# mem_dump

$ cat config.mk
export PLATFORM = sky130hd
export DESIGN_NAME = mem_dump
export DESIGN_NICKNAME = d
export VERILOG_FILES = /design/src/rtl/mem_dump_pkg.sv /design/src/rtl/mem_dump.sv
export SDC_FILE = /design/constraint.sdc
export NUM_CORES = 1
export LEC_CHECK = 0
export CORE_ASPECT_RATIO = 0.75
export CORE_MARGIN = 2
export CORE_UTILIZATION = 39
export DETAILED_ROUTE_END_ITERATION = 8
export MAX_ROUTING_LAYER = met4
export PLACE_DENSITY = 0.7
export SYNTH_ARGS = -nofsm -noshare
export SYNTH_HDL_FRONTEND = slang
export SYNTH_SLANG_ARGS = --single-unit
$ cat constraint.sdc
create_clock -name clk -period 1.78 [get_ports clk]
set_input_delay 0.267 -clock clk [delete_from_list [all_inputs] [get_ports clk]]
set_output_delay 0.267 -clock clk [all_outputs]
set_load 0.05 [all_outputs]
$ cat src/rtl/mem_dump_pkg.sv
// Shared types and default geometry for the VeriRISC post-halt memory dump engine.
package mem_dump_pkg;

    localparam int unsigned MEM_AWIDTH = 5;
    localparam int unsigned MEM_DWIDTH = 8;

    // ST_CKSUM is always encoded so the state map is identical across builds.
    typedef enum logic [2:0] {
        ST_IDLE  = 3'd0,
        ST_READ  = 3'd1,
        ST_WAIT  = 3'd2,
        ST_SEND  = 3'd3,
        ST_CKSUM = 3'd4,
        ST_DONE  = 3'd5
    } state_e;

endpackage

$ cat src/rtl/mem_dump.sv
// Post-halt memory dump: streams every memory word with its address on a valid/ready port.
// Optional trailing checksum word enabled by defining MEM_DUMP_CHECKSUM_EN.
module mem_dump
    import mem_dump_pkg::*;
#(
    parameter int unsigned AWIDTH = MEM_AWIDTH,
    parameter int unsigned DWIDTH = MEM_DWIDTH
) (
    input  logic              clk,
    input  logic              rst,
    input  logic              start,
    output logic              busy,
    output logic              done,
    output logic              mem_rd,
    output logic [AWIDTH-1:0] mem_addr,
    input  logic [DWIDTH-1:0] mem_data,
    output logic              out_valid,
    input  logic              out_ready,
    output logic [DWIDTH-1:0] out_data,
    output logic [AWIDTH-1:0] out_addr,
    output logic              out_last
);

    state_e            state_q, state_d;
    logic [AWIDTH-1:0] ptr_q, ptr_d;
    logic [AWIDTH-1:0] mem_addr_q, mem_addr_d;
    logic [DWIDTH-1:0] out_data_q, out_data_d;
    logic [AWIDTH-1:0] out_addr_q, out_addr_d;
    logic              out_last_q, out_last_d;
    logic              ptr_is_last;

`ifdef MEM_DUMP_CHECKSUM_EN
    logic [DWIDTH-1:0] csum_q, csum_d;
`endif

    assign ptr_is_last = (ptr_q == '1);

    always_comb begin
        state_d    = state_q;
        ptr_d      = ptr_q;
        mem_addr_d = mem_addr_q;
        out_data_d = out_data_q;
        out_addr_d = out_addr_q;
        out_last_d = out_last_q;
`ifdef MEM_DUMP_CHECKSUM_EN
        csum_d     = csum_q;
`endif
        case (state_q)
            ST_IDLE: begin
                if (start) begin
                    state_d    = ST_READ;
                    ptr_d      = '0;
                    mem_addr_d = '0;
`ifdef MEM_DUMP_CHECKSUM_EN
                    csum_d     = '0;
`endif
                end
            end
            ST_READ: begin
                state_d = ST_WAIT;
            end
            ST_WAIT: begin
                out_data_d = mem_data;
                out_addr_d = ptr_q;
`ifdef MEM_DUMP_CHECKSUM_EN
                out_last_d = 1'b0;
                csum_d     = csum_q + mem_data;
`else
                out_last_d = ptr_is_last;
`endif
                state_d    = ST_SEND;
            end
            ST_SEND: begin
                if (out_ready) begin
                    if (ptr_is_last) begin
`ifdef MEM_DUMP_CHECKSUM_EN
                        // csum_q already includes the final word captured in WAIT
                        state_d    = ST_CKSUM;
                        out_data_d = csum_q;
                        out_addr_d = '0;
                        out_last_d = 1'b1;
`else
                        state_d    = ST_DONE;
`endif
                    end else begin
                        state_d    = ST_READ;
                        ptr_d      = ptr_q + AWIDTH'(1);
                        mem_addr_d = ptr_q + AWIDTH'(1);
                    end
                end
            end
`ifdef MEM_DUMP_CHECKSUM_EN
            ST_CKSUM: begin
                if (out_ready) begin
                    state_d = ST_DONE;
                end
            end
`endif
            ST_DONE: begin
                state_d = ST_IDLE;
            end
            default: begin
                state_d = ST_IDLE;
            end
        endcase
    end

    always_ff @(posedge clk or negedge rst) begin
        if (!rst) begin
            state_q    <= ST_IDLE;
            ptr_q      <= '0;
            mem_addr_q <= '0;
            out_data_q <= '0;
            out_addr_q <= '0;
            out_last_q <= 1'b0;
        end else begin
            state_q    <= state_d;
            ptr_q      <= ptr_d;
            mem_addr_q <= mem_addr_d;
            out_data_q <= out_data_d;
            out_addr_q <= out_addr_d;
            out_last_q <= out_last_d;
        end
    end

`ifdef MEM_DUMP_CHECKSUM_EN
    always_ff @(posedge clk or negedge rst) begin
        if (!rst) begin
            csum_q <= '0;
        end else begin
            csum_q <= csum_d;
        end
    end
`endif

    assign busy      = (state_q != ST_IDLE);
    assign done      = (state_q == ST_DONE);
    assign mem_rd    = (state_q == ST_READ);
    assign mem_addr  = mem_addr_q;
`ifdef MEM_DUMP_CHECKSUM_EN
    assign out_valid = (state_q == ST_SEND) || (state_q == ST_CKSUM);
`else
    assign out_valid = (state_q == ST_SEND);
`endif
    assign out_data  = out_data_q;
    assign out_addr  = out_addr_q;
    assign out_last  = out_last_q;

endmodule

**mem_dump: M1 wires**

Scale: 10 px per um. Supply wires on this layer in gray. Cells faint in the background.
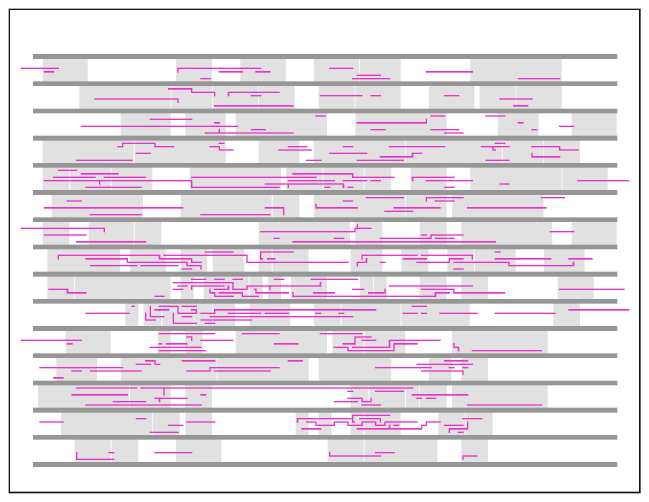
wire length on this layer: 973 um
share of all routed wire: 46%

**mem_dump: routed metal, one color a layer**

Scale: 8 px per um. Only two layers are drawn.
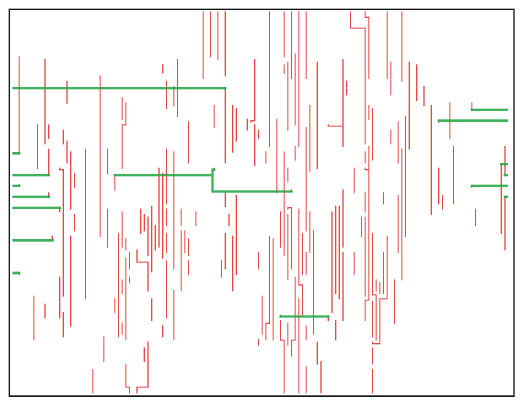
[red] metal 2 | wire length: 1050 um
[green] metal 3 | wire length: 97.2 um
total track usage: 0.147
WL final: 2.12 mm
wire per inst: 13.6 um

**mem_dump: routing congestion**

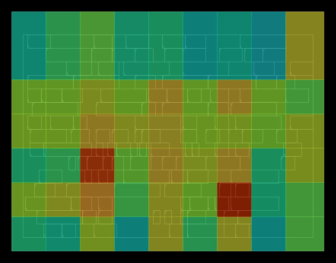
GR met2 Demand/Resource: 0.236
GR peak layer: met2
Finished Core Util: 0.653

==> flow_metrics.tcl <==
# place-and-route summary
set metrics [dict create \
    status "complete, no violations" \
    buffers_excl_clock 45 \
    hpwl_mm 1.46 \
    dr.pass1.iters 4 \
    seq_share 0.358 \
    finalHoldViolations 0 \
    r2r_slack_ns 0.08 \
    synth_top_cell_by_count "dfrtp_1" \
    postSynthCellCount 78 \
    power.total_w 0.00311 \
    report.final.slew_viol_count 0 \
    powerClk_w 0.000268 \
    inverters 6 \
    fp-row-count 15 \
    yosys_cells 78 \
]

# sequence_ctrl

**sequence_ctrl: routed metal, one color a layer**

Scale: 4 px per um. Only two layers are drawn.
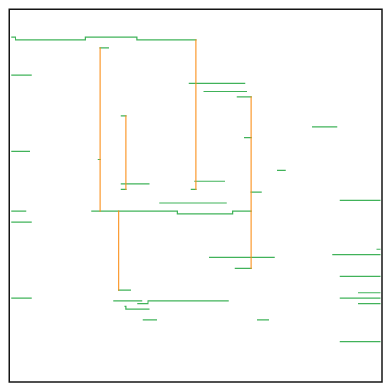
**sequence_ctrl: signal wires on met4**

Scale: 4 px per um. Supply wires on this layer in gray.
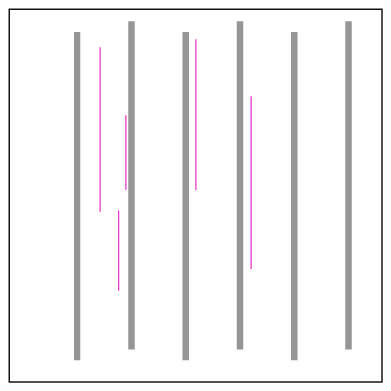
**sequence_ctrl: sequential cells colored by netlist name**

Scale: 4 px per um.
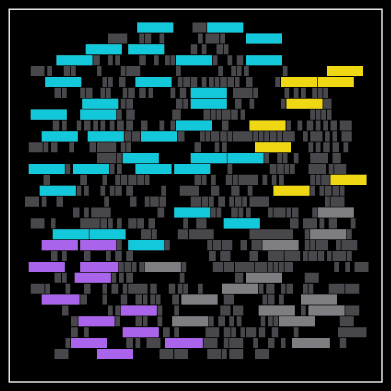
==> config.mk <==
export PLATFORM = sky130hd
export DESIGN_NAME = sequence_ctrl
export DESIGN_NICKNAME = d
export VERILOG_FILES = /design/src/rtl/sequence_ctrl_pkg.sv /design/src/rtl/sequence_step_table.sv /design/src/rtl/sequence_ctrl.sv
export SDC_FILE = /design/constraint.sdc
export NUM_CORES = 1
export LEC_CHECK = 0
export ABC_AREA = 1
export CAP_MARGIN = 20
export CORE_MARGIN = 3
export CORE_UTILIZATION = 44
export DETAILED_ROUTE_END_ITERATION = 10
export GPL_TIMING_DRIVEN = 1
export SLEW_MARGIN = 40
export SYNTH_ARGS = -nofsm -noshare
export SYNTH_HDL_FRONTEND = slang
export SYNTH_SLANG_ARGS = --single-unit
==> constraint.sdc <==
create_clock -name clk -period 2.05 [get_ports clk]
set_input_delay 0.41 -clock clk [delete_from_list [all_inputs] [get_ports clk]]
set_output_delay 0.41 -clock clk [all_outputs]
set_load 0.005 [all_outputs]
==> src/rtl/sequence_ctrl_pkg.sv <==
// Shared types and power-on table contents for the a/b/c step sequencer.
package sequence_ctrl_pkg;

  typedef enum logic [1:0] {
    ST_IDLE,
    ST_RUN,
    ST_DONE
  } state_t;

  typedef logic [2:0] pattern_t;

  localparam pattern_t RST_PAT0    = 3'b100;
  localparam pattern_t RST_PAT1    = 3'b010;
  localparam pattern_t RST_PAT2    = 3'b001;
  localparam int       RST_END_IDX = 2;

  // Entries beyond the classic three-phase rotation come up blank.
  function automatic pattern_t rstPattern(input int idx);
    case (idx)
      0:       return RST_PAT0;
      1:       return RST_PAT1;
      2:       return RST_PAT2;
      default: return '0;
    endcase
  endfunction

endpackage

==> src/rtl/sequence_step_table.sv <==
// Step table register file: pattern, dwell and end flag per entry, with a
// gated write port, combinational read and first-end-flag detection.
module sequence_step_table
  import sequence_ctrl_pkg::*;
#(
  parameter int NUM_STEPS = 4,
  parameter int DWELL_W   = 8,
  parameter int IDX_W     = $clog2(NUM_STEPS)
) (
  input  logic               clk,
  input  logic               rst_n,
  input  logic               we_i,
  input  logic [IDX_W-1:0]   wrAddr_i,
  input  logic [2:0]         wrPattern_i,
  input  logic [DWELL_W-1:0] wrDwell_i,
  input  logic               wrEnd_i,
  input  logic [IDX_W-1:0]   rdAddr_i,
  output logic [2:0]         rdPattern_o,
  output logic [DWELL_W-1:0] rdDwell_o,
  output logic [IDX_W-1:0]   endIdx_o
);

  pattern_t           patterns_q [NUM_STEPS];
  logic [DWELL_W-1:0] dwells_q   [NUM_STEPS];
  logic               ends_q     [NUM_STEPS];

  logic               addrValid;

  assign addrValid = (32'(wrAddr_i) < NUM_STEPS);

  always_ff @(posedge clk or negedge rst_n) begin
    if (!rst_n) begin
      for (int i = 0; i < NUM_STEPS; i++) begin
        patterns_q[i] <= rstPattern(i);
        dwells_q[i]   <= '0;
        ends_q[i]     <= (i == RST_END_IDX);
      end
    end else if (we_i && addrValid) begin
      patterns_q[wrAddr_i] <= wrPattern_i;
      dwells_q[wrAddr_i]   <= wrDwell_i;
      ends_q[wrAddr_i]     <= wrEnd_i;
    end
  end

  assign rdPattern_o = patterns_q[rdAddr_i];
  assign rdDwell_o   = dwells_q[rdAddr_i];

  // Scan downwards so the lowest flagged entry wins; the last entry is the
  // fallback end when nothing is flagged.
  always_comb begin
    endIdx_o = IDX_W'(NUM_STEPS - 1);
    for (int i = NUM_STEPS - 1; i >= 0; i--) begin
      if (ends_q[i]) endIdx_o = IDX_W'(i);
    end
  end

endmodule

==> src/rtl/sequence_ctrl.sv <==
// Programmable a/b/c step sequencer: start/stop handshake, one-shot or
// looping walk of the step table, registered pattern and progress outputs.
module sequence_ctrl
  import sequence_ctrl_pkg::*;
#(
  parameter int NUM_STEPS = 4,
  parameter int DWELL_W   = 8,
  parameter int IDX_W     = $clog2(NUM_STEPS)
) (
  input  logic               clk,
  input  logic               rst_n,
  input  logic               start,
  input  logic               stop,
  input  logic               loop,
  input  logic               cfg_we,
  input  logic [IDX_W-1:0]   cfg_addr,
  input  logic [2:0]         cfg_pattern,
  input  logic [DWELL_W-1:0] cfg_dwell,
  input  logic               cfg_end,
  output logic               a,
  output logic               b,
  output logic               c,
  output logic               busy,
  output logic               done,
  output logic [IDX_W-1:0]   step
);

  state_t             state_q;
  pattern_t           pattern_q;
  logic               busy_q;
  logic               done_q;
  logic               loop_q;
  logic [IDX_W-1:0]   step_q;
  logic [IDX_W-1:0]   step_d;
  logic [DWELL_W-1:0] dwell_q;

  logic               tblWe;
  logic [2:0]         rdPattern;
  logic [DWELL_W-1:0] rdDwell;
  logic [IDX_W-1:0]   endIdx;

  assign tblWe = cfg_we && (state_q != ST_RUN);

  sequence_step_table #(
    .NUM_STEPS (NUM_STEPS),
    .DWELL_W   (DWELL_W),
    .IDX_W     (IDX_W)
  ) u_table (
    .clk         (clk),
    .rst_n       (rst_n),
    .we_i        (tblWe),
    .wrAddr_i    (cfg_addr),
    .wrPattern_i (cfg_pattern),
    .wrDwell_i   (cfg_dwell),
    .wrEnd_i     (cfg_end),
    .rdAddr_i    (step_d),
    .rdPattern_o (rdPattern),
    .rdDwell_o   (rdDwell),
    .endIdx_o    (endIdx)
  );

  // The table is always read at the step that would be entered next, so a
  // launch, advance or wrap can load pattern and dwell in the same edge.
  always_comb begin
    step_d = '0;
    if (state_q == ST_RUN && step_q != endIdx) step_d = step_q + IDX_W'(1);
  end

  always_ff @(posedge clk or negedge rst_n) begin
    if (!rst_n) begin
      state_q   <= ST_IDLE;
      pattern_q <= '0;
      busy_q    <= 1'b0;
      done_q    <= 1'b0;
      loop_q    <= 1'b0;
      step_q    <= '0;
      dwell_q   <= '0;
    end else begin
      done_q <= 1'b0;
      case (state_q)
        ST_IDLE, ST_DONE: begin
          if (start && !stop) begin
            state_q   <= ST_RUN;
            loop_q    <= loop;
            step_q    <= step_d;
            pattern_q <= rdPattern;
            dwell_q   <= rdDwell;
            busy_q    <= 1'b1;
          end else begin
            state_q <= ST_IDLE;
          end
        end
        ST_RUN: begin
          if (stop) begin
            state_q   <= ST_IDLE;
            pattern_q <= '0;
            busy_q    <= 1'b0;
            step_q    <= '0;
          end else if (dwell_q != '0) begin
            dwell_q <= dwell_q - DWELL_W'(1);
          end else if (step_q == endIdx && !loop_q) begin
            state_q   <= ST_DONE;
            pattern_q <= '0;
            busy_q    <= 1'b0;
            done_q    <= 1'b1;
            step_q    <= '0;
          end else begin
            step_q    <= step_d;
            pattern_q <= rdPattern;
            dwell_q   <= rdDwell;
          end
        end
        default: state_q <= ST_IDLE;
      endcase
    end
  end

  assign {a, b, c} = pattern_q;
  assign busy      = busy_q;
  assign done      = done_q;
  assign step      = step_q;

endmodule
==> flow_metrics.tcl <==
# place-and-route summary
set metrics [dict create \
    ys_async_sr_fraction 1.00 \
    largest_reg_flops 32 \
    crit_family "simple AND/OR/NAND/NOR gates" \
    seq_cells 65 \
    r2r_slack_ns 0.28 \
    setup_tns_ns 0 \
    seq_power_share 0.385 \
    max_cap_violations 0 \
    cp.buffers_inverters 1 \
    grt_pass1_vias 2629 \
    crit_start "u_table.ends_q[1]" \
    clkPwrFrac 0.196 \
    synth_top_cell_by_area "dfrtp_1" \
    cts_setup_buffers 0 \
    cts_tree "built" \
    cp_max_fo 14 \
    grt_use_met1 0.262 \
    status "complete, no violations" \
    adder_share 0.00755 \
    tightest_slew_ns 0.442 \
    taps 99 \
    final.setup.worst_slack_ns 0.282 \
    wl_per_cell_um 13.1 \
    clk_share 0.0534 \
    flop_area_mm2 0.00163 \
    warning_count 27 \
    io_pins 27 \
    comb_share 0.338 \
]
Notes on 'routed metal, one color a layer' of sequence_ctrl above:
[orange] metal 4 | wire length: 159 um
[green] metal 3 | wire length: 316 um

Notes on 'signal wires on met4' of sequence_ctrl above:
share of all routed wire: 2.2%
main direction: vertical
WL final: 7.33 mm
DR vias: 2754

Notes on 'sequential cells colored by netlist name' of sequence_ctrl above:
[purple] u_table.patterns_q | sequential cells: 12 | where: lower left
[cyan] u_table.dwells_q | sequential cells: 32
[yellow] dwell_q | sequential cells: 8
Finished Core Util: 0.533
Seq power: 0.00222 W


# x86_regfile_sequencer

File: src/rtl/x86_regctl_pkg.sv
// Shared types for the 8-bit register-file sequencer: opcodes, FSM states,
// register indices and the ALU result bundle.
package x86_regctl_pkg;

  typedef enum logic [2:0] {
    OP_MOV  = 3'd0,
    OP_MOVI = 3'd1,
    OP_ADD  = 3'd2,
    OP_SUB  = 3'd3,
    OP_AND  = 3'd4,
    OP_OR   = 3'd5,
    OP_XOR  = 3'd6,
    OP_INC  = 3'd7
  } op_e;

  typedef enum logic [2:0] {
    ST_IDLE  = 3'd0,
    ST_READ  = 3'd1,
    ST_EXEC  = 3'd2,
    ST_WRITE = 3'd3,
    ST_RESP  = 3'd4
  } state_e;

  localparam logic [2:0] REG_AX = 3'd0;
  localparam logic [2:0] REG_BX = 3'd1;
  localparam logic [2:0] REG_CX = 3'd2;
  localparam logic [2:0] REG_DX = 3'd3;

  typedef struct packed {
    logic [7:0] data;
    logic       zf;
    logic       cf;
    logic       sf;
  } alu_res_t;

endpackage

File: src/rtl/x86_alu8.sv
// Combinational 8-bit ALU. ZF/SF always reflect the result; the caller decides
// whether to commit them. CF passes cf_in through for ops that leave it alone.
module x86_alu8
  import x86_regctl_pkg::*;
(
  input  op_e        op,
  input  logic [7:0] a,
  input  logic [7:0] b,
  input  logic [7:0] imm,
  input  logic       cf_in,
  output alu_res_t   res
);

  logic [8:0] sum_s;
  logic [8:0] diff_s;
  logic [8:0] inc_s;

  assign sum_s  = {1'b0, a} + {1'b0, b};
  assign diff_s = {1'b0, a} - {1'b0, b};
  assign inc_s  = {1'b0, a} + 9'd1;

  // Result and carry selection per opcode; bit 8 of diff_s is the borrow
  always_comb begin
    res.data = 8'd0;
    res.cf   = cf_in;
    case (op)
      OP_MOV:  begin res.data = b;           res.cf = cf_in;     end
      OP_MOVI: begin res.data = imm;         res.cf = cf_in;     end
      OP_ADD:  begin res.data = sum_s[7:0];  res.cf = sum_s[8];  end
      OP_SUB:  begin res.data = diff_s[7:0]; res.cf = diff_s[8]; end
      OP_AND:  begin res.data = a & b;       res.cf = 1'b0;      end
      OP_OR:   begin res.data = a | b;       res.cf = 1'b0;      end
      OP_XOR:  begin res.data = a ^ b;       res.cf = 1'b0;      end
      OP_INC:  begin res.data = inc_s[7:0];  res.cf = cf_in;     end
      default: begin res.data = 8'd0;        res.cf = cf_in;     end
    endcase
    res.zf = (res.data == 8'd0);
    res.sf = res.data[7];
  end

endmodule

File: src/rtl/x86_regfile_sequencer.sv
// Sequences one micro-op at a time through READ/EXEC/WRITE/RESP against an
// external AX/BX/CX/DX register file; every output is registered.
module x86_regfile_sequencer
  import x86_regctl_pkg::*;
(
  input  logic       clk,
  input  logic       rst_n,
  input  logic       req_valid,
  output logic       req_ready,
  input  logic [2:0] req_op,
  input  logic [2:0] req_dst,
  input  logic [2:0] req_src,
  input  logic [7:0] req_imm,
  output logic [2:0] read_addr1,
  output logic [2:0] read_addr2,
  input  logic [7:0] read_data1,
  input  logic [7:0] read_data2,
  output logic [7:0] write_data1,
  output logic [7:0] write_data2,
  output logic [7:0] write_data3,
  output logic       we1,
  output logic       we2,
  output logic       we3,
  output logic       rsp_valid,
  input  logic       rsp_ready,
  output logic [7:0] rsp_data,
  output logic       rsp_err,
  output logic       flag_zf,
  output logic       flag_cf,
  output logic       flag_sf
);

  state_e     state_r;
  op_e        op_r;
  logic [2:0] dst_r;
  logic [2:0] src_r;
  logic [7:0] imm_r;
  logic [7:0] opa_r;
  logic [7:0] opb_r;
  logic [7:0] result_r;
  alu_res_t   alu_s;

  x86_alu8 u_alu (
    .op    (op_r),
    .a     (opa_r),
    .b     (opb_r),
    .imm   (imm_r),
    .cf_in (flag_cf),
    .res   (alu_s)
  );

  // Control FSM with registered ports; DX is readable but never a destination
  always_ff @(posedge clk or negedge rst_n) begin
    if (!rst_n) begin
      state_r     <= ST_IDLE;
      op_r        <= OP_MOV;
      dst_r       <= 3'd0;
      src_r       <= 3'd0;
      imm_r       <= 8'd0;
      opa_r       <= 8'd0;
      opb_r       <= 8'd0;
      result_r    <= 8'd0;
      req_ready   <= 1'b1;
      read_addr1  <= 3'd0;
      read_addr2  <= 3'd0;
      write_data1 <= 8'd0;
      write_data2 <= 8'd0;
      write_data3 <= 8'd0;
      we1         <= 1'b0;
      we2         <= 1'b0;
      we3         <= 1'b0;
      rsp_valid   <= 1'b0;
      rsp_data    <= 8'd0;
      rsp_err     <= 1'b0;
      flag_zf     <= 1'b0;
      flag_cf     <= 1'b0;
      flag_sf     <= 1'b0;
    end else begin
      case (state_r)
        ST_IDLE: begin
          if (req_valid) begin
            op_r      <= op_e'(req_op);
            dst_r     <= req_dst;
            src_r     <= req_src;
            imm_r     <= req_imm;
            req_ready <= 1'b0;
            if ((req_dst > REG_CX) || (req_src > REG_DX)) begin
              rsp_valid <= 1'b1;
              rsp_err   <= 1'b1;
              rsp_data  <= 8'd0;
              state_r   <= ST_RESP;
            end else begin
              read_addr1 <= req_dst;
              read_addr2 <= req_src;
              state_r    <= ST_READ;
            end
          end
        end
        ST_READ: begin
          opa_r      <= read_data1;
          opb_r      <= read_data2;
          read_addr1 <= 3'd0;
          read_addr2 <= 3'd0;
          state_r    <= ST_EXEC;
        end
        ST_EXEC: begin
          result_r <= alu_s.data;
          flag_cf  <= alu_s.cf;
          if ((op_r != OP_MOV) && (op_r != OP_MOVI)) begin
            flag_zf <= alu_s.zf;
            flag_sf <= alu_s.sf;
          end
          case (dst_r)
            REG_AX:  begin we1 <= 1'b1; write_data1 <= alu_s.data; end
            REG_BX:  begin we2 <= 1'b1; write_data2 <= alu_s.data; end
            REG_CX:  begin we3 <= 1'b1; write_data3 <= alu_s.data; end
            default: begin we1 <= 1'b0; we2 <= 1'b0; we3 <= 1'b0; end
          endcase
          state_r <= ST_WRITE;
        end
        ST_WRITE: begin
          we1         <= 1'b0;
          we2         <= 1'b0;
          we3         <= 1'b0;
          write_data1 <= 8'd0;
          write_data2 <= 8'd0;
          write_data3 <= 8'd0;
          rsp_valid   <= 1'b1;
          rsp_err     <= 1'b0;
          rsp_data    <= result_r;
          state_r     <= ST_RESP;
        end
        ST_RESP: begin
          if (rsp_ready) begin
            rsp_valid <= 1'b0;
            rsp_err   <= 1'b0;
            rsp_data  <= 8'd0;
            req_ready <= 1'b1;
            state_r   <= ST_IDLE;
          end
        end
        default: begin
          req_ready <= 1'b1;
          rsp_valid <= 1'b0;
          rsp_err   <= 1'b0;
          rsp_data  <= 8'd0;
          we1       <= 1'b0;
          we2       <= 1'b0;
          we3       <= 1'b0;
          state_r   <= ST_IDLE;
        end
      endcase
    end
  end

endmodule

File: config.mk
export PLATFORM = sky130hd
export DESIGN_NAME = x86_regfile_sequencer
export DESIGN_NICKNAME = d
export VERILOG_FILES = /design/src/rtl/x86_regctl_pkg.sv /design/src/rtl/x86_alu8.sv /design/src/rtl/x86_regfile_sequencer.sv
export SDC_FILE = /design/constraint.sdc
export NUM_CORES = 1
export LEC_CHECK = 0
export ABC_AREA = 1
export CAP_MARGIN = 25
export CORE_MARGIN = 3
export CORE_UTILIZATION = 54
export DETAILED_ROUTE_END_ITERATION = 6
export DONT_BUFFER_PORTS = 1
export PLACE_DENSITY = 0.69
export SYNTH_ARGS = -nofsm -noshare
export SYNTH_HDL_FRONTEND = slang
export SYNTH_SLANG_ARGS = --single-unit
File: constraint.sdc
create_clock -name clk -period 4.09 [get_ports clk]
set_input_delay 1.227 -clock clk [delete_from_list [all_inputs] [get_ports clk]]
set_output_delay 1.227 -clock clk [all_outputs]
set_load 0.01 [all_outputs]
**x86_regfile_sequencer: M1 wires**

Scale: 6 px per um. Supply wires on this layer in gray. Cells faint in the background.
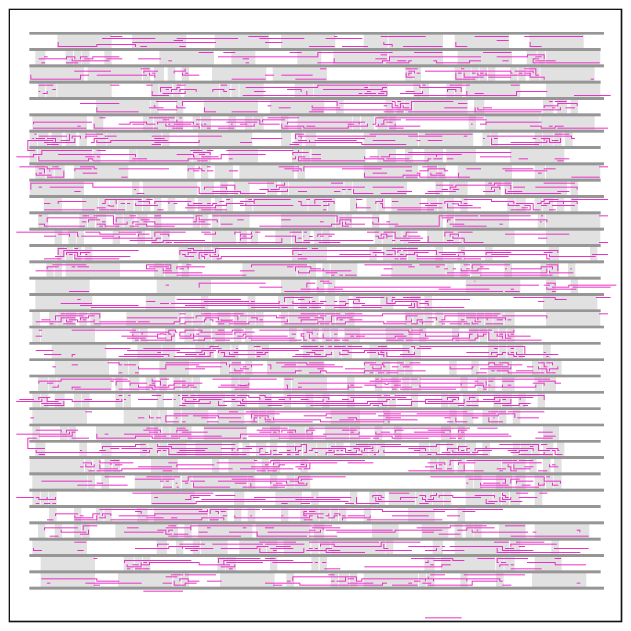
nets with wire on the layer: 664
share of all routed wire: 47%
wire length on this layer: 6380 um
longest straight run: 36.8 um
main direction: horizontal
DR vias: 4348
met1 Use GR: 0.405
WL final: 13.6 mm

==> flow_metrics.tcl <==
# place-and-route summary
set metrics [dict create \
    drc 0 \
    cts_num_sinks 88 \
    gp_congestion 1.01 \
    ys_seq_elements 88 \
    comb_share 0.443 \
    clkSlewWorstSetupHoldPaths_ns 0.10 \
    grtUsageMet2 0.413 \
    cell_internal_pwr_w 0.00224 \
    comb_cells 466 \
    power-top-group "combinational logic" \
    hpwl_mm 10.3 \
    aoi_share 0.100 \
    cts_tree "built" \
    initial_core_util 0.563 \
    synth_top_cell_by_count "nand2_1" \
    fin_crit_sh 0.582 \
    crit_family "simple AND/OR/NAND/NOR gates" \
    io_pins 84 \
    nNetsFinal 725 \
    cts_root_buf "clkbuf_8" \
    yosys.area.top_type_share 0.439 \
    antenna_found_initial 0 \
    status "complete, no violations" \
    cts_resized 0 \
    nClkBuffers 9 \
    grt_max_degree 89 \
    combGateArea_mm2 0.00232 \
    ys_sh_xor 0 \
]
**x86_regfile_sequencer: the metal 3 layer**

Scale: 4 px per um. Cells faint in the background.
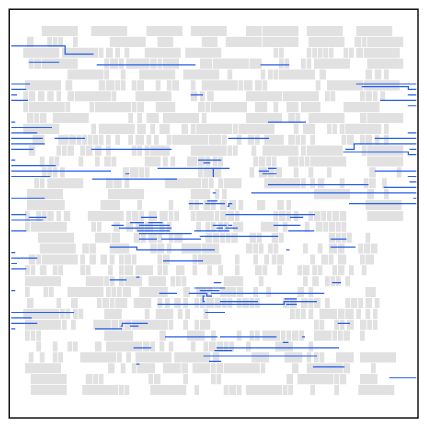
share of all routed wire: 7.1%
wire length on this layer: 971 um
longest straight run: 40.9 um
M3 GR Usage: 0.0461


# ram_load

**ram_load: routing congestion**

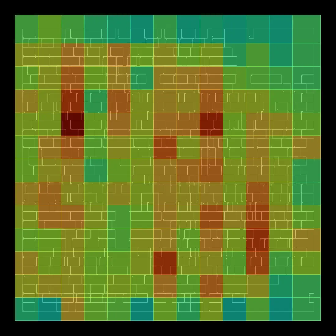
**ram_load: the metal 3 layer**

Scale: 4 px per um. Cells faint in the background.
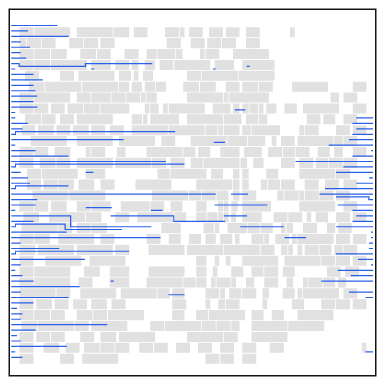
==> config.mk <==
export PLATFORM = sky130hd
export DESIGN_NAME = ram_load
export DESIGN_NICKNAME = d
export VERILOG_FILES = /design/src/rtl/ram_load.sv
export SDC_FILE = /design/constraint.sdc
export NUM_CORES = 1
export LEC_CHECK = 0
export CAP_MARGIN = 20
export CORE_MARGIN = 2
export CORE_UTILIZATION = 45
export CTS_BUF_LIST = sky130_fd_sc_hd__clkbuf_8
export DETAILED_ROUTE_END_ITERATION = 10
export HOLD_SLACK_MARGIN = 0.02
export PLACE_DENSITY = 0.84
export SYNTH_ARGS = -nofsm -noshare
export SYNTH_HDL_FRONTEND = slang
export SYNTH_SLANG_ARGS = --single-unit
export TNS_END_PERCENT = 50
==> constraint.sdc <==
create_clock -name clk_i -period 2.05 [get_ports clk_i]
set_input_delay 0.205 -clock clk_i [delete_from_list [all_inputs] [get_ports clk_i]]
set_output_delay 0.205 -clock clk_i [all_outputs]
set_load 0.01 [all_outputs]
==> src/rtl/ram_load.sv <==
// ram_load: load-side data-memory unit that reads one or two RAM words and returns the
// extended byte/halfword/word. Define RAM_LOAD_MISALIGNED_EN to service word-crossing loads.
module ram_load #(
    parameter int WIDTH = 32
) (
    input  logic             clk_i,
    input  logic             rst_ni,
    input  logic             req_i,
    input  logic [1:0]       memtype_i,
    input  logic             unsigned_i,
    input  logic [WIDTH-1:0] a_i,
    output logic             ready_o,
    output logic             mem_re_o,
    output logic [WIDTH-1:0] mem_a_o,
    input  logic [WIDTH-1:0] mem_rd_i,
    output logic             valid_o,
    output logic [WIDTH-1:0] rd_o,
    output logic             fault_o
);

    typedef enum logic [2:0] {
        IDLE   = 3'd0,
        ISSUE0 = 3'd1,
        CAP0   = 3'd2,
`ifdef RAM_LOAD_MISALIGNED_EN
        ISSUE1 = 3'd3,
        CAP1   = 3'd4,
`endif
        RESP   = 3'd5
    } state_t;

    state_t state_q, state_d;

    logic [WIDTH-1:0]   addr_q;
    logic [1:0]         memtype_q;
    logic               unsigned_q;
    logic [WIDTH-1:0]   mem_a_q;
    logic [WIDTH-1:0]   rd_q;
    logic [WIDTH-1:0]   rd_next;
    logic [2*WIDTH-1:0] pair;

    // An access crosses a word boundary when its last byte lands in the next word.
    function automatic logic is_crossing(input logic [1:0] mt, input logic [1:0] lsb);
        case (mt)
            2'b01:   is_crossing = 1'b0;
            2'b10:   is_crossing = (lsb == 2'b11);
            default: is_crossing = (lsb != 2'b00);
        endcase
    endfunction

    function automatic logic [WIDTH-1:0] extract(input logic [2*WIDTH-1:0] p,
                                                 input logic [1:0] lsb,
                                                 input logic [1:0] mt,
                                                 input logic uns);
        logic [WIDTH-1:0] s;
        s = WIDTH'(p >> {lsb, 3'b000});
        case (mt)
            2'b01:   extract = uns ? {{(WIDTH-8){1'b0}}, s[7:0]}
                               : {{(WIDTH-8){s[7]}}, s[7:0]};
            2'b10:   extract = uns ? {{(WIDTH-16){1'b0}}, s[15:0]}
                               : {{(WIDTH-16){s[15]}}, s[15:0]};
            default: extract = s;
        endcase
    endfunction

`ifdef RAM_LOAD_MISALIGNED_EN
    logic [WIDTH-1:0] lo_q;
    logic             cross_q;
    assign cross_q = is_crossing(memtype_q, addr_q[1:0]);
`else
    logic             fault_q;
    logic             cross_in;
    assign cross_in = is_crossing(memtype_i, a_i[1:0]);
`endif

    always_ff @(posedge clk_i or negedge rst_ni) begin
        if (!rst_ni) begin
            state_q <= IDLE;
        end else begin
            state_q <= state_d;
        end
    end

    always_comb begin
        state_d = state_q;
        case (state_q)
            IDLE: begin
                if (req_i) begin
`ifdef RAM_LOAD_MISALIGNED_EN
                    state_d = ISSUE0;
`else
                    state_d = cross_in ? RESP : ISSUE0;
`endif
                end
            end
            ISSUE0: state_d = CAP0;
`ifdef RAM_LOAD_MISALIGNED_EN
            CAP0:   state_d = cross_q ? ISSUE1 : RESP;
            ISSUE1: state_d = CAP1;
            CAP1:   state_d = RESP;
`else
            CAP0:   state_d = RESP;
`endif
            RESP:   state_d = IDLE;
            default: state_d = IDLE;
        endcase
    end

    always_comb begin
        ready_o  = 1'b0;
        mem_re_o = 1'b0;
        valid_o  = 1'b0;
        case (state_q)
            IDLE:   ready_o  = 1'b1;
            ISSUE0: mem_re_o = 1'b1;
`ifdef RAM_LOAD_MISALIGNED_EN
            ISSUE1: mem_re_o = 1'b1;
`endif
            RESP:   valid_o  = 1'b1;
            default: ;
        endcase
    end

    // The upper word only carries real data while the second read is being captured.
    always_comb begin
`ifdef RAM_LOAD_MISALIGNED_EN
        if (state_q == CAP1) begin
            pair = {mem_rd_i, lo_q};
        end else begin
            pair = {{WIDTH{1'b0}}, mem_rd_i};
        end
`else
        pair = {{WIDTH{1'b0}}, mem_rd_i};
`endif
        rd_next = extract(pair, addr_q[1:0], memtype_q, unsigned_q);
    end

    always_ff @(posedge clk_i or negedge rst_ni) begin
        if (!rst_ni) begin
            addr_q     <= '0;
            memtype_q  <= '0;
            unsigned_q <= 1'b0;
            mem_a_q    <= '0;
            rd_q       <= '0;
`ifdef RAM_LOAD_MISALIGNED_EN
            lo_q       <= '0;
`else
            fault_q    <= 1'b0;
`endif
        end else begin
            if (state_q == IDLE && req_i) begin
                addr_q     <= a_i;
                memtype_q  <= memtype_i;
                unsigned_q <= unsigned_i;
            end
            if (state_q == IDLE && state_d == ISSUE0) begin
                mem_a_q <= {a_i[WIDTH-1:2], 2'b00};
            end
`ifdef RAM_LOAD_MISALIGNED_EN
            if (state_q == CAP0) begin
                lo_q <= mem_rd_i;
            end
            if (state_d == ISSUE1) begin
                mem_a_q <= {addr_q[WIDTH-1:2] + (WIDTH-2)'(1), 2'b00};
            end
            if (state_d == RESP) begin
                rd_q <= rd_next;
            end
`else
            // Jumping straight from IDLE to RESP is the misaligned-fault path.
            if (state_d == RESP) begin
                if (state_q == IDLE) begin
                    rd_q    <= '0;
                    fault_q <= 1'b1;
                end else begin
                    rd_q    <= rd_next;
                    fault_q <= 1'b0;
                end
            end
`endif
        end
    end

    assign mem_a_o = mem_a_q;
    assign rd_o    = rd_q;
`ifdef RAM_LOAD_MISALIGNED_EN
    assign fault_o = 1'b0;
`else
    assign fault_o = fault_q & valid_o;
`endif

endmodule

==> flow_metrics.tcl <==
# place-and-route summary
set metrics [dict create \
    status "complete, no violations" \
    largest_reg_flops 32 \
    buffers_excl_clock 146 \
    fmax_ghz 0.523 \
    finish.utilization 0.694 \
    finalHoldViolations 0 \
    wl_per_cell_um 17.5 \
    yosys.area.top_type_share 0.519 \
    drt-met1-wl_mm 3.82 \
    ys_async_sr_fraction 1.00 \
    synth-edff-count 0 \
    ys_seq_elements 71 \
    tightest_slew_ns 0.704 \
    reg2reg_to "rd_o[24]" \
    yosys_cells 283 \
    synth_top_cell_by_count "dfrtp_1" \
    cts_root_buf "clkbuf_8" \
    die_h_um 91.3 \
    critPathKind "reg2out" \
    leakagePower_nw 2.14 \
    grtUsageTotal 0.227 \
    powerSeq_w 0.00248 \
]
## Picture notes: 'routing congestion' of ram_load
GR peak layer: met2
GR met2 Demand/Resource: 0.348

## Picture notes: 'the metal 3 layer' of ram_load
main direction: horizontal
nets with wire on the layer: 103
share of all routed wire: 11%
wire length on this layer: 958 um


# nios_system_carcontrol_nios_oci_dct_ctrl_flat

**nios_system_carcontrol_nios_oci_dct_ctrl_flat: signal wires on met4**

Scale: 4 px per um. Supply wires on this layer in gray.
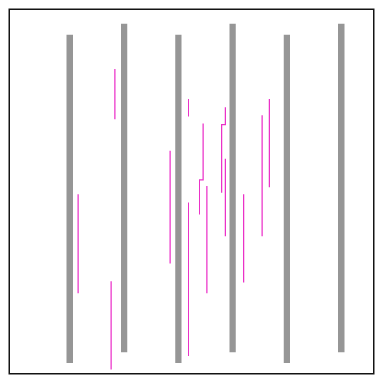
**nios_system_carcontrol_nios_oci_dct_ctrl_flat: routing congestion**

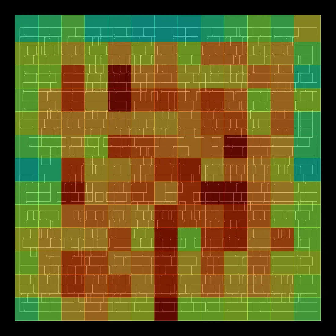
**nios_system_carcontrol_nios_oci_dct_ctrl_flat: sequential cells colored by netlist name**

Scale: 4 px per um.
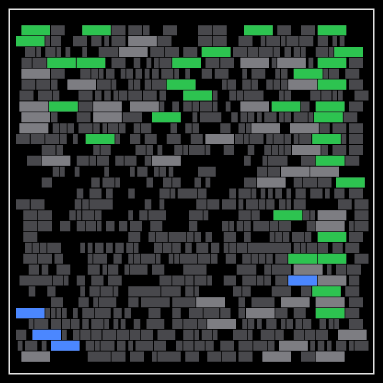
<file path="src/rtl/nios_system_carcontrol_nios_oci_dct_ctrl_if.sv">
// Trace fragment, flush and output-word handshake bundle for the DCT packing controller.
interface nios_system_carcontrol_nios_oci_dct_ctrl_if;
   logic        dtr_req;
   logic [2:0]  dtr_frag;
   logic        dtr_gnt;
   logic        itr_req;
   logic [2:0]  itr_frag;
   logic        itr_gnt;
   logic        flush;
   logic        out_valid;
   logic        out_ready;
   logic [29:0] out_data;
   logic [3:0]  out_count;
   logic [29:0] dct_buffer;
   logic [3:0]  dct_count;

   // Controller side
   modport slave (
      input  dtr_req, dtr_frag, itr_req, itr_frag, flush, out_ready,
      output dtr_gnt, itr_gnt, out_valid, out_data, out_count, dct_buffer, dct_count
   );

   // Trace sources and downstream FIFO side
   modport master (
      output dtr_req, dtr_frag, itr_req, itr_frag, flush, out_ready,
      input  dtr_gnt, itr_gnt, out_valid, out_data, out_count, dct_buffer, dct_count
   );
endinterface

</file>
<file path="src/rtl/nios_system_carcontrol_nios_oci_dct_ctrl.sv">
// DCT trace packing controller: round-robin arbitration between data and
// instruction trace, 3-bit fragment packing into a 30-bit word, and a
// valid/ready hand-off of full or flushed words.
module nios_system_carcontrol_nios_oci_dct_ctrl (
   input  logic clk,
   input  logic reset,
   nios_system_carcontrol_nios_oci_dct_ctrl_if.slave bus
);
   localparam int unsigned FRAG_W  = 3;
   localparam int unsigned SLOTS   = 10;
   localparam int unsigned BUF_W   = FRAG_W * SLOTS;
   localparam int unsigned CNT_W   = 4;
   localparam int unsigned IDX_W   = 5;

   typedef enum logic {FILL = 1'b0, DRAIN = 1'b1} state_e;

   state_e             state_q, state_d;
   logic               last_itr_q, last_itr_d;
   logic [BUF_W-1:0]   buf_q, buf_d;
   logic [CNT_W-1:0]   cnt_q, cnt_d;
   logic               out_valid_q, out_valid_d;
   logic [BUF_W-1:0]   out_data_q, out_data_d;
   logic [CNT_W-1:0]   out_count_q, out_count_d;

   logic               dtr_gnt_c, itr_gnt_c;
   logic [BUF_W-1:0]   buf_acc;
   logic [CNT_W-1:0]   cnt_acc;
   logic [FRAG_W-1:0]  frag;
   logic [IDX_W-1:0]   slot_idx;

   // Arbitration, packing and next-state decode
   always_comb begin
      state_d     = state_q;
      last_itr_d  = last_itr_q;
      buf_d       = buf_q;
      cnt_d       = cnt_q;
      out_valid_d = out_valid_q;
      out_data_d  = out_data_q;
      out_count_d = out_count_q;
      dtr_gnt_c   = 1'b0;
      itr_gnt_c   = 1'b0;
      buf_acc     = buf_q;
      cnt_acc     = cnt_q;
      frag        = bus.dtr_frag;
      slot_idx    = IDX_W'(cnt_q) * IDX_W'(FRAG_W);

      case (state_q)
         FILL: begin
            // A tie goes to whichever source was not granted last
            dtr_gnt_c = bus.dtr_req && (!bus.itr_req || last_itr_q);
            itr_gnt_c = bus.itr_req && (!bus.dtr_req || !last_itr_q);
            if (itr_gnt_c) begin
               frag = bus.itr_frag;
            end
            if ((dtr_gnt_c || itr_gnt_c) && (cnt_q < CNT_W'(SLOTS))) begin
               buf_acc[slot_idx +: FRAG_W] = frag;
               cnt_acc    = cnt_q + CNT_W'(1);
               last_itr_d = itr_gnt_c;
            end
            if ((cnt_acc == CNT_W'(SLOTS)) || (bus.flush && (cnt_acc != '0))) begin
               out_data_d  = buf_acc;
               out_count_d = cnt_acc;
               out_valid_d = 1'b1;
               buf_d       = '0;
               cnt_d       = '0;
               state_d     = DRAIN;
            end else begin
               buf_d = buf_acc;
               cnt_d = cnt_acc;
            end
         end
         DRAIN: begin
            if (out_valid_q && bus.out_ready) begin
               out_valid_d = 1'b0;
               state_d     = FILL;
            end
         end
         default: state_d = FILL;
      endcase
   end

   // State and output registers, synchronous reset
   always_ff @(posedge clk) begin
      if (reset) begin
         state_q     <= FILL;
         last_itr_q  <= 1'b1;
         buf_q       <= '0;
         cnt_q       <= '0;
         out_valid_q <= 1'b0;
         out_data_q  <= '0;
         out_count_q <= '0;
      end else begin
         state_q     <= state_d;
         last_itr_q  <= last_itr_d;
         buf_q       <= buf_d;
         cnt_q       <= cnt_d;
         out_valid_q <= out_valid_d;
         out_data_q  <= out_data_d;
         out_count_q <= out_count_d;
      end
   end

   assign bus.dtr_gnt    = dtr_gnt_c;
   assign bus.itr_gnt    = itr_gnt_c;
   assign bus.out_valid  = out_valid_q;
   assign bus.out_data   = out_data_q;
   assign bus.out_count  = out_count_q;
   assign bus.dct_buffer = buf_q;
   assign bus.dct_count  = cnt_q;
endmodule
</file>
<file path="src/flat_wrapper.sv">
// flat-port wrapper written by rule: the top's interface ports become plain ports
module nios_system_carcontrol_nios_oci_dct_ctrl_flat 
  (clk, reset, bus_dtr_req, bus_dtr_frag, bus_itr_req, bus_itr_frag, bus_flush, bus_out_ready, bus_dtr_gnt, bus_itr_gnt, bus_out_valid, bus_out_data, bus_out_count, bus_dct_buffer, bus_dct_count);
  nios_system_carcontrol_nios_oci_dct_ctrl_if bus_i ();
  input  logic clk;
  input  logic reset;
  input wire logic [$bits(bus_i.dtr_req)-1:0] bus_dtr_req;
  input wire logic [$bits(bus_i.dtr_frag)-1:0] bus_dtr_frag;
  input wire logic [$bits(bus_i.itr_req)-1:0] bus_itr_req;
  input wire logic [$bits(bus_i.itr_frag)-1:0] bus_itr_frag;
  input wire logic [$bits(bus_i.flush)-1:0] bus_flush;
  input wire logic [$bits(bus_i.out_ready)-1:0] bus_out_ready;
  output wire logic [$bits(bus_i.dtr_gnt)-1:0] bus_dtr_gnt;
  output wire logic [$bits(bus_i.itr_gnt)-1:0] bus_itr_gnt;
  output wire logic [$bits(bus_i.out_valid)-1:0] bus_out_valid;
  output wire logic [$bits(bus_i.out_data)-1:0] bus_out_data;
  output wire logic [$bits(bus_i.out_count)-1:0] bus_out_count;
  output wire logic [$bits(bus_i.dct_buffer)-1:0] bus_dct_buffer;
  output wire logic [$bits(bus_i.dct_count)-1:0] bus_dct_count;
  assign bus_i.dtr_req = bus_dtr_req;
  assign bus_i.dtr_frag = bus_dtr_frag;
  assign bus_i.itr_req = bus_itr_req;
  assign bus_i.itr_frag = bus_itr_frag;
  assign bus_i.flush = bus_flush;
  assign bus_i.out_ready = bus_out_ready;
  assign bus_dtr_gnt = bus_i.dtr_gnt;
  assign bus_itr_gnt = bus_i.itr_gnt;
  assign bus_out_valid = bus_i.out_valid;
  assign bus_out_data = bus_i.out_data;
  assign bus_out_count = bus_i.out_count;
  assign bus_dct_buffer = bus_i.dct_buffer;
  assign bus_dct_count = bus_i.dct_count;
  nios_system_carcontrol_nios_oci_dct_ctrl u_core (.clk(clk), .reset(reset), .bus(bus_i));
endmodule
</file>
<file path="config.mk">
export PLATFORM = sky130hd
export DESIGN_NAME = nios_system_carcontrol_nios_oci_dct_ctrl_flat
export DESIGN_NICKNAME = d
export VERILOG_FILES = /design/src/rtl/nios_system_carcontrol_nios_oci_dct_ctrl_if.sv /design/src/rtl/nios_system_carcontrol_nios_oci_dct_ctrl.sv /design/src/flat_wrapper.sv
export SDC_FILE = /design/constraint.sdc
export NUM_CORES = 1
export LEC_CHECK = 0
export CORE_UTILIZATION = 55
export DETAILED_ROUTE_END_ITERATION = 10
export PLACE_DENSITY = 0.9
export SLEW_MARGIN = 15
export SYNTH_ARGS = -nofsm -noshare
export SYNTH_HDL_FRONTEND = slang
export SYNTH_SLANG_ARGS = --single-unit
</file>
<file path="constraint.sdc">
create_clock -name clk -period 6.14 [get_ports clk]
set_input_delay 0.614 -clock clk [delete_from_list [all_inputs] [get_ports clk]]
set_output_delay 0.614 -clock clk [all_outputs]
set_load 0.01 [all_outputs]
</file>
==> flow_metrics.tcl <==
# place-and-route summary
set metrics [dict create \
    status "complete, no violations" \
    synth_area_mm2 0.00433 \
    comb_cells 424 \
    cellPowerDensity_mw_per_mm2 265 \
    initial_core_util 0.582 \
    synthFlopType "dfxtp_1" \
    cts_buffers 9 \
    synth_top_cell_by_count "dfxtp_1" \
    reg2reg_to "u_core.bus.dct_buffer[3]" \
    fin_cells 709 \
    largestClassByArea "multi-input combinational cells" \
    ys_seq_share 0.328 \
    gp_congestion 0.990 \
    finish.utilization 0.722 \
    seq_cells 71 \
    ys_seq_elements 71 \
    avgSynthCellArea_um2 7.99 \
    grt_max_degree 58 \
    logic_family "AND-OR/OR-AND gates" \
    max_cap_violations 0 \
    fp.coreArea_mm2 0.00745 \
    syn_nets 563 \
    nClkBuffers 9 \
    synth_warnings 0 \
    p_comb_frac 0.376 \
    crit_family "AND-OR/OR-AND gates" \
    clkPwrFrac 0.262 \
    critPathRequiredTime_ns 6.39 \
    critPathKind "reg2reg" \
    drc 0 \
]
## Picture notes: 'signal wires on met4' of nios_system_carcontrol_nios_oci_dct_ctrl_flat
share of all routed wire: 2.1%
main direction: vertical
longest straight run: 38.1 um
wire length on this layer: 293 um
nets with wire on the layer: 10

## Picture notes: 'routing congestion' of nios_system_carcontrol_nios_oci_dct_ctrl_flat
wire per inst: 19.8 um
M3 GR Usage: 0.0833
GR peak layer: met2
met1 Use GR: 0.490

## Picture notes: 'sequential cells colored by netlist name' of nios_system_carcontrol_nios_oci_dct_ctrl_flat
[blue] u_core.bus.dct_count | sequential cells: 4
[green] u_core.bus.out_data | sequential cells: 30 | where: spread over the die
not colored: 37
Reg area: 0.00142 mm2
Seq area share: 0.264


# pic_host_bus_master

**pic_host_bus_master: M1 wires**

Scale: 6 px per um. Supply wires on this layer in gray. Cells faint in the background.
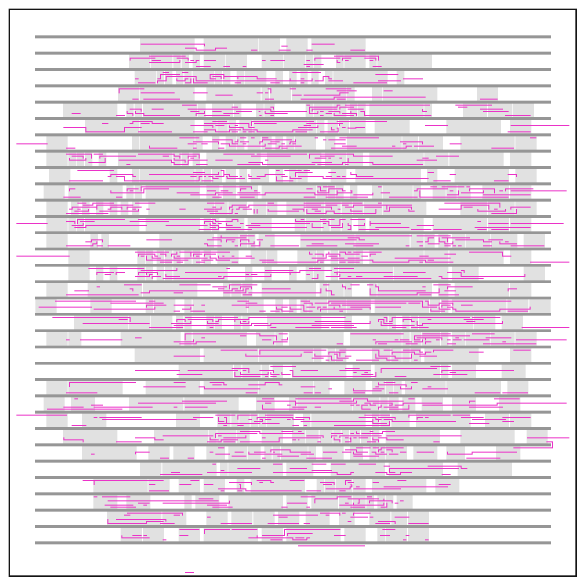
**pic_host_bus_master: the metal 3 layer**

Scale: 4 px per um. Cells faint in the background.
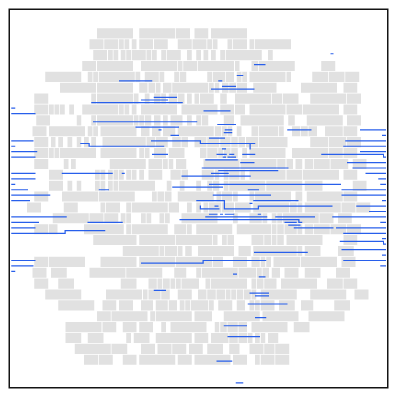
`src/rtl/pic_host_bus_master.sv`:
```
// rtl/pic_host_bus_master.sv - host-side bus master for the 8259A: init/EOI write cycles and 8086 INTA acknowledge
//
// Purpose: issues the ICW1..ICW4/OCW1 programming writes and OCW2 EOI writes to the PIC, and
//          answers INT with the two-pulse INTA handshake, capturing the vector driven on D_IN.
// Ports:
//    clk, reset                  rising-edge clock, asynchronous active-high reset
//    init_start, icw1..4, ocw1   start programming sequence with the given words
//    eoi_req, eoi_cmd            request one OCW2 write with the given byte
//    INT, D_IN                   PIC interrupt request and vector bus
//    CS_n, WR_n, A0, D_OUT, D_OE PIC write interface
//    INTA_n                      interrupt acknowledge strobe
//    vector, vector_valid        last captured vector and its one-cycle update pulse
//    init_done, busy             programming complete / FSM not idle
module pic_host_bus_master #(
   parameter int WR_WIDTH   = 2,
   parameter int INTA_WIDTH = 2,
   parameter int INTA_GAP   = 1
) (
   input  logic       clk,
   input  logic       reset,
   input  logic       init_start,
   input  logic [7:0] icw1,
   input  logic [7:0] icw2,
   input  logic [7:0] icw3,
   input  logic [7:0] icw4,
   input  logic [7:0] ocw1,
   input  logic       eoi_req,
   input  logic [7:0] eoi_cmd,
   input  logic       INT,
   input  logic [7:0] D_IN,
   output logic       CS_n,
   output logic       WR_n,
   output logic       A0,
   output logic [7:0] D_OUT,
   output logic       D_OE,
   output logic       INTA_n,
   output logic [7:0] vector,
   output logic       vector_valid,
   output logic       init_done,
   output logic       busy
);

   typedef enum logic [2:0] {
      S_IDLE, S_W_SETUP, S_W_STROBE, S_W_HOLD, S_INTA1, S_GAP, S_INTA2, S_RECOVER
   } state_t;

   // Init word steps: 0=ICW1 1=ICW2 2=ICW3 3=ICW4 4=OCW1
   localparam logic [2:0] STEP_OCW1 = 3'd4;

   state_t     r_state, w_next;
   logic [7:0] r_cnt;
   logic [7:0] r_icw1, r_icw2, r_icw3, r_icw4, r_ocw1;
   logic [2:0] r_step, w_step_nxt;
   logic [7:0] w_next_word;
   logic       r_in_init, r_init_done, r_eoi_pend, r_a0, r_vv;
   logic [7:0] r_eoi_cmd, r_dout, r_vector;
   logic       w_start_init, w_start_eoi, w_next_write, w_init_fin, w_capture;
   logic       w_eoi_pend, w_wr_last, w_inta_last, w_gap_last;

   assign w_wr_last   = (r_cnt == 8'(WR_WIDTH - 1));
   assign w_inta_last = (r_cnt == 8'(INTA_WIDTH - 1));
   assign w_gap_last  = (r_cnt == 8'(INTA_GAP - 1));
   // A request arriving this cycle competes in arbitration as if already pending
   assign w_eoi_pend  = r_eoi_pend | eoi_req;

   assign A0           = r_a0;
   assign D_OUT        = r_dout;
   assign vector       = r_vector;
   assign vector_valid = r_vv;
   assign init_done    = r_init_done;
   assign busy         = (r_state != S_IDLE);

   // ICW3 only in cascade mode (icw1[1]==0), ICW4 only when IC4 (icw1[0]==1)
   always_comb begin
      w_step_nxt = STEP_OCW1;
      case (r_step)
         3'd0:    w_step_nxt = 3'd1;
         3'd1:    w_step_nxt = !r_icw1[1] ? 3'd2 : (r_icw1[0] ? 3'd3 : STEP_OCW1);
         3'd2:    w_step_nxt = r_icw1[0] ? 3'd3 : STEP_OCW1;
         default: w_step_nxt = STEP_OCW1;
      endcase
   end

   always_comb begin
      w_next_word = r_ocw1;
      case (w_step_nxt)
         3'd1:    w_next_word = r_icw2;
         3'd2:    w_next_word = r_icw3;
         3'd3:    w_next_word = r_icw4;
         default: w_next_word = r_ocw1;
      endcase
   end

   always_ff @(posedge clk or posedge reset) begin
      if (reset) begin
         r_state <= S_IDLE;
         r_cnt   <= 8'd0;
      end else begin
         r_state <= w_next;
         r_cnt   <= (w_next != r_state) ? 8'd0 : r_cnt + 8'd1;
      end
   end

   always_comb begin
      w_next       = r_state;
      w_start_init = 1'b0;
      w_start_eoi  = 1'b0;
      w_next_write = 1'b0;
      w_init_fin   = 1'b0;
      w_capture    = 1'b0;
      CS_n         = 1'b1;
      WR_n         = 1'b1;
      D_OE         = 1'b0;
      INTA_n       = 1'b1;
      case (r_state)
         S_IDLE: begin
            if (init_start) begin
               w_start_init = 1'b1;
               w_next       = S_W_SETUP;
            end else if (w_eoi_pend && r_init_done) begin
               w_start_eoi = 1'b1;
               w_next      = S_W_SETUP;
            end else if (INT && r_init_done) begin
               w_next = S_INTA1;
            end
         end
         S_W_SETUP: begin
            CS_n   = 1'b0;
            D_OE   = 1'b1;
            w_next = S_W_STROBE;
         end
         S_W_STROBE: begin
            CS_n = 1'b0;
            D_OE = 1'b1;
            WR_n = 1'b0;
            if (w_wr_last) w_next = S_W_HOLD;
         end
         S_W_HOLD: begin
            CS_n = 1'b0;
            D_OE = 1'b1;
            if (r_in_init && (r_step != STEP_OCW1)) begin
               w_next_write = 1'b1;
               w_next       = S_W_SETUP;
            end else begin
               w_init_fin = r_in_init;
               w_next     = S_IDLE;
            end
         end
         S_INTA1: begin
            INTA_n = 1'b0;
            if (w_inta_last) w_next = S_GAP;
         end
         S_GAP: begin
            if (w_gap_last) w_next = S_INTA2;
         end
         S_INTA2: begin
            INTA_n = 1'b0;
            if (w_inta_last) begin
               w_capture = 1'b1;
               w_next    = S_RECOVER;
            end
         end
         S_RECOVER: w_next = S_IDLE;
         default:   w_next = S_IDLE;
      endcase
   end

   always_ff @(posedge clk or posedge reset) begin
      if (reset) begin
         r_icw1      <= 8'd0;
         r_icw2      <= 8'd0;
         r_icw3      <= 8'd0;
         r_icw4      <= 8'd0;
         r_ocw1      <= 8'd0;
         r_step      <= 3'd0;
         r_in_init   <= 1'b0;
         r_init_done <= 1'b0;
         r_eoi_pend  <= 1'b0;
         r_eoi_cmd   <= 8'd0;
         r_a0        <= 1'b0;
         r_dout      <= 8'd0;
         r_vv        <= 1'b0;
         r_vector    <= 8'd0;
      end else begin
         if (eoi_req) r_eoi_cmd <= eoi_cmd;
         // A request in the same cycle the write launches is served by that write
         if (w_start_eoi)  r_eoi_pend <= 1'b0;
         else if (eoi_req) r_eoi_pend <= 1'b1;

         if (w_start_init) begin
            r_icw1      <= icw1;
            r_icw2      <= icw2;
            r_icw3      <= icw3;
            r_icw4      <= icw4;
            r_ocw1      <= ocw1;
            r_step      <= 3'd0;
            r_in_init   <= 1'b1;
            r_init_done <= 1'b0;
            r_a0        <= 1'b0;
            r_dout      <= icw1;
         end else if (w_start_eoi) begin
            r_a0   <= 1'b0;
            r_dout <= eoi_req ? eoi_cmd : r_eoi_cmd;
         end else if (w_next_write) begin
            r_step <= w_step_nxt;
            r_a0   <= 1'b1;
            r_dout <= w_next_word;
         end else if (w_init_fin) begin
            r_in_init   <= 1'b0;
            r_init_done <= 1'b1;
         end

         r_vv <= w_capture;
         if (w_capture) r_vector <= D_IN;
      end
   end

endmodule

```
`config.mk`:
```
export PLATFORM = sky130hd
export DESIGN_NAME = pic_host_bus_master
export DESIGN_NICKNAME = d
export VERILOG_FILES = /design/src/rtl/pic_host_bus_master.sv
export SDC_FILE = /design/constraint.sdc
export NUM_CORES = 1
export LEC_CHECK = 0
export CORE_MARGIN = 4
export CORE_UTILIZATION = 50
export CTS_BUF_LIST = sky130_fd_sc_hd__clkbuf_16
export DETAILED_ROUTE_END_ITERATION = 7
export GPL_TIMING_DRIVEN = 0
export HOLD_SLACK_MARGIN = 0.02
export PLACE_DENSITY = 0.92
export SLEW_MARGIN = 5
export SYNTH_ARGS = -nofsm -noshare
export SYNTH_HDL_FRONTEND = slang
export SYNTH_SLANG_ARGS = --single-unit
```
`constraint.sdc`:
```
create_clock -name clk -period 3.3 [get_ports clk]
set_input_delay 0.495 -clock clk [delete_from_list [all_inputs] [get_ports clk]]
set_output_delay 0.495 -clock clk [all_outputs]
set_load 0.01 [all_outputs]
```
==> flow_metrics.tcl <==
# place-and-route summary
set metrics [dict create \
    status "complete, no violations" \
    nNetsFinal 537 \
    ys_seq_elements 77 \
    r2r_start "r_state[2]" \
    seq_share 0.381 \
    grtUsageMet2 0.366 \
    numPortBuffers 83 \
    antenna_found_initial 0 \
    combGateArea_mm2 0.00157 \
    r2r_cells 5 \
    arrival_ns 1.77 \
    grt_use_met1 0.281 \
    ys_sh_xor 0.0165 \
    finish.utilization 0.697 \
    wl_met3_um 852 \
    highest_layer "met4" \
    drc 0 \
    seq_power_share 0.339 \
    yosys.area.top_type_share 0.518 \
    end_kind "output pin" \
    io_pins 85 \
    nClkBuffers 9 \
    setup_tns_ns 0 \
    crit_start "r_state[1]" \
    postSynthCellCount 378 \
    tightest_slew_ns 0.583 \
    crit_family "buffers and inverters" \
    drive_gt1_frac 0.145 \
    comb-power_w 0.00188 \
    cts_resized 0 \
    ys_async_sr_fraction 1.00 \
    clkPwrFrac 0.255 \
    die_x_um 94.2 \
]
About 'M1 wires' of pic_host_bus_master:
main direction: horizontal
wire length on this layer: 3740 um
share of all routed wire: 40%

About 'the metal 3 layer' of pic_host_bus_master:
main direction: horizontal
nets with wire on the layer: 97
DR vias: 3139
WL final: 9.39 mm
M3 GR Usage: 0.0625


# scaled_frame_writer

**scaled_frame_writer: routing congestion**

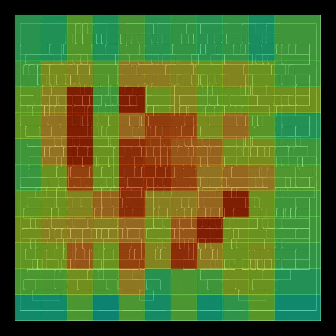
**scaled_frame_writer: the metal 3 layer**

Scale: 4 px per um. Cells faint in the background.
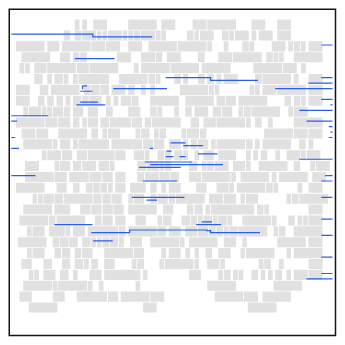
**scaled_frame_writer: sequential cells colored by netlist name**

Scale: 6 px per um.
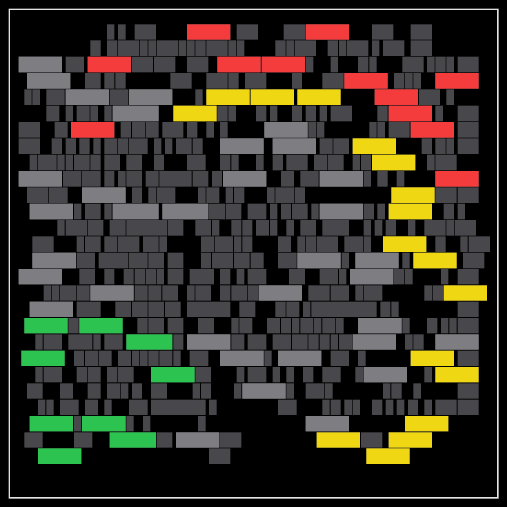
`config.mk`:
```
export PLATFORM = sky130hd
export DESIGN_NAME = scaled_frame_writer
export DESIGN_NICKNAME = d
export VERILOG_FILES = /design/src/rtl/scaled_frame_writer.sv
export SDC_FILE = /design/constraint.sdc
export NUM_CORES = 1
export LEC_CHECK = 0
export CAP_MARGIN = 30
export CORE_UTILIZATION = 49
export CTS_BUF_LIST = sky130_fd_sc_hd__clkbuf_2
export DETAILED_ROUTE_END_ITERATION = 12
export PLACE_DENSITY = 0.77
export SYNTH_ARGS = -nofsm -noshare
export SYNTH_HDL_FRONTEND = slang
export SYNTH_SLANG_ARGS = --single-unit
```
`constraint.sdc`:
```
create_clock -name clk -period 2.19 [get_ports clk]
set_clock_uncertainty 0.1 [all_clocks]
set_input_delay 0.3285 -clock clk [delete_from_list [all_inputs] [get_ports clk]]
set_output_delay 0.3285 -clock clk [all_outputs]
set_load 0.02 [all_outputs]
```
`src/rtl/scaled_frame_writer.sv`:
```
// Writes the downscaled pixel stream into a ping-pong pair of BRAM frame banks,
// keeping even input lines only and swapping banks when a frame is complete.
module scaled_frame_writer #(
    parameter int IN_W   = 320,
    parameter int IN_H   = 480,
    parameter int DATA_W = 12,
    parameter int ADDR_W = 17
) (
    input  logic              clk,
    input  logic              rst,
    input  logic              frame_start,
    input  logic [DATA_W-1:0] in_data,
    input  logic              in_valid,
    output logic              scaler_en,
    output logic              wr_en,
    output logic [ADDR_W-1:0] wr_addr,
    output logic [DATA_W-1:0] wr_data,
    output logic              wr_bank,
    output logic              rd_bank,
    output logic              frame_done,
    output logic              sync_err
);

    localparam int XW = (IN_W > 1) ? $clog2(IN_W) : 1;
    localparam int YW = (IN_H > 1) ? $clog2(IN_H) : 1;

    localparam logic [XW-1:0]     X_LAST    = XW'(IN_W - 1);
    localparam logic [YW-1:0]     Y_LAST    = YW'(IN_H - 1);
    localparam logic [ADDR_W-1:0] ADDR_LAST = ADDR_W'(IN_W * IN_H / 2 - 1);

    localparam logic [1:0] S_IDLE = 2'd0;
    localparam logic [1:0] S_RUN  = 2'd1;
    localparam logic [1:0] S_DONE = 2'd2;

    logic [1:0]        state;
    logic [XW-1:0]     x;
    logic [YW-1:0]     y;
    logic [ADDR_W-1:0] waddr;

    always_ff @(posedge clk) begin
        if (rst) begin
            state      <= S_IDLE;
            x          <= '0;
            y          <= '0;
            waddr      <= '0;
            scaler_en  <= 1'b0;
            wr_en      <= 1'b0;
            wr_addr    <= '0;
            wr_data    <= '0;
            wr_bank    <= 1'b0;
            rd_bank    <= 1'b1;
            frame_done <= 1'b0;
            sync_err   <= 1'b0;
        end else begin
            wr_en      <= 1'b0;
            frame_done <= 1'b0;
            sync_err   <= 1'b0;
            case (state)
                S_IDLE: begin
                    scaler_en <= 1'b0;
                    if (frame_start) begin
                        state     <= S_RUN;
                        scaler_en <= 1'b1;
                        x         <= '0;
                        y         <= '0;
                        waddr     <= '0;
                    end
                end
                S_RUN: begin
                    // A frame_start here means the camera resynced: drop the
                    // in-flight pixel and restart the frame in the same bank.
                    if (frame_start) begin
                        sync_err <= 1'b1;
                        x        <= '0;
                        y        <= '0;
                        waddr    <= '0;
                    end else if (in_valid) begin
                        if (!y[0]) begin
                            wr_en   <= 1'b1;
                            wr_addr <= waddr;
                            wr_data <= in_data;
                            waddr   <= (waddr == ADDR_LAST) ? '0 : waddr + 1'b1;
                        end
                        if (x == X_LAST) begin
                            x <= '0;
                            if (y == Y_LAST) begin
                                y          <= '0;
                                waddr      <= '0;
                                state      <= S_DONE;
                                scaler_en  <= 1'b0;
                                frame_done <= 1'b1;
                                wr_bank    <= ~wr_bank;
                                rd_bank    <= wr_bank;
                            end else begin
                                y <= y + 1'b1;
                            end
                        end else begin
                            x <= x + 1'b1;
                        end
                    end
                end
                S_DONE: begin
                    if (frame_start) begin
                        state     <= S_RUN;
                        scaler_en <= 1'b1;
                        x         <= '0;
                        y         <= '0;
                        waddr     <= '0;
                    end else begin
                        state     <= S_IDLE;
                        scaler_en <= 1'b0;
                    end
                end
                default: begin
                    state     <= S_IDLE;
                    scaler_en <= 1'b0;
                end
            endcase
        end
    end

endmodule

```
==> flow_metrics.tcl <==
# place-and-route summary
set metrics [dict create \
    status "complete, no violations" \
    overflow 0 \
    initial_core_util 0.513 \
    final.setup.worst_slack_ns 0.0731 \
    clk_share 0.0275 \
    ys_sh_simple 0.304 \
    synthFlopType "dfxtp_1" \
    r2r_start "y[0]" \
    comb-power_w 0.000192 \
    grt_first_pass_wirelength_mm 11.8 \
    grtUsageTotal 0.235 \
    clkPwrFrac 0.322 \
    nClkBuffers 10 \
    dpl.cell_count 517 \
    cts_root_buf "clkbuf_2" \
    comb_share 0.391 \
    diodes 0 \
    slowest_delay_ns 0.55 \
    drc 0 \
    synth_top_cell_by_count "nand2_1" \
    crit_start "y[0]" \
    postSynthCellCount 378 \
    crit_cells 7 \
    tightest_slew_ns 0.493 \
    ys_seq_elements 72 \
    synth_area_mm2 0.00307 \
    cp-start-kind "flip-flop" \
    synth_warnings 0 \
    dr.pass1.iters 5 \
    ir_worst_vdd_mv 0.518 \
    yosys.area.top_type_share 0.469 \
    postCtsHoldBufs 0 \
    powerClk_w 0.000726 \
    r2r_cells 7 \
    setup_viol 0 \
    clock.latency.late_pin_ns 0.51 \
    inverters 6 \
]
Notes on 'routing congestion' of scaled_frame_writer above:
met1 Use GR: 0.282
GR peak layer: met2
GR met2 Demand/Resource: 0.398
M3 GR Usage: 0.0753
wire per inst: 13.0 um

Notes on 'the metal 3 layer' of scaled_frame_writer above:
wire length on this layer: 335 um
main direction: horizontal
nets with wire on the layer: 41
longest straight run: 20.2 um

Notes on 'sequential cells colored by netlist name' of scaled_frame_writer above:
[yellow] wr_addr | sequential cells: 17
[red] wr_data | sequential cells: 12
[green] x | sequential cells: 9 | where: lower left
Finished Core Util: 0.669
Reg area: 0.00145 mm2


# ucode_sequencer

===== config.mk =====
export PLATFORM = sky130hd
export DESIGN_NAME = ucode_sequencer
export DESIGN_NICKNAME = d
export VERILOG_FILES = /design/src/rtl/ucode_pkg.sv /design/src/rtl/int_arbiter.sv /design/src/rtl/ucode_sequencer.sv
export SDC_FILE = /design/constraint.sdc
export NUM_CORES = 1
export LEC_CHECK = 0
export CAP_MARGIN = 20
export CORE_MARGIN = 2
export CORE_UTILIZATION = 40
export CTS_CLUSTER_DIAMETER = 100
export DETAILED_ROUTE_END_ITERATION = 6
export PLACE_DENSITY = 0.86
export SETUP_SLACK_MARGIN = 0.05
export SYNTH_ARGS = -nofsm -noshare
export SYNTH_HDL_FRONTEND = slang
export SYNTH_SLANG_ARGS = --single-unit

===== constraint.sdc =====
create_clock -name ph1 -period 2.7 [get_ports ph1]
set_input_delay 0.27 -clock ph1 [delete_from_list [all_inputs] [get_ports ph1]]
set_output_delay 0.27 -clock ph1 [all_outputs]
set_load 0.005 [all_outputs]

===== src/rtl/ucode_pkg.sv =====
// Shared constants for the microcode sequencer: fixed microstate numbers,
// next-state select encodings and interrupt vector encodings.
package ucode_pkg;

  localparam int ST_RESET        = 0;
  localparam int ST_BR_TAKEN     = 67;
  localparam int ST_BR_NOT_TAKEN = 4;
  localparam int ST_NMI          = 70;
  localparam int ST_IRQ          = 71;

  typedef enum logic [1:0] {
    SEL_NEXT   = 2'd0,
    SEL_OP     = 2'd1,
    SEL_BRANCH = 2'd2,
    SEL_HOLD   = 2'd3
  } st_sel_e;

  typedef enum logic [1:0] {
    INT_NONE = 2'd0,
    INT_IRQ  = 2'd1,
    INT_NMI  = 2'd2
  } int_vec_e;

endpackage


===== src/rtl/int_arbiter.sv =====
// Interrupt capture and priority: NMI edge latch, IRQ masking, entry decision
// at instruction boundaries and the registered vector of the one in service.
module int_arbiter
  import ucode_pkg::*;
(
  input  logic       ph1,
  input  logic       reset,
  input  logic       rdy,
  input  logic       nmi,
  input  logic       irq,
  input  logic       irq_mask,
  input  logic       st_last,
  output logic       enter_nmi,
  output logic       enter_irq,
  output logic [1:0] int_vec
);

  logic nmi_prev;
  logic nmi_pend;
  logic nmi_edge;

  assign nmi_edge  = nmi & ~nmi_prev;
  assign enter_nmi = rdy & st_last & (nmi_pend | nmi_edge);
  assign enter_irq = rdy & st_last & ~enter_nmi & irq & ~irq_mask;

  // Edge history runs every edge, so NMI is captured even while stalled.
  // On entry the pending flag is consumed, but an edge seen in the same
  // cycle as an already pending NMI is kept for the next boundary.
  always_ff @(posedge ph1 or negedge reset) begin
    if (!reset) begin
      nmi_prev <= 1'b0;
      nmi_pend <= 1'b0;
      int_vec  <= INT_NONE;
    end else begin
      nmi_prev <= nmi;
      if (enter_nmi) nmi_pend <= nmi_pend & nmi_edge;
      else           nmi_pend <= nmi_pend | nmi_edge;
      if (rdy && st_last) begin
        if (enter_nmi)      int_vec <= INT_NMI;
        else if (enter_irq) int_vec <= INT_IRQ;
        else                int_vec <= INT_NONE;
      end
    end
  end

endmodule


===== src/rtl/ucode_sequencer.sv =====
// Microcode sequencer: selects the next ROM state, latches the opcode at fetch,
// registers the control word and forces interrupt entry at instruction ends.
module ucode_sequencer
  import ucode_pkg::*;
#(
  parameter int STATE_W = 8,
  parameter int CTRL_W  = 46,
  parameter int OPC_W   = 14,
  parameter logic [STATE_W-1:0] RESET_STATE        = STATE_W'(ST_RESET),
  parameter logic [STATE_W-1:0] BR_TAKEN_STATE     = STATE_W'(ST_BR_TAKEN),
  parameter logic [STATE_W-1:0] BR_NOT_TAKEN_STATE = STATE_W'(ST_BR_NOT_TAKEN),
  parameter logic [STATE_W-1:0] NMI_STATE          = STATE_W'(ST_NMI),
  parameter logic [STATE_W-1:0] IRQ_STATE          = STATE_W'(ST_IRQ)
) (
  input  logic                    ph1,
  input  logic                    reset,
  input  logic                    rdy,
  input  logic [7:0]              data_in,
  input  logic [7:0]              p,
  input  logic                    nmi,
  input  logic                    irq,
  input  logic [STATE_W-1:0]      st_next,
  input  logic [1:0]              st_sel,
  input  logic                    st_last,
  input  logic                    st_opsel,
  input  logic [CTRL_W-OPC_W-1:0] st_ctrl,
  input  logic [OPC_W-1:0]        st_opctrl,
  input  logic [STATE_W-1:0]      op_next,
  input  logic [OPC_W-1:0]        op_ctrl,
  input  logic [7:0]              br_mask,
  input  logic                    br_pol,
  output logic [STATE_W-1:0]      state,
  output logic [7:0]              opcode,
  output logic [CTRL_W-1:0]       ctrl,
  output logic                    first_cycle,
  output logic [1:0]              int_vec
);

  logic               enter_nmi;
  logic               enter_irq;
  logic               taken;
  logic [STATE_W-1:0] next_state;

  int_arbiter u_int_arbiter (
    .ph1       (ph1),
    .reset     (reset),
    .rdy       (rdy),
    .nmi       (nmi),
    .irq       (irq),
    .irq_mask  (p[2]),
    .st_last   (st_last),
    .enter_nmi (enter_nmi),
    .enter_irq (enter_irq),
    .int_vec   (int_vec)
  );

  assign taken = ((|(p & br_mask)) == br_pol);

  always_comb begin
    next_state = state;
    case (st_sel_e'(st_sel))
      SEL_NEXT:   next_state = st_next;
      SEL_OP:     next_state = op_next;
      SEL_BRANCH: next_state = taken ? BR_TAKEN_STATE : BR_NOT_TAKEN_STATE;
      default:    next_state = state;
    endcase
  end

  // Interrupt entry overrides both the state select and the opcode fetch.
  always_ff @(posedge ph1 or negedge reset) begin
    if (!reset) begin
      state       <= RESET_STATE;
      opcode      <= 8'h00;
      ctrl        <= '0;
      first_cycle <= 1'b0;
    end else if (rdy) begin
      if (enter_nmi)      state <= NMI_STATE;
      else if (enter_irq) state <= IRQ_STATE;
      else                state <= next_state;
      if (enter_nmi || enter_irq) opcode <= 8'h00;
      else if (first_cycle)       opcode <= data_in;
      ctrl        <= {st_ctrl, st_opsel ? op_ctrl : st_opctrl};
      first_cycle <= st_last;
    end
  end

endmodule


**ucode_sequencer: routing congestion**

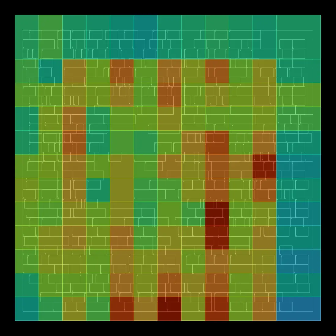
total track usage: 0.198
GR met2 Demand/Resource: 0.347

**ucode_sequencer: routed metal, one color a layer**

Scale: 6 px per um. Only two layers are drawn.
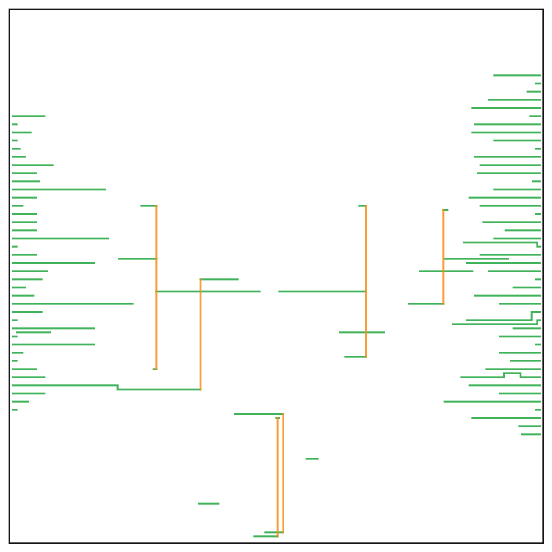
[green] metal 3 | wire length: 669 um
[orange] metal 4 | wire length: 126 um
wire per inst: 15.7 um
DR vias: 2476

==> flow_metrics.tcl <==
# place-and-route summary
set metrics [dict create \
    crit_start "nmi" \
    r2r_start "u_int_arbiter.nmi_pend" \
    grt_first_pass_wirelength_mm 11.9 \
    cellPowerDensity_mw_per_mm2 532 \
    postCtsHoldBufs 1 \
    combGateArea_mm2 0.00111 \
    fin_area_mm2 0.00487 \
    reg.largest.list "ctrl x46, opcode x8, state x8" \
    buffers_excl_clock 177 \
    area_leaders "dfrtp_1 (58%), mux2_2 (13%), mux2i_1 (5.6%)" \
    antenna_found_initial 0 \
    flop_area_mm2 0.00168 \
    logic_family "multiplexers" \
    dr.pass1.iters 4 \
    fin_cells 499 \
    dpl.cell_count 482 \
    cell_internal_pwr_w 0.00194 \
    overflow 0 \
    drt-total-wl_mm 7.83 \
    report.final.slew_viol_count 0 \
    synth_area_mm2 0.00287 \
    drt-met1-wl_mm 2.98 \
    area_delta_synth_final_pct 69.6 \
    setup_tns_ns 0 \
    status "complete, no violations" \
    reg2reg_to "state[1]" \
    layout_top_cells "clkdlybuf4s50_1 (172), dfrtp_1 (67), mux2_2 (32), nor2_1 (21)" \
    fin_crit_ns 1.94 \
    grt_use_met1 0.233 \
    path_cells "clkdlybuf4s50_1 -> nor2b_4 -> o311a_1 -> o41ai_4 -> a221oi_1 -> a21oi_1" \
    cts_tree "built" \
]

# fifo_wr_arbiter

**fifo_wr_arbiter: the metal 3 layer**

Scale: 6 px per um. Cells faint in the background.
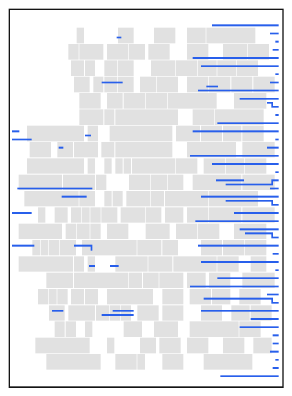
$ cat config.mk
export PLATFORM = sky130hd
export DESIGN_NAME = fifo_wr_arbiter
export DESIGN_NICKNAME = d
export VERILOG_FILES = /design/src/rtl/fifo_arb_pkg.sv /design/src/rtl/fifo_wr_arbiter_rr_pick.sv /design/src/rtl/fifo_wr_arbiter.sv
export SDC_FILE = /design/constraint.sdc
export NUM_CORES = 1
export LEC_CHECK = 0
export CAP_MARGIN = 20
export CORE_ASPECT_RATIO = 1.4
export CORE_UTILIZATION = 36
export DETAILED_ROUTE_END_ITERATION = 10
export PLACE_DENSITY = 0.75
export RECOVER_POWER = 50
export SETUP_SLACK_MARGIN = 0.15
export SLEW_MARGIN = 10
export SYNTH_ARGS = -nofsm -noshare
export SYNTH_HDL_FRONTEND = slang
export SYNTH_SLANG_ARGS = --single-unit
$ cat constraint.sdc
create_clock -name wclk -period 2.2 [get_ports wclk]
set_input_delay 0.44 -clock wclk [delete_from_list [all_inputs] [get_ports wclk]]
set_output_delay 0.44 -clock wclk [all_outputs]
set_load 0.05 [all_outputs]
$ cat src/rtl/fifo_arb_pkg.sv
// fifo_arb_pkg: shared state encoding, default sizes and width helper for the FIFO arbiters.
package fifo_arb_pkg;

    typedef enum logic {IDLE, BUSY} state_e;

    localparam int DefNumReq = 4;
    localparam int DefMaxPkt = 16;

    function automatic int clog2w(input int n);
        return (n > 1) ? $clog2(n) : 1;
    endfunction

endpackage

$ cat src/rtl/fifo_wr_arbiter_rr_pick.sv
// rr_pick: combinational round-robin picker, searching upward from last_gnt+1 with wrap.
module rr_pick
    import fifo_arb_pkg::*;
#(
    parameter int NumReq = DefNumReq,
    parameter int IdxW   = clog2w(NumReq)
) (
    input  logic [NumReq-1:0] req,
    input  logic [IdxW-1:0]   last_gnt,
    output logic              found,
    output logic [IdxW-1:0]   idx
);

    logic [IdxW-1:0] c;

    // Scan farthest-first so the nearest requester after last_gnt overwrites the result.
    always_comb begin
        found = 1'b0;
        idx   = '0;
        c     = '0;
        for (int k = NumReq; k >= 1; k--) begin
            c = IdxW'((int'(last_gnt) + k) % NumReq);
            if (req[c]) begin
                found = 1'b1;
                idx   = c;
            end
        end
    end

endmodule

$ cat src/rtl/fifo_wr_arbiter.sv
// fifo_wr_arbiter: packet-locked round-robin arbiter driving the write port of fifo_async.
module fifo_wr_arbiter
    import fifo_arb_pkg::*;
#(
    parameter int Width  = 8,
    parameter int NumReq = DefNumReq,
    parameter int MaxPkt = DefMaxPkt,
    parameter int IdxW   = clog2w(NumReq)
) (
    input  logic                    wclk,
    input  logic                    wrst_n,
    input  logic [NumReq-1:0]       req_valid,
    input  logic [NumReq-1:0]       req_last,
    input  logic [NumReq*Width-1:0] req_data,
    output logic [NumReq-1:0]       req_ready,
    input  logic                    full,
    output logic                    w_en,
    output logic [Width-1:0]        data_in,
    output logic [IdxW-1:0]         grant_id,
    output logic                    busy,
    output logic                    pkt_err
);

    localparam int CntW = clog2w(MaxPkt + 1);

    state_e          state;
    logic [IdxW-1:0] gnt;
    logic [IdxW-1:0] last_gnt;
    logic [IdxW-1:0] pick;
    logic            found;
    logic [CntW-1:0] word_cnt;
    logic            acc;

    rr_pick #(.NumReq(NumReq), .IdxW(IdxW)) u_pick (
        .req      (req_valid),
        .last_gnt (last_gnt),
        .found    (found),
        .idx      (pick)
    );

    assign busy      = (state == BUSY);
    assign grant_id  = gnt;
    assign acc       = busy && req_valid[gnt] && !full;
    assign w_en      = acc;
    assign req_ready = (busy && !full) ? NumReq'(1) << gnt : '0;
    assign data_in   = busy ? req_data[gnt*Width +: Width] : '0;

    always_ff @(posedge wclk or negedge wrst_n) begin
        if (!wrst_n) begin
            state    <= IDLE;
            gnt      <= '0;
            last_gnt <= IdxW'(NumReq - 1);
            word_cnt <= '0;
            pkt_err  <= 1'b0;
        end else begin
            pkt_err <= 1'b0;
            if (state == IDLE) begin
                if (found) begin
                    gnt      <= pick;
                    word_cnt <= '0;
                    state    <= BUSY;
                end
            end else if (acc) begin
                word_cnt <= word_cnt + 1'b1;
                // The length limit releases the lock; the rest of the packet re-arbitrates.
                if (req_last[gnt] || word_cnt == CntW'(MaxPkt - 1)) begin
                    last_gnt <= gnt;
                    state    <= IDLE;
                    pkt_err  <= !req_last[gnt];
                end
            end
        end
    end

endmodule

==> flow_metrics.tcl <==
# place-and-route summary
set metrics [dict create \
    status "complete, no violations" \
    grt_max_degree 18 \
    skew_ns 0.00479 \
    fin_crit_ns 2.13 \
    setup_viol 0 \
    viasPerCell 5.36 \
    ant_nets 0 \
    clock.latency.late_pin_ns 0.27 \
    hpwl_mm 2.46 \
    cts_num_sinks 11 \
    fp.coreArea_mm2 0.00244 \
    setup_tns_ns 0 \
    inverters 7 \
    power-top-group "combinational logic" \
    ys_sh_mux 0.292 \
    placed_area_mm2 0.00168 \
    die_x_um 45.4 \
    hold_path_class "reg2reg" \
    initial_core_util 0.388 \
    synth_cell_types 31 \
    r2r_start "grant_id[0]" \
    logic_family "multiplexers" \
    adder_share 0.0264 \
    grtUsageTotal 0.233 \
    finalHoldViolations 0 \
    grt.busiest_layer "met2" \
    postCtsHoldBufs 0 \
]
About 'the metal 3 layer' of fifo_wr_arbiter:
longest straight run: 14.5 um
main direction: horizontal


# id_ex_reg

**id_ex_reg: routing congestion**

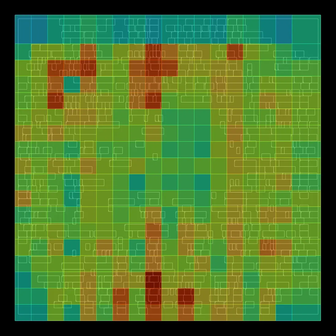
**id_ex_reg: sequential cells colored by netlist name**

Scale: 4 px per um.
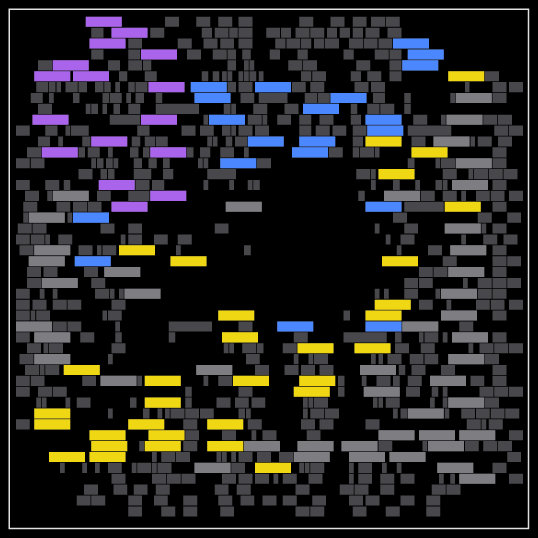
### src/rtl/id_ex_reg_pkg.sv
// Shared pipeline definitions: datapath widths, immediate formats, ALU NOP code.
// Latency: n/a (types and constants only).
// Backpressure: n/a.
package id_ex_reg_pkg;

    localparam int RegBus    = 32;  // datapath width
    localparam int GPR_AW    = 5;   // general-purpose register address width
    localparam int ALU_OP_W  = 5;   // execute operation code width
    localparam int IMM_RAW_W = 20;  // raw immediate field width in the instruction

    localparam logic [ALU_OP_W-1:0] ALU_NOP = 5'd0;

    // Immediate formats selected by decode
    typedef enum logic [1:0] {
        IMM5U  = 2'd0,  // zero-extend [4:0]
        IMM15S = 2'd1,  // sign-extend [14:0]
        IMM15U = 2'd2,  // zero-extend [14:0]
        IMM20S = 2'd3   // sign-extend [19:0]
    } imm_sel_e;

    // Everything the execute stage receives from decode
    typedef struct packed {
        logic                valid;
        logic [RegBus-1:0]   op_a;
        logic [RegBus-1:0]   reg_b;
        logic [RegBus-1:0]   imm;
        logic                movsrc;
        logic [ALU_OP_W-1:0] alu_op;
        logic [GPR_AW-1:0]   wb_addr;
        logic                wb_en;
    } idex_t;

endpackage

### src/rtl/id_ex_reg_imm_ext.sv
// Widens the raw instruction immediate to RegBus according to the decoded format.
// Latency: combinational.
// Backpressure: none.
// Ports: imm_raw_i (20b raw field), imm_sel_i (format), imm_o (RegBus extended value).
module imm_ext
    import id_ex_reg_pkg::*;
(
    input  logic [IMM_RAW_W-1:0] imm_raw_i,
    input  logic [1:0]           imm_sel_i,
    output logic [RegBus-1:0]    imm_o
);

    always_comb begin
        imm_o = '0;
        case (imm_sel_e'(imm_sel_i))
            IMM5U:   imm_o = {27'd0, imm_raw_i[4:0]};
            IMM15S:  imm_o = {{17{imm_raw_i[14]}}, imm_raw_i[14:0]};
            IMM15U:  imm_o = {17'd0, imm_raw_i[14:0]};
            IMM20S:  imm_o = {{12{imm_raw_i[19]}}, imm_raw_i};
            default: imm_o = '0;
        endcase
    end

endmodule

### src/rtl/id_ex_reg.sv
// ID/EX pipeline register with stall hold, flush bubble insertion and a saturating bubble counter.
// Latency: 1 cycle from id_* inputs to ex_* outputs; no combinational input-to-output path.
// Backpressure: stall freezes every register including the counter; flush overrides stall.
// Ports: clk/rst (async active-high); stall, flush; id_* decode fields in; ex_* execute fields out;
//        bubble_cnt counts edges that loaded a bubble since reset.
module id_ex_reg
    import id_ex_reg_pkg::*;
#(
    parameter int CNT_W = 16
) (
    input  logic                 clk,
    input  logic                 rst,
    input  logic                 stall,
    input  logic                 flush,
    input  logic                 id_valid,
    input  logic [RegBus-1:0]    id_rs1_data,
    input  logic [RegBus-1:0]    id_rs2_data,
    input  logic [IMM_RAW_W-1:0] id_imm_raw,
    input  logic [1:0]           id_imm_sel,
    input  logic                 id_movsrc,
    input  logic [ALU_OP_W-1:0]  id_alu_op,
    input  logic [GPR_AW-1:0]    id_wb_addr,
    input  logic                 id_wb_en,
    output logic                 ex_valid,
    output logic [RegBus-1:0]    ex_op_a,
    output logic [RegBus-1:0]    ex_reg_b,
    output logic [RegBus-1:0]    ex_imm,
    output logic                 ex_movsrc,
    output logic [ALU_OP_W-1:0]  ex_alu_op,
    output logic [GPR_AW-1:0]    ex_wb_addr,
    output logic                 ex_wb_en,
    output logic [CNT_W-1:0]     bubble_cnt
);

    logic [RegBus-1:0] id_imm_ext;
    idex_t             pipe_q, pipe_d, bubble_val;
    logic [CNT_W-1:0]  cnt_q, cnt_d;
    logic              load_bubble;

    // Extension happens in decode so ex_imm leaves a flop directly
    imm_ext u_imm_ext (
        .imm_raw_i (id_imm_raw),
        .imm_sel_i (id_imm_sel),
        .imm_o     (id_imm_ext)
    );

    // An invalid decode slot is indistinguishable from a flush bubble
    assign load_bubble = flush | (~stall & ~id_valid);

    always_comb begin
        bubble_val        = '0;
        bubble_val.alu_op = ALU_NOP;
    end

    always_comb begin
        pipe_d = pipe_q;
        cnt_d  = cnt_q;
        if (load_bubble) begin
            pipe_d = bubble_val;
            // Saturate rather than wrap so a long bubble run never reads as few
            if (cnt_q != {CNT_W{1'b1}}) begin
                cnt_d = cnt_q + CNT_W'(1);
            end
        end else if (!stall) begin
            pipe_d.valid   = id_valid;
            pipe_d.op_a    = id_rs1_data;
            pipe_d.reg_b   = id_rs2_data;
            pipe_d.imm     = id_imm_ext;
            pipe_d.movsrc  = id_movsrc;
            pipe_d.alu_op  = id_alu_op;
            pipe_d.wb_addr = id_wb_addr;
            pipe_d.wb_en   = id_wb_en & id_valid;
        end
    end

    always_ff @(posedge clk or posedge rst) begin
        if (rst) begin
            pipe_q <= bubble_val;
            cnt_q  <= '0;
        end else begin
            pipe_q <= pipe_d;
            cnt_q  <= cnt_d;
        end
    end

    assign ex_valid   = pipe_q.valid;
    assign ex_op_a    = pipe_q.op_a;
    assign ex_reg_b   = pipe_q.reg_b;
    assign ex_imm     = pipe_q.imm;
    assign ex_movsrc  = pipe_q.movsrc;
    assign ex_alu_op  = pipe_q.alu_op;
    assign ex_wb_addr = pipe_q.wb_addr;
    assign ex_wb_en   = pipe_q.wb_en;
    assign bubble_cnt = cnt_q;

endmodule

### config.mk
export PLATFORM = sky130hd
export DESIGN_NAME = id_ex_reg
export DESIGN_NICKNAME = d
export VERILOG_FILES = /design/src/rtl/id_ex_reg_pkg.sv /design/src/rtl/id_ex_reg_imm_ext.sv /design/src/rtl/id_ex_reg.sv
export SDC_FILE = /design/constraint.sdc
export NUM_CORES = 1
export LEC_CHECK = 0
export CAP_MARGIN = 20
export CORE_UTILIZATION = 29
export CTS_BUF_LIST = sky130_fd_sc_hd__clkbuf_2
export CTS_CLUSTER_SIZE = 25
export DETAILED_ROUTE_END_ITERATION = 8
export GPL_TIMING_DRIVEN = 0
export SLEW_MARGIN = 20
export SYNTH_ARGS = -nofsm -noshare
export SYNTH_HDL_FRONTEND = slang
export SYNTH_SLANG_ARGS = --single-unit
### constraint.sdc
create_clock -name clk -period 3.7 [get_ports clk]
set_clock_uncertainty 0.2 [all_clocks]
set_input_delay 0.74 -clock clk [delete_from_list [all_inputs] [get_ports clk]]
set_output_delay 0.74 -clock clk [all_outputs]
set_load 0.1 [all_outputs]
==> flow_metrics.tcl <==
# place-and-route summary
set metrics [dict create \
    status "complete, no violations" \
    htree_levels 4 \
    slowest_delay_ns 1.13 \
    yosys_cells 399 \
    largestClassByArea "sequential cells" \
    grt_max_degree 34 \
    powerSeq_w 0.00141 \
    drt-total-wl_mm 13.0 \
    crit_start "ex_imm[30]" \
    tightest_slew_ns 1.05 \
    grt.busiest_layer "met2" \
    synth_chip_area_mm2 0.00471 \
    area_delta_synth_final_pct 60.8 \
    powerClk_w 0.000886 \
    seq_power_share 0.395 \
    fin_area_mm2 0.00757 \
    fmax_ghz 0.288 \
    ys_seq_share 0.600 \
    flop_area_mm2 0.00283 \
    cp_max_fo 14 \
    grtUsageTotal 0.158 \
    bufAreaShareNonClock 0.331 \
    initial_core_util 0.296 \
    setup_tns_ns 0 \
]
About 'routing congestion' of id_ex_reg:
met1 Use GR: 0.180
GR met2 Demand/Resource: 0.261
wire per inst: 14.9 um
Finished Core Util: 0.477

About 'sequential cells colored by netlist name' of id_ex_reg:
[yellow] ex_op_a | sequential cells: 32
[purple] bubble_cnt | sequential cells: 16 | where: upper left
[blue] ex_imm | sequential cells: 20
not colored: 45


# ex_mem_stage_flat

$ cat config.mk
export PLATFORM = sky130hd
export DESIGN_NAME = ex_mem_stage_flat
export DESIGN_NICKNAME = d
export VERILOG_FILES = /design/src/rtl/ex_mem_stage_if.sv /design/src/rtl/ex_mem_stage.sv /design/src/flat_wrapper.sv
export SDC_FILE = /design/constraint.sdc
export NUM_CORES = 1
export LEC_CHECK = 0
export CAP_MARGIN = 10
export CORE_AREA = 2 2 71 73
export DETAILED_ROUTE_END_ITERATION = 6
export DIE_AREA = 0 0 73 75
export GPL_TIMING_DRIVEN = 0
export PLACE_DENSITY_LB_ADDON = 0.1
export SLEW_MARGIN = 20
export SYNTH_ARGS = -nofsm -noshare
export SYNTH_HDL_FRONTEND = slang
export SYNTH_SLANG_ARGS = --single-unit
$ cat constraint.sdc
create_clock -name clk -period 2.2 [get_ports clk]
set_input_delay 0.33 -clock clk [delete_from_list [all_inputs] [get_ports clk]]
set_output_delay 0.33 -clock clk [all_outputs]
set_load 0.05 [all_outputs]
$ cat src/rtl/ex_mem_stage_if.sv
// EX -> MEM stage bus: EX-side instruction fields in, registered MEM-side fields and flags out.
// stall/flush travel with the bus because they come from the same hazard unit that feeds EX.
interface ex_mem_stage_if #(
  parameter int DW = 16,
  parameter int RW = 4
);
  logic          stall;
  logic          flush;
  logic          ex_valid;
  logic [3:0]    ex_op;
  logic [DW-1:0] alu_out;
  logic          alu_ovfl;
  logic [DW-1:0] ex_store_data;
  logic [RW-1:0] ex_rd;
  logic          ex_regwrite;
  logic          ex_memread;
  logic          ex_memwrite;

  logic          mem_valid;
  logic [3:0]    mem_op;
  logic [DW-1:0] mem_result;
  logic [DW-1:0] mem_store_data;
  logic [RW-1:0] mem_rd;
  logic          mem_regwrite;
  logic          mem_memread;
  logic          mem_memwrite;
  logic [2:0]    flags;
  logic          fwd_en;

  modport master (
    output stall, flush, ex_valid, ex_op, alu_out, alu_ovfl, ex_store_data,
           ex_rd, ex_regwrite, ex_memread, ex_memwrite,
    input  mem_valid, mem_op, mem_result, mem_store_data, mem_rd,
           mem_regwrite, mem_memread, mem_memwrite, flags, fwd_en
  );

  modport slave (
    input  stall, flush, ex_valid, ex_op, alu_out, alu_ovfl, ex_store_data,
           ex_rd, ex_regwrite, ex_memread, ex_memwrite,
    output mem_valid, mem_op, mem_result, mem_store_data, mem_rd,
           mem_regwrite, mem_memread, mem_memwrite, flags, fwd_en
  );
endinterface

$ cat src/rtl/ex_mem_stage.sv
// EX/MEM pipeline register plus {Z,V,N} flag register; one cycle EX->MEM latency.
// Backpressure: stall holds everything (and overrides flush); flush loads a bubble.
module ex_mem_stage #(
  parameter int DW = 16,
  parameter int RW = 4
) (
  input logic           clk,
  input logic           rst_n,
  ex_mem_stage_if.slave bus
);

  localparam logic [3:0] OP_ADD = 4'b0000;
  localparam logic [3:0] OP_SUB = 4'b0001;
  localparam logic [3:0] OP_XOR = 4'b0011;
  localparam logic [3:0] OP_SLL = 4'b0100;
  localparam logic [3:0] OP_SRA = 4'b0101;
  localparam logic [3:0] OP_ROR = 4'b0110;

  logic          valid_q;
  logic [3:0]    op_q;
  logic [DW-1:0] result_q;
  logic [DW-1:0] store_data_q;
  logic [RW-1:0] rd_q;
  logic          regwrite_q;
  logic          memread_q;
  logic          memwrite_q;
  logic          flag_z_q;
  logic          flag_v_q;
  logic          flag_n_q;

  logic z_new;
  assign z_new = (bus.alu_out == '0);

  always_ff @(posedge clk or negedge rst_n) begin
    if (!rst_n) begin
      valid_q      <= 1'b0;
      op_q         <= '0;
      result_q     <= '0;
      store_data_q <= '0;
      rd_q         <= '0;
      regwrite_q   <= 1'b0;
      memread_q    <= 1'b0;
      memwrite_q   <= 1'b0;
      flag_z_q     <= 1'b0;
      flag_v_q     <= 1'b0;
      flag_n_q     <= 1'b0;
    end else if (!bus.stall) begin
      if (bus.flush) begin
        valid_q      <= 1'b0;
        op_q         <= '0;
        result_q     <= '0;
        store_data_q <= '0;
        rd_q         <= '0;
        regwrite_q   <= 1'b0;
        memread_q    <= 1'b0;
        memwrite_q   <= 1'b0;
      end else begin
        valid_q      <= bus.ex_valid;
        op_q         <= bus.ex_op;
        result_q     <= bus.alu_out;
        store_data_q <= bus.ex_store_data;
        rd_q         <= bus.ex_rd;
        // Side-effect controls are masked so an empty EX slot can never write.
        regwrite_q   <= bus.ex_regwrite & bus.ex_valid;
        memread_q    <= bus.ex_memread & bus.ex_valid;
        memwrite_q   <= bus.ex_memwrite & bus.ex_valid;
        if (bus.ex_valid) begin
          case (bus.ex_op)
            OP_ADD, OP_SUB: begin
              flag_z_q <= z_new;
              flag_v_q <= bus.alu_ovfl;
              flag_n_q <= bus.alu_out[DW-1];
            end
            OP_XOR, OP_SLL, OP_SRA, OP_ROR: flag_z_q <= z_new;
            default: ;
          endcase
        end
      end
    end
  end

  assign bus.mem_valid      = valid_q;
  assign bus.mem_op         = op_q;
  assign bus.mem_result     = result_q;
  assign bus.mem_store_data = store_data_q;
  assign bus.mem_rd         = rd_q;
  assign bus.mem_regwrite   = regwrite_q;
  assign bus.mem_memread    = memread_q;
  assign bus.mem_memwrite   = memwrite_q;
  assign bus.flags          = {flag_z_q, flag_v_q, flag_n_q};
  assign bus.fwd_en         = valid_q & regwrite_q & ~memread_q;

endmodule

$ cat src/flat_wrapper.sv
// flat-port wrapper written by rule: the top's interface ports become plain ports
module ex_mem_stage_flat 
#(
  parameter int DW = 16,
  parameter int RW = 4
)
  (clk, rst_n, bus_stall, bus_flush, bus_ex_valid, bus_ex_op, bus_alu_out, bus_alu_ovfl, bus_ex_store_data, bus_ex_rd, bus_ex_regwrite, bus_ex_memread, bus_ex_memwrite, bus_mem_valid, bus_mem_op, bus_mem_result, bus_mem_store_data, bus_mem_rd, bus_mem_regwrite, bus_mem_memread, bus_mem_memwrite, bus_flags, bus_fwd_en);
  ex_mem_stage_if #(.DW(DW), .RW(RW)) bus_i ();
  input logic clk;
  input logic rst_n;
  input wire logic [$bits(bus_i.stall)-1:0] bus_stall;
  input wire logic [$bits(bus_i.flush)-1:0] bus_flush;
  input wire logic [$bits(bus_i.ex_valid)-1:0] bus_ex_valid;
  input wire logic [$bits(bus_i.ex_op)-1:0] bus_ex_op;
  input wire logic [$bits(bus_i.alu_out)-1:0] bus_alu_out;
  input wire logic [$bits(bus_i.alu_ovfl)-1:0] bus_alu_ovfl;
  input wire logic [$bits(bus_i.ex_store_data)-1:0] bus_ex_store_data;
  input wire logic [$bits(bus_i.ex_rd)-1:0] bus_ex_rd;
  input wire logic [$bits(bus_i.ex_regwrite)-1:0] bus_ex_regwrite;
  input wire logic [$bits(bus_i.ex_memread)-1:0] bus_ex_memread;
  input wire logic [$bits(bus_i.ex_memwrite)-1:0] bus_ex_memwrite;
  output wire logic [$bits(bus_i.mem_valid)-1:0] bus_mem_valid;
  output wire logic [$bits(bus_i.mem_op)-1:0] bus_mem_op;
  output wire logic [$bits(bus_i.mem_result)-1:0] bus_mem_result;
  output wire logic [$bits(bus_i.mem_store_data)-1:0] bus_mem_store_data;
  output wire logic [$bits(bus_i.mem_rd)-1:0] bus_mem_rd;
  output wire logic [$bits(bus_i.mem_regwrite)-1:0] bus_mem_regwrite;
  output wire logic [$bits(bus_i.mem_memread)-1:0] bus_mem_memread;
  output wire logic [$bits(bus_i.mem_memwrite)-1:0] bus_mem_memwrite;
  output wire logic [$bits(bus_i.flags)-1:0] bus_flags;
  output wire logic [$bits(bus_i.fwd_en)-1:0] bus_fwd_en;
  assign bus_i.stall = bus_stall;
  assign bus_i.flush = bus_flush;
  assign bus_i.ex_valid = bus_ex_valid;
  assign bus_i.ex_op = bus_ex_op;
  assign bus_i.alu_out = bus_alu_out;
  assign bus_i.alu_ovfl = bus_alu_ovfl;
  assign bus_i.ex_store_data = bus_ex_store_data;
  assign bus_i.ex_rd = bus_ex_rd;
  assign bus_i.ex_regwrite = bus_ex_regwrite;
  assign bus_i.ex_memread = bus_ex_memread;
  assign bus_i.ex_memwrite = bus_ex_memwrite;
  assign bus_mem_valid = bus_i.mem_valid;
  assign bus_mem_op = bus_i.mem_op;
  assign bus_mem_result = bus_i.mem_result;
  assign bus_mem_store_data = bus_i.mem_store_data;
  assign bus_mem_rd = bus_i.mem_rd;
  assign bus_mem_regwrite = bus_i.mem_regwrite;
  assign bus_mem_memread = bus_i.mem_memread;
  assign bus_mem_memwrite = bus_i.mem_memwrite;
  assign bus_flags = bus_i.flags;
  assign bus_fwd_en = bus_i.fwd_en;
  ex_mem_stage #(.DW(DW), .RW(RW)) u_core (.clk(clk), .rst_n(rst_n), .bus(bus_i));
endmodule
**ex_mem_stage_flat: M1 wires**

Scale: 8 px per um. Supply wires on this layer in gray. Cells faint in the background.
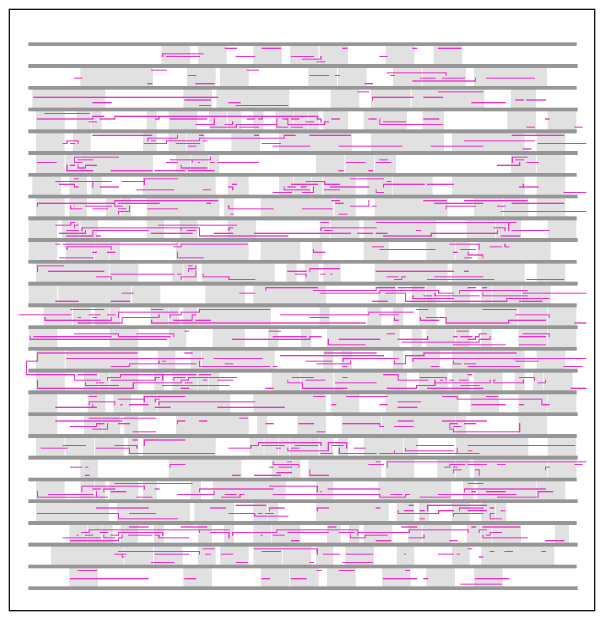
wire length on this layer: 2190 um
main direction: horizontal
longest straight run: 26.7 um
nets with wire on the layer: 292
met1 Use GR: 0.252
DR vias: 1722
WL final: 4.84 mm

**ex_mem_stage_flat: sequential cells colored by netlist name**

Scale: 6 px per um.
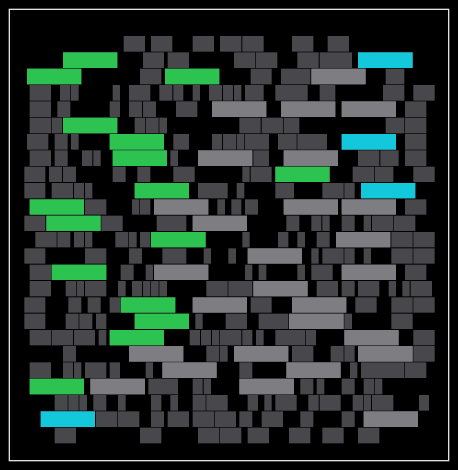
[cyan] u_core.bus.mem_rd | sequential cells: 4
[green] u_core.bus.mem_result | sequential cells: 16
not colored: 27

==> flow_metrics.tcl <==
# place-and-route summary
set metrics [dict create \
    overflow 0 \
    grt_pass1_vias 1650 \
    cpMaxStageDelayCell "clkdlybuf4s50_1" \
    postCtsHoldBufs 0 \
    ys_sh_xor 0.00442 \
    synth_area_mm2 0.00198 \
    syn_nets 241 \
    dp_slack_ns 0.0331 \
    status "complete, no violations" \
    seq_power_share 0.447 \
    skew_ns 0 \
    powerClk_w 0.000557 \
    clkPwrFrac 0.256 \
    hold_path_class "in2async" \
    lay_top_count "clkdlybuf4s50_1" \
    r2r_slack_ns 1.45 \
    buffers_excl_clock 111 \
    taps 54 \
    cp-start-kind "flip-flop" \
    crit_family "buffers and inverters" \
    drt_iter0_drc 81 \
    rsz0062_at_grt "false" \
    critPathKind "reg2out" \
    cp_max_fo 3 \
    seq_cells 47 \
    r2r_start "u_core.flag_n_q" \
    wl_met2_mm 2.22 \
    power-top-group "sequential cells" \
    slowest_delay_ns 0.80 \
    drc 0 \
    fillers 402 \
    final.setup.worst_slack_ns 0.257 \
    yosys_cells 192 \
    cts_setup_buffers 0 \
    crit_cells 3 \
    seq_share 0.379 \
    wl_per_cell_um 13.9 \
    swShare 0.320 \
]

# alu_instr_sequencer_flat

--- src/rtl/alu_instr_sequencer_pkg.sv ---
// Shared constants, instruction layout and FSM encoding for the ALU instruction sequencer.
// The register-file/ALU datapath and the testbench both rely on these definitions.
package alu_instr_sequencer_pkg;

   localparam int unsigned INSTR_WIDTH  = 16;
   localparam int unsigned RESULT_WIDTH = 8;
   localparam int unsigned REG_AW       = 3;
   localparam int unsigned DATA_W       = 4;
   localparam int unsigned FUNC_W       = 4;
   localparam int unsigned OP_W         = 3;

   localparam int unsigned REGW_LSB = 13;
   localparam int unsigned REG1_LSB = 10;
   localparam int unsigned REG2_LSB = 7;
   localparam int unsigned FUNC_LSB = 3;
   localparam int unsigned OP_LSB   = 0;

   localparam logic [OP_W-1:0] OP_NOP = 3'b000;
   localparam logic [OP_W-1:0] OP_CMP = 3'b001;
   localparam logic [OP_W-1:0] OP_ALU = 3'b011;

   typedef enum logic [FUNC_W-1:0] {
      FN_AND  = 4'h0,
      FN_OR   = 4'h1,
      FN_XOR  = 4'h2,
      FN_NAND = 4'h3,
      FN_NOR  = 4'h4,
      FN_XNOR = 4'h5,
      FN_ADD  = 4'h6,
      FN_SUB  = 4'h7,
      FN_MUL  = 4'h8,
      FN_EQ   = 4'h9,
      FN_LT   = 4'hA,
      FN_GT   = 4'hB,
      FN_NOTA = 4'hC,
      FN_INC  = 4'hD,
      FN_SHL  = 4'hE,
      FN_SHR  = 4'hF
   } alu_func_e;

   // Field order mirrors the bit positions above (MSB first).
   typedef struct packed {
      logic [REG_AW-1:0] regw;
      logic [REG_AW-1:0] reg1;
      logic [REG_AW-1:0] reg2;
      logic [FUNC_W-1:0] func;
      logic [OP_W-1:0]   op;
   } instr_t;

   localparam logic [2:0] ST_IDLE = 3'd0;
   localparam logic [2:0] ST_READ = 3'd1;
   localparam logic [2:0] ST_OPND = 3'd2;
   localparam logic [2:0] ST_EXEC = 3'd3;
   localparam logic [2:0] ST_WB   = 3'd4;
   localparam logic [2:0] ST_RESP = 3'd5;

   function automatic logic op_is_legal(logic [OP_W-1:0] op);
      return (op == OP_NOP) || (op == OP_CMP) || (op == OP_ALU);
   endfunction

endpackage

--- src/rtl/alu_instr_sequencer_if.sv ---
// Instruction and result valid/ready channels of the sequencer.
// master = instruction producer / result consumer, slave = sequencer.
interface alu_instr_sequencer_if;
   import alu_instr_sequencer_pkg::*;

   logic                    inst_valid;
   logic                    inst_ready;
   logic [INSTR_WIDTH-1:0]  inst_data;
   logic                    res_valid;
   logic                    res_ready;
   logic [RESULT_WIDTH-1:0] res_data;
   logic                    res_zero;
   logic                    res_err;

   modport master (
      output inst_valid, inst_data, res_ready,
      input  inst_ready, res_valid, res_data, res_zero, res_err
   );

   modport slave (
      input  inst_valid, inst_data, res_ready,
      output inst_ready, res_valid, res_data, res_zero, res_err
   );

endinterface

--- src/rtl/alu_instr_sequencer_instr_fifo.sv ---
// Instruction buffer: power-of-two depth, no bypass, flush overrides push and pop.
module alu_instr_sequencer_instr_fifo #(
   parameter  int unsigned DEPTH = 4,
   parameter  int unsigned WIDTH = 16,
   localparam int unsigned PTR_W = $clog2(DEPTH)
) (
   input  logic             clk,
   input  logic             rst_n,
   input  logic             i_push,
   input  logic             i_pop,
   input  logic             i_flush,
   input  logic [WIDTH-1:0] i_wdata,
   output logic [WIDTH-1:0] o_rdata,
   output logic             o_full,
   output logic             o_empty,
   output logic [PTR_W:0]   o_count
);

   logic [WIDTH-1:0] r_mem [DEPTH];
   logic [PTR_W-1:0] r_wr_ptr;
   logic [PTR_W-1:0] r_rd_ptr;
   logic [PTR_W:0]   r_count;
   logic             w_do_push;
   logic             w_do_pop;

   assign o_full    = (r_count == (PTR_W+1)'(DEPTH));
   assign o_empty   = (r_count == '0);
   assign o_count   = r_count;
   assign o_rdata   = r_mem[r_rd_ptr];
   assign w_do_push = i_push & ~o_full & ~i_flush;
   assign w_do_pop  = i_pop & ~o_empty & ~i_flush;

   always_ff @(posedge clk or negedge rst_n) begin
      if (!rst_n) begin
         r_wr_ptr <= '0;
         r_rd_ptr <= '0;
         r_count  <= '0;
      end else if (i_flush) begin
         r_wr_ptr <= '0;
         r_rd_ptr <= '0;
         r_count  <= '0;
      end else begin
         if (w_do_push) r_wr_ptr <= r_wr_ptr + PTR_W'(1);
         if (w_do_pop)  r_rd_ptr <= r_rd_ptr + PTR_W'(1);
         case ({w_do_push, w_do_pop})
            2'b10:   r_count <= r_count + (PTR_W+1)'(1);
            2'b01:   r_count <= r_count - (PTR_W+1)'(1);
            default: r_count <= r_count;
         endcase
      end
   end

   // Storage needs no reset: entries are only read after being written.
   always_ff @(posedge clk) begin
      if (w_do_push) r_mem[r_wr_ptr] <= i_wdata;
   end

endmodule

--- src/rtl/alu_instr_sequencer.sv ---
// Multi-cycle sequencer: buffers instructions, then steps each through register read,
// operand latch, execute, writeback and response against an external register file and ALU.
module alu_instr_sequencer
   import alu_instr_sequencer_pkg::*;
#(
   parameter int unsigned FIFO_DEPTH = 4,
   parameter int unsigned INST_W     = 16,
   parameter int unsigned RES_W      = 8
) (
   input  logic                  clk,
   input  logic                  rst_n,
   alu_instr_sequencer_if.slave  bus,
   input  logic                  i_flush,
   output logic [REG_AW-1:0]     o_rf_raddr1,
   output logic [REG_AW-1:0]     o_rf_raddr2,
   input  logic [DATA_W-1:0]     i_rf_rdata1,
   input  logic [DATA_W-1:0]     i_rf_rdata2,
   output logic                  o_rf_we,
   output logic [REG_AW-1:0]     o_rf_waddr,
   output logic [RES_W-1:0]      o_rf_wdata,
   output logic [FUNC_W-1:0]     o_alu_func,
   output logic [DATA_W-1:0]     o_alu_in1,
   output logic [DATA_W-1:0]     o_alu_in2,
   input  logic [RES_W-1:0]      i_alu_result,
   input  logic                  i_alu_zero,
   output logic                  o_busy
);

   localparam int unsigned CNT_W = $clog2(FIFO_DEPTH) + 1;

   logic [INST_W-1:0] w_fifo_rdata;
   logic [CNT_W-1:0]  w_count;
   logic              w_full;
   logic              w_empty;
   logic              w_push;
   logic              w_pop;
   instr_t            w_head;
   logic              w_head_legal;

   logic [2:0]        r_state;
   logic [2:0]        w_state_next;
   instr_t            r_inst;
   logic [RES_W-1:0]  r_result;
   logic              r_zero;
   logic              r_err;
   logic [DATA_W-1:0] r_alu_in1;
   logic [DATA_W-1:0] r_alu_in2;

   assign w_push = bus.inst_valid & ~w_full;
   // A flush in IDLE discards the head entry instead of issuing it.
   assign w_pop  = (r_state == ST_IDLE) & ~w_empty & ~i_flush;

   alu_instr_sequencer_instr_fifo #(
      .DEPTH (FIFO_DEPTH),
      .WIDTH (INST_W)
   ) u_instr_fifo (
      .clk     (clk),
      .rst_n   (rst_n),
      .i_push  (w_push),
      .i_pop   (w_pop),
      .i_flush (i_flush),
      .i_wdata (bus.inst_data),
      .o_rdata (w_fifo_rdata),
      .o_full  (w_full),
      .o_empty (w_empty),
      .o_count (w_count)
   );

   assign w_head       = instr_t'(w_fifo_rdata);
   assign w_head_legal = op_is_legal(w_head.op);

   always_comb begin
      w_state_next = r_state;
      case (r_state)
         ST_IDLE: begin
            if (w_pop) begin
               if (w_head.op == OP_NOP) w_state_next = ST_IDLE;
               else if (!w_head_legal)  w_state_next = ST_RESP;
               else                     w_state_next = ST_READ;
            end
         end
         ST_READ: w_state_next = ST_OPND;
         ST_OPND: w_state_next = ST_EXEC;
         ST_EXEC: w_state_next = ST_WB;
         ST_WB:   w_state_next = ST_RESP;
         ST_RESP: if (bus.res_ready) w_state_next = ST_IDLE;
         default: w_state_next = ST_IDLE;
      endcase
   end

   always_ff @(posedge clk or negedge rst_n) begin
      if (!rst_n) r_state <= ST_IDLE;
      else        r_state <= w_state_next;
   end

   always_ff @(posedge clk or negedge rst_n) begin
      if (!rst_n) begin
         r_inst    <= '0;
         r_result  <= '0;
         r_zero    <= 1'b0;
         r_err     <= 1'b0;
         r_alu_in1 <= '0;
         r_alu_in2 <= '0;
      end else begin
         if (w_pop) begin
            r_inst <= w_head;
            r_err  <= ~w_head_legal;
            if (!w_head_legal) begin
               r_result <= '0;
               r_zero   <= 1'b0;
            end
         end
         if (r_state == ST_OPND) begin
            r_alu_in1 <= i_rf_rdata1;
            r_alu_in2 <= i_rf_rdata2;
         end
         if (r_state == ST_EXEC) begin
            r_result <= i_alu_result;
            r_zero   <= i_alu_zero;
         end
      end
   end

   // Addresses and function select track inst_q in every state; only their
   // READ/EXEC/WB values matter to the datapath.
   assign o_rf_raddr1 = r_inst.reg1;
   assign o_rf_raddr2 = r_inst.reg2;
   assign o_rf_waddr  = r_inst.regw;
   assign o_rf_wdata  = r_result;
   assign o_rf_we     = (r_state == ST_WB) & (r_inst.op == OP_ALU);
   assign o_alu_func  = r_inst.func;
   assign o_alu_in1   = r_alu_in1;
   assign o_alu_in2   = r_alu_in2;

   assign bus.inst_ready = ~w_full;
   assign bus.res_valid  = (r_state == ST_RESP);
   assign bus.res_data   = r_result;
   assign bus.res_zero   = r_zero;
   assign bus.res_err    = r_err;

   assign o_busy = (r_state != ST_IDLE) | (w_count != '0);

endmodule

--- src/flat_wrapper.sv ---
// flat-port wrapper written by rule: the top's interface ports become plain ports
module alu_instr_sequencer_flat import alu_instr_sequencer_pkg::*;
#(
   parameter int unsigned FIFO_DEPTH = 4,
   parameter int unsigned INST_W     = 16,
   parameter int unsigned RES_W      = 8
)
  (clk, rst_n, i_flush, o_rf_raddr1, o_rf_raddr2, i_rf_rdata1, i_rf_rdata2, o_rf_we, o_rf_waddr, o_rf_wdata, o_alu_func, o_alu_in1, o_alu_in2, i_alu_result, i_alu_zero, o_busy, bus_inst_valid, bus_inst_data, bus_res_ready, bus_inst_ready, bus_res_valid, bus_res_data, bus_res_zero, bus_res_err);
  alu_instr_sequencer_if bus_i ();
  input  logic clk;
  input  logic rst_n;
  input  logic i_flush;
  output logic [REG_AW-1:0] o_rf_raddr1;
  output logic [REG_AW-1:0] o_rf_raddr2;
  input  logic [DATA_W-1:0] i_rf_rdata1;
  input  logic [DATA_W-1:0] i_rf_rdata2;
  output logic o_rf_we;
  output logic [REG_AW-1:0] o_rf_waddr;
  output logic [RES_W-1:0] o_rf_wdata;
  output logic [FUNC_W-1:0] o_alu_func;
  output logic [DATA_W-1:0] o_alu_in1;
  output logic [DATA_W-1:0] o_alu_in2;
  input  logic [RES_W-1:0] i_alu_result;
  input  logic i_alu_zero;
  output logic o_busy;
  input wire logic [$bits(bus_i.inst_valid)-1:0] bus_inst_valid;
  input wire logic [$bits(bus_i.inst_data)-1:0] bus_inst_data;
  input wire logic [$bits(bus_i.res_ready)-1:0] bus_res_ready;
  output wire logic [$bits(bus_i.inst_ready)-1:0] bus_inst_ready;
  output wire logic [$bits(bus_i.res_valid)-1:0] bus_res_valid;
  output wire logic [$bits(bus_i.res_data)-1:0] bus_res_data;
  output wire logic [$bits(bus_i.res_zero)-1:0] bus_res_zero;
  output wire logic [$bits(bus_i.res_err)-1:0] bus_res_err;
  assign bus_i.inst_valid = bus_inst_valid;
  assign bus_i.inst_data = bus_inst_data;
  assign bus_i.res_ready = bus_res_ready;
  assign bus_inst_ready = bus_i.inst_ready;
  assign bus_res_valid = bus_i.res_valid;
  assign bus_res_data = bus_i.res_data;
  assign bus_res_zero = bus_i.res_zero;
  assign bus_res_err = bus_i.res_err;
  alu_instr_sequencer #(.FIFO_DEPTH(FIFO_DEPTH), .INST_W(INST_W), .RES_W(RES_W)) u_core (.clk(clk), .rst_n(rst_n), .bus(bus_i), .i_flush(i_flush), .o_rf_raddr1(o_rf_raddr1), .o_rf_raddr2(o_rf_raddr2), .i_rf_rdata1(i_rf_rdata1), .i_rf_rdata2(i_rf_rdata2), .o_rf_we(o_rf_we), .o_rf_waddr(o_rf_waddr), .o_rf_wdata(o_rf_wdata), .o_alu_func(o_alu_func), .o_alu_in1(o_alu_in1), .o_alu_in2(o_alu_in2), .i_alu_result(i_alu_result), .i_alu_zero(i_alu_zero), .o_busy(o_busy));
endmodule
--- config.mk ---
export PLATFORM = sky130hd
export DESIGN_NAME = alu_instr_sequencer_flat
export DESIGN_NICKNAME = d
export VERILOG_FILES = /design/src/rtl/alu_instr_sequencer_pkg.sv /design/src/rtl/alu_instr_sequencer_if.sv /design/src/rtl/alu_instr_sequencer_instr_fifo.sv /design/src/rtl/alu_instr_sequencer.sv /design/src/flat_wrapper.sv
export SDC_FILE = /design/constraint.sdc
export NUM_CORES = 1
export LEC_CHECK = 0
export ABC_AREA = 0
export CAP_MARGIN = 20
export CORE_ASPECT_RATIO = 0.75
export CORE_UTILIZATION = 49
export CTS_BUF_LIST = sky130_fd_sc_hd__clkbuf_4 sky130_fd_sc_hd__clkbuf_8
export CTS_CLUSTER_DIAMETER = 30
export DETAILED_ROUTE_END_ITERATION = 10
export HOLD_SLACK_MARGIN = 0.06
export PLACE_DENSITY = 0.78
export SYNTH_ARGS = -nofsm -noshare
export SYNTH_HDL_FRONTEND = slang
export SYNTH_SLANG_ARGS = --single-unit
--- constraint.sdc ---
create_clock -name clk -period 2.21 [get_ports clk]
set_input_delay 0.5525 -clock clk [delete_from_list [all_inputs] [get_ports clk]]
set_output_delay 0.5525 -clock clk [all_outputs]
set_load 0.05 [all_outputs]
==> flow_metrics.tcl <==
# place-and-route summary
set metrics [dict create \
    drc 0 \
    max_cap_violations 0 \
    numPortBuffers 80 \
    nClkBuffers 10 \
    bufAreaShareNonClock 0.180 \
    grt_max_degree 20 \
    final.setup.worst_slack_ns 0.0857 \
    powerClk_w 0.00122 \
    cts_buffers 9 \
    buffers_excl_clock 105 \
    synth_warnings 0 \
    combGateArea_mm2 0.00123 \
    ys_sh_simple 0.0670 \
    dpl.cell_count 456 \
    status "complete, no violations" \
    crit_start "u_core.o_rf_waddr[2]" \
    antenna_found_initial 0 \
    crit_cells 1 \
    yosys_cells 276 \
    viasPerCell 5.14 \
    grt_pass1_vias 2473 \
    fin_hold_ws_ns 0.0847 \
    seq_power_share 0.374 \
    syn_nets 319 \
    leakagePower_nw 2.10 \
    grt_first_pass_wirelength_mm 12.6 \
    critPathKind "reg2out" \
    setup_viol 0 \
    gp_congestion 0.783 \
    layout_top_cells "clkdlybuf4s50_1 (75), edfxtp_1 (64), dfrtp_1 (44), buf_4 (26), mux2_2 (24)" \
    cts_setup_buffers 0 \
    comb-power_w 0.00352 \
    hold_path_class "in2async" \
    slowest_delay_ns 0.82 \
    finish.utilization 0.648 \
    taps 108 \
    ys_async_sr_fraction 0.407 \
    dieArea_mm2 0.00957 \
    fin_cells 472 \
    yosys.area.top_type_share 0.427 \
    ys_sh_mux 0.148 \
    largest_reg_flops 64 \
]
**alu_instr_sequencer_flat: routed metal, one color a layer**

Scale: 4 px per um. Only two layers are drawn.
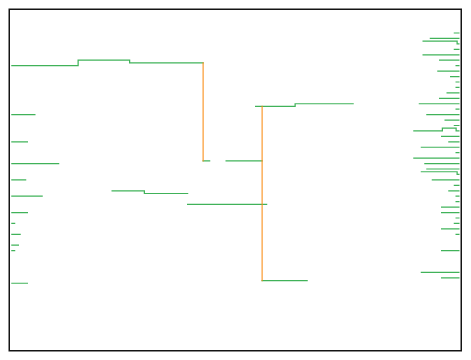
[green] metal 3 | wire length: 368 um
[orange] metal 4 | wire length: 68.0 um

**alu_instr_sequencer_flat: sequential cells colored by netlist name**

Scale: 4 px per um.
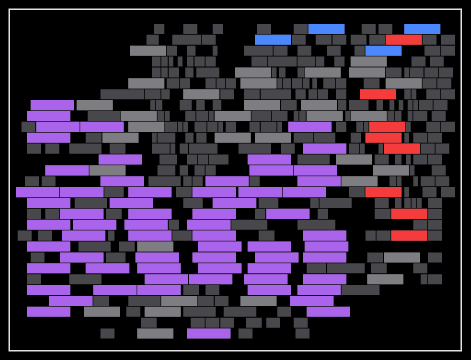
[purple] u_core.u_instr_fifo.r_mem | sequential cells: 64
[blue] u_core.o_alu_in1 | sequential cells: 4 | where: upper right
[red] u_core.bus.res_data | sequential cells: 8
not colored: 32
Seq area share: 0.538
Reg area: 0.00302 mm2


# blockmem_arbiter_flat

File: config.mk
export PLATFORM = sky130hd
export DESIGN_NAME = blockmem_arbiter_flat
export DESIGN_NICKNAME = d
export VERILOG_FILES = /design/src/rtl/blockmem_arb_pkg.sv /design/src/rtl/blockmem_arbiter_if.sv /design/src/rtl/rr_arb2.sv /design/src/rtl/blockmem_arbiter.sv /design/src/flat_wrapper.sv
export SDC_FILE = /design/constraint.sdc
export NUM_CORES = 1
export LEC_CHECK = 0
export ABC_AREA = 1
export CORE_AREA = 2 2 75 77
export CTS_CLUSTER_SIZE = 28
export DETAILED_ROUTE_END_ITERATION = 10
export DIE_AREA = 0 0 77 79
export DONT_BUFFER_PORTS = 1
export GPL_TIMING_DRIVEN = 0
export SYNTH_ARGS = -nofsm -noshare
export SYNTH_HDL_FRONTEND = slang
export SYNTH_SLANG_ARGS = --single-unit
File: constraint.sdc
create_clock -name clk -period 2.3 [get_ports clk]
set_clock_uncertainty 0.1 [all_clocks]
set_input_delay 0.69 -clock clk [delete_from_list [all_inputs] [get_ports clk]]
set_output_delay 0.69 -clock clk [all_outputs]
set_load 0.1 [all_outputs]
File: src/rtl/blockmem_arb_pkg.sv
// Shared constants and types for blockmem_arbiter and its sub-blocks.
package blockmem_arb_pkg;

    localparam int unsigned CLIENTS   = 2;
    localparam int unsigned DATA_BITS = 32;

    localparam logic OP_READ  = 1'b0;
    localparam logic OP_WRITE = 1'b1;

    typedef logic [DATA_BITS-1:0] word_t;

endpackage

File: src/rtl/blockmem_arbiter_if.sv
// Client-side request/response bundle of blockmem_arbiter.
// Per-client fields are packed as slices, client i in slice i.
interface blockmem_arbiter_if
    import blockmem_arb_pkg::*;
#(
    parameter int unsigned WORD_COUNT = 32
);
    localparam int unsigned ADDR_BITS = $clog2(WORD_COUNT);

    logic [CLIENTS-1:0]           req_valid;
    logic [CLIENTS-1:0]           req_write;
    logic [CLIENTS*ADDR_BITS-1:0] req_addr;
    logic [CLIENTS*DATA_BITS-1:0] req_wdata;
    logic [CLIENTS-1:0]           req_ready;
    logic [CLIENTS-1:0]           rsp_valid;
    logic [DATA_BITS-1:0]         rsp_rdata;

    modport master (
        output req_valid, req_write, req_addr, req_wdata,
        input  req_ready, rsp_valid, rsp_rdata
    );

    modport slave (
        input  req_valid, req_write, req_addr, req_wdata,
        output req_ready, rsp_valid, rsp_rdata
    );

endinterface

File: src/rtl/rr_arb2.sv
// Two-way round-robin arbiter; a lone requester always wins, on contention
// the client that was not granted last wins.
module rr_arb2 (
    input  logic       clk,
    input  logic       rst,
    input  logic [1:0] req,
    output logic [1:0] grant
);

    // Index of the most recently granted client; resets to 1 so client 0 wins first.
    logic last;

    always_comb begin
        grant = '0;
        case (req)
            2'b01:   grant = 2'b01;
            2'b10:   grant = 2'b10;
            2'b11:   grant = last ? 2'b01 : 2'b10;
            default: grant = '0;
        endcase
    end

    always_ff @(posedge clk or posedge rst) begin
        if (rst) begin
            last <= 1'b1;
        end else if (|grant) begin
            last <= grant[1];
        end
    end

endmodule

File: src/rtl/blockmem_arbiter.sv
// Shares one blockmem (1R + 1W, 1-cycle registered read) between two clients,
// with independent round-robin arbitration per port. Optional write-first
// forwarding of same-address read/write collisions: BLOCKMEM_ARB_FWD_EN.
module blockmem_arbiter
    import blockmem_arb_pkg::*;
#(
    parameter  int unsigned WORD_COUNT = 32,
    localparam int unsigned ADDR_BITS  = $clog2(WORD_COUNT)
) (
    input  logic                  clk,
    input  logic                  rst,
    blockmem_arbiter_if.slave     clients,
    output logic                  mem_read_en,
    output logic [ADDR_BITS-1:0]  mem_raddr,
    input  logic [DATA_BITS-1:0]  mem_rdata,
    output logic                  mem_write_en,
    output logic [ADDR_BITS-1:0]  mem_waddr,
    output logic [DATA_BITS-1:0]  mem_wdata
);

    logic [CLIENTS-1:0] rd_req;
    logic [CLIENTS-1:0] wr_req;
    logic [CLIENTS-1:0] rd_grant;
    logic [CLIENTS-1:0] wr_grant;
    logic [CLIENTS-1:0] rsp_tag;

    always_comb begin
        rd_req = '0;
        wr_req = '0;
        for (int unsigned i = 0; i < CLIENTS; i++) begin
            rd_req[i] = clients.req_valid[i] && (clients.req_write[i] == OP_READ);
            wr_req[i] = clients.req_valid[i] && (clients.req_write[i] == OP_WRITE);
        end
    end

    rr_arb2 u_rd_arb (
        .clk   (clk),
        .rst   (rst),
        .req   (rd_req),
        .grant (rd_grant)
    );

    rr_arb2 u_wr_arb (
        .clk   (clk),
        .rst   (rst),
        .req   (wr_req),
        .grant (wr_grant)
    );

    // A client has only one op pending, so at most one of its grants is set.
    assign clients.req_ready = rd_grant | wr_grant;

    always_comb begin
        mem_read_en  = |rd_grant;
        mem_write_en = |wr_grant;
        mem_raddr    = '0;
        mem_waddr    = '0;
        mem_wdata    = '0;
        for (int unsigned i = 0; i < CLIENTS; i++) begin
            if (rd_grant[i]) begin
                mem_raddr = clients.req_addr[i*ADDR_BITS +: ADDR_BITS];
            end
            if (wr_grant[i]) begin
                mem_waddr = clients.req_addr[i*ADDR_BITS +: ADDR_BITS];
                mem_wdata = clients.req_wdata[i*DATA_BITS +: DATA_BITS];
            end
        end
    end

    always_ff @(posedge clk or posedge rst) begin
        if (rst) begin
            rsp_tag <= '0;
        end else begin
            rsp_tag <= rd_grant;
        end
    end

    assign clients.rsp_valid = rsp_tag;

`ifdef BLOCKMEM_ARB_FWD_EN
    logic  fwd_hit;
    word_t fwd_data;

    always_ff @(posedge clk or posedge rst) begin
        if (rst) begin
            fwd_hit  <= 1'b0;
            fwd_data <= '0;
        end else begin
            fwd_hit  <= mem_read_en && mem_write_en && (mem_raddr == mem_waddr);
            fwd_data <= mem_wdata;
        end
    end

    assign clients.rsp_rdata = (rsp_tag == '0) ? '0 : (fwd_hit ? fwd_data : mem_rdata);
`else
    assign clients.rsp_rdata = (rsp_tag == '0) ? '0 : mem_rdata;
`endif

endmodule
File: src/flat_wrapper.sv
// flat-port wrapper written by rule: the top's interface ports become plain ports
module blockmem_arbiter_flat import blockmem_arb_pkg::*;
#(
    parameter  int unsigned WORD_COUNT = 32,
    localparam int unsigned ADDR_BITS  = $clog2(WORD_COUNT)
)
  (clk, rst, mem_read_en, mem_raddr, mem_rdata, mem_write_en, mem_waddr, mem_wdata, clients_req_valid, clients_req_write, clients_req_addr, clients_req_wdata, clients_req_ready, clients_rsp_valid, clients_rsp_rdata);
  blockmem_arbiter_if #(.WORD_COUNT(WORD_COUNT)) clients_i ();
  input  logic clk;
  input  logic rst;
  output logic mem_read_en;
  output logic [ADDR_BITS-1:0] mem_raddr;
  input  logic [DATA_BITS-1:0] mem_rdata;
  output logic mem_write_en;
  output logic [ADDR_BITS-1:0] mem_waddr;
  output logic [DATA_BITS-1:0] mem_wdata;
  input wire logic [$bits(clients_i.req_valid)-1:0] clients_req_valid;
  input wire logic [$bits(clients_i.req_write)-1:0] clients_req_write;
  input wire logic [$bits(clients_i.req_addr)-1:0] clients_req_addr;
  input wire logic [$bits(clients_i.req_wdata)-1:0] clients_req_wdata;
  output wire logic [$bits(clients_i.req_ready)-1:0] clients_req_ready;
  output wire logic [$bits(clients_i.rsp_valid)-1:0] clients_rsp_valid;
  output wire logic [$bits(clients_i.rsp_rdata)-1:0] clients_rsp_rdata;
  assign clients_i.req_valid = clients_req_valid;
  assign clients_i.req_write = clients_req_write;
  assign clients_i.req_addr = clients_req_addr;
  assign clients_i.req_wdata = clients_req_wdata;
  assign clients_req_ready = clients_i.req_ready;
  assign clients_rsp_valid = clients_i.rsp_valid;
  assign clients_rsp_rdata = clients_i.rsp_rdata;
  blockmem_arbiter #(.WORD_COUNT(WORD_COUNT)) u_core (.clk(clk), .rst(rst), .clients(clients_i), .mem_read_en(mem_read_en), .mem_raddr(mem_raddr), .mem_rdata(mem_rdata), .mem_write_en(mem_write_en), .mem_waddr(mem_waddr), .mem_wdata(mem_wdata));
endmodule
==> flow_metrics.tcl <==
# place-and-route summary
set metrics [dict create \
    yosys.area.top_type_share 0.232 \
    synth_cell_types 16 \
    taps 72 \
    arrival_ns 1.74 \
    clkSlewWorstSetupHoldPaths_ns 0.03 \
    violations "setup timing" \
    setup_tns_ns -12.64 \
    end_kind "output pin" \
    synthFlopType "dfstp_2" \
    status "finished, violations left" \
    dieArea_mm2 0.00608 \
    grt_use_met1 0.167 \
    swShare 0.715 \
    final.setup.worst_slack_ns -0.234 \
    grt_first_pass_wirelength_mm 7.39 \
    power-top-group "combinational logic" \
    powerSeq_w 0.000114 \
    syn_nets 349 \
    setup_viol 69 \
    drc 0 \
    slew_headroom 0.397 \
    htree_levels 1 \
    ys_async_sr_fraction 1.00 \
]
**Blockmem_arbiter_flat: pin map**

Scale: 4 px per um. Pins as bars across the die edge, other pins in gray.
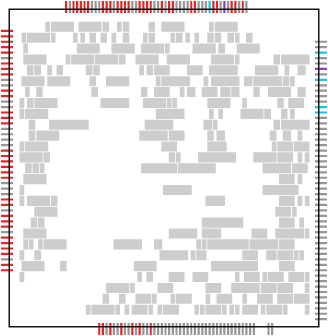
[purple] clients_req_valid | pins: 2 | direction: input | edge: 1 right, 1 top
[cyan] mem_raddr | pins: 5 | direction: output | edge: 4 right, 1 top
[red] clients_req_wdata | pins: 64 | direction: input | edge: 30 left, 27 top, 7 bottom
all pins by edge: 52 right, 50 top, 45 bottom, 45 left


# seg_scan_ctrl

**seg_scan_ctrl: signal wires on met4**

Scale: 6 px per um. Supply wires on this layer in gray.
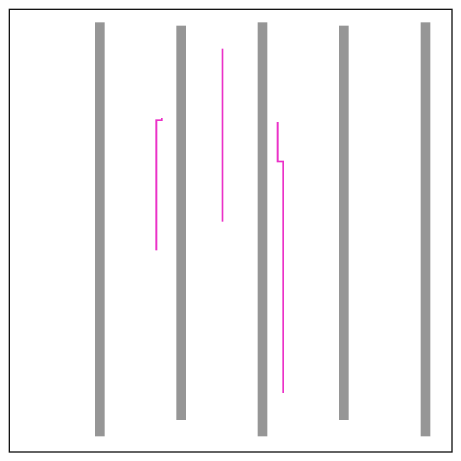
**seg_scan_ctrl: sequential cells colored by netlist name**

Scale: 6 px per um.
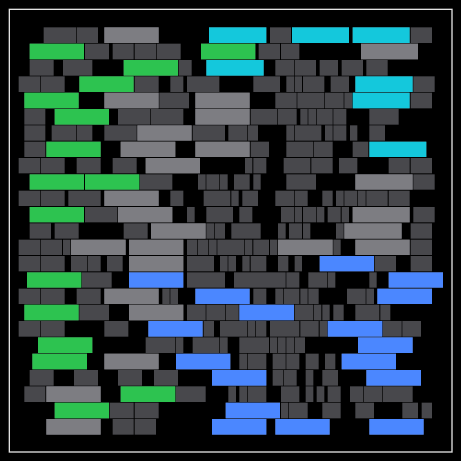
$ cat config.mk
export PLATFORM = sky130hd
export DESIGN_NAME = seg_scan_ctrl
export DESIGN_NICKNAME = d
export VERILOG_FILES = /design/src/rtl/seg_pkg.sv /design/src/rtl/hex7seg_dec.sv /design/src/rtl/seg_scan_ctrl.sv
export SDC_FILE = /design/constraint.sdc
export NUM_CORES = 1
export LEC_CHECK = 0
export CAP_MARGIN = 0
export CORE_UTILIZATION = 59
export CTS_BUF_LIST = sky130_fd_sc_hd__clkbuf_4 sky130_fd_sc_hd__clkbuf_8 sky130_fd_sc_hd__clkbuf_16
export DETAILED_ROUTE_END_ITERATION = 10
export PLACE_DENSITY = 0.81
export SLEW_MARGIN = 10
export SYNTH_ARGS = -nofsm -noshare
export SYNTH_HDL_FRONTEND = slang
export SYNTH_SLANG_ARGS = --single-unit
export TNS_END_PERCENT = 5
$ cat constraint.sdc
create_clock -name clk -period 3.59 [get_ports clk]
set_input_delay 0.718 -clock clk [delete_from_list [all_inputs] [get_ports clk]]
set_output_delay 0.718 -clock clk [all_outputs]
set_load 0.05 [all_outputs]
$ cat src/rtl/seg_pkg.sv
// Shared 7-segment constants and scan-state type for the display path.
// Segment words are active-low {g,f,e,d,c,b,a}.
package seg_pkg;

    localparam logic [6:0] SEG_BLANK = 7'h7F;

    localparam logic [6:0] SEG_HEX [0:15] = '{
        7'b1000000, 7'b1111001, 7'b0100100, 7'b0110000,
        7'b0011001, 7'b0010010, 7'b0000010, 7'b1111000,
        7'b0000000, 7'b0010000, 7'b0001000, 7'b0000011,
        7'b1000110, 7'b0100001, 7'b0000110, 7'b0001110
    };

    typedef enum logic {
        SHOW = 1'b0,
        GAP  = 1'b1
    } scan_state_t;

endpackage

$ cat src/rtl/hex7seg_dec.sv
// Combinational hex nibble to active-low 7-segment lookup.
// Shared between the scan controller and the adder display path.
module hex7seg_dec
    import seg_pkg::*;
(
    input  logic [3:0] i_hex,
    output logic [6:0] o_seg
);

    assign o_seg = SEG_HEX[i_hex];

endmodule

$ cat src/rtl/seg_scan_ctrl.sv
// Time-multiplexed scan controller for a common-anode 7-segment display.
// New words are buffered in a pending slot and committed only at frame ends.
module seg_scan_ctrl
    import seg_pkg::*;
#(
    parameter int NUM_DIGITS  = 4,
    parameter int REFRESH_DIV = 50000,
    parameter int GAP_CYCLES  = 2
) (
    input  logic                    clk,
    input  logic                    rst_n,
    input  logic                    load_valid,
    output logic                    load_ready,
    input  logic [4*NUM_DIGITS-1:0] load_data,
    input  logic [NUM_DIGITS-1:0]   blank_mask,
    output logic [6:0]              seg_out,
    output logic [NUM_DIGITS-1:0]   dig_en_n,
    output logic                    frame_done
);

    localparam int MAX_CNT = (REFRESH_DIV > GAP_CYCLES) ? REFRESH_DIV : GAP_CYCLES;
    localparam int CNT_W   = $clog2(MAX_CNT) + 1;
    localparam int IDX_W   = $clog2(NUM_DIGITS);

    scan_state_t             r_state;
    scan_state_t             w_state_nxt;
    logic [CNT_W-1:0]        r_cnt;
    logic [CNT_W-1:0]        w_cnt_nxt;
    logic [IDX_W-1:0]        r_idx;
    logic [IDX_W-1:0]        w_idx_nxt;
    logic                    w_boundary;

    logic [4*NUM_DIGITS-1:0] r_active;
    logic [4*NUM_DIGITS-1:0] r_pending;
    logic                    r_pend_full;
    logic                    w_accept;

    logic [3:0]              w_nib;
    logic [6:0]              w_seg;
    logic [NUM_DIGITS-1:0]   w_dig_n;
    logic                    w_lit;

    always_ff @(posedge clk or negedge rst_n) begin
        if (!rst_n) begin
            r_state <= SHOW;
            r_cnt   <= '0;
            r_idx   <= '0;
        end else begin
            r_state <= w_state_nxt;
            r_cnt   <= w_cnt_nxt;
            r_idx   <= w_idx_nxt;
        end
    end

    // Index wraps explicitly so non-power-of-two digit counts scan correctly.
    always_comb begin
        w_state_nxt = r_state;
        w_cnt_nxt   = r_cnt + CNT_W'(1);
        w_idx_nxt   = r_idx;
        w_boundary  = 1'b0;
        case (r_state)
            SHOW: begin
                if (r_cnt == CNT_W'(REFRESH_DIV - 1)) begin
                    w_state_nxt = GAP;
                    w_cnt_nxt   = '0;
                end
            end
            GAP: begin
                if (r_cnt == CNT_W'(GAP_CYCLES - 1)) begin
                    w_state_nxt = SHOW;
                    w_cnt_nxt   = '0;
                    if (r_idx == IDX_W'(NUM_DIGITS - 1)) begin
                        w_idx_nxt  = '0;
                        w_boundary = 1'b1;
                    end else begin
                        w_idx_nxt  = r_idx + IDX_W'(1);
                    end
                end
            end
            default: begin
                w_state_nxt = SHOW;
                w_cnt_nxt   = '0;
            end
        endcase
    end

    assign load_ready = ~r_pend_full;
    assign w_accept   = load_valid & ~r_pend_full;

    // A full pending slot blocks accepts, so commit and accept never collide.
    always_ff @(posedge clk or negedge rst_n) begin
        if (!rst_n) begin
            r_active    <= '0;
            r_pending   <= '0;
            r_pend_full <= 1'b0;
        end else if (w_boundary && r_pend_full) begin
            r_active    <= r_pending;
            r_pend_full <= 1'b0;
        end else if (w_accept) begin
            r_pending   <= load_data;
            r_pend_full <= 1'b1;
        end
    end

    always_comb begin
        w_nib   = '0;
        w_dig_n = '1;
        for (int i = 0; i < NUM_DIGITS; i++) begin
            if (r_idx == IDX_W'(i)) begin
                w_nib = r_active[4*i +: 4];
                if (r_state == SHOW && !blank_mask[i]) begin
                    w_dig_n[i] = 1'b0;
                end
            end
        end
    end

    assign w_lit = ~&w_dig_n;

    hex7seg_dec u_dec (
        .i_hex (w_nib),
        .o_seg (w_seg)
    );

    always_ff @(posedge clk or negedge rst_n) begin
        if (!rst_n) begin
            seg_out    <= SEG_BLANK;
            dig_en_n   <= '1;
            frame_done <= 1'b0;
        end else begin
            seg_out    <= w_lit ? w_seg : SEG_BLANK;
            dig_en_n   <= w_dig_n;
            frame_done <= w_boundary;
        end
    end

endmodule
==> flow_metrics.tcl <==
# place-and-route summary
set metrics [dict create \
    fin_area_mm2 0.00363 \
    overflow 0 \
    ys_seq_elements 65 \
    synth_area_mm2 0.00302 \
    hpwl_mm 3.69 \
    comb_share 0.360 \
    dr.pass1.iters 4 \
    finalHoldViolations 0 \
    synth_top_cell_by_count "dfrtp_1" \
    synth_cell_types 40 \
    postCtsHoldBufs 0 \
    slowest_delay_ns 0.45 \
    io_pins 36 \
    antenna_found_initial 0 \
    drt_iter0_drc 110 \
    ant_nets 0 \
    ys_sh_simple 0.135 \
    grt_use_met1 0.319 \
    fillers 340 \
    fp-row-count 25 \
    ir_worst_vdd_mv 0.327 \
    status "complete, no violations" \
    drive_gt1_frac 0.233 \
    critPathMostFrequentCell "inv_1" \
    cpMaxStageDelayCell "a21oi_1" \
    area_delta_synth_final_pct 20.3 \
    switchingPower_w 0.000344 \
    cts_resized 0 \
    nClkBuffers 12 \
    yosys.area.top_type_share 0.447 \
]
About 'signal wires on met4' of seg_scan_ctrl:
nets with wire on the layer: 2
longest straight run: 38.4 um
wire length on this layer: 97.0 um
WL final: 5.38 mm
DR vias: 1974

About 'sequential cells colored by netlist name' of seg_scan_ctrl:
[blue] r_cnt | sequential cells: 17
[cyan] seg_out | sequential cells: 7 | where: upper right
[green] r_pending | sequential cells: 16
not colored: 25
Finished Core Util: 0.754
Seq power: 0.000776 W
Reg area: 0.00164 mm2
Seq area share: 0.451


# param_register_file

## config.mk

```make
export PLATFORM = sky130hd
export DESIGN_NAME = param_register_file
export DESIGN_NICKNAME = d
export VERILOG_FILES = /design/src/rtl/param_register_file.sv
export SDC_FILE = /design/constraint.sdc
export NUM_CORES = 2
export LEC_CHECK = 0
export ABC_AREA = 0
export CAP_MARGIN = 20
export CELL_PAD_IN_SITES_DETAIL_PLACEMENT = 1
export CELL_PAD_IN_SITES_GLOBAL_PLACEMENT = 2
export CORE_UTILIZATION = 45
export DETAILED_ROUTE_END_ITERATION = 16
export PLACE_DENSITY = 0.79
export SLEW_MARGIN = 5
export SYNTH_ARGS = -nofsm -noshare
export SYNTH_HDL_FRONTEND = slang
export SYNTH_SLANG_ARGS = --single-unit
```

## constraint.sdc

```tcl
create_clock -name clk -period 4.09 [get_ports clk]
set_input_delay 0.409 -clock clk [delete_from_list [all_inputs] [get_ports clk]]
set_output_delay 0.409 -clock clk [all_outputs]
set_load 0.05 [all_outputs]
```

## src/rtl/param_register_file.sv

```systemverilog
`default_nettype none
// ============================================================================
// Module   : param_register_file
// Purpose  : DEPTH x WIDTH register file, two combinational read ports, one
//            synchronous write port, optional hardwired-zero entry 0 and a
//            one-entry-per-cycle clear sweep after reset. Defining the macro
//            PARAM_REGISTER_FILE_BYPASS_EN enables write-to-read forwarding.
// Revision : 1.0
// ============================================================================
module param_register_file #(
    parameter int WIDTH    = 64,
    parameter int DEPTH    = 32,
    parameter int ZERO_REG = 1,
    parameter int AW       = $clog2(DEPTH)
) (
    input  logic             clk,
    input  logic             reset,
    input  logic [AW-1:0]    read_register_1,
    input  logic [AW-1:0]    read_register_2,
    input  logic [AW-1:0]    write_register,
    input  logic [WIDTH-1:0] write_data,
    input  logic             reg_write,
    output logic [WIDTH-1:0] read_data_1,
    output logic [WIDTH-1:0] read_data_2,
    output logic             busy
);

    typedef enum logic [0:0] {
        S_CLEAR = 1'b0,
        S_READY = 1'b1
    } state_t;

    localparam logic [AW-1:0] c_LAST_IDX = AW'(DEPTH - 1);
    localparam bit            c_ZERO_EN  = (ZERO_REG != 0);

    state_t           r_state;
    logic [AW-1:0]    r_clr_idx;
    logic             r_busy;
    logic [WIDTH-1:0] r_mem [DEPTH];

    logic             w_wr_ok;
    logic [WIDTH-1:0] w_rd1;
    logic [WIDTH-1:0] w_rd2;

    assign w_wr_ok = reg_write && !(c_ZERO_EN && (write_register == '0));

    // Writes arriving during the sweep are dropped; upstream stalls on busy.
    always_ff @(posedge clk) begin
        if (reset) begin
            r_state   <= S_CLEAR;
            r_clr_idx <= '0;
            r_busy    <= 1'b1;
            r_mem[0]  <= '0;
        end else if (r_state == S_CLEAR) begin
            r_mem[r_clr_idx] <= '0;
            r_clr_idx        <= r_clr_idx + 1'b1;
            if (r_clr_idx == c_LAST_IDX) begin
                r_state <= S_READY;
                r_busy  <= 1'b0;
            end
        end else if (w_wr_ok) begin
            r_mem[write_register] <= write_data;
        end
    end

    always_comb begin
        w_rd1 = r_mem[read_register_1];
`ifdef PARAM_REGISTER_FILE_BYPASS_EN
        if (reg_write && (write_register == read_register_1)) begin
            w_rd1 = write_data;
        end
`endif
        if (r_busy || (c_ZERO_EN && (read_register_1 == '0))) begin
            w_rd1 = '0;
        end
    end

    always_comb begin
        w_rd2 = r_mem[read_register_2];
`ifdef PARAM_REGISTER_FILE_BYPASS_EN
        if (reg_write && (write_register == read_register_2)) begin
            w_rd2 = write_data;
        end
`endif
        if (r_busy || (c_ZERO_EN && (read_register_2 == '0))) begin
            w_rd2 = '0;
        end
    end

    assign read_data_1 = w_rd1;
    assign read_data_2 = w_rd2;
    assign busy        = r_busy;

endmodule
`default_nettype wire

```

==> flow_metrics.tcl <==
# place-and-route summary
set metrics [dict create \
    status "complete, no violations" \
    arrival_ns 3.51 \
    slew_headroom 0.276 \
    overflow 0 \
    hpwl_mm 178 \
    gp_congestion 0.817 \
    layout_top_cells "edfxtp_1 (2048), mux4_2 (960), mux2i_1 (506), buf_4 (265), buf_12 (221)" \
    min_to "r_clr_idx[4]" \
    r2r_cells 5 \
    critPathRequiredTime_ns 3.68 \
    hold_depth 2 \
    r2r_start "r_state" \
    grt_use_met1 0.388 \
    final.setup.worst_slack_ns 0.174 \
    synth_area_mm2 0.0953 \
    cts_root_buf "clkbuf_16" \
    taps 2805 \
    grt_pass1_vias 56727 \
    cp.buffers_inverters 1 \
    skew_ns 0.0467 \
    comb-power_w 0.00255 \
    numPortBuffers 210 \
    viasPerCell 6.85 \
    synthFlopType "edfxtp_1" \
    adder_share 0.000263 \
    nClkBuffers 269 \
    nNetsFinal 5016 \
    placed_area_mm2 0.105 \
    fin_hold_ws_ns 0.377 \
    clock.latency.late_pin_ns 0.88 \
    grt_max_degree 90 \
    reg2reg_to "r_mem[4][59]" \
    worstSetupEndpoint "read_data_1[26]" \
    wl_per_cell_um 38.5 \
    cpMaxStageDelayCell "o22ai_1" \
    synth_cell_types 53 \
    powerClk_w 0.0199 \
    fin_crit_sh 0.957 \
    finish.utilization 0.532 \
    grt.busiest_layer "met2" \
    combGateArea_mm2 0.0321 \
]
**param_register_file: routed metal, one color a layer**

Scale: 1 px per um. Only two layers are drawn.
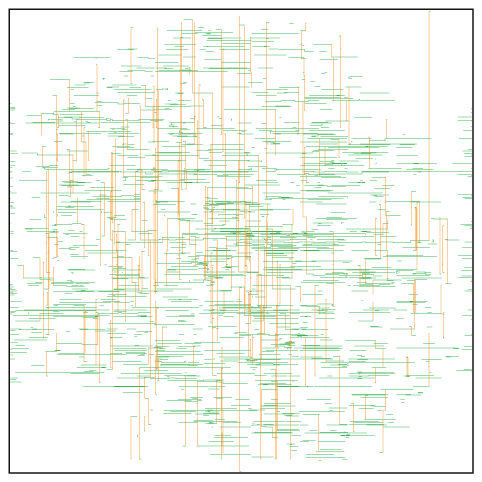
[orange] metal 4 | wire length: 12100 um
[green] metal 3 | wire length: 24.9 mm


# mult_accumulator

==> src/rtl/mult_accumulator.sv <==
// Saturating product accumulator with a snapshot that is read out as three bytes
// (low, high, status) over a valid/ready byte stream.
module mult_accumulator #(
    parameter int ACC_W = 16
) (
    input  logic       clk,
    input  logic       rst_n,
    input  logic       prod_valid,
    input  logic [7:0] prod,
    output logic       prod_ready,
    input  logic       acc_clear,
    input  logic       dump,
    output logic [7:0] out_byte,
    output logic       out_valid,
    input  logic       out_ready,
    output logic       out_last,
    output logic       sat,
    output logic [3:0] count
);

    typedef enum logic [1:0] {ACC, DUMP_LO, DUMP_HI, DUMP_ST} state_t;

    localparam logic [ACC_W-1:0] ACC_MAX = '1;

    state_t           state_q, state_d;
    logic [ACC_W-1:0] acc_q, acc_d;
    logic [3:0]       count_q, count_d;
    logic             sat_q, sat_d;
    logic [ACC_W-1:0] snap_acc_q, snap_acc_d;
    logic [3:0]       snap_count_q, snap_count_d;
    logic             snap_sat_q, snap_sat_d;

    logic [ACC_W:0]   sum;
    logic [ACC_W-1:0] acc_a;
    logic [3:0]       count_a;
    logic             sat_a;
    logic [15:0]      snap16;

    always_ff @(posedge clk) begin
        if (!rst_n) begin
            state_q      <= ACC;
            acc_q        <= '0;
            count_q      <= '0;
            sat_q        <= 1'b0;
            snap_acc_q   <= '0;
            snap_count_q <= '0;
            snap_sat_q   <= 1'b0;
        end else begin
            state_q      <= state_d;
            acc_q        <= acc_d;
            count_q      <= count_d;
            sat_q        <= sat_d;
            snap_acc_q   <= snap_acc_d;
            snap_count_q <= snap_count_d;
            snap_sat_q   <= snap_sat_d;
        end
    end

    // Accumulator values after applying this cycle's product, if one is offered
    always_comb begin
        sum     = {1'b0, acc_q} + {{(ACC_W-7){1'b0}}, prod};
        acc_a   = acc_q;
        count_a = count_q;
        sat_a   = sat_q;
        if (prod_valid) begin
            acc_a   = sum[ACC_W] ? ACC_MAX : sum[ACC_W-1:0];
            count_a = (count_q == 4'hF) ? 4'hF : count_q + 4'd1;
            sat_a   = sat_q | sum[ACC_W];
        end
    end

    always_comb begin
        state_d      = state_q;
        acc_d        = acc_q;
        count_d      = count_q;
        sat_d        = sat_q;
        snap_acc_d   = snap_acc_q;
        snap_count_d = snap_count_q;
        snap_sat_d   = snap_sat_q;
        case (state_q)
            ACC: begin
                if (dump) begin
                    snap_acc_d   = acc_a;
                    snap_count_d = count_a;
                    snap_sat_d   = sat_a;
                    state_d      = DUMP_LO;
                    acc_d        = acc_clear ? '0 : acc_a;
                    count_d      = acc_clear ? 4'd0 : count_a;
                    sat_d        = acc_clear ? 1'b0 : sat_a;
                end else if (acc_clear) begin
                    // A product arriving with clear starts the new sum
                    acc_d   = prod_valid ? ACC_W'(prod) : '0;
                    count_d = prod_valid ? 4'd1 : 4'd0;
                    sat_d   = 1'b0;
                end else begin
                    acc_d   = acc_a;
                    count_d = count_a;
                    sat_d   = sat_a;
                end
            end
            default: begin
                if (acc_clear) begin
                    acc_d   = '0;
                    count_d = 4'd0;
                    sat_d   = 1'b0;
                end
                if (out_ready) begin
                    case (state_q)
                        DUMP_LO: state_d = DUMP_HI;
                        DUMP_HI: state_d = DUMP_ST;
                        default: state_d = ACC;
                    endcase
                end
            end
        endcase
    end

    assign snap16 = 16'(snap_acc_q);

    always_comb begin
        prod_ready = (state_q == ACC);
        out_valid  = (state_q != ACC);
        out_last   = (state_q == DUMP_ST);
        case (state_q)
            DUMP_LO: out_byte = snap16[7:0];
            DUMP_HI: out_byte = snap16[15:8];
            DUMP_ST: out_byte = {snap_sat_q, 3'b000, snap_count_q};
            default: out_byte = 8'h00;
        endcase
    end

    assign sat   = sat_q;
    assign count = count_q;

endmodule

==> config.mk <==
export PLATFORM = sky130hd
export DESIGN_NAME = mult_accumulator
export DESIGN_NICKNAME = d
export VERILOG_FILES = /design/src/rtl/mult_accumulator.sv
export SDC_FILE = /design/constraint.sdc
export NUM_CORES = 1
export LEC_CHECK = 0
export CORE_AREA = 3 3 79 81
export DETAILED_ROUTE_END_ITERATION = 10
export DIE_AREA = 0 0 82 84
export GPL_TIMING_DRIVEN = 0
export PLACE_DENSITY = 0.78
export SYNTH_ARGS = -nofsm -noshare
export SYNTH_HDL_FRONTEND = slang
export SYNTH_SLANG_ARGS = --single-unit
export TNS_END_PERCENT = 20
==> constraint.sdc <==
create_clock -name clk -period 3.3 [get_ports clk]
set_input_delay 0.66 -clock clk [delete_from_list [all_inputs] [get_ports clk]]
set_output_delay 0.66 -clock clk [all_outputs]
set_load 0.05 [all_outputs]
==> flow_metrics.tcl <==
# place-and-route summary
set metrics [dict create \
    bufAreaShareNonClock 0.112 \
    max_cap_violations 0 \
    seq_power_share 0.373 \
    powerClk_w 0.000359 \
    fp.coreArea_mm2 0.00554 \
    tightest_slew_ns 0.772 \
    grt_use_met1 0.335 \
    crit_family "buffers and inverters" \
    clkPwrFrac 0.204 \
    fin_cells 457 \
    hpwl_mm 5.99 \
    logic_family "AND-OR/OR-AND gates" \
    p_comb_frac 0.423 \
    wl_per_cell_um 17.6 \
    cell_internal_pwr_w 0.00101 \
    synth_cell_types 58 \
    slew_headroom 0.482 \
    fin_crit_ns 3.18 \
    leakagePower_nw 1.21 \
    slowest_delay_ns 0.61 \
    ir_worst_vdd_mv 0.341 \
    cpMaxStageDelayCell "dlygate4sd2_1" \
    cellPowerDensity_mw_per_mm2 536 \
    ys_async_sr_fraction 0 \
    seq_share 0.269 \
    fp-row-count 27 \
    hold_path_class "reg2reg" \
    ys_sh_mux 0.0111 \
    status "complete, no violations" \
    gp_congestion 0.881 \
    drt-met1-wl_mm 3.57 \
    wl_met3_um 590 \
]
**mult_accumulator: routed metal, one color a layer**

Scale: 6 px per um. Only two layers are drawn.
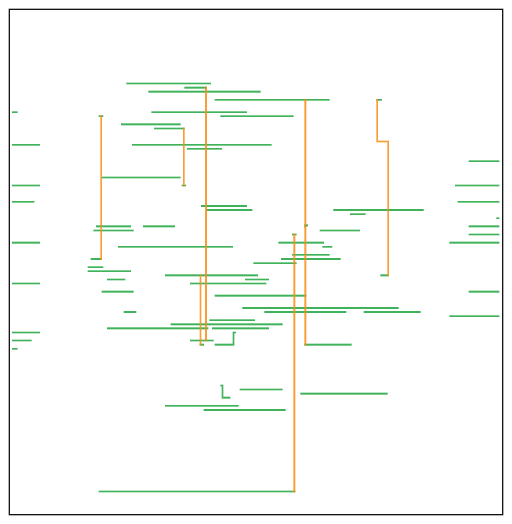
[green] metal 3 | wire length: 591 um
[orange] metal 4 | wire length: 202 um

**mult_accumulator: M1 wires**

Scale: 6 px per um. Supply wires on this layer in gray. Cells faint in the background.
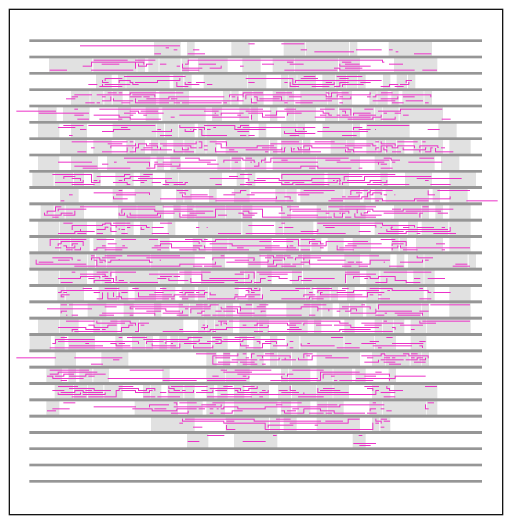
nets with wire on the layer: 378
wire length on this layer: 3570 um


# grant_uart_tx

File: config.mk
export PLATFORM = sky130hd
export DESIGN_NAME = grant_uart_tx
export DESIGN_NICKNAME = d
export VERILOG_FILES = /design/src/rtl/grant_uart_tx_pkg.sv /design/src/rtl/grant_uart_tx_baud_counter.sv /design/src/rtl/grant_uart_tx.sv
export SDC_FILE = /design/constraint.sdc
export NUM_CORES = 1
export LEC_CHECK = 0
export ABC_AREA = 1
export CAP_MARGIN = 20
export CORE_UTILIZATION = 40
export DETAILED_ROUTE_END_ITERATION = 10
export PLACE_DENSITY = 0.76
export SYNTH_ARGS = -nofsm -noshare
export SYNTH_HDL_FRONTEND = slang
export SYNTH_SLANG_ARGS = --single-unit
export TNS_END_PERCENT = 1
File: constraint.sdc
create_clock -name clock -period 1.6 [get_ports clock]
set_input_delay 0.48 -clock clock [delete_from_list [all_inputs] [get_ports clock]]
set_output_delay 0.48 -clock clock [all_outputs]
set_load 0.03 [all_outputs]
File: src/rtl/grant_uart_tx_pkg.sv
// Shared definitions for the granted UART transmitter: FSM state
// encodings, frame data width and the default bit period.
package grant_uart_tx_pkg;

  localparam int DATA_BITS            = 8;
  localparam int CLKS_PER_BIT_DEFAULT = 16;

  typedef enum logic [1:0] {
    IDLE  = 2'd0,
    START = 2'd1,
    DATA  = 2'd2,
    STOP  = 2'd3
  } state_t;

endpackage

File: src/rtl/grant_uart_tx_baud_counter.sv
// Bit-period counter: counts 0..CLKS_PER_BIT-1, wraps, and flags the
// terminal count. Held at zero while clear is high so every bit period
// that follows a state change starts from a fresh count.
module baud_counter
  import grant_uart_tx_pkg::*;
#(
  parameter int CLKS_PER_BIT = CLKS_PER_BIT_DEFAULT
) (
  input  logic clock,
  input  logic reset,
  input  logic clear,
  output logic tick
);

  localparam int                CNT_W = (CLKS_PER_BIT > 1) ? $clog2(CLKS_PER_BIT) : 1;
  localparam logic [CNT_W-1:0]  LAST  = CNT_W'(CLKS_PER_BIT - 1);

  logic [CNT_W-1:0] cnt;

  // Free-running period count, zeroed by reset/clear and on wrap.
  always_ff @(posedge clock) begin
    if (reset || clear)  cnt <= '0;
    else if (cnt == LAST) cnt <= '0;
    else                  cnt <= cnt + 1'b1;
  end

  assign tick = (cnt == LAST) && !clear;

endmodule

File: src/rtl/grant_uart_tx.sv
// UART transmitter fed by a two-requester arbiter. A grant seen in IDLE
// latches that source's byte and sends an 8N1 frame; a one-cycle done
// pulse names the source once the stop bit ends. Source 0 wins when
// both grants are high. All outputs come straight from flops.
module grant_uart_tx
  import grant_uart_tx_pkg::*;
#(
  parameter int CLKS_PER_BIT = CLKS_PER_BIT_DEFAULT
) (
  input  logic                 clock,
  input  logic                 reset,
  input  logic                 gnt_0,
  input  logic                 gnt_1,
  input  logic [DATA_BITS-1:0] data_0,
  input  logic [DATA_BITS-1:0] data_1,
  output logic                 txd,
  output logic                 busy,
  output logic                 done_0,
  output logic                 done_1
);

  state_t               state;
  logic [DATA_BITS-1:0] byte_q;
  logic [2:0]           bit_idx;
  logic                 src;
  logic                 tick;
  logic                 clear;

  // Counter idles at zero in IDLE; every other transition lands on a
  // tick, where the counter wraps to zero by itself.
  assign clear = (state == IDLE);

  baud_counter #(.CLKS_PER_BIT(CLKS_PER_BIT)) u_baud (
    .clock (clock),
    .reset (reset),
    .clear (clear),
    .tick  (tick)
  );

  // Frame sequencer with registered line, busy and done outputs.
  always_ff @(posedge clock) begin
    if (reset) begin
      state   <= IDLE;
      txd     <= 1'b1;
      busy    <= 1'b0;
      done_0  <= 1'b0;
      done_1  <= 1'b0;
      byte_q  <= '0;
      bit_idx <= '0;
      src     <= 1'b0;
    end else begin
      done_0 <= 1'b0;
      done_1 <= 1'b0;
      case (state)
        IDLE: begin
          // The done cycle blocks acceptance so a held grant is not
          // taken twice for the same request.
          if (!done_0 && !done_1) begin
            if (gnt_0) begin
              byte_q  <= data_0;
              src     <= 1'b0;
              state   <= START;
              txd     <= 1'b0;
              busy    <= 1'b1;
              bit_idx <= '0;
            end else if (gnt_1) begin
              byte_q  <= data_1;
              src     <= 1'b1;
              state   <= START;
              txd     <= 1'b0;
              busy    <= 1'b1;
              bit_idx <= '0;
            end
          end
        end
        START: begin
          if (tick) begin
            state <= DATA;
            txd   <= byte_q[0];
          end
        end
        DATA: begin
          if (tick) begin
            if (bit_idx == 3'd7) begin
              state <= STOP;
              txd   <= 1'b1;
            end else begin
              bit_idx <= bit_idx + 3'd1;
              txd     <= byte_q[bit_idx + 3'd1];
            end
          end
        end
        STOP: begin
          if (tick) begin
            state  <= IDLE;
            busy   <= 1'b0;
            done_0 <= !src;
            done_1 <= src;
          end
        end
        default: state <= IDLE;
      endcase
    end
  end

endmodule

**grant_uart_tx: sequential cells colored by netlist name**

Scale: 8 px per um.
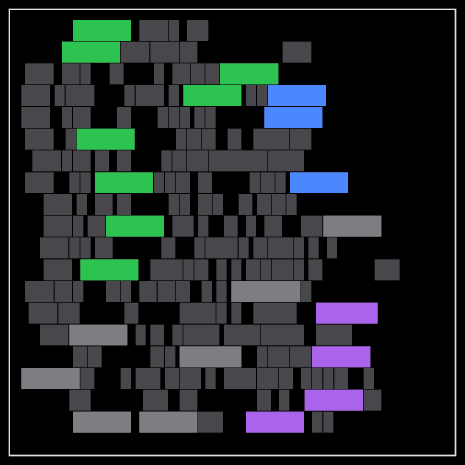
[green] byte_q | sequential cells: 8
[purple] u_baud.cnt | sequential cells: 4 | where: lower right
[blue] bit_idx | sequential cells: 3
not colored: 7

==> flow_metrics.tcl <==
# place-and-route summary
set metrics [dict create \
    status "complete, no violations" \
    ys_seq_elements 22 \
    ant_nets 0 \
    synth-edff-count 0 \
    io_pins 24 \
    cts_resized 6 \
    lay_top_count "nand2_1" \
    cts_tree "built" \
    max_cap_violations 0 \
    largestClassByArea "multi-input combinational cells" \
    hold_path_class "reg2reg" \
    comb-power_w 0.00114 \
    power.total_w 0.00217 \
    fin_cells 215 \
    fmax_ghz 0.644 \
    clk_share 0.0153 \
    ys_sh_xor 0 \
    synth_top_cell_by_area "dfxtp_1" \
    fin_area_mm2 0.00148 \
    skew_ns 0.00134 \
]

# ps2_serial_rx_flat

**ps2_serial_rx_flat: the metal 3 layer**

Scale: 6 px per um. Cells faint in the background.
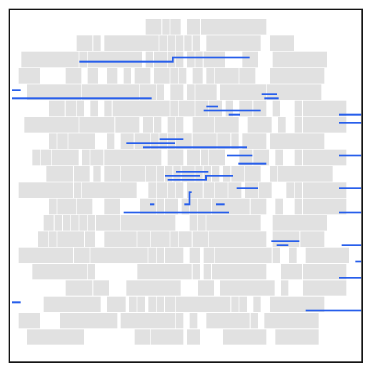
**ps2_serial_rx_flat: routed metal, one color a layer**

Scale: 8 px per um. Only two layers are drawn.
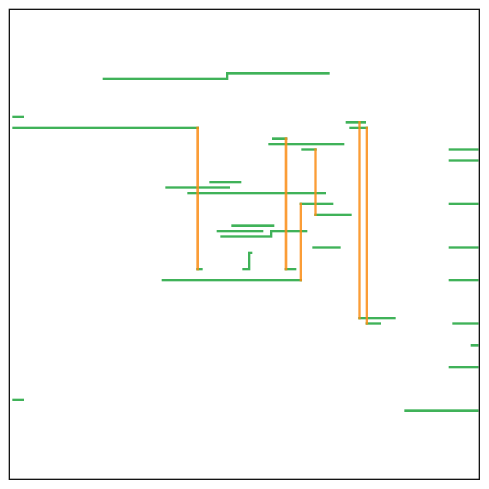
File: config.mk
export PLATFORM = sky130hd
export DESIGN_NAME = ps2_serial_rx_flat
export DESIGN_NICKNAME = d
export VERILOG_FILES = /design/src/rtl/ps2_serial_rx_if.sv /design/src/rtl/ps2_serial_rx.sv /design/src/flat_wrapper.sv
export SDC_FILE = /design/constraint.sdc
export NUM_CORES = 1
export LEC_CHECK = 0
export ABC_AREA = 1
export CORE_UTILIZATION = 51
export DETAILED_ROUTE_END_ITERATION = 8
export GPL_ROUTABILITY_DRIVEN = 0
export PLACE_DENSITY = 0.74
export SYNTH_ARGS = -nofsm -noshare
export SYNTH_HDL_FRONTEND = slang
export SYNTH_SLANG_ARGS = --single-unit
File: constraint.sdc
create_clock -name clk_i -period 1.3 [get_ports clk_i]
set_input_delay 0.195 -clock clk_i [delete_from_list [all_inputs] [get_ports clk_i]]
set_output_delay 0.195 -clock clk_i [all_outputs]
set_load 0.1 [all_outputs]
File: src/rtl/ps2_serial_rx_if.sv
// Received-byte stream from the PS/2 receiver to the keyboard event decoder.
// The master drives the last byte, its one-cycle valid strobe and the frame-error strobe.
interface ps2_serial_rx_if;
  typedef logic [7:0] byte_t;

  byte_t data_o;
  logic  valid_o;
  logic  error_o;

  modport master (output data_o, output valid_o, output error_o);
  modport slave  (input  data_o, input  valid_o, input  error_o);
endinterface

File: src/rtl/ps2_serial_rx.sv
// PS/2 device-to-host frame receiver: synchronize, glitch-filter ps2_clk, decode 11-bit frames.
// Optional inter-edge frame timeout is built only when PS2_SERIAL_RX_TIMEOUT_EN is defined.
module ps2_serial_rx #(
  parameter int unsigned FILTER_CYCLES  = 8,
  parameter int unsigned TIMEOUT_CYCLES = 50000
) (
  input  logic           clk_i,
  input  logic           reset_ni,
  input  logic           ps2_clk_i,
  input  logic           ps2_data_i,
  ps2_serial_rx_if.master rx
);
  typedef logic [7:0] byte_t;
  typedef enum logic [1:0] {IDLE, DATA, PARITY, STOP} state_t;

  localparam int unsigned FILT_W = $clog2(FILTER_CYCLES + 1);
  localparam logic [FILT_W-1:0] FILT_LAST = FILT_W'(FILTER_CYCLES - 1);

  if (FILTER_CYCLES < 1 || TIMEOUT_CYCLES < 1) begin : g_param_check
    $error("ps2_serial_rx: FILTER_CYCLES and TIMEOUT_CYCLES must be at least 1");
  end

  logic              clk_p0, clk_p1;
  logic              dat_p0, dat_p1;
  logic              filt_clk, filt_prev;
  logic [FILT_W-1:0] filt_cnt;
  logic              edge_evt;

  state_t            state;
  logic [2:0]        bit_cnt;
  byte_t             shift_q;
  logic              par_q;
  byte_t             data_q;
  logic              valid_q;
  logic              error_q;

  // Stage p0/p1: two-flop synchronizers, idle-high reset
  always_ff @(posedge clk_i or negedge reset_ni) begin
    if (!reset_ni) begin
      clk_p0 <= 1'b1;
      clk_p1 <= 1'b1;
      dat_p0 <= 1'b1;
      dat_p1 <= 1'b1;
    end else begin
      clk_p0 <= ps2_clk_i;
      clk_p1 <= clk_p0;
      dat_p0 <= ps2_data_i;
      dat_p1 <= dat_p0;
    end
  end

  // Filter: a level change is accepted only after FILTER_CYCLES uninterrupted cycles
  always_ff @(posedge clk_i or negedge reset_ni) begin
    if (!reset_ni) begin
      filt_clk  <= 1'b1;
      filt_prev <= 1'b1;
      filt_cnt  <= '0;
    end else begin
      filt_prev <= filt_clk;
      if (clk_p1 != filt_clk) begin
        if (filt_cnt == FILT_LAST) begin
          filt_clk <= clk_p1;
          filt_cnt <= '0;
        end else begin
          filt_cnt <= filt_cnt + FILT_W'(1);
        end
      end else begin
        filt_cnt <= '0;
      end
    end
  end

  assign edge_evt = filt_prev & ~filt_clk;

`ifdef PS2_SERIAL_RX_TIMEOUT_EN
  localparam int unsigned TO_W = $clog2(TIMEOUT_CYCLES + 1);
  localparam logic [TO_W-1:0] TO_LAST = TO_W'(TIMEOUT_CYCLES - 1);
  logic [TO_W-1:0] to_cnt;
`endif

  // Frame FSM: every transition is triggered by a filtered falling edge
  always_ff @(posedge clk_i or negedge reset_ni) begin
    if (!reset_ni) begin
      state   <= IDLE;
      bit_cnt <= '0;
      shift_q <= '0;
      par_q   <= 1'b0;
      data_q  <= '0;
      valid_q <= 1'b0;
      error_q <= 1'b0;
`ifdef PS2_SERIAL_RX_TIMEOUT_EN
      to_cnt  <= '0;
`endif
    end else begin
      valid_q <= 1'b0;
      error_q <= 1'b0;
      if (edge_evt) begin
        unique case (state)
          IDLE: begin
            if (!dat_p1) begin
              state   <= DATA;
              bit_cnt <= '0;
            end
          end
          DATA: begin
            shift_q <= {dat_p1, shift_q[7:1]};
            bit_cnt <= bit_cnt + 3'd1;
            if (bit_cnt == 3'd7) state <= PARITY;
          end
          PARITY: begin
            par_q <= dat_p1;
            state <= STOP;
          end
          STOP: begin
            if (dat_p1 && (^{shift_q, par_q})) begin
              data_q  <= shift_q;
              valid_q <= 1'b1;
            end else begin
              error_q <= 1'b1;
            end
            state <= IDLE;
          end
          default: state <= IDLE;
        endcase
      end
`ifdef PS2_SERIAL_RX_TIMEOUT_EN
      if (edge_evt || state == IDLE) begin
        to_cnt <= '0;
      end else if (to_cnt == TO_LAST) begin
        to_cnt  <= '0;
        error_q <= 1'b1;
        state   <= IDLE;
      end else begin
        to_cnt <= to_cnt + TO_W'(1);
      end
`endif
    end
  end

  assign rx.data_o  = data_q;
  assign rx.valid_o = valid_q;
  assign rx.error_o = error_q;
endmodule

File: src/flat_wrapper.sv
// flat-port wrapper written by rule: the top's interface ports become plain ports
module ps2_serial_rx_flat 
#(
  parameter int unsigned FILTER_CYCLES  = 8,
  parameter int unsigned TIMEOUT_CYCLES = 50000
)
  (clk_i, reset_ni, ps2_clk_i, ps2_data_i, rx_data_o, rx_valid_o, rx_error_o);
  ps2_serial_rx_if rx_i ();
  input  logic clk_i;
  input  logic reset_ni;
  input  logic ps2_clk_i;
  input  logic ps2_data_i;
  output wire logic [$bits(rx_i.data_o)-1:0] rx_data_o;
  output wire logic [$bits(rx_i.valid_o)-1:0] rx_valid_o;
  output wire logic [$bits(rx_i.error_o)-1:0] rx_error_o;
  assign rx_data_o = rx_i.data_o;
  assign rx_valid_o = rx_i.valid_o;
  assign rx_error_o = rx_i.error_o;
  ps2_serial_rx #(.FILTER_CYCLES(FILTER_CYCLES), .TIMEOUT_CYCLES(TIMEOUT_CYCLES)) u_core (.clk_i(clk_i), .reset_ni(reset_ni), .ps2_clk_i(ps2_clk_i), .ps2_data_i(ps2_data_i), .rx(rx_i));
endmodule
==> flow_metrics.tcl <==
# place-and-route summary
set metrics [dict create \
    clkPwrFrac 0.224 \
    path_cells "buf_4 -> nor2_1 -> nor2_1 -> nand2_1 -> nand3_2 -> nand2_4 -> nand2_4 -> nand2_4 -> nand2_1 -> nand2_1 -> inv_1" \
    p_comb_frac 0.381 \
    grt_first_pass_wirelength_mm 6.03 \
    power.total_w 0.00337 \
    clk_share 0.0321 \
    crit_family "simple AND/OR/NAND/NOR gates" \
    cell_internal_pwr_w 0.00216 \
    violations "setup timing" \
    cp.buffers_inverters 2 \
    final.setup.worst_slack_ns -0.195 \
    status "finished, violations left" \
    setup_viol 10 \
    fin_cells 280 \
    initial_core_util 0.535 \
]
## Picture notes: 'the metal 3 layer' of ps2_serial_rx_flat
wire length on this layer: 193 um
longest straight run: 23.0 um
nets with wire on the layer: 26
main direction: horizontal

## Picture notes: 'routed metal, one color a layer' of ps2_serial_rx_flat
[orange] metal 4 | wire length: 101 um
[green] metal 3 | wire length: 193 um


# axil_native_bridge

**axil_native_bridge: M1 wires**

Scale: 4 px per um. Supply wires on this layer in gray. Cells faint in the background.
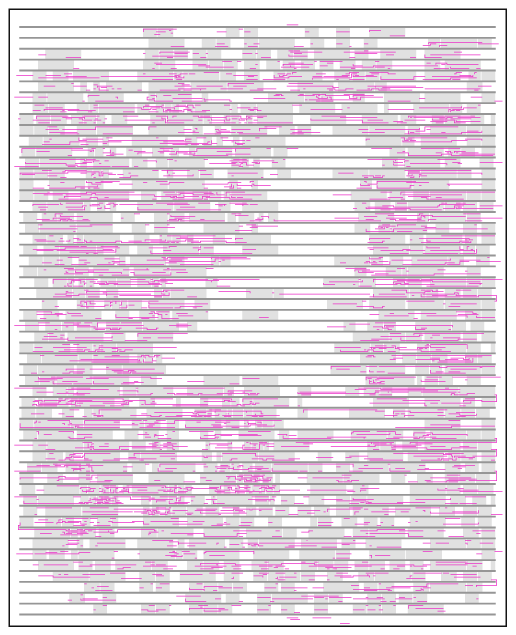
**axil_native_bridge: the metal 3 layer**

Scale: 2 px per um. Cells faint in the background.
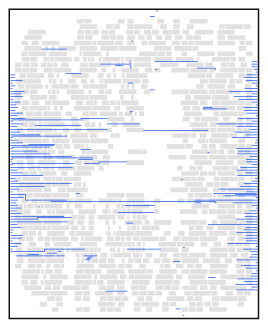
### config.mk
export PLATFORM = sky130hd
export DESIGN_NAME = axil_native_bridge
export DESIGN_NICKNAME = d
export VERILOG_FILES = /design/src/rtl/axil_native_pkg.sv /design/src/rtl/axil_native_arb.sv /design/src/rtl/axil_native_bridge.sv
export SDC_FILE = /design/constraint.sdc
export NUM_CORES = 1
export LEC_CHECK = 0
export ABC_CLOCK_PERIOD_IN_PS = 8500
export CAP_MARGIN = 0
export CORE_ASPECT_RATIO = 1.25
export CORE_MARGIN = 2
export CORE_UTILIZATION = 47
export DETAILED_ROUTE_END_ITERATION = 10
export GPL_ROUTABILITY_DRIVEN = 0
export PLACE_DENSITY = 0.8
export SYNTH_ARGS = -nofsm -noshare
export SYNTH_HDL_FRONTEND = slang
export SYNTH_SLANG_ARGS = --single-unit
export TNS_END_PERCENT = 100
### constraint.sdc
create_clock -name clk -period 8.5 [get_ports clk]
set_input_delay 1.7 -clock clk [delete_from_list [all_inputs] [get_ports clk]]
set_output_delay 1.7 -clock clk [all_outputs]
set_load 0.05 [all_outputs]
### src/rtl/axil_native_pkg.sv
// Shared constants for the AXI4-Lite to native memory-port bridge:
// response codes, FSM state encoding and arbitration modes.
package axil_native_pkg;

  localparam logic [1:0] OKAY   = 2'b00;
  localparam logic [1:0] SLVERR = 2'b10;

  localparam logic [2:0] ST_IDLE  = 3'd0;
  localparam logic [2:0] ST_WR    = 3'd1;
  localparam logic [2:0] ST_RD    = 3'd2;
  localparam logic [2:0] ST_BRESP = 3'd3;
  localparam logic [2:0] ST_RRESP = 3'd4;

  localparam int RR       = 0;
  localparam int WR_FIRST = 1;
  localparam int RD_FIRST = 2;

endpackage

### src/rtl/axil_native_arb.sv
// Read/write grant selection for the bridge. Combinational grant, with a
// last_grant flop that alternates contested grants in round-robin mode.
module axil_native_arb
  import axil_native_pkg::*;
#(
  parameter int PRIO_MODE = RR
) (
  input  logic clk,
  input  logic rst,
  input  logic req_en,
  input  logic wr_req,
  input  logic rd_req,
  output logic grant_wr,
  output logic grant_rd
);

  // High when the most recent grant went to the write side; resets to read.
  logic last_wr;

  always_comb begin
    grant_wr = 1'b0;
    grant_rd = 1'b0;
    if (req_en) begin
      if (wr_req && rd_req) begin
        case (PRIO_MODE)
          WR_FIRST: grant_wr = 1'b1;
          RD_FIRST: grant_rd = 1'b1;
          default: begin
            if (last_wr) grant_rd = 1'b1;
            else         grant_wr = 1'b1;
          end
        endcase
      end else begin
        grant_wr = wr_req;
        grant_rd = rd_req;
      end
    end
  end

  always_ff @(posedge clk or posedge rst) begin
    if (rst) begin
      last_wr <= 1'b0;
    end else if (grant_wr || grant_rd) begin
      last_wr <= grant_wr;
    end
  end

endmodule

### src/rtl/axil_native_bridge.sv
// AXI4-Lite slave to native valid/ready memory-port bridge with independent
// AW/W/AR holding registers, registered B/R responses and optional timeout.
module axil_native_bridge
  import axil_native_pkg::*;
#(
  parameter int DATA_WIDTH = 32,
  parameter int ADDR_WIDTH = 32,
  parameter int STRB_WIDTH = DATA_WIDTH / 8,
  parameter int PRIO_MODE  = 0,
  parameter int TIMEOUT    = 0
) (
  input  logic                  clk,
  input  logic                  rst,
  input  logic [ADDR_WIDTH-1:0] s_axil_awaddr,
  input  logic                  s_axil_awvalid,
  output logic                  s_axil_awready,
  input  logic [DATA_WIDTH-1:0] s_axil_wdata,
  input  logic [STRB_WIDTH-1:0] s_axil_wstrb,
  input  logic                  s_axil_wvalid,
  output logic                  s_axil_wready,
  output logic [1:0]            s_axil_bresp,
  output logic                  s_axil_bvalid,
  input  logic                  s_axil_bready,
  input  logic [ADDR_WIDTH-1:0] s_axil_araddr,
  input  logic                  s_axil_arvalid,
  output logic                  s_axil_arready,
  output logic [DATA_WIDTH-1:0] s_axil_rdata,
  output logic [1:0]            s_axil_rresp,
  output logic                  s_axil_rvalid,
  input  logic                  s_axil_rready,
  output logic                  native_valid,
  input  logic                  native_ready,
  output logic [ADDR_WIDTH-1:0] native_addr,
  output logic [DATA_WIDTH-1:0] native_wdata,
  output logic [STRB_WIDTH-1:0] native_wstrb,
  input  logic [DATA_WIDTH-1:0] native_rdata
);

  localparam int TW = (TIMEOUT > 0) ? $clog2(TIMEOUT + 1) : 1;
  localparam logic [TW-1:0] TO_LIMIT = TW'(TIMEOUT);

  logic                  en;
  logic                  aw_full, w_full, ar_full;
  logic [ADDR_WIDTH-1:0] aw_addr, ar_addr;
  logic [DATA_WIDTH-1:0] w_data;
  logic [STRB_WIDTH-1:0] w_strb;
  logic [2:0]            state;
  logic [TW-1:0]         tcnt, tcnt_inc;
  logic                  timed_out;
  logic                  grant_wr, grant_rd;

  assign s_axil_awready = en && !aw_full;
  assign s_axil_wready  = en && !w_full;
  assign s_axil_arready = en && !ar_full;

  // Timeout fires on the cycle the count would reach TIMEOUT, so native_valid
  // is high for exactly TIMEOUT cycles.
  assign tcnt_inc  = tcnt + TW'(1);
  assign timed_out = (TIMEOUT > 0) && (tcnt_inc == TO_LIMIT);

  axil_native_arb #(
    .PRIO_MODE(PRIO_MODE)
  ) u_arb (
    .clk     (clk),
    .rst     (rst),
    .req_en  (state == ST_IDLE),
    .wr_req  (aw_full && w_full),
    .rd_req  (ar_full),
    .grant_wr(grant_wr),
    .grant_rd(grant_rd)
  );

  always_ff @(posedge clk or posedge rst) begin
    if (rst) begin
      en            <= 1'b0;
      aw_full       <= 1'b0;
      w_full        <= 1'b0;
      ar_full       <= 1'b0;
      aw_addr       <= '0;
      ar_addr       <= '0;
      w_data        <= '0;
      w_strb        <= '0;
      state         <= ST_IDLE;
      tcnt          <= '0;
      native_valid  <= 1'b0;
      native_addr   <= '0;
      native_wdata  <= '0;
      native_wstrb  <= '0;
      s_axil_bvalid <= 1'b0;
      s_axil_bresp  <= '0;
      s_axil_rvalid <= 1'b0;
      s_axil_rresp  <= '0;
      s_axil_rdata  <= '0;
    end else begin
      en <= 1'b1;

      if (s_axil_awvalid && s_axil_awready) begin
        aw_addr <= s_axil_awaddr;
        aw_full <= 1'b1;
      end
      if (s_axil_wvalid && s_axil_wready) begin
        w_data <= s_axil_wdata;
        w_strb <= s_axil_wstrb;
        w_full <= 1'b1;
      end
      if (s_axil_arvalid && s_axil_arready) begin
        ar_addr <= s_axil_araddr;
        ar_full <= 1'b1;
      end

      // Full flags clear at native completion; the handshakes above cannot
      // coincide with that because ready is low while a register is full.
      case (state)
        ST_IDLE: begin
          if (grant_wr) begin
            native_valid <= 1'b1;
            native_addr  <= aw_addr;
            native_wdata <= w_data;
            native_wstrb <= w_strb;
            tcnt         <= '0;
            state        <= ST_WR;
          end else if (grant_rd) begin
            native_valid <= 1'b1;
            native_addr  <= ar_addr;
            native_wdata <= '0;
            native_wstrb <= '0;
            tcnt         <= '0;
            state        <= ST_RD;
          end
        end
        ST_WR: begin
          if (native_ready || timed_out) begin
            native_valid  <= 1'b0;
            s_axil_bvalid <= 1'b1;
            s_axil_bresp  <= native_ready ? OKAY : SLVERR;
            aw_full       <= 1'b0;
            w_full        <= 1'b0;
            state         <= ST_BRESP;
          end else begin
            tcnt <= tcnt_inc;
          end
        end
        ST_RD: begin
          if (native_ready || timed_out) begin
            native_valid  <= 1'b0;
            s_axil_rvalid <= 1'b1;
            s_axil_rresp  <= native_ready ? OKAY : SLVERR;
            s_axil_rdata  <= native_ready ? native_rdata : '0;
            ar_full       <= 1'b0;
            state         <= ST_RRESP;
          end else begin
            tcnt <= tcnt_inc;
          end
        end
        ST_BRESP: begin
          if (s_axil_bready) begin
            s_axil_bvalid <= 1'b0;
            state         <= ST_IDLE;
          end
        end
        ST_RRESP: begin
          if (s_axil_rready) begin
            s_axil_rvalid <= 1'b0;
            state         <= ST_IDLE;
          end
        end
        default: state <= ST_IDLE;
      endcase
    end
  end

endmodule
==> flow_metrics.tcl <==
# place-and-route summary
set metrics [dict create \
    status "complete, no violations" \
    io_pins 250 \
    critPathKind "reg2out" \
    fin_crit_sh 0.438 \
    combGateArea_mm2 0.00291 \
    fin_area_mm2 0.0117 \
    powerSeq_w 0.00183 \
    inverters 6 \
    drt-total-wl_mm 20.5 \
    die_x_um 124 \
    power-top-group "combinational logic" \
    buffers_excl_clock 255 \
    overflow 0 \
    postSynthCellCount 610 \
    max_cap_violations 0 \
    cts_setup_buffers 0 \
    ys_sh_xor 0 \
    fin_hold_ws_ns 0.487 \
    grtUsageMet2 0.362 \
    adder_share 0 \
]
About 'M1 wires' of axil_native_bridge:
share of all routed wire: 39%
wire length on this layer: 8070 um
main direction: horizontal
nets with wire on the layer: 830
longest straight run: 26.7 um

About 'the metal 3 layer' of axil_native_bridge:
wire length on this layer: 1730 um
share of all routed wire: 8.4%
longest straight run: 82.1 um
main direction: horizontal
nets with wire on the layer: 177


# mac_pe

**mac_pe: sequential cells colored by netlist name**

Scale: 2 px per um.
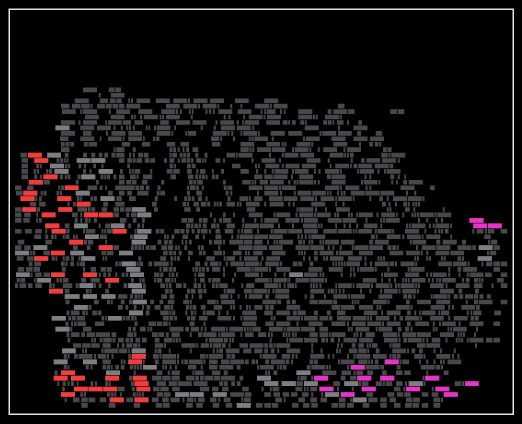
<file path="config.mk">
export PLATFORM = sky130hd
export DESIGN_NAME = mac_pe
export DESIGN_NICKNAME = d
export VERILOG_FILES = /design/src/rtl/mac_pe.sv
export SDC_FILE = /design/constraint.sdc
export NUM_CORES = 1
export LEC_CHECK = 0
export ABC_AREA = 0
export ABC_CLOCK_PERIOD_IN_PS = 9500
export CAP_MARGIN = 20
export CORE_ASPECT_RATIO = 0.8
export CORE_MARGIN = 2
export CORE_UTILIZATION = 35
export CTS_BUF_LIST = sky130_fd_sc_hd__clkbuf_8
export CTS_CLUSTER_DIAMETER = 50
export CTS_CLUSTER_SIZE = 10
export DETAILED_ROUTE_END_ITERATION = 10
export PLACE_DENSITY = 0.6
export SLEW_MARGIN = 20
export SYNTH_ARGS = -nofsm -noshare
export SYNTH_HDL_FRONTEND = slang
export SYNTH_SLANG_ARGS = --single-unit
</file>
<file path="constraint.sdc">
create_clock -name clk -period 9.5 [get_ports clk]
set_clock_uncertainty 0.2 [all_clocks]
set_input_delay 1.9 -clock clk [delete_from_list [all_inputs] [get_ports clk]]
set_output_delay 1.9 -clock clk [all_outputs]
set_load 0.02 [all_outputs]
</file>
<file path="src/rtl/mac_pe.sv">
// Systolic multiply-accumulate processing element: forwards operands east/south
// and accumulates a*b into a dot product that is handed off through a valid/ready port.
//
// state | meaning
// IDLE  | no tile in progress, accumulator is zero
// ACCUM | tile in progress, accumulator holds a partial sum
module mac_pe #(
    parameter int DATA_W   = 16,
    parameter int ACC_W    = 40,
    parameter int SIGNED   = 1,
    parameter int SATURATE = 1
) (
    input  logic              clk,
    input  logic              rst,
    input  logic [DATA_W-1:0] a_in,
    input  logic [DATA_W-1:0] b_in,
    input  logic              in_valid,
    input  logic              in_last,
    input  logic              stall,
    output logic [DATA_W-1:0] a_out,
    output logic [DATA_W-1:0] b_out,
    output logic              out_valid,
    output logic              out_last,
    output logic [ACC_W-1:0]  acc_out,
    output logic              acc_valid,
    input  logic              acc_ready,
    output logic              overflow,
    output logic              drop_err
);

    typedef enum logic {IDLE, ACCUM} state_t;

    state_t           state;
    logic [ACC_W-1:0] acc;
    logic [ACC_W-1:0] acc_base;
    logic [ACC_W-1:0] a_ext;
    logic [ACC_W-1:0] b_ext;
    logic [ACC_W-1:0] prod;
    logic             ext_acc;
    logic             ext_prod;
    logic [ACC_W:0]   sum_x;
    logic             ovf;
    logic [ACC_W-1:0] sat_val;
    logic [ACC_W-1:0] result;
    logic             step;
    logic             load;

    // Operands are widened to ACC_W first; the low ACC_W bits of the product are
    // exact because ACC_W >= 2*DATA_W, and identical for signed and unsigned.
    generate
        if (SIGNED != 0) begin : g_signed
            assign a_ext    = ACC_W'($signed(a_out));
            assign b_ext    = ACC_W'($signed(b_out));
            assign ext_acc  = acc_base[ACC_W-1];
            assign ext_prod = prod[ACC_W-1];
            assign ovf      = sum_x[ACC_W] ^ sum_x[ACC_W-1];
            assign sat_val  = sum_x[ACC_W] ? {1'b1, {(ACC_W-1){1'b0}}}
                                           : {1'b0, {(ACC_W-1){1'b1}}};
        end else begin : g_unsigned
            assign a_ext    = ACC_W'(a_out);
            assign b_ext    = ACC_W'(b_out);
            assign ext_acc  = 1'b0;
            assign ext_prod = 1'b0;
            assign ovf      = sum_x[ACC_W];
            assign sat_val  = {ACC_W{1'b1}};
        end
    endgenerate

    assign acc_base = (state == IDLE) ? '0 : acc;
    assign prod     = a_ext * b_ext;
    assign sum_x    = {ext_acc, acc_base} + {ext_prod, prod};
    assign result   = (ovf && (SATURATE != 0)) ? sat_val : sum_x[ACC_W-1:0];
    assign step     = out_valid && !stall;
    assign load     = step && out_last;

    always_ff @(posedge clk) begin
        if (rst) begin
            a_out     <= '0;
            b_out     <= '0;
            out_valid <= 1'b0;
            out_last  <= 1'b0;
        end else if (!stall) begin
            a_out     <= a_in;
            b_out     <= b_in;
            out_valid <= in_valid;
            out_last  <= in_last;
        end
    end

    always_ff @(posedge clk) begin
        if (rst) begin
            state     <= IDLE;
            acc       <= '0;
            acc_out   <= '0;
            acc_valid <= 1'b0;
            overflow  <= 1'b0;
            drop_err  <= 1'b0;
        end else begin
            if (step) begin
                if (ovf) overflow <= 1'b1;
                if (out_last) begin
                    acc     <= '0;
                    acc_out <= result;
                    state   <= IDLE;
                end else begin
                    acc     <= result;
                    state   <= ACCUM;
                end
            end
            // The result handshake runs even while the datapath is stalled.
            if (load) begin
                acc_valid <= 1'b1;
                if (acc_valid && !acc_ready) drop_err <= 1'b1;
            end else if (acc_valid && acc_ready) begin
                acc_valid <= 1'b0;
            end
        end
    end

endmodule

</file>
==> flow_metrics.tcl <==
# place-and-route summary
set metrics [dict create \
    status "complete, no violations" \
    ys_sh_mux 0.0205 \
    fp.coreArea_mm2 0.0483 \
    final.setup.worst_slack_ns 1.53 \
    taps 629 \
    leakagePower_nw 9.51 \
    hold_depth 2 \
    htree_levels 4 \
    tightest_slew_ns 0.974 \
    arrival_ns 8.13 \
    comb_share 0.670 \
    max_cap_violations 0 \
    synthFlopType "dfxtp_1" \
    cts_resized 0 \
    layout_top_cells "inv_1 (419), fa_1 (334), nand2_1 (233), and2_1 (153), ha_1 (118)" \
    dieArea_mm2 0.0507 \
    cpMaxStageDelayCell "dfxtp_1" \
    synth_top_cell_by_area "fa_1" \
    postSynthCellCount 1912 \
    fillers 4878 \
    min_from "acc[9]" \
    synth_cell_types 62 \
    synth_top_cell_by_count "inv_1" \
    drt-met1-wl_mm 23.4 \
    r2r_start "b_out[1]" \
    comb_cells 1290 \
    syn_nets 2402 \
    cts_root_buf "clkbuf_8" \
    fin_hold_ws_ns 0.248 \
    initial_core_util 0.354 \
    swShare 0.488 \
    avgSynthCellArea_um2 8.95 \
    cts_tree "built" \
    ys_async_sr_fraction 0 \
    worstSetupEndpoint "acc[11]" \
    switchingPower_w 0.00107 \
    crit_family "adder cells" \
    logic_family "adder cells" \
    drc 0 \
    slew_headroom 0.350 \
    gp_congestion 0.891 \
    cts.path.max_buffers 2 \
    ys_seq_elements 118 \
]
## Picture notes: 'sequential cells colored by netlist name' of mac_pe
[magenta] b_out | sequential cells: 16
[red] acc_out | sequential cells: 40
not colored: 62
Reg area: 0.00236 mm2
Finished Core Util: 0.396
Seq area share: 0.123


# mem_port_arbiter_flat

**mem_port_arbiter_flat: sequential cells colored by netlist name**

Scale: 6 px per um.
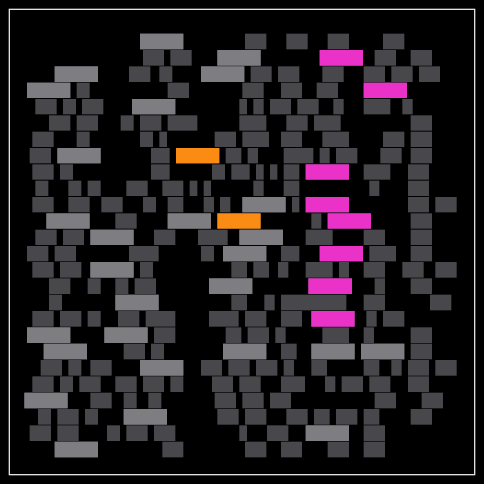
**mem_port_arbiter_flat: the metal 3 layer**

Scale: 4 px per um. Cells faint in the background.
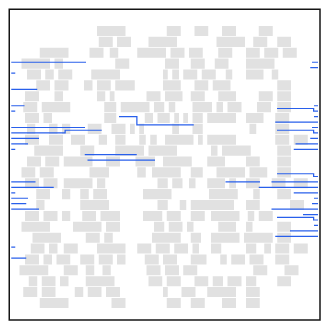
--- src/rtl/mem_port_arbiter_if.sv ---
// -----------------------------------------------------------------------------
// mem_port_arbiter_if
//   Bundles the three buses around the shared program/data RAM:
//   the CPU request port, the program-loader (LD) request port and the RAM port.
//   Parameters: ADDR_W (RAM address width), DATA_W (RAM data width).
//   Modports:
//     slave  - the arbiter: takes CPU/LD requests and RAM read data, drives
//              completion pulses, read data, stall and the RAM controls.
//     master - the surrounding system (CPU, loader, RAM): the opposite view.
// -----------------------------------------------------------------------------
interface mem_port_arbiter_if #(
  parameter int ADDR_W = 8,
  parameter int DATA_W = 8
);
  // CPU port
  logic              cpu_read;
  logic              cpu_write;
  logic [ADDR_W-1:0] cpu_addr;
  logic [DATA_W-1:0] cpu_wdata;
  logic [DATA_W-1:0] cpu_rdata;
  logic              cpu_done;
  logic              cpu_stall;
  // Loader port
  logic              ld_req;
  logic              ld_we;
  logic [ADDR_W-1:0] ld_addr;
  logic [DATA_W-1:0] ld_wdata;
  logic [DATA_W-1:0] ld_rdata;
  logic              ld_done;
  // RAM port
  logic              mem_en;
  logic              mem_we;
  logic [ADDR_W-1:0] mem_addr;
  logic [DATA_W-1:0] mem_wdata;
  logic [DATA_W-1:0] mem_rdata;

  modport slave (
    input  cpu_read, cpu_write, cpu_addr, cpu_wdata,
    input  ld_req, ld_we, ld_addr, ld_wdata,
    input  mem_rdata,
    output cpu_rdata, cpu_done, cpu_stall,
    output ld_rdata, ld_done,
    output mem_en, mem_we, mem_addr, mem_wdata
  );

  modport master (
    output cpu_read, cpu_write, cpu_addr, cpu_wdata,
    output ld_req, ld_we, ld_addr, ld_wdata,
    output mem_rdata,
    input  cpu_rdata, cpu_done, cpu_stall,
    input  ld_rdata, ld_done,
    input  mem_en, mem_we, mem_addr, mem_wdata
  );
endinterface

--- src/rtl/mem_port_arbiter.sv ---
// -----------------------------------------------------------------------------
// mem_port_arbiter
//   Shares one single-port RAM between the CPU control unit and the program
//   loader. One access at a time: IDLE picks an owner and latches its request,
//   ACCESS holds mem_en for MEM_LAT cycles (read data captured on the last
//   one), DONE gives the owner a one-cycle done pulse.
//   Parameters: ADDR_W, DATA_W, MEM_LAT (cycles mem_en is held, >= 1).
//   Ports:
//     clk  - system clock, rising edge
//     rst  - synchronous reset, active high (aborts any access, no done pulse)
//     bus  - mem_port_arbiter_if.slave (CPU port, LD port, RAM port)
//   Build option: ARB_ROUND_ROBIN_EN
//     defined   - on contention grant the port not granted last (a last-grant
//                 register resets to LD, so the CPU wins the first contention)
//     undefined - fixed priority, LD always beats CPU
// -----------------------------------------------------------------------------
module mem_port_arbiter #(
  parameter int ADDR_W  = 8,
  parameter int DATA_W  = 8,
  parameter int MEM_LAT = 2
) (
  input  logic                clk,
  input  logic                rst,
  mem_port_arbiter_if.slave   bus
);

  localparam int               CNT_W    = (MEM_LAT > 1) ? $clog2(MEM_LAT) : 1;
  localparam logic [CNT_W-1:0] CNT_LAST = CNT_W'(MEM_LAT - 1);

  typedef enum logic [1:0] {
    S_IDLE   = 2'd0,
    S_ACCESS = 2'd1,
    S_DONE   = 2'd2
  } state_t;

  state_t            r_state;
  state_t            w_state_next;
  logic [CNT_W-1:0]  r_cnt;
  logic              r_owner_ld;   // 1: loader owns the current access
  logic              r_we;
  logic [ADDR_W-1:0] r_addr;
  logic [DATA_W-1:0] r_wdata;
  logic [DATA_W-1:0] r_cpu_rdata;
  logic [DATA_W-1:0] r_ld_rdata;

  logic w_cpu_req;
  logic w_any_req;
  logic w_grant_ld;
  logic w_last_cycle;
  logic w_mem_en;
  logic w_mem_we;
  logic w_cpu_done;
  logic w_ld_done;

  assign w_cpu_req    = bus.cpu_read | bus.cpu_write;
  assign w_any_req    = w_cpu_req | bus.ld_req;
  assign w_last_cycle = (r_cnt == CNT_LAST);

`ifdef ARB_ROUND_ROBIN_EN
  logic r_last_ld;   // 1: the most recent grant went to the loader
  // Loader wins if alone, or on contention when the CPU had the last grant.
  assign w_grant_ld = bus.ld_req & (~w_cpu_req | ~r_last_ld);
`else
  assign w_grant_ld = bus.ld_req;
`endif

  // State and datapath registers
  always_ff @(posedge clk) begin
    if (rst) begin
      r_state     <= S_IDLE;
      r_cnt       <= '0;
      r_owner_ld  <= 1'b0;
      r_we        <= 1'b0;
      r_addr      <= '0;
      r_wdata     <= '0;
      r_cpu_rdata <= '0;
      r_ld_rdata  <= '0;
`ifdef ARB_ROUND_ROBIN_EN
      r_last_ld   <= 1'b1;
`endif
    end else begin
      r_state <= w_state_next;
      case (r_state)
        S_IDLE: begin
          r_cnt <= '0;
          if (w_any_req) begin
            r_owner_ld <= w_grant_ld;
`ifdef ARB_ROUND_ROBIN_EN
            r_last_ld  <= w_grant_ld;
`endif
            if (w_grant_ld) begin
              r_we    <= bus.ld_we;
              r_addr  <= bus.ld_addr;
              r_wdata <= bus.ld_wdata;
            end else begin
              // read+write together is a write
              r_we    <= bus.cpu_write;
              r_addr  <= bus.cpu_addr;
              r_wdata <= bus.cpu_wdata;
            end
          end
        end
        S_ACCESS: begin
          r_cnt <= r_cnt + 1'b1;
          if (w_last_cycle && !r_we) begin
            if (r_owner_ld) begin
              r_ld_rdata <= bus.mem_rdata;
            end else begin
              r_cpu_rdata <= bus.mem_rdata;
            end
          end
        end
        default: begin
        end
      endcase
    end
  end

  // Next-state logic
  always_comb begin
    w_state_next = r_state;
    case (r_state)
      S_IDLE:   if (w_any_req) w_state_next = S_ACCESS;
      S_ACCESS: if (w_last_cycle) w_state_next = S_DONE;
      S_DONE:   w_state_next = S_IDLE;
      default:  w_state_next = S_IDLE;
    endcase
  end

  // Output decode
  always_comb begin
    w_mem_en   = 1'b0;
    w_mem_we   = 1'b0;
    w_cpu_done = 1'b0;
    w_ld_done  = 1'b0;
    case (r_state)
      S_ACCESS: begin
        w_mem_en = 1'b1;
        w_mem_we = r_we;
      end
      S_DONE: begin
        w_cpu_done = ~r_owner_ld;
        w_ld_done  = r_owner_ld;
      end
      default: begin
      end
    endcase
  end

  assign bus.mem_en    = w_mem_en;
  assign bus.mem_we    = w_mem_we;
  assign bus.mem_addr  = r_addr;
  assign bus.mem_wdata = r_wdata;
  assign bus.cpu_done  = w_cpu_done;
  assign bus.ld_done   = w_ld_done;
  assign bus.cpu_rdata = r_cpu_rdata;
  assign bus.ld_rdata  = r_ld_rdata;
  // Stall drops in the done cycle so the CPU can advance on the same edge.
  assign bus.cpu_stall = w_cpu_req & ~w_cpu_done;

endmodule
--- src/flat_wrapper.sv ---
// flat-port wrapper written by rule: the top's interface ports become plain ports
module mem_port_arbiter_flat 
#(
  parameter int ADDR_W  = 8,
  parameter int DATA_W  = 8,
  parameter int MEM_LAT = 2
)
  (clk, rst, bus_cpu_read, bus_cpu_write, bus_cpu_addr, bus_cpu_wdata, bus_ld_req, bus_ld_we, bus_ld_addr, bus_ld_wdata, bus_mem_rdata, bus_cpu_rdata, bus_cpu_done, bus_cpu_stall, bus_ld_rdata, bus_ld_done, bus_mem_en, bus_mem_we, bus_mem_addr, bus_mem_wdata);
  mem_port_arbiter_if #(.ADDR_W(ADDR_W), .DATA_W(DATA_W)) bus_i ();
  input  logic clk;
  input  logic rst;
  input wire logic [$bits(bus_i.cpu_read)-1:0] bus_cpu_read;
  input wire logic [$bits(bus_i.cpu_write)-1:0] bus_cpu_write;
  input wire logic [$bits(bus_i.cpu_addr)-1:0] bus_cpu_addr;
  input wire logic [$bits(bus_i.cpu_wdata)-1:0] bus_cpu_wdata;
  input wire logic [$bits(bus_i.ld_req)-1:0] bus_ld_req;
  input wire logic [$bits(bus_i.ld_we)-1:0] bus_ld_we;
  input wire logic [$bits(bus_i.ld_addr)-1:0] bus_ld_addr;
  input wire logic [$bits(bus_i.ld_wdata)-1:0] bus_ld_wdata;
  input wire logic [$bits(bus_i.mem_rdata)-1:0] bus_mem_rdata;
  output wire logic [$bits(bus_i.cpu_rdata)-1:0] bus_cpu_rdata;
  output wire logic [$bits(bus_i.cpu_done)-1:0] bus_cpu_done;
  output wire logic [$bits(bus_i.cpu_stall)-1:0] bus_cpu_stall;
  output wire logic [$bits(bus_i.ld_rdata)-1:0] bus_ld_rdata;
  output wire logic [$bits(bus_i.ld_done)-1:0] bus_ld_done;
  output wire logic [$bits(bus_i.mem_en)-1:0] bus_mem_en;
  output wire logic [$bits(bus_i.mem_we)-1:0] bus_mem_we;
  output wire logic [$bits(bus_i.mem_addr)-1:0] bus_mem_addr;
  output wire logic [$bits(bus_i.mem_wdata)-1:0] bus_mem_wdata;
  assign bus_i.cpu_read = bus_cpu_read;
  assign bus_i.cpu_write = bus_cpu_write;
  assign bus_i.cpu_addr = bus_cpu_addr;
  assign bus_i.cpu_wdata = bus_cpu_wdata;
  assign bus_i.ld_req = bus_ld_req;
  assign bus_i.ld_we = bus_ld_we;
  assign bus_i.ld_addr = bus_ld_addr;
  assign bus_i.ld_wdata = bus_ld_wdata;
  assign bus_i.mem_rdata = bus_mem_rdata;
  assign bus_cpu_rdata = bus_i.cpu_rdata;
  assign bus_cpu_done = bus_i.cpu_done;
  assign bus_cpu_stall = bus_i.cpu_stall;
  assign bus_ld_rdata = bus_i.ld_rdata;
  assign bus_ld_done = bus_i.ld_done;
  assign bus_mem_en = bus_i.mem_en;
  assign bus_mem_we = bus_i.mem_we;
  assign bus_mem_addr = bus_i.mem_addr;
  assign bus_mem_wdata = bus_i.mem_wdata;
  mem_port_arbiter #(.ADDR_W(ADDR_W), .DATA_W(DATA_W), .MEM_LAT(MEM_LAT)) u_core (.clk(clk), .rst(rst), .bus(bus_i));
endmodule
--- config.mk ---
export PLATFORM = sky130hd
export DESIGN_NAME = mem_port_arbiter_flat
export DESIGN_NICKNAME = d
export VERILOG_FILES = /design/src/rtl/mem_port_arbiter_if.sv /design/src/rtl/mem_port_arbiter.sv /design/src/flat_wrapper.sv
export SDC_FILE = /design/constraint.sdc
export NUM_CORES = 1
export LEC_CHECK = 0
export CELL_PAD_IN_SITES_DETAIL_PLACEMENT = 1
export CELL_PAD_IN_SITES_GLOBAL_PLACEMENT = 1
export CORE_MARGIN = 2
export CORE_UTILIZATION = 32
export DETAILED_ROUTE_END_ITERATION = 8
export PLACE_DENSITY_LB_ADDON = 0.1
export SETUP_SLACK_MARGIN = 0.2
export SYNTH_ARGS = -nofsm -noshare
export SYNTH_HDL_FRONTEND = slang
export SYNTH_SLANG_ARGS = --single-unit
--- constraint.sdc ---
create_clock -name clk -period 4.2 [get_ports clk]
set_clock_uncertainty 0.2 [all_clocks]
set_input_delay 1.05 -clock clk [delete_from_list [all_inputs] [get_ports clk]]
set_output_delay 1.05 -clock clk [all_outputs]
set_load 0.02 [all_outputs]
==> flow_metrics.tcl <==
# place-and-route summary
set metrics [dict create \
    fp.coreArea_mm2 0.00514 \
    grt_pass1_vias 1679 \
    grt_first_pass_wirelength_mm 8.07 \
    inverters 1 \
    tightest_slew_ns 1.19 \
    max_cap_violations 0 \
    critPathKind "in2out" \
    adder_share 0 \
    r2r_cells 3 \
    status "complete, no violations" \
    powerClk_w 0.000319 \
    r2r_start "u_core.r_state[1]" \
    power.total_w 0.000928 \
    grtUsageMet2 0.310 \
    area_delta_synth_final_pct 55.8 \
    fin_area_mm2 0.00268 \
]
Notes on 'sequential cells colored by netlist name' of mem_port_arbiter_flat above:
[magenta] u_core.bus.mem_wdata | sequential cells: 8
[orange] u_core.r_state | sequential cells: 2
not colored: 27
Seq power: 0.000392 W
Finished Core Util: 0.521
Seq area share: 0.276
Reg area: 741 um2

Notes on 'the metal 3 layer' of mem_port_arbiter_flat above:
wire length on this layer: 311 um
longest straight run: 18.4 um


# game_timer

**game_timer: M1 wires**

Scale: 8 px per um. Supply wires on this layer in gray. Cells faint in the background.
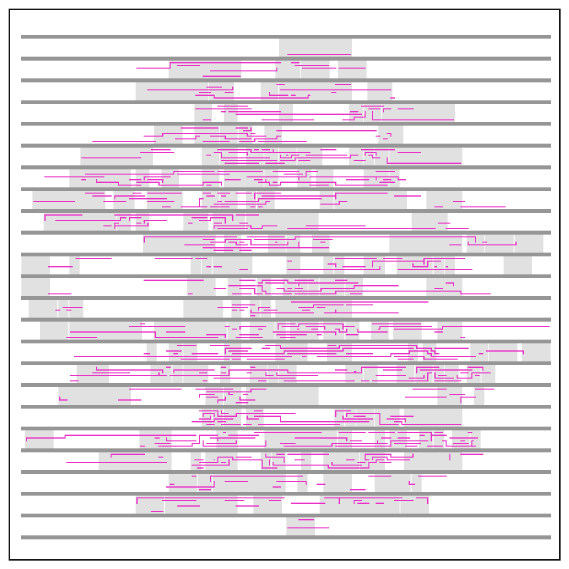
**game_timer: routed metal, one color a layer**

Scale: 6 px per um. Only two layers are drawn.
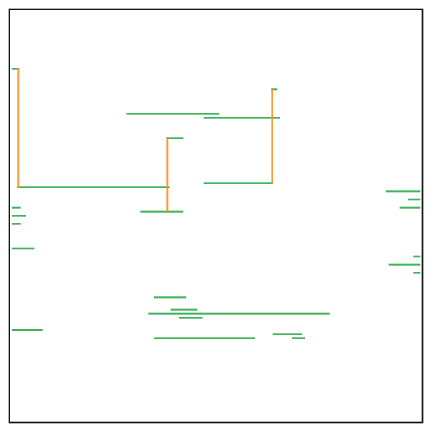
**game_timer: sequential cells colored by netlist name**

Scale: 6 px per um.
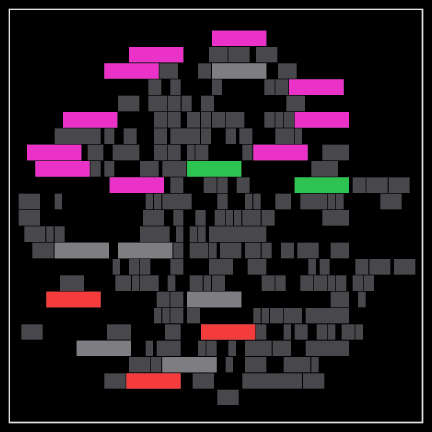
==> src/rtl/game_timer_pkg.sv <==
// Shared types and constants for the counting-game second-tick timer.
package game_timer_pkg;

    typedef enum logic [1:0] {IDLE, RUN, PAUSE, DONE} timer_state_t;

    localparam logic MODE_DOWN = 1'b0;
    localparam logic MODE_UP   = 1'b1;

endpackage

==> src/rtl/game_timer_tick_prescaler.sv <==
// Divides clk by DIV; tick flags the last phase of each DIV-cycle period.
module tick_prescaler #(
    parameter int DIV = 1000
) (
    input  logic clk,
    input  logic rst,
    input  logic clr,
    input  logic en,
    output logic tick
);

    localparam int            PW   = (DIV > 1) ? $clog2(DIV) : 1;
    localparam logic [PW-1:0] LAST = PW'(DIV - 1);

    logic [PW-1:0] cnt;

    always_ff @(posedge clk or posedge rst) begin
        if (rst)
            cnt <= '0;
        else if (clr)
            cnt <= '0;
        else if (en)
            cnt <= (cnt == LAST) ? '0 : cnt + 1'b1;
    end

    // Decoded from the counter alone; the caller qualifies it with its own state.
    assign tick = (cnt == LAST);

endmodule

==> src/rtl/game_timer.sv <==
// Countdown / count-up game timer with pause, auto-reload, low-time warning and expiry strobe.
module game_timer
    import game_timer_pkg::*;
#(
    parameter int CNT_W   = 3,
    parameter int DIV     = 1000,
    parameter int WARN_TH = 1
) (
    input  logic             clk,
    input  logic             rst,
    input  logic             load,
    input  logic [CNT_W-1:0] load_val,
    input  logic             mode,
    input  logic             auto_reload,
    input  logic             start,
    input  logic             pause,
    output logic [CNT_W-1:0] count,
    output logic             tick,
    output logic             running,
    output logic             paused,
    output logic             expired,
    output logic             expire_pulse,
    output logic             warn
);

    localparam logic [CNT_W-1:0] WARN_V = CNT_W'(WARN_TH);

    timer_state_t     state, state_n;
    logic [CNT_W-1:0] count_n, limit, limit_n;
    logic             mode_q, mode_n, reload_q, reload_n, pulse_n;
    logic             presc_clr, presc_en, wrap;
    logic [CNT_W-1:0] target, remaining, reload_val, step_val;

    tick_prescaler #(.DIV(DIV)) u_presc (
        .clk  (clk),
        .rst  (rst),
        .clr  (presc_clr),
        .en   (presc_en),
        .tick (wrap)
    );

    assign target     = (mode_q == MODE_UP) ? limit : '0;
    assign remaining  = (mode_q == MODE_UP) ? limit - count : count;
    assign reload_val = (mode_q == MODE_UP) ? '0 : limit;
    assign step_val   = (mode_q == MODE_UP) ? count + 1'b1 : count - 1'b1;

    always_comb begin
        state_n   = state;
        count_n   = count;
        limit_n   = limit;
        mode_n    = mode_q;
        reload_n  = reload_q;
        pulse_n   = 1'b0;
        presc_clr = 1'b0;
        presc_en  = 1'b0;
        if (load) begin
            count_n   = (mode == MODE_UP) ? '0 : load_val;
            limit_n   = load_val;
            mode_n    = mode;
            reload_n  = auto_reload;
            presc_clr = 1'b1;
            state_n   = IDLE;
        end else begin
            case (state)
                IDLE: begin
                    if (start) begin
                        presc_clr = 1'b1;
                        if (count == target) begin
                            state_n = DONE;
                            pulse_n = 1'b1;
                        end else begin
                            state_n = RUN;
                        end
                    end
                end
                DONE: begin
                    // A zero-length period has nothing to run, so it stays expired.
                    if (start && reload_val != target) begin
                        presc_clr = 1'b1;
                        count_n   = reload_val;
                        state_n   = RUN;
                    end
                end
                default: begin
                    // RUN and PAUSE share this path: the prescaler advances on the
                    // resume cycle itself, so a pause adds exactly its own length.
                    if (pause) begin
                        state_n = PAUSE;
                    end else begin
                        state_n  = RUN;
                        presc_en = 1'b1;
                        if (wrap) begin
                            count_n = step_val;
                            if (step_val == target) begin
                                pulse_n = 1'b1;
                                if (reload_q)
                                    count_n = reload_val;
                                else
                                    state_n = DONE;
                            end
                        end
                    end
                end
            endcase
        end
    end

    always_ff @(posedge clk or posedge rst) begin
        if (rst) begin
            state        <= IDLE;
            count        <= '0;
            limit        <= '0;
            mode_q       <= MODE_DOWN;
            reload_q     <= 1'b0;
            expire_pulse <= 1'b0;
        end else begin
            state        <= state_n;
            count        <= count_n;
            limit        <= limit_n;
            mode_q       <= mode_n;
            reload_q     <= reload_n;
            expire_pulse <= pulse_n;
        end
    end

    assign running = (state == RUN);
    assign paused  = (state == PAUSE);
    assign expired = (state == DONE);
    assign tick    = running && wrap;
    assign warn    = (running || paused) && (remaining <= WARN_V);

endmodule

==> config.mk <==
export PLATFORM = sky130hd
export DESIGN_NAME = game_timer
export DESIGN_NICKNAME = d
export VERILOG_FILES = /design/src/rtl/game_timer_pkg.sv /design/src/rtl/game_timer_tick_prescaler.sv /design/src/rtl/game_timer.sv
export SDC_FILE = /design/constraint.sdc
export NUM_CORES = 1
export LEC_CHECK = 0
export ABC_AREA = 0
export CORE_UTILIZATION = 35
export CTS_CLUSTER_SIZE = 24
export DETAILED_ROUTE_END_ITERATION = 10
export PLACE_DENSITY = 0.6
export RECOVER_POWER = 25
export SETUP_SLACK_MARGIN = 0.3
export SLEW_MARGIN = 5
export SYNTH_ARGS = -nofsm -noshare
export SYNTH_HDL_FRONTEND = slang
export SYNTH_SLANG_ARGS = --single-unit
==> constraint.sdc <==
create_clock -name clk -period 7 [get_ports clk]
set_input_delay 0.7 -clock clk [delete_from_list [all_inputs] [get_ports clk]]
set_output_delay 0.7 -clock clk [all_outputs]
set_load 0.02 [all_outputs]
==> flow_metrics.tcl <==
# place-and-route summary
set metrics [dict create \
    combGateArea_um2 945 \
    reg2reg_to "count[2]" \
    fin_crit_ns 3.13 \
    powerClk_w 0.0000837 \
    comb_share 0.525 \
    slowest_delay_ns 0.60 \
    status "complete, no violations" \
    cp_max_fo 7 \
    synth_warnings 0 \
    top_register "u_presc.cnt" \
    grt_first_pass_wirelength_mm 6.23 \
    fin_hold_ws_ns 0.525 \
    drt_iter0_drc 103 \
    reg.largest.list "u_presc.cnt x10, count x3, limit x3" \
    met3_usage 0.0214 \
    power-top-group "combinational logic" \
    synth_chip_area_mm2 0.00155 \
    cp.buffers_inverters 3 \
    dr.pass1.iters 4 \
    ys_seq_elements 21 \
    ys_sh_simple 0.242 \
    r2r_start "mode_q" \
    clkPwrFrac 0.148 \
    cts_tree "built" \
    crit_cells 9 \
    crit_start "limit[0]" \
    gp_congestion 0.861 \
    largestClassByArea "multi-input combinational cells" \
    ys_sh_xor 0.0225 \
    clkSlewWorstSetupHoldPaths_ns 0.09 \
    inverters 11 \
    seq_cells 21 \
    cts.path.max_buffers 2 \
    finalHoldViolations 0 \
    setup_viol 0 \
    switchingPower_w 0.000258 \
    fp-row-count 23 \
    buffers_excl_clock 18 \
    comb_cells 133 \
    clock.latency.late_pin_ns 0.27 \
    hold_depth 1 \
    diodes 0 \
    highest_layer "met4" \
]
Notes on 'M1 wires' of game_timer above:
nets with wire on the layer: 184
main direction: horizontal
share of all routed wire: 50%

Notes on 'routed metal, one color a layer' of game_timer above:
[orange] metal 4 | wire length: 47.6 um
[green] metal 3 | wire length: 170 um
WL final: 3.67 mm
total track usage: 0.177
DR vias: 1357

Notes on 'sequential cells colored by netlist name' of game_timer above:
[green] state | sequential cells: 2
[red] limit | sequential cells: 3
[magenta] u_presc.cnt | sequential cells: 10
Reg area: 526 um2
Finished Core Util: 0.434
Seq area share: 0.292
Seq power: 0.000178 W


# id_stage_flat

### src/rtl/core_pkg.sv
// Shared definitions for the 8-bit pipelined core: opcodes, instruction field slots, default widths.
// Optional feature macro used by id_stage: ID_STALL_CNT_EN.
package core_pkg;

  localparam int DATA_W_DEF = 8;
  localparam int REG_AW_DEF = 4;
  localparam int OPC_W      = 4;

  localparam logic [OPC_W-1:0] OP_NOP = 4'h0;
  localparam logic [OPC_W-1:0] OP_LI  = 4'h1;
  localparam logic [OPC_W-1:0] OP_ADD = 4'h2;
  localparam logic [OPC_W-1:0] OP_SUB = 4'h3;
  localparam logic [OPC_W-1:0] OP_AND = 4'h4;
  localparam logic [OPC_W-1:0] OP_OR  = 4'h5;
  localparam logic [OPC_W-1:0] OP_XOR = 4'h6;
  localparam logic [OPC_W-1:0] OP_MOV = 4'h7;

  // Register fields sit at slot*REG_AW; the opcode occupies the top OPC_W bits.
  localparam int RD_SLOT  = 2;
  localparam int RS1_SLOT = 1;
  localparam int RS2_SLOT = 0;

  typedef enum logic {ST_EMPTY, ST_FULL} id_state_e;

  function automatic logic is_alu_op(input logic [OPC_W-1:0] op);
    return (op >= OP_ADD) && (op <= OP_MOV);
  endfunction

endpackage

### src/rtl/id_stage_if.sv
// Decode-stage bus: fetch handshake, execute issue, writeback and register-file control pins.
interface id_stage_if import core_pkg::*; #(
  parameter int DATA_W = DATA_W_DEF,
  parameter int REG_AW = REG_AW_DEF
);
  localparam int INSTR_W = OPC_W + 3 * REG_AW;

  logic               flush;
  logic               instr_valid;
  logic [INSTR_W-1:0] instr;
  logic               instr_ready;
  logic               ex_ready;
  logic               ex_valid;
  logic [OPC_W-1:0]   ex_op;
  logic [REG_AW-1:0]  ex_rd;
  logic               wb_valid;
  logic [REG_AW-1:0]  wb_rd;
  logic [DATA_W-1:0]  wb_data;
  logic [REG_AW-1:0]  rf_rs1;
  logic [REG_AW-1:0]  rf_rs2;
  logic [REG_AW-1:0]  rf_rd;
  logic [DATA_W-1:0]  rf_imm;
  logic               rf_w;
  logic               illegal;

  modport master (
    output flush, instr_valid, instr, ex_ready, wb_valid, wb_rd, wb_data,
    input  instr_ready, ex_valid, ex_op, ex_rd, rf_rs1, rf_rs2, rf_rd, rf_imm, rf_w, illegal
  );

  modport slave (
    input  flush, instr_valid, instr, ex_ready, wb_valid, wb_rd, wb_data,
    output instr_ready, ex_valid, ex_op, ex_rd, rf_rs1, rf_rs2, rf_rd, rf_imm, rf_w, illegal
  );
endinterface

### src/rtl/id_scoreboard.sv
// Pending-write scoreboard: one bit per register, set on issue, cleared on writeback, set wins.
module id_scoreboard #(
  parameter int REG_AW = 4
) (
  input  logic              clk,
  input  logic              rst,
  input  logic              set_en,
  input  logic [REG_AW-1:0] set_addr,
  input  logic              clr_en,
  input  logic [REG_AW-1:0] clr_addr,
  input  logic [REG_AW-1:0] look_a,
  input  logic [REG_AW-1:0] look_b,
  input  logic [REG_AW-1:0] look_c,
  output logic              hit_a,
  output logic              hit_b,
  output logic              hit_c
);
  localparam int NREGS = 2 ** REG_AW;

  logic [NREGS-1:0] pending_reg;

  genvar gi;
  generate
    for (gi = 0; gi < NREGS; gi++) begin : g_pend
      always_ff @(posedge clk or negedge rst) begin
        if (!rst) begin
          pending_reg[gi] <= 1'b0;
        end else if (set_en && (set_addr == REG_AW'(gi))) begin
          pending_reg[gi] <= 1'b1;
        end else if (clr_en && (clr_addr == REG_AW'(gi))) begin
          pending_reg[gi] <= 1'b0;
        end
      end
    end
  endgenerate

  assign hit_a = pending_reg[look_a];
  assign hit_b = pending_reg[look_b];
  assign hit_c = pending_reg[look_c];
endmodule

### src/rtl/id_stage.sv
// Instruction-decode stage: holds one instruction, issues ALU ops, executes LI via the RF port.
// Optional stall cycle counter enabled by ID_STALL_CNT_EN.
module id_stage import core_pkg::*; #(
  parameter int DATA_W = DATA_W_DEF,
  parameter int REG_AW = REG_AW_DEF
) (
  input  logic        clk,
  input  logic        rst,
  id_stage_if.slave   bus
`ifdef ID_STALL_CNT_EN
  ,
  output logic [15:0] stall_cnt
`endif
);
  localparam int INSTR_W = OPC_W + 3 * REG_AW;

  id_state_e          state_reg;
  logic [INSTR_W-1:0] instr_reg;
  logic               illegal_reg;

  logic [OPC_W-1:0]  op;
  logic [REG_AW-1:0] rd, rs1, rs2;
  logic [DATA_W-1:0] imm;
  logic full, pend_rs1, pend_rs2, pend_rd;
  logic alu_go, li_go, pass_go, retire, ready, accept, wb_take;

  assign op   = instr_reg[INSTR_W-1 -: OPC_W];
  assign rd   = instr_reg[RD_SLOT*REG_AW +: REG_AW];
  assign rs1  = instr_reg[RS1_SLOT*REG_AW +: REG_AW];
  assign rs2  = instr_reg[RS2_SLOT*REG_AW +: REG_AW];
  assign imm  = instr_reg[DATA_W-1:0];
  assign full = (state_reg == ST_FULL);

  id_scoreboard #(.REG_AW(REG_AW)) u_sb (
    .clk      (clk),
    .rst      (rst),
    .set_en   (alu_go),
    .set_addr (rd),
    .clr_en   (wb_take),
    .clr_addr (bus.wb_rd),
    .look_a   (rs1),
    .look_b   (rs2),
    .look_c   (rd),
    .hit_a    (pend_rs1),
    .hit_b    (pend_rs2),
    .hit_c    (pend_rd)
  );

  // A flushed instruction never retires, so all retire terms are gated by flush.
  assign alu_go  = full && !bus.flush && is_alu_op(op) && bus.ex_ready
                   && !pend_rs1 && !pend_rs2 && !pend_rd;
  assign li_go   = full && !bus.flush && (op == OP_LI) && !pend_rd && !bus.wb_valid;
  assign pass_go = full && !bus.flush && ((op == OP_NOP) || op[OPC_W-1]);
  assign retire  = alu_go || li_go || pass_go;
  assign ready   = rst && !bus.flush && (!full || retire);
  assign accept  = bus.instr_valid && ready;
  assign wb_take = rst && bus.wb_valid;

  always_ff @(posedge clk or negedge rst) begin
    if (!rst) begin
      state_reg   <= ST_EMPTY;
      instr_reg   <= '0;
      illegal_reg <= 1'b0;
    end else begin
      case (state_reg)
        ST_EMPTY: begin
          if (accept) begin
            state_reg <= ST_FULL;
            instr_reg <= bus.instr;
          end
        end
        ST_FULL: begin
          if (bus.flush) begin
            state_reg <= ST_EMPTY;
          end else if (accept) begin
            instr_reg <= bus.instr;
          end else if (retire) begin
            state_reg <= ST_EMPTY;
          end
        end
        default: state_reg <= ST_EMPTY;
      endcase
      if (pass_go && op[OPC_W-1]) begin
        illegal_reg <= 1'b1;
      end
    end
  end

  always_comb begin
    bus.ex_valid = 1'b0;
    bus.ex_op    = '0;
    bus.ex_rd    = '0;
    bus.rf_w     = 1'b0;
    bus.rf_rd    = '0;
    bus.rf_imm   = '0;
    if (alu_go) begin
      bus.ex_valid = 1'b1;
      bus.ex_op    = op;
      bus.ex_rd    = rd;
    end
    // Writeback owns the write port; a held LI waits for a free cycle.
    if (wb_take) begin
      bus.rf_w   = 1'b1;
      bus.rf_rd  = bus.wb_rd;
      bus.rf_imm = bus.wb_data;
    end else if (li_go) begin
      bus.rf_w   = 1'b1;
      bus.rf_rd  = rd;
      bus.rf_imm = imm;
    end
  end

  assign bus.instr_ready = ready;
  assign bus.rf_rs1      = rs1;
  assign bus.rf_rs2      = rs2;
  assign bus.illegal     = illegal_reg;

`ifdef ID_STALL_CNT_EN
  logic [15:0] stall_cnt_reg;

  always_ff @(posedge clk or negedge rst) begin
    if (!rst) begin
      stall_cnt_reg <= '0;
    end else if (full && !retire && (stall_cnt_reg != 16'hFFFF)) begin
      stall_cnt_reg <= stall_cnt_reg + 16'd1;
    end
  end

  assign stall_cnt = stall_cnt_reg;
`endif
endmodule

### src/flat_wrapper.sv
// flat-port wrapper written by rule: the top's interface ports become plain ports
module id_stage_flat import core_pkg::*;
#(
  parameter int DATA_W = DATA_W_DEF,
  parameter int REG_AW = REG_AW_DEF
)
  (clk, rst, bus_flush, bus_instr_valid, bus_instr, bus_ex_ready, bus_wb_valid, bus_wb_rd, bus_wb_data, bus_instr_ready, bus_ex_valid, bus_ex_op, bus_ex_rd, bus_rf_rs1, bus_rf_rs2, bus_rf_rd, bus_rf_imm, bus_rf_w, bus_illegal);
  id_stage_if #(.DATA_W(DATA_W), .REG_AW(REG_AW)) bus_i ();
  input  logic clk;
  input  logic rst;
  input wire logic [$bits(bus_i.flush)-1:0] bus_flush;
  input wire logic [$bits(bus_i.instr_valid)-1:0] bus_instr_valid;
  input wire logic [$bits(bus_i.instr)-1:0] bus_instr;
  input wire logic [$bits(bus_i.ex_ready)-1:0] bus_ex_ready;
  input wire logic [$bits(bus_i.wb_valid)-1:0] bus_wb_valid;
  input wire logic [$bits(bus_i.wb_rd)-1:0] bus_wb_rd;
  input wire logic [$bits(bus_i.wb_data)-1:0] bus_wb_data;
  output wire logic [$bits(bus_i.instr_ready)-1:0] bus_instr_ready;
  output wire logic [$bits(bus_i.ex_valid)-1:0] bus_ex_valid;
  output wire logic [$bits(bus_i.ex_op)-1:0] bus_ex_op;
  output wire logic [$bits(bus_i.ex_rd)-1:0] bus_ex_rd;
  output wire logic [$bits(bus_i.rf_rs1)-1:0] bus_rf_rs1;
  output wire logic [$bits(bus_i.rf_rs2)-1:0] bus_rf_rs2;
  output wire logic [$bits(bus_i.rf_rd)-1:0] bus_rf_rd;
  output wire logic [$bits(bus_i.rf_imm)-1:0] bus_rf_imm;
  output wire logic [$bits(bus_i.rf_w)-1:0] bus_rf_w;
  output wire logic [$bits(bus_i.illegal)-1:0] bus_illegal;
  assign bus_i.flush = bus_flush;
  assign bus_i.instr_valid = bus_instr_valid;
  assign bus_i.instr = bus_instr;
  assign bus_i.ex_ready = bus_ex_ready;
  assign bus_i.wb_valid = bus_wb_valid;
  assign bus_i.wb_rd = bus_wb_rd;
  assign bus_i.wb_data = bus_wb_data;
  assign bus_instr_ready = bus_i.instr_ready;
  assign bus_ex_valid = bus_i.ex_valid;
  assign bus_ex_op = bus_i.ex_op;
  assign bus_ex_rd = bus_i.ex_rd;
  assign bus_rf_rs1 = bus_i.rf_rs1;
  assign bus_rf_rs2 = bus_i.rf_rs2;
  assign bus_rf_rd = bus_i.rf_rd;
  assign bus_rf_imm = bus_i.rf_imm;
  assign bus_rf_w = bus_i.rf_w;
  assign bus_illegal = bus_i.illegal;
  id_stage #(.DATA_W(DATA_W), .REG_AW(REG_AW)) u_core (.clk(clk), .rst(rst), .bus(bus_i));
endmodule
### config.mk
export PLATFORM = sky130hd
export DESIGN_NAME = id_stage_flat
export DESIGN_NICKNAME = d
export VERILOG_FILES = /design/src/rtl/core_pkg.sv /design/src/rtl/id_stage_if.sv /design/src/rtl/id_scoreboard.sv /design/src/rtl/id_stage.sv /design/src/flat_wrapper.sv
export SDC_FILE = /design/constraint.sdc
export NUM_CORES = 1
export LEC_CHECK = 0
export CORE_ASPECT_RATIO = 0.75
export CORE_MARGIN = 2
export CORE_UTILIZATION = 51
export CTS_BUF_LIST = sky130_fd_sc_hd__clkbuf_16
export DETAILED_ROUTE_END_ITERATION = 8
export HOLD_SLACK_MARGIN = 0.15
export PLACE_DENSITY = 0.91
export REMOVE_ABC_BUFFERS = 1
export SYNTH_ARGS = -nofsm -noshare
export SYNTH_HDL_FRONTEND = slang
export SYNTH_SLANG_ARGS = --single-unit
### constraint.sdc
create_clock -name clk -period 6.6 [get_ports clk]
set_input_delay 1.32 -clock clk [delete_from_list [all_inputs] [get_ports clk]]
set_output_delay 1.32 -clock clk [all_outputs]
set_load 0.01 [all_outputs]
**id_stage_flat: pin map**

Scale: 4 px per um. Pins as bars across the die edge, other pins in gray.
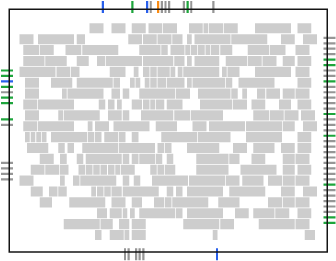
[orange] bus_ex_valid | pins: 1 | direction: output | edge: top
[green] bus_instr | pins: 16 | direction: input | edge: 8 right, 6 left, 2 top
[blue] bus_ex_op | pins: 4 | direction: output | edge: 2 top, 1 left, 1 bottom
Buffers on Ports: 64
Die Width: 79.1 um
Die Span Y: 60.3 um

**id_stage_flat: M1 wires**

Scale: 8 px per um. Supply wires on this layer in gray. Cells faint in the background.
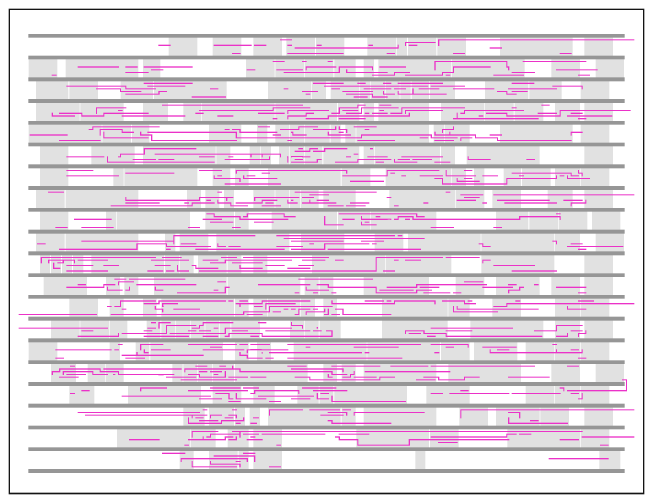
share of all routed wire: 42%
nets with wire on the layer: 237
main direction: horizontal
longest straight run: 43.7 um
WL final: 5.77 mm
met1 Use GR: 0.345
DR vias: 1876

==> flow_metrics.tcl <==
# place-and-route summary
set metrics [dict create \
    status "complete, no violations" \
    finish.utilization 0.718 \
    cts_buffers 5 \
    fillers 302 \
    cp-start-kind "input port" \
    synth_top_cell_by_count "dfrtp_1" \
    yosys.area.top_type_share 0.394 \
    critPathRequiredTime_ns 5.28 \
    ant_nets 0 \
    bufAreaShareNonClock 0.225 \
    critPathMostFrequentCell "clkdlybuf4s50_1" \
    inverters 9 \
    ir_worst_vdd_mv 0.208 \
    comb_cells 138 \
    grt_pass1_vias 1745 \
]

# fp8_vecmul_result_buffer

**fp8_vecmul_result_buffer: routed metal, one color a layer**

Scale: 2 px per um. Only two layers are drawn.
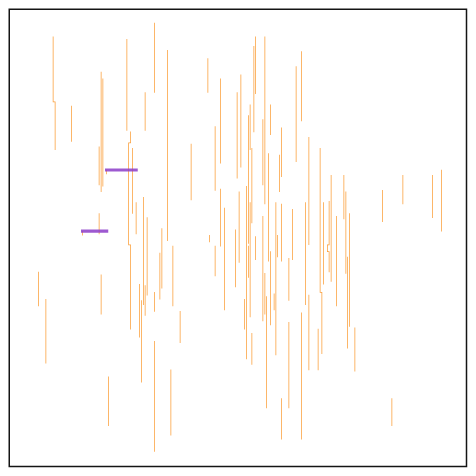
**fp8_vecmul_result_buffer: routing congestion**

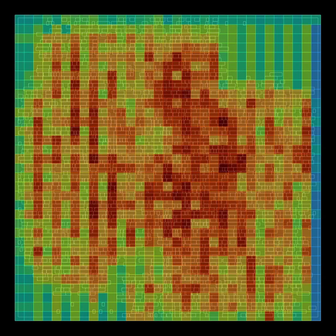
[config.mk]
export PLATFORM = sky130hd
export DESIGN_NAME = fp8_vecmul_result_buffer
export DESIGN_NICKNAME = d
export VERILOG_FILES = /design/src/rtl/fp8_pkg.sv /design/src/rtl/sync_fifo_fwft.sv /design/src/rtl/fp8_vecmul_result_buffer.sv
export SDC_FILE = /design/constraint.sdc
export NUM_CORES = 1
export LEC_CHECK = 0
export CORE_MARGIN = 2
export CORE_UTILIZATION = 54
export CTS_CLUSTER_SIZE = 12
export DETAILED_ROUTE_END_ITERATION = 8
export GPL_TIMING_DRIVEN = 0
export PLACE_DENSITY = 0.76
export SLEW_MARGIN = 0
export SYNTH_ARGS = -nofsm -noshare
export SYNTH_HDL_FRONTEND = slang
export SYNTH_SLANG_ARGS = --single-unit
[constraint.sdc]
create_clock -name clk -period 3.7 [get_ports clk]
set_input_delay 0.925 -clock clk [delete_from_list [all_inputs] [get_ports clk]]
set_output_delay 0.925 -clock clk [all_outputs]
set_load 0.005 [all_outputs]
[src/rtl/fp8_pkg.sv]
// Shared widths, FP16 lane layout and result-entry type for the FP8 vector-multiply result path.
// The entry id field is FP8_ID_W wide; the top's ID_WIDTH must not exceed it.
package fp8_pkg;

  localparam int LANE_W      = 16;
  localparam int RES_W       = 64;
  localparam int LANES       = 4;
  localparam int FP8_MUL_LAT = 3;
  localparam int FP8_ID_W    = 4;

  // FP16 lane: sign [15], exponent [14:10], mantissa [9:0].
  typedef struct packed {
    logic       sign;
    logic [4:0] exp;
    logic [9:0] mant;
  } fp16_t;

  typedef struct packed {
    logic [RES_W-1:0]    data;
    logic [FP8_ID_W-1:0] id;
    logic                mode;
  } res_entry_t;

endpackage

[src/rtl/sync_fifo_fwft.sv]
// First-word-fall-through FIFO: head visible combinationally, written entry seen the cycle after push.
// Push when full is dropped unless a pop happens on the same edge; the head holds its last value when empty.
module sync_fifo_fwft #(
  parameter int WIDTH = 8,
  parameter int DEPTH = 8
) (
  input  logic                   clk,
  input  logic                   rst_n,
  input  logic                   clear,
  input  logic                   push,
  input  logic [WIDTH-1:0]       push_data,
  input  logic                   pop,
  output logic [WIDTH-1:0]       head_data,
  output logic                   full,
  output logic                   empty,
  output logic [$clog2(DEPTH):0] count
);

  localparam int AW = $clog2(DEPTH);

  logic [WIDTH-1:0] mem [DEPTH];
  logic [AW:0]      wr_ptr;
  logic [AW:0]      rd_ptr;
  logic [AW-1:0]    head_idx;
  logic             do_push;
  logic             do_pop;

  assign empty   = (wr_ptr == rd_ptr);
  assign full    = (wr_ptr[AW] != rd_ptr[AW]) && (wr_ptr[AW-1:0] == rd_ptr[AW-1:0]);
  assign count   = wr_ptr - rd_ptr;
  assign do_pop  = pop && !empty;
  assign do_push = push && (!full || do_pop);

  // When empty, point at the slot just popped so the head output keeps its last value.
  assign head_idx  = empty ? (rd_ptr[AW-1:0] - AW'(1)) : rd_ptr[AW-1:0];
  assign head_data = mem[head_idx];

  always_ff @(posedge clk or negedge rst_n) begin
    if (!rst_n) begin
      wr_ptr <= '0;
      rd_ptr <= '0;
      for (int i = 0; i < DEPTH; i++) begin
        mem[i] <= '0;
      end
    end else if (clear) begin
      wr_ptr <= rd_ptr;
    end else begin
      if (do_push) begin
        mem[wr_ptr[AW-1:0]] <= push_data;
        wr_ptr              <= wr_ptr + (AW+1)'(1);
      end
      if (do_pop) begin
        rd_ptr <= rd_ptr + (AW+1)'(1);
      end
    end
  end

endmodule

[src/rtl/fp8_vecmul_result_buffer.sv]
// Collects results of the non-stalling MUL_LAT-cycle FP8 multiplier into an FWFT FIFO; out_valid rises the cycle after capture.
// issue_ready is a credit (occupancy + in-flight < DEPTH), out_* is valid/ready; FP8_RESBUF_SATCOUNT_EN adds sat_count.
module fp8_vecmul_result_buffer
  import fp8_pkg::*;
#(
  parameter int ID_WIDTH = FP8_ID_W,
  parameter int DEPTH    = 8,
  parameter int MUL_LAT  = FP8_MUL_LAT
) (
  input  logic                   clk,
  input  logic                   rst_n,
  input  logic                   flush,
  input  logic                   issue_valid,
  input  logic [ID_WIDTH-1:0]    issue_id,
  input  logic                   issue_mode,
  output logic                   issue_ready,
  input  logic [RES_W-1:0]       mul_res,
  input  logic [ID_WIDTH-1:0]    mul_id,
  output logic                   out_valid,
  input  logic                   out_ready,
  output logic [RES_W-1:0]       out_data,
  output logic [ID_WIDTH-1:0]    out_id,
  output logic                   out_mode,
  output logic [$clog2(DEPTH):0] count,
  output logic                   drop_err,
  output logic                   tag_err
`ifdef FP8_RESBUF_SATCOUNT_EN
  ,
  output logic [15:0]            sat_count
`endif
);

  logic [MUL_LAT-1:0]    dl_valid;
  logic [MUL_LAT-1:0]    dl_mode;
  logic [ID_WIDTH-1:0]   dl_id [MUL_LAT];
  logic [$clog2(DEPTH):0] fifo_count;
  logic                  fifo_full;
  logic                  fifo_empty;
  logic                  accept;
  logic                  capture;
  logic                  pop;
  logic                  wr_ok;
  int                    inflight;
  res_entry_t            wr_entry;
  res_entry_t            head;

  always_comb begin
    inflight = 0;
    for (int i = 0; i < MUL_LAT; i++) begin
      inflight = inflight + int'(dl_valid[i]);
    end
  end

  assign issue_ready = (int'(fifo_count) + inflight) < DEPTH;
  assign accept      = issue_valid && issue_ready && !flush;
  assign capture     = dl_valid[MUL_LAT-1];
  assign pop         = !fifo_empty && out_ready;
  assign wr_ok       = capture && (!fifo_full || pop);

  always_comb begin
    wr_entry      = '0;
    wr_entry.data = mul_res;
    wr_entry.id   = FP8_ID_W'(mul_id);
    wr_entry.mode = dl_mode[MUL_LAT-1];
  end

  always_ff @(posedge clk or negedge rst_n) begin
    if (!rst_n) begin
      dl_valid <= '0;
      dl_mode  <= '0;
      for (int i = 0; i < MUL_LAT; i++) begin
        dl_id[i] <= '0;
      end
      drop_err <= 1'b0;
      tag_err  <= 1'b0;
    end else if (flush) begin
      dl_valid <= '0;
      drop_err <= 1'b0;
      tag_err  <= 1'b0;
    end else begin
      dl_valid[0] <= accept;
      dl_id[0]    <= issue_id;
      dl_mode[0]  <= issue_mode;
      for (int i = 1; i < MUL_LAT; i++) begin
        dl_valid[i] <= dl_valid[i-1];
        dl_id[i]    <= dl_id[i-1];
        dl_mode[i]  <= dl_mode[i-1];
      end
      // A capture into a full FIFO with no pop only happens if upstream ignored the credit.
      if ((issue_valid && !issue_ready) || (capture && !wr_ok)) begin
        drop_err <= 1'b1;
      end
      if (capture && (mul_id != dl_id[MUL_LAT-1])) begin
        tag_err <= 1'b1;
      end
    end
  end

  sync_fifo_fwft #(
    .WIDTH ($bits(res_entry_t)),
    .DEPTH (DEPTH)
  ) u_fifo (
    .clk       (clk),
    .rst_n     (rst_n),
    .clear     (flush),
    .push      (capture),
    .push_data (wr_entry),
    .pop       (pop),
    .head_data (head),
    .full      (fifo_full),
    .empty     (fifo_empty),
    .count     (fifo_count)
  );

  assign out_valid = !fifo_empty;
  assign out_data  = head.data;
  assign out_id    = ID_WIDTH'(head.id);
  assign out_mode  = head.mode;
  assign count     = fifo_count;

`ifdef FP8_RESBUF_SATCOUNT_EN
  localparam int SLW = $clog2(LANES + 1);

  logic [SLW-1:0] sat_lanes;
  logic [16:0]    sat_sum;
  fp16_t          lane_f;

  always_comb begin
    sat_lanes = '0;
    lane_f    = '0;
    for (int l = 0; l < LANES; l++) begin
      lane_f    = mul_res[l*LANE_W +: LANE_W];
      sat_lanes = sat_lanes + SLW'(lane_f.exp == 5'h1F);
    end
  end

  assign sat_sum = {1'b0, sat_count} + 17'(sat_lanes);

  always_ff @(posedge clk or negedge rst_n) begin
    if (!rst_n) begin
      sat_count <= '0;
    end else if (flush) begin
      sat_count <= '0;
    end else if (wr_ok) begin
      sat_count <= sat_sum[16] ? 16'hFFFF : sat_sum[15:0];
    end
  end
`endif

endmodule

==> flow_metrics.tcl <==
# place-and-route summary
set metrics [dict create \
    setup_viol 73 \
    cellPowerDensity_mw_per_mm2 864 \
    setup_tns_ns -34.85 \
    reg.largest.list "u_fifo.mem x552, dl_id x12" \
    report.final.slew_viol_count 0 \
    aoi_share 0.0837 \
    final.setup.worst_slack_ns -0.664 \
    cts_num_sinks 580 \
    status "finished, violations left" \
    violations "setup timing" \
    clkSlewWorstSetupHoldPaths_ns 0.06 \
    synthFlopType "dfrtp_1" \
    power-top-group "combinational logic" \
    grtUsageTotal 0.302 \
    warning_count 38 \
    buffers_excl_clock 417 \
    reg2reg_to "u_fifo.mem[204]" \
]
Notes on 'routed metal, one color a layer' of fp8_vecmul_result_buffer above:
[orange] metal 4 | wire length: 3290 um
[purple] metal 5 | wire length: 26.7 um

Notes on 'routing congestion' of fp8_vecmul_result_buffer above:
Finished Core Util: 0.686
GR peak layer: met2
wire per inst: 26.9 um


# latch_bank_writer

**latch_bank_writer: M1 wires**

Scale: 10 px per um. Supply wires on this layer in gray. Cells faint in the background.
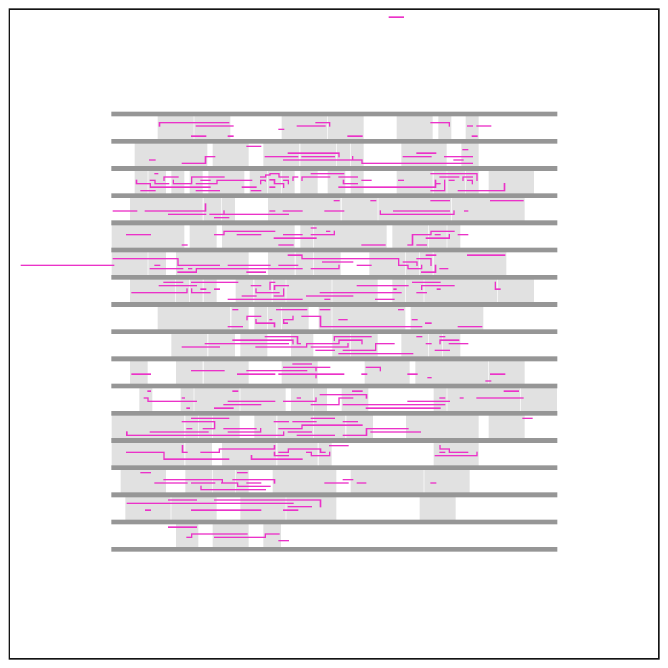
**latch_bank_writer: routed metal, one color a layer**

Scale: 8 px per um. Only two layers are drawn.
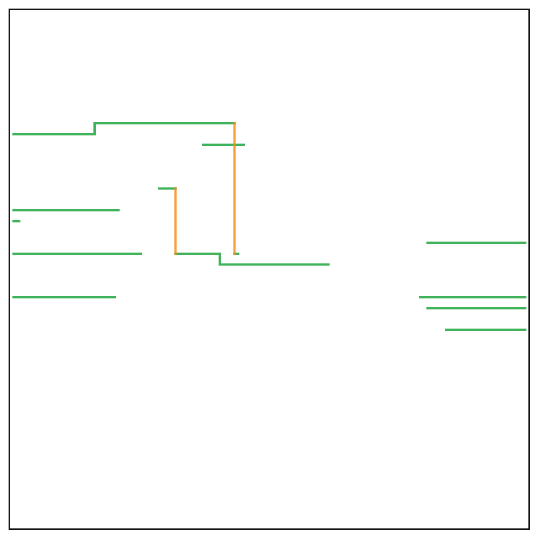
<file path="src/rtl/latch_wr_pkg.sv">
// Shared definitions for the latch bank write controller.
//   wr_state_e    : controller phase (IDLE/SETUP/PULSE/HOLD)
//   cnt_width()   : phase counter width large enough for the longest phase
package latch_wr_pkg;

   typedef enum logic [1:0] {
      ST_IDLE  = 2'd0,
      ST_SETUP = 2'd1,
      ST_PULSE = 2'd2,
      ST_HOLD  = 2'd3
   } wr_state_e;

   // Width holding the largest phase length; one spare bit keeps the
   // width non-zero when every phase lasts a single cycle.
   function automatic int cnt_width(input int setup_cyc, input int pulse_cyc,
                                    input int hold_cyc);
      int mx;
      mx = setup_cyc;
      if (pulse_cyc > mx) mx = pulse_cyc;
      if (hold_cyc > mx) mx = hold_cyc;
      return $clog2(mx) + 1;
   endfunction

endpackage

</file>
<file path="src/rtl/latch_bank_writer_phase_timer.sv">
// Loadable down-counter timing one controller phase.
//   clk_in      : clock, rising edge
//   rst_in      : synchronous active-high reset (count -> 0)
//   load_in     : load load_val_in this edge (wins over counting)
//   load_val_in : cycles remaining minus one for the new phase
//   zero_out    : count has reached zero (last cycle of the phase)
module phase_timer #(
   parameter int CNT_W = 2
) (
   input  logic             clk_in,
   input  logic             rst_in,
   input  logic             load_in,
   input  logic [CNT_W-1:0] load_val_in,
   output logic             zero_out
);

   logic [CNT_W-1:0] cnt_q, cnt_d;

   always_comb begin
      cnt_d = cnt_q;
      if (load_in) begin
         cnt_d = load_val_in;
      end else if (cnt_q != '0) begin
         cnt_d = cnt_q - 1'b1;
      end
   end

   always_ff @(posedge clk_in) begin
      if (rst_in) cnt_q <= '0;
      else        cnt_q <= cnt_d;
   end

   assign zero_out = (cnt_q == '0);

endmodule

</file>
<file path="src/rtl/latch_bank_writer.sv">
// Write controller for an external bank of level-sensitive D latches.
// Accepts one write per handshake, then sequences SETUP -> PULSE -> HOLD
// so the data bus is stable around the one-hot enable pulse.
//   clk_in / rst_in : clock, synchronous active-high reset
//   wr_valid_in, wr_ready_out, wr_addr_in, wr_data_in : write request port
//   lat_d_out       : data bus to every latch
//   lat_en_out      : one-hot latch enables, straight from flops
//   busy_out        : write sequence in progress
//   done_out        : one-cycle pulse on the first IDLE cycle after a write
//
// Handshake: a request transfers on a rising edge where wr_valid_in and
// wr_ready_out are both high; addr/data are sampled only on that edge and
// the producer keeps the request stable until it transfers.
module latch_bank_writer
   import latch_wr_pkg::*;
#(
   parameter int DATA_W    = 8,
   parameter int ADDR_W    = 2,
   parameter int SETUP_CYC = 1,
   parameter int PULSE_CYC = 2,
   parameter int HOLD_CYC  = 1
) (
   input  logic                 clk_in,
   input  logic                 rst_in,
   input  logic                 wr_valid_in,
   output logic                 wr_ready_out,
   input  logic [ADDR_W-1:0]    wr_addr_in,
   input  logic [DATA_W-1:0]    wr_data_in,
   output logic [DATA_W-1:0]    lat_d_out,
   output logic [2**ADDR_W-1:0] lat_en_out,
   output logic                 busy_out,
   output logic                 done_out
);

   localparam int N     = 2**ADDR_W;
   localparam int CNT_W = cnt_width(SETUP_CYC, PULSE_CYC, HOLD_CYC);

   // Timer counts down to zero, so each phase loads its length minus one.
   localparam logic [CNT_W-1:0] SETUP_LD = CNT_W'(SETUP_CYC - 1);
   localparam logic [CNT_W-1:0] PULSE_LD = CNT_W'(PULSE_CYC - 1);
   localparam logic [CNT_W-1:0] HOLD_LD  = CNT_W'(HOLD_CYC - 1);

   wr_state_e          state_q, state_d;
   logic [ADDR_W-1:0]  addr_q, addr_d;
   logic [DATA_W-1:0]  data_q, data_d;
   logic [N-1:0]       en_q, en_d;
   logic               done_q, done_d;
   logic               tmr_load;
   logic [CNT_W-1:0]   tmr_load_val;
   logic               tmr_zero;
   logic [N-1:0]       addr_onehot;

   assign addr_onehot = {{(N-1){1'b0}}, 1'b1} << addr_q;

   always_comb begin
      state_d      = state_q;
      addr_d       = addr_q;
      data_d       = data_q;
      en_d         = '0;
      done_d       = 1'b0;
      tmr_load     = 1'b0;
      tmr_load_val = '0;
      case (state_q)
         ST_IDLE: begin
            // Ready is high throughout IDLE, so valid alone completes it.
            if (wr_valid_in) begin
               addr_d       = wr_addr_in;
               data_d       = wr_data_in;
               state_d      = ST_SETUP;
               tmr_load     = 1'b1;
               tmr_load_val = SETUP_LD;
            end
         end
         ST_SETUP: begin
            if (tmr_zero) begin
               state_d      = ST_PULSE;
               tmr_load     = 1'b1;
               tmr_load_val = PULSE_LD;
               en_d         = addr_onehot;
            end
         end
         ST_PULSE: begin
            // Enable is registered in lockstep with the state, so it rises
            // and falls exactly on the PULSE entry/exit edges.
            if (tmr_zero) begin
               state_d      = ST_HOLD;
               tmr_load     = 1'b1;
               tmr_load_val = HOLD_LD;
            end else begin
               en_d = addr_onehot;
            end
         end
         ST_HOLD: begin
            if (tmr_zero) begin
               state_d = ST_IDLE;
               done_d  = 1'b1;
            end
         end
         default: state_d = ST_IDLE;
      endcase
   end

   always_ff @(posedge clk_in) begin
      if (rst_in) begin
         state_q <= ST_IDLE;
         addr_q  <= '0;
         data_q  <= '0;
         en_q    <= '0;
         done_q  <= 1'b0;
      end else begin
         state_q <= state_d;
         addr_q  <= addr_d;
         data_q  <= data_d;
         en_q    <= en_d;
         done_q  <= done_d;
      end
   end

   phase_timer #(
      .CNT_W(CNT_W)
   ) u_phase_timer (
      .clk_in     (clk_in),
      .rst_in     (rst_in),
      .load_in    (tmr_load),
      .load_val_in(tmr_load_val),
      .zero_out   (tmr_zero)
   );

   assign wr_ready_out = (state_q == ST_IDLE);
   assign busy_out     = (state_q != ST_IDLE);
   assign done_out     = done_q;
   assign lat_d_out    = data_q;
   assign lat_en_out   = en_q;

endmodule

</file>
<file path="config.mk">
export PLATFORM = sky130hd
export DESIGN_NAME = latch_bank_writer
export DESIGN_NICKNAME = d
export VERILOG_FILES = /design/src/rtl/latch_wr_pkg.sv /design/src/rtl/latch_bank_writer_phase_timer.sv /design/src/rtl/latch_bank_writer.sv
export SDC_FILE = /design/constraint.sdc
export NUM_CORES = 1
export LEC_CHECK = 0
export ABC_AREA = 0
export CAP_MARGIN = 5
export CORE_MARGIN = 10
export CORE_UTILIZATION = 44
export CTS_CLUSTER_DIAMETER = 30
export DETAILED_ROUTE_END_ITERATION = 6
export PLACE_DENSITY = 0.74
export SLEW_MARGIN = 10
export SYNTH_ARGS = -nofsm -noshare
export SYNTH_HDL_FRONTEND = slang
export SYNTH_SLANG_ARGS = --single-unit
</file>
<file path="constraint.sdc">
create_clock -name clk_in -period 1.61 [get_ports clk_in]
set_input_delay 0.322 -clock clk_in [delete_from_list [all_inputs] [get_ports clk_in]]
set_output_delay 0.322 -clock clk_in [all_outputs]
set_load 0.02 [all_outputs]
</file>
==> flow_metrics.tcl <==
# place-and-route summary
set metrics [dict create \
    common_cells "nand2_1 (25), dfxtp_1 (19), a21oi_1 (13)" \
    area_leaders "dfxtp_1 (43%), ha_1 (13%), nand2_1 (11%)" \
    largestClassByArea "multi-input combinational cells" \
    synth_warnings 0 \
    gp_congestion 0.785 \
    seq_share 0.298 \
    buffers_excl_clock 35 \
    fin_hold_ws_ns 0.457 \
    path_cells "clkdlybuf4s50_1" \
    postSynthCellCount 98 \
    fillers 164 \
    wl_met2_mm 1.11 \
    postCtsHoldBufs 0 \
    ir_worst_vdd_mv 0.964 \
    io_pins 28 \
    drt_iter0_drc 16 \
    status "complete, no violations" \
    hpwl_mm 1.70 \
    reg2reg_to "state_q[0]" \
    power.total_w 0.00197 \
    taps 27 \
    hold_depth 2 \
    cellPowerDensity_mw_per_mm2 1550 \
    dp_slack_ns 0.0169 \
    ys_seq_share 0.431 \
    crit_cells 1 \
    r2r_slack_ns 0.18 \
    clkSlewWorstSetupHoldPaths_ns 0.09 \
    warning_count 33 \
    initial_core_util 0.455 \
    swShare 0.401 \
    viasPerCell 4.74 \
    p_comb_frac 0.571 \
    cts.path.max_buffers 2 \
    cts_root_buf "clkbuf_4" \
]
Notes on 'M1 wires' of latch_bank_writer above:
longest straight run: 16.6 um
share of all routed wire: 38%
wire length on this layer: 772 um

Notes on 'routed metal, one color a layer' of latch_bank_writer above:
[orange] metal 4 | wire length: 24.5 um
[green] metal 3 | wire length: 147 um
WL final: 2.06 mm
wire per inst: 12.8 um
total track usage: 0.0995


# proj_read_sched

**proj_read_sched: M1 wires**

Scale: 6 px per um. Supply wires on this layer in gray. Cells faint in the background.
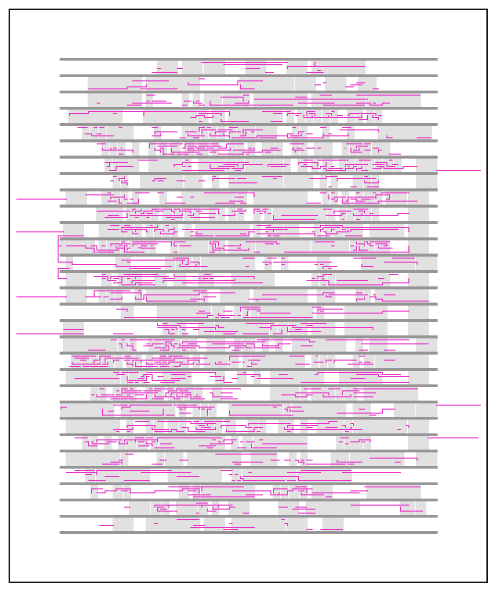
**proj_read_sched: routed metal, one color a layer**

Scale: 4 px per um. Only two layers are drawn.
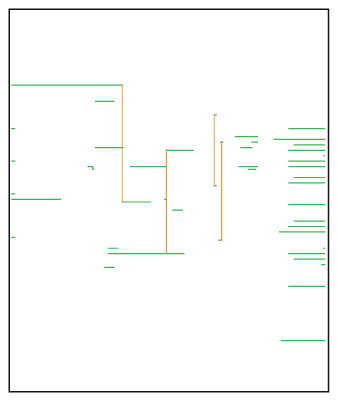
**proj_read_sched: the metal 3 layer**

Scale: 4 px per um. Cells faint in the background.
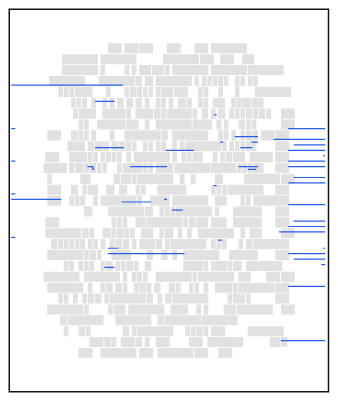
===== config.mk =====
export PLATFORM = sky130hd
export DESIGN_NAME = proj_read_sched
export DESIGN_NICKNAME = d
export VERILOG_FILES = /design/src/rtl/proj_read_sched.sv
export SDC_FILE = /design/constraint.sdc
export NUM_CORES = 1
export LEC_CHECK = 0
export ABC_AREA = 1
export CORE_ASPECT_RATIO = 1.25
export CORE_MARGIN = 8
export CORE_UTILIZATION = 59
export DETAILED_ROUTE_END_ITERATION = 10
export PLACE_DENSITY = 0.84
export SLEW_MARGIN = 20
export SYNTH_ARGS = -nofsm -noshare
export SYNTH_HDL_FRONTEND = slang
export SYNTH_SLANG_ARGS = --single-unit

===== constraint.sdc =====
create_clock -name clk -period 5.1 [get_ports clk]
set_input_delay 0.51 -clock clk [delete_from_list [all_inputs] [get_ports clk]]
set_output_delay 0.51 -clock clk [all_outputs]
set_load 0.05 [all_outputs]

===== src/rtl/proj_read_sched.sv =====
// proj_read_sched
// Read-level controller in front of the MinHash pipeline core. It forwards
// upstream bases one per cycle, caps each read at READ_LEN bases, and then
// appends DRAIN_CYCLES pad beats so the core finishes its index sweep before
// the next read enters. Core back-pressure (core_wait) stalls both the base
// stream and the pad drain.
module proj_read_sched #(
  parameter int                  BASE_LEN     = 2,
  parameter int                  READ_LEN     = 1024,
  parameter int                  DRAIN_CYCLES = 64,
  parameter logic [BASE_LEN-1:0] PAD_BASE     = {BASE_LEN{1'b0}},
  parameter int                  CNT_W        = 16,
  localparam int                 LEN_W        = $clog2(READ_LEN + 1)
) (
  input  logic                clk,
  input  logic                rst_n,
  input  logic                s_valid,
  input  logic [BASE_LEN-1:0] s_base,
  input  logic                s_last,
  output logic                s_ready,
  input  logic                core_wait,
  input  logic                abort,
  output logic [BASE_LEN-1:0] core_base,
  output logic                core_valid,
  output logic                read_done,
  output logic [LEN_W-1:0]    read_len,
  output logic                read_trunc,
  output logic [CNT_W-1:0]    read_count,
  output logic                busy
);

  localparam int               DRN_W     = $clog2(DRAIN_CYCLES + 1);
  localparam logic [LEN_W-1:0] LAST_IDX  = LEN_W'(READ_LEN - 1);
  localparam logic [DRN_W-1:0] DRAIN_END = DRN_W'(DRAIN_CYCLES);

  typedef enum logic [1:0] {
    ST_IDLE   = 2'd0,
    ST_STREAM = 2'd1,
    ST_DRAIN  = 2'd2
  } state_t;

  state_t              state_r;
  state_t              state_nxt_s;
  logic [LEN_W-1:0]    base_cnt_r;
  logic [LEN_W-1:0]    base_cnt_nxt_s;
  logic [DRN_W-1:0]    drain_cnt_r;
  logic [DRN_W-1:0]    drain_cnt_nxt_s;
  logic                trunc_q_r;
  logic                trunc_q_nxt_s;
  logic [BASE_LEN-1:0] core_base_r;
  logic [BASE_LEN-1:0] core_base_nxt_s;
  logic                core_valid_r;
  logic                core_valid_nxt_s;
  logic                read_done_r;
  logic                read_done_nxt_s;
  logic [LEN_W-1:0]    read_len_r;
  logic [LEN_W-1:0]    read_len_nxt_s;
  logic                read_trunc_r;
  logic                read_trunc_nxt_s;
  logic [CNT_W-1:0]    read_count_r;
  logic [CNT_W-1:0]    read_count_nxt_s;
  logic                busy_r;

  logic                ready_s;
  logic                xfer_s;
  logic                at_limit_s;
  logic                drain_end_s;

  // Upstream handshake: accept only while streaming, the core is not stalling
  // and no abort is being applied this cycle.
  always_comb begin
    ready_s = 1'b0;
    if ((state_r == ST_STREAM) && !core_wait && !abort) begin
      ready_s = 1'b1;
    end else begin
      ready_s = 1'b0;
    end
  end

  assign xfer_s      = s_valid && ready_s;
  assign at_limit_s  = (base_cnt_r == LAST_IDX);
  assign drain_end_s = (drain_cnt_r == DRAIN_END);

  // Next-state and next-output decode; abort overrides every state.
  always_comb begin
    state_nxt_s      = state_r;
    base_cnt_nxt_s   = base_cnt_r;
    drain_cnt_nxt_s  = drain_cnt_r;
    trunc_q_nxt_s    = trunc_q_r;
    core_base_nxt_s  = core_base_r;
    core_valid_nxt_s = 1'b0;
    read_done_nxt_s  = 1'b0;
    read_len_nxt_s   = read_len_r;
    read_trunc_nxt_s = read_trunc_r;
    read_count_nxt_s = read_count_r;
    if (abort) begin
      state_nxt_s      = ST_IDLE;
      base_cnt_nxt_s   = {LEN_W{1'b0}};
      drain_cnt_nxt_s  = {DRN_W{1'b0}};
      core_valid_nxt_s = 1'b0;
    end else begin
      case (state_r)
        ST_IDLE: begin
          base_cnt_nxt_s = {LEN_W{1'b0}};
          // The first base is not consumed here; STREAM takes it next cycle.
          if (s_valid) begin
            state_nxt_s = ST_STREAM;
          end else begin
            state_nxt_s = ST_IDLE;
          end
        end
        ST_STREAM: begin
          if (xfer_s) begin
            base_cnt_nxt_s   = base_cnt_r + LEN_W'(1);
            core_base_nxt_s  = s_base;
            core_valid_nxt_s = 1'b1;
            if (s_last || at_limit_s) begin
              state_nxt_s   = ST_DRAIN;
              trunc_q_nxt_s = at_limit_s && !s_last;
            end else begin
              state_nxt_s = ST_STREAM;
            end
          end else begin
            // Bubble: core_base keeps its last value, core_valid drops.
            core_valid_nxt_s = 1'b0;
          end
        end
        ST_DRAIN: begin
          if (drain_end_s) begin
            // Last pad beat is on the bus now; report the read.
            state_nxt_s      = ST_IDLE;
            drain_cnt_nxt_s  = {DRN_W{1'b0}};
            read_done_nxt_s  = 1'b1;
            read_len_nxt_s   = base_cnt_r;
            read_trunc_nxt_s = trunc_q_r;
            read_count_nxt_s = read_count_r + CNT_W'(1);
          end else if (!core_wait) begin
            core_base_nxt_s  = PAD_BASE;
            core_valid_nxt_s = 1'b1;
            drain_cnt_nxt_s  = drain_cnt_r + DRN_W'(1);
          end else begin
            core_valid_nxt_s = 1'b0;
          end
        end
        default: begin
          state_nxt_s     = ST_IDLE;
          base_cnt_nxt_s  = {LEN_W{1'b0}};
          drain_cnt_nxt_s = {DRN_W{1'b0}};
        end
      endcase
    end
  end

  // State, counters and registered outputs.
  always_ff @(posedge clk or negedge rst_n) begin
    if (!rst_n) begin
      state_r      <= ST_IDLE;
      base_cnt_r   <= {LEN_W{1'b0}};
      drain_cnt_r  <= {DRN_W{1'b0}};
      trunc_q_r    <= 1'b0;
      core_base_r  <= {BASE_LEN{1'b0}};
      core_valid_r <= 1'b0;
      read_done_r  <= 1'b0;
      read_len_r   <= {LEN_W{1'b0}};
      read_trunc_r <= 1'b0;
      read_count_r <= {CNT_W{1'b0}};
      busy_r       <= 1'b0;
    end else begin
      state_r      <= state_nxt_s;
      base_cnt_r   <= base_cnt_nxt_s;
      drain_cnt_r  <= drain_cnt_nxt_s;
      trunc_q_r    <= trunc_q_nxt_s;
      core_base_r  <= core_base_nxt_s;
      core_valid_r <= core_valid_nxt_s;
      read_done_r  <= read_done_nxt_s;
      read_len_r   <= read_len_nxt_s;
      read_trunc_r <= read_trunc_nxt_s;
      read_count_r <= read_count_nxt_s;
      busy_r       <= (state_nxt_s != ST_IDLE);
    end
  end

  assign s_ready    = ready_s;
  assign core_base  = core_base_r;
  assign core_valid = core_valid_r;
  assign read_done  = read_done_r;
  assign read_len   = read_len_r;
  assign read_trunc = read_trunc_r;
  assign read_count = read_count_r;
  assign busy       = busy_r;

endmodule

==> flow_metrics.tcl <==
# place-and-route summary
set metrics [dict create \
    cp_max_fo 8 \
    postCtsHoldBufs 0 \
    common_cells "nand2_1 (123), dfrtp_1 (54), inv_1 (45)" \
    comb_cells 257 \
    swShare 0.278 \
    critPathKind "in2out" \
    cts_root_buf "clkbuf_8" \
    aoi_share 0.0608 \
    powerSeq_w 0.000443 \
    comb_share 0.395 \
    fin_cells 472 \
    yosys.area.top_type_share 0.456 \
    htree_levels 2 \
    status "complete, no violations" \
    wl_met3_um 269 \
]
Notes on 'M1 wires' of proj_read_sched above:
share of all routed wire: 42%
wire length on this layer: 2600 um
nets with wire on the layer: 385
longest straight run: 23.5 um
DR vias: 2428
met1 Use GR: 0.192
WL final: 6.15 mm

Notes on 'routed metal, one color a layer' of proj_read_sched above:
[green] metal 3 | wire length: 269 um
[orange] metal 4 | wire length: 97.2 um

Notes on 'the metal 3 layer' of proj_read_sched above:
wire length on this layer: 269 um
longest straight run: 27.6 um
nets with wire on the layer: 39



==> notes/layouts.md <==
Pictures saved along the way, in no particular order.

Signal wires on met4.
image #1
Scale: 4 px per um. Supply wires on this layer in gray.
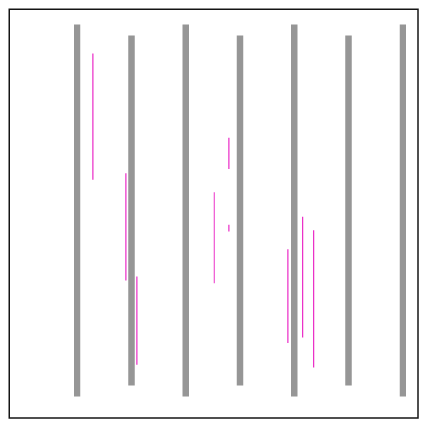
image #2
Scale: 2 px per um. Supply wires on this layer in gray.
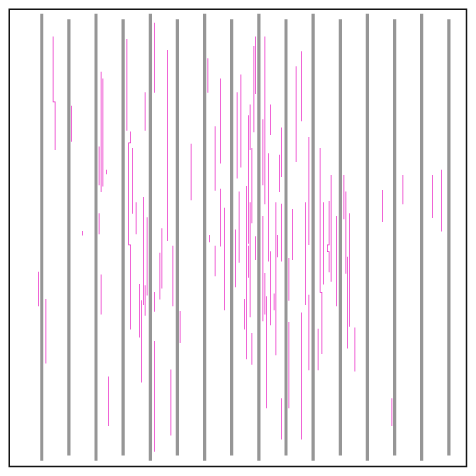
image #3
Scale: 2 px per um. Supply wires on this layer in gray.
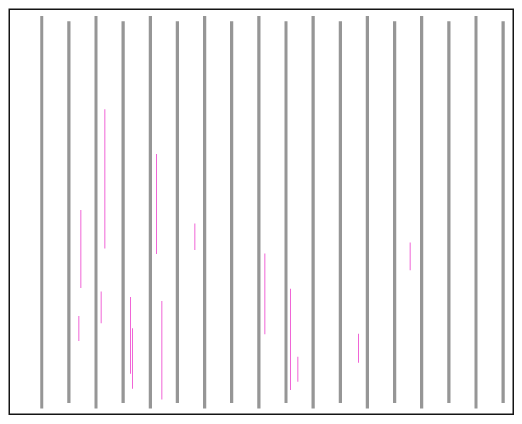
image #4
Scale: 4 px per um. Supply wires on this layer in gray.
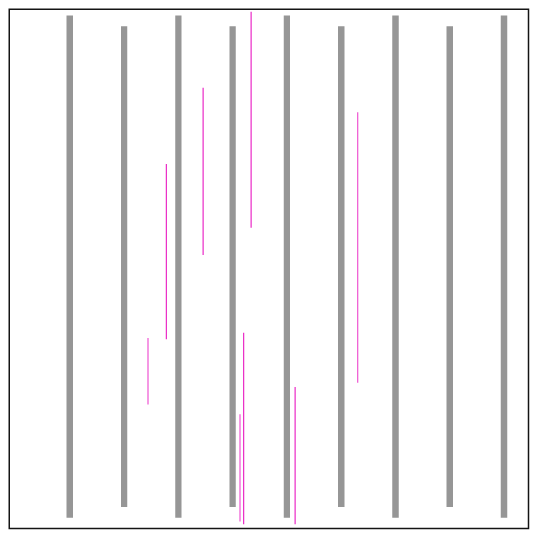
image #5
Scale: 1 px per um. Supply wires on this layer in gray.
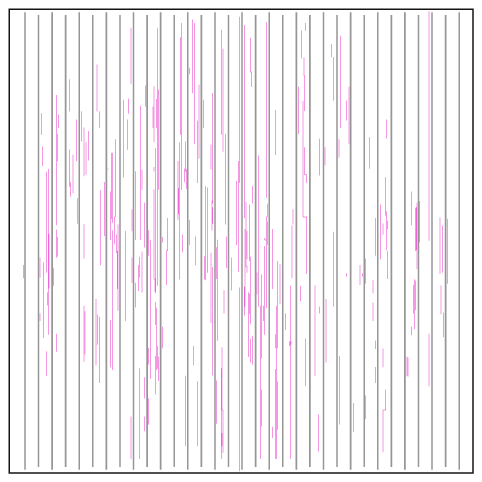
image #6
Scale: 6 px per um. Supply wires on this layer in gray.
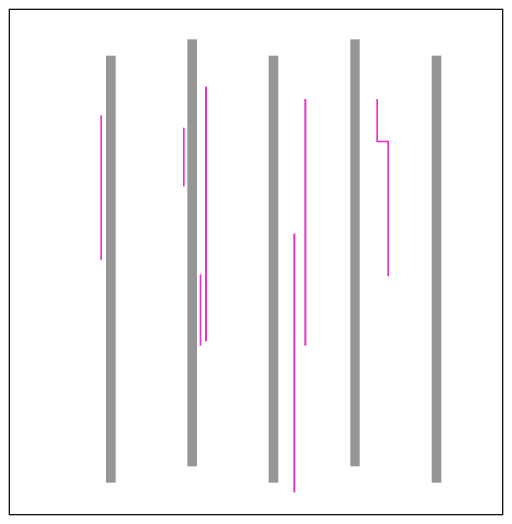
Image #1 comes from x86_regfile_sequencer.
Image #3 comes from mac_pe.
Image #5 comes from param_register_file.
Image #4 comes from id_ex_reg.
Image #6 comes from mult_accumulator.
Image #2 comes from fp8_vecmul_result_buffer.


==> notes/layouts.md <==
Pictures saved along the way, in no particular order.

Routing congestion.
(a)
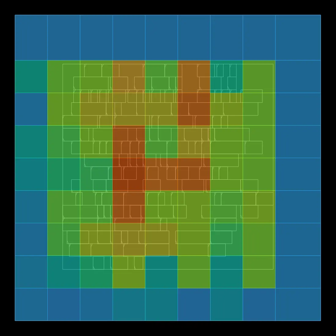
(b)
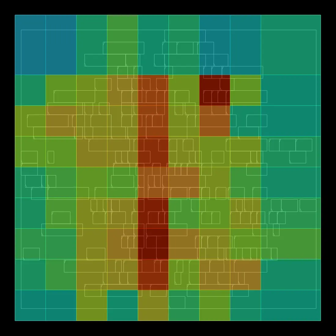
(c)
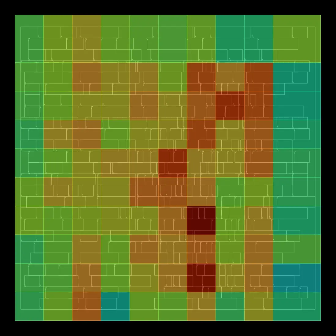
(d)
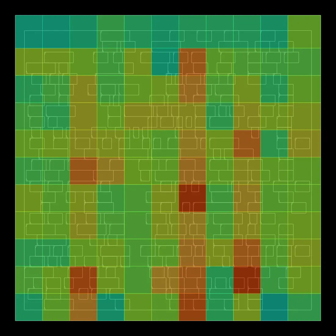
(e)
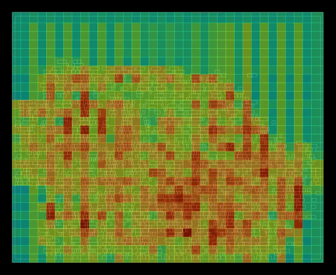
(f)
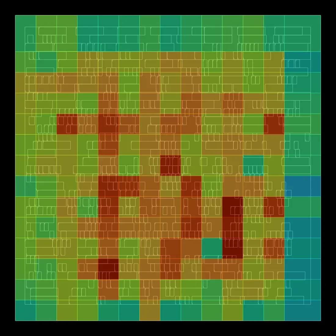
For game_timer, see (b).
For latch_bank_writer, see (a).
For seg_scan_ctrl, see (c).
For mem_port_arbiter_flat, see (d).
For mac_pe, see (e).
For x86_regfile_sequencer, see (f).

Power figures rest on the tool's default switching activity, not on a simulated workload.
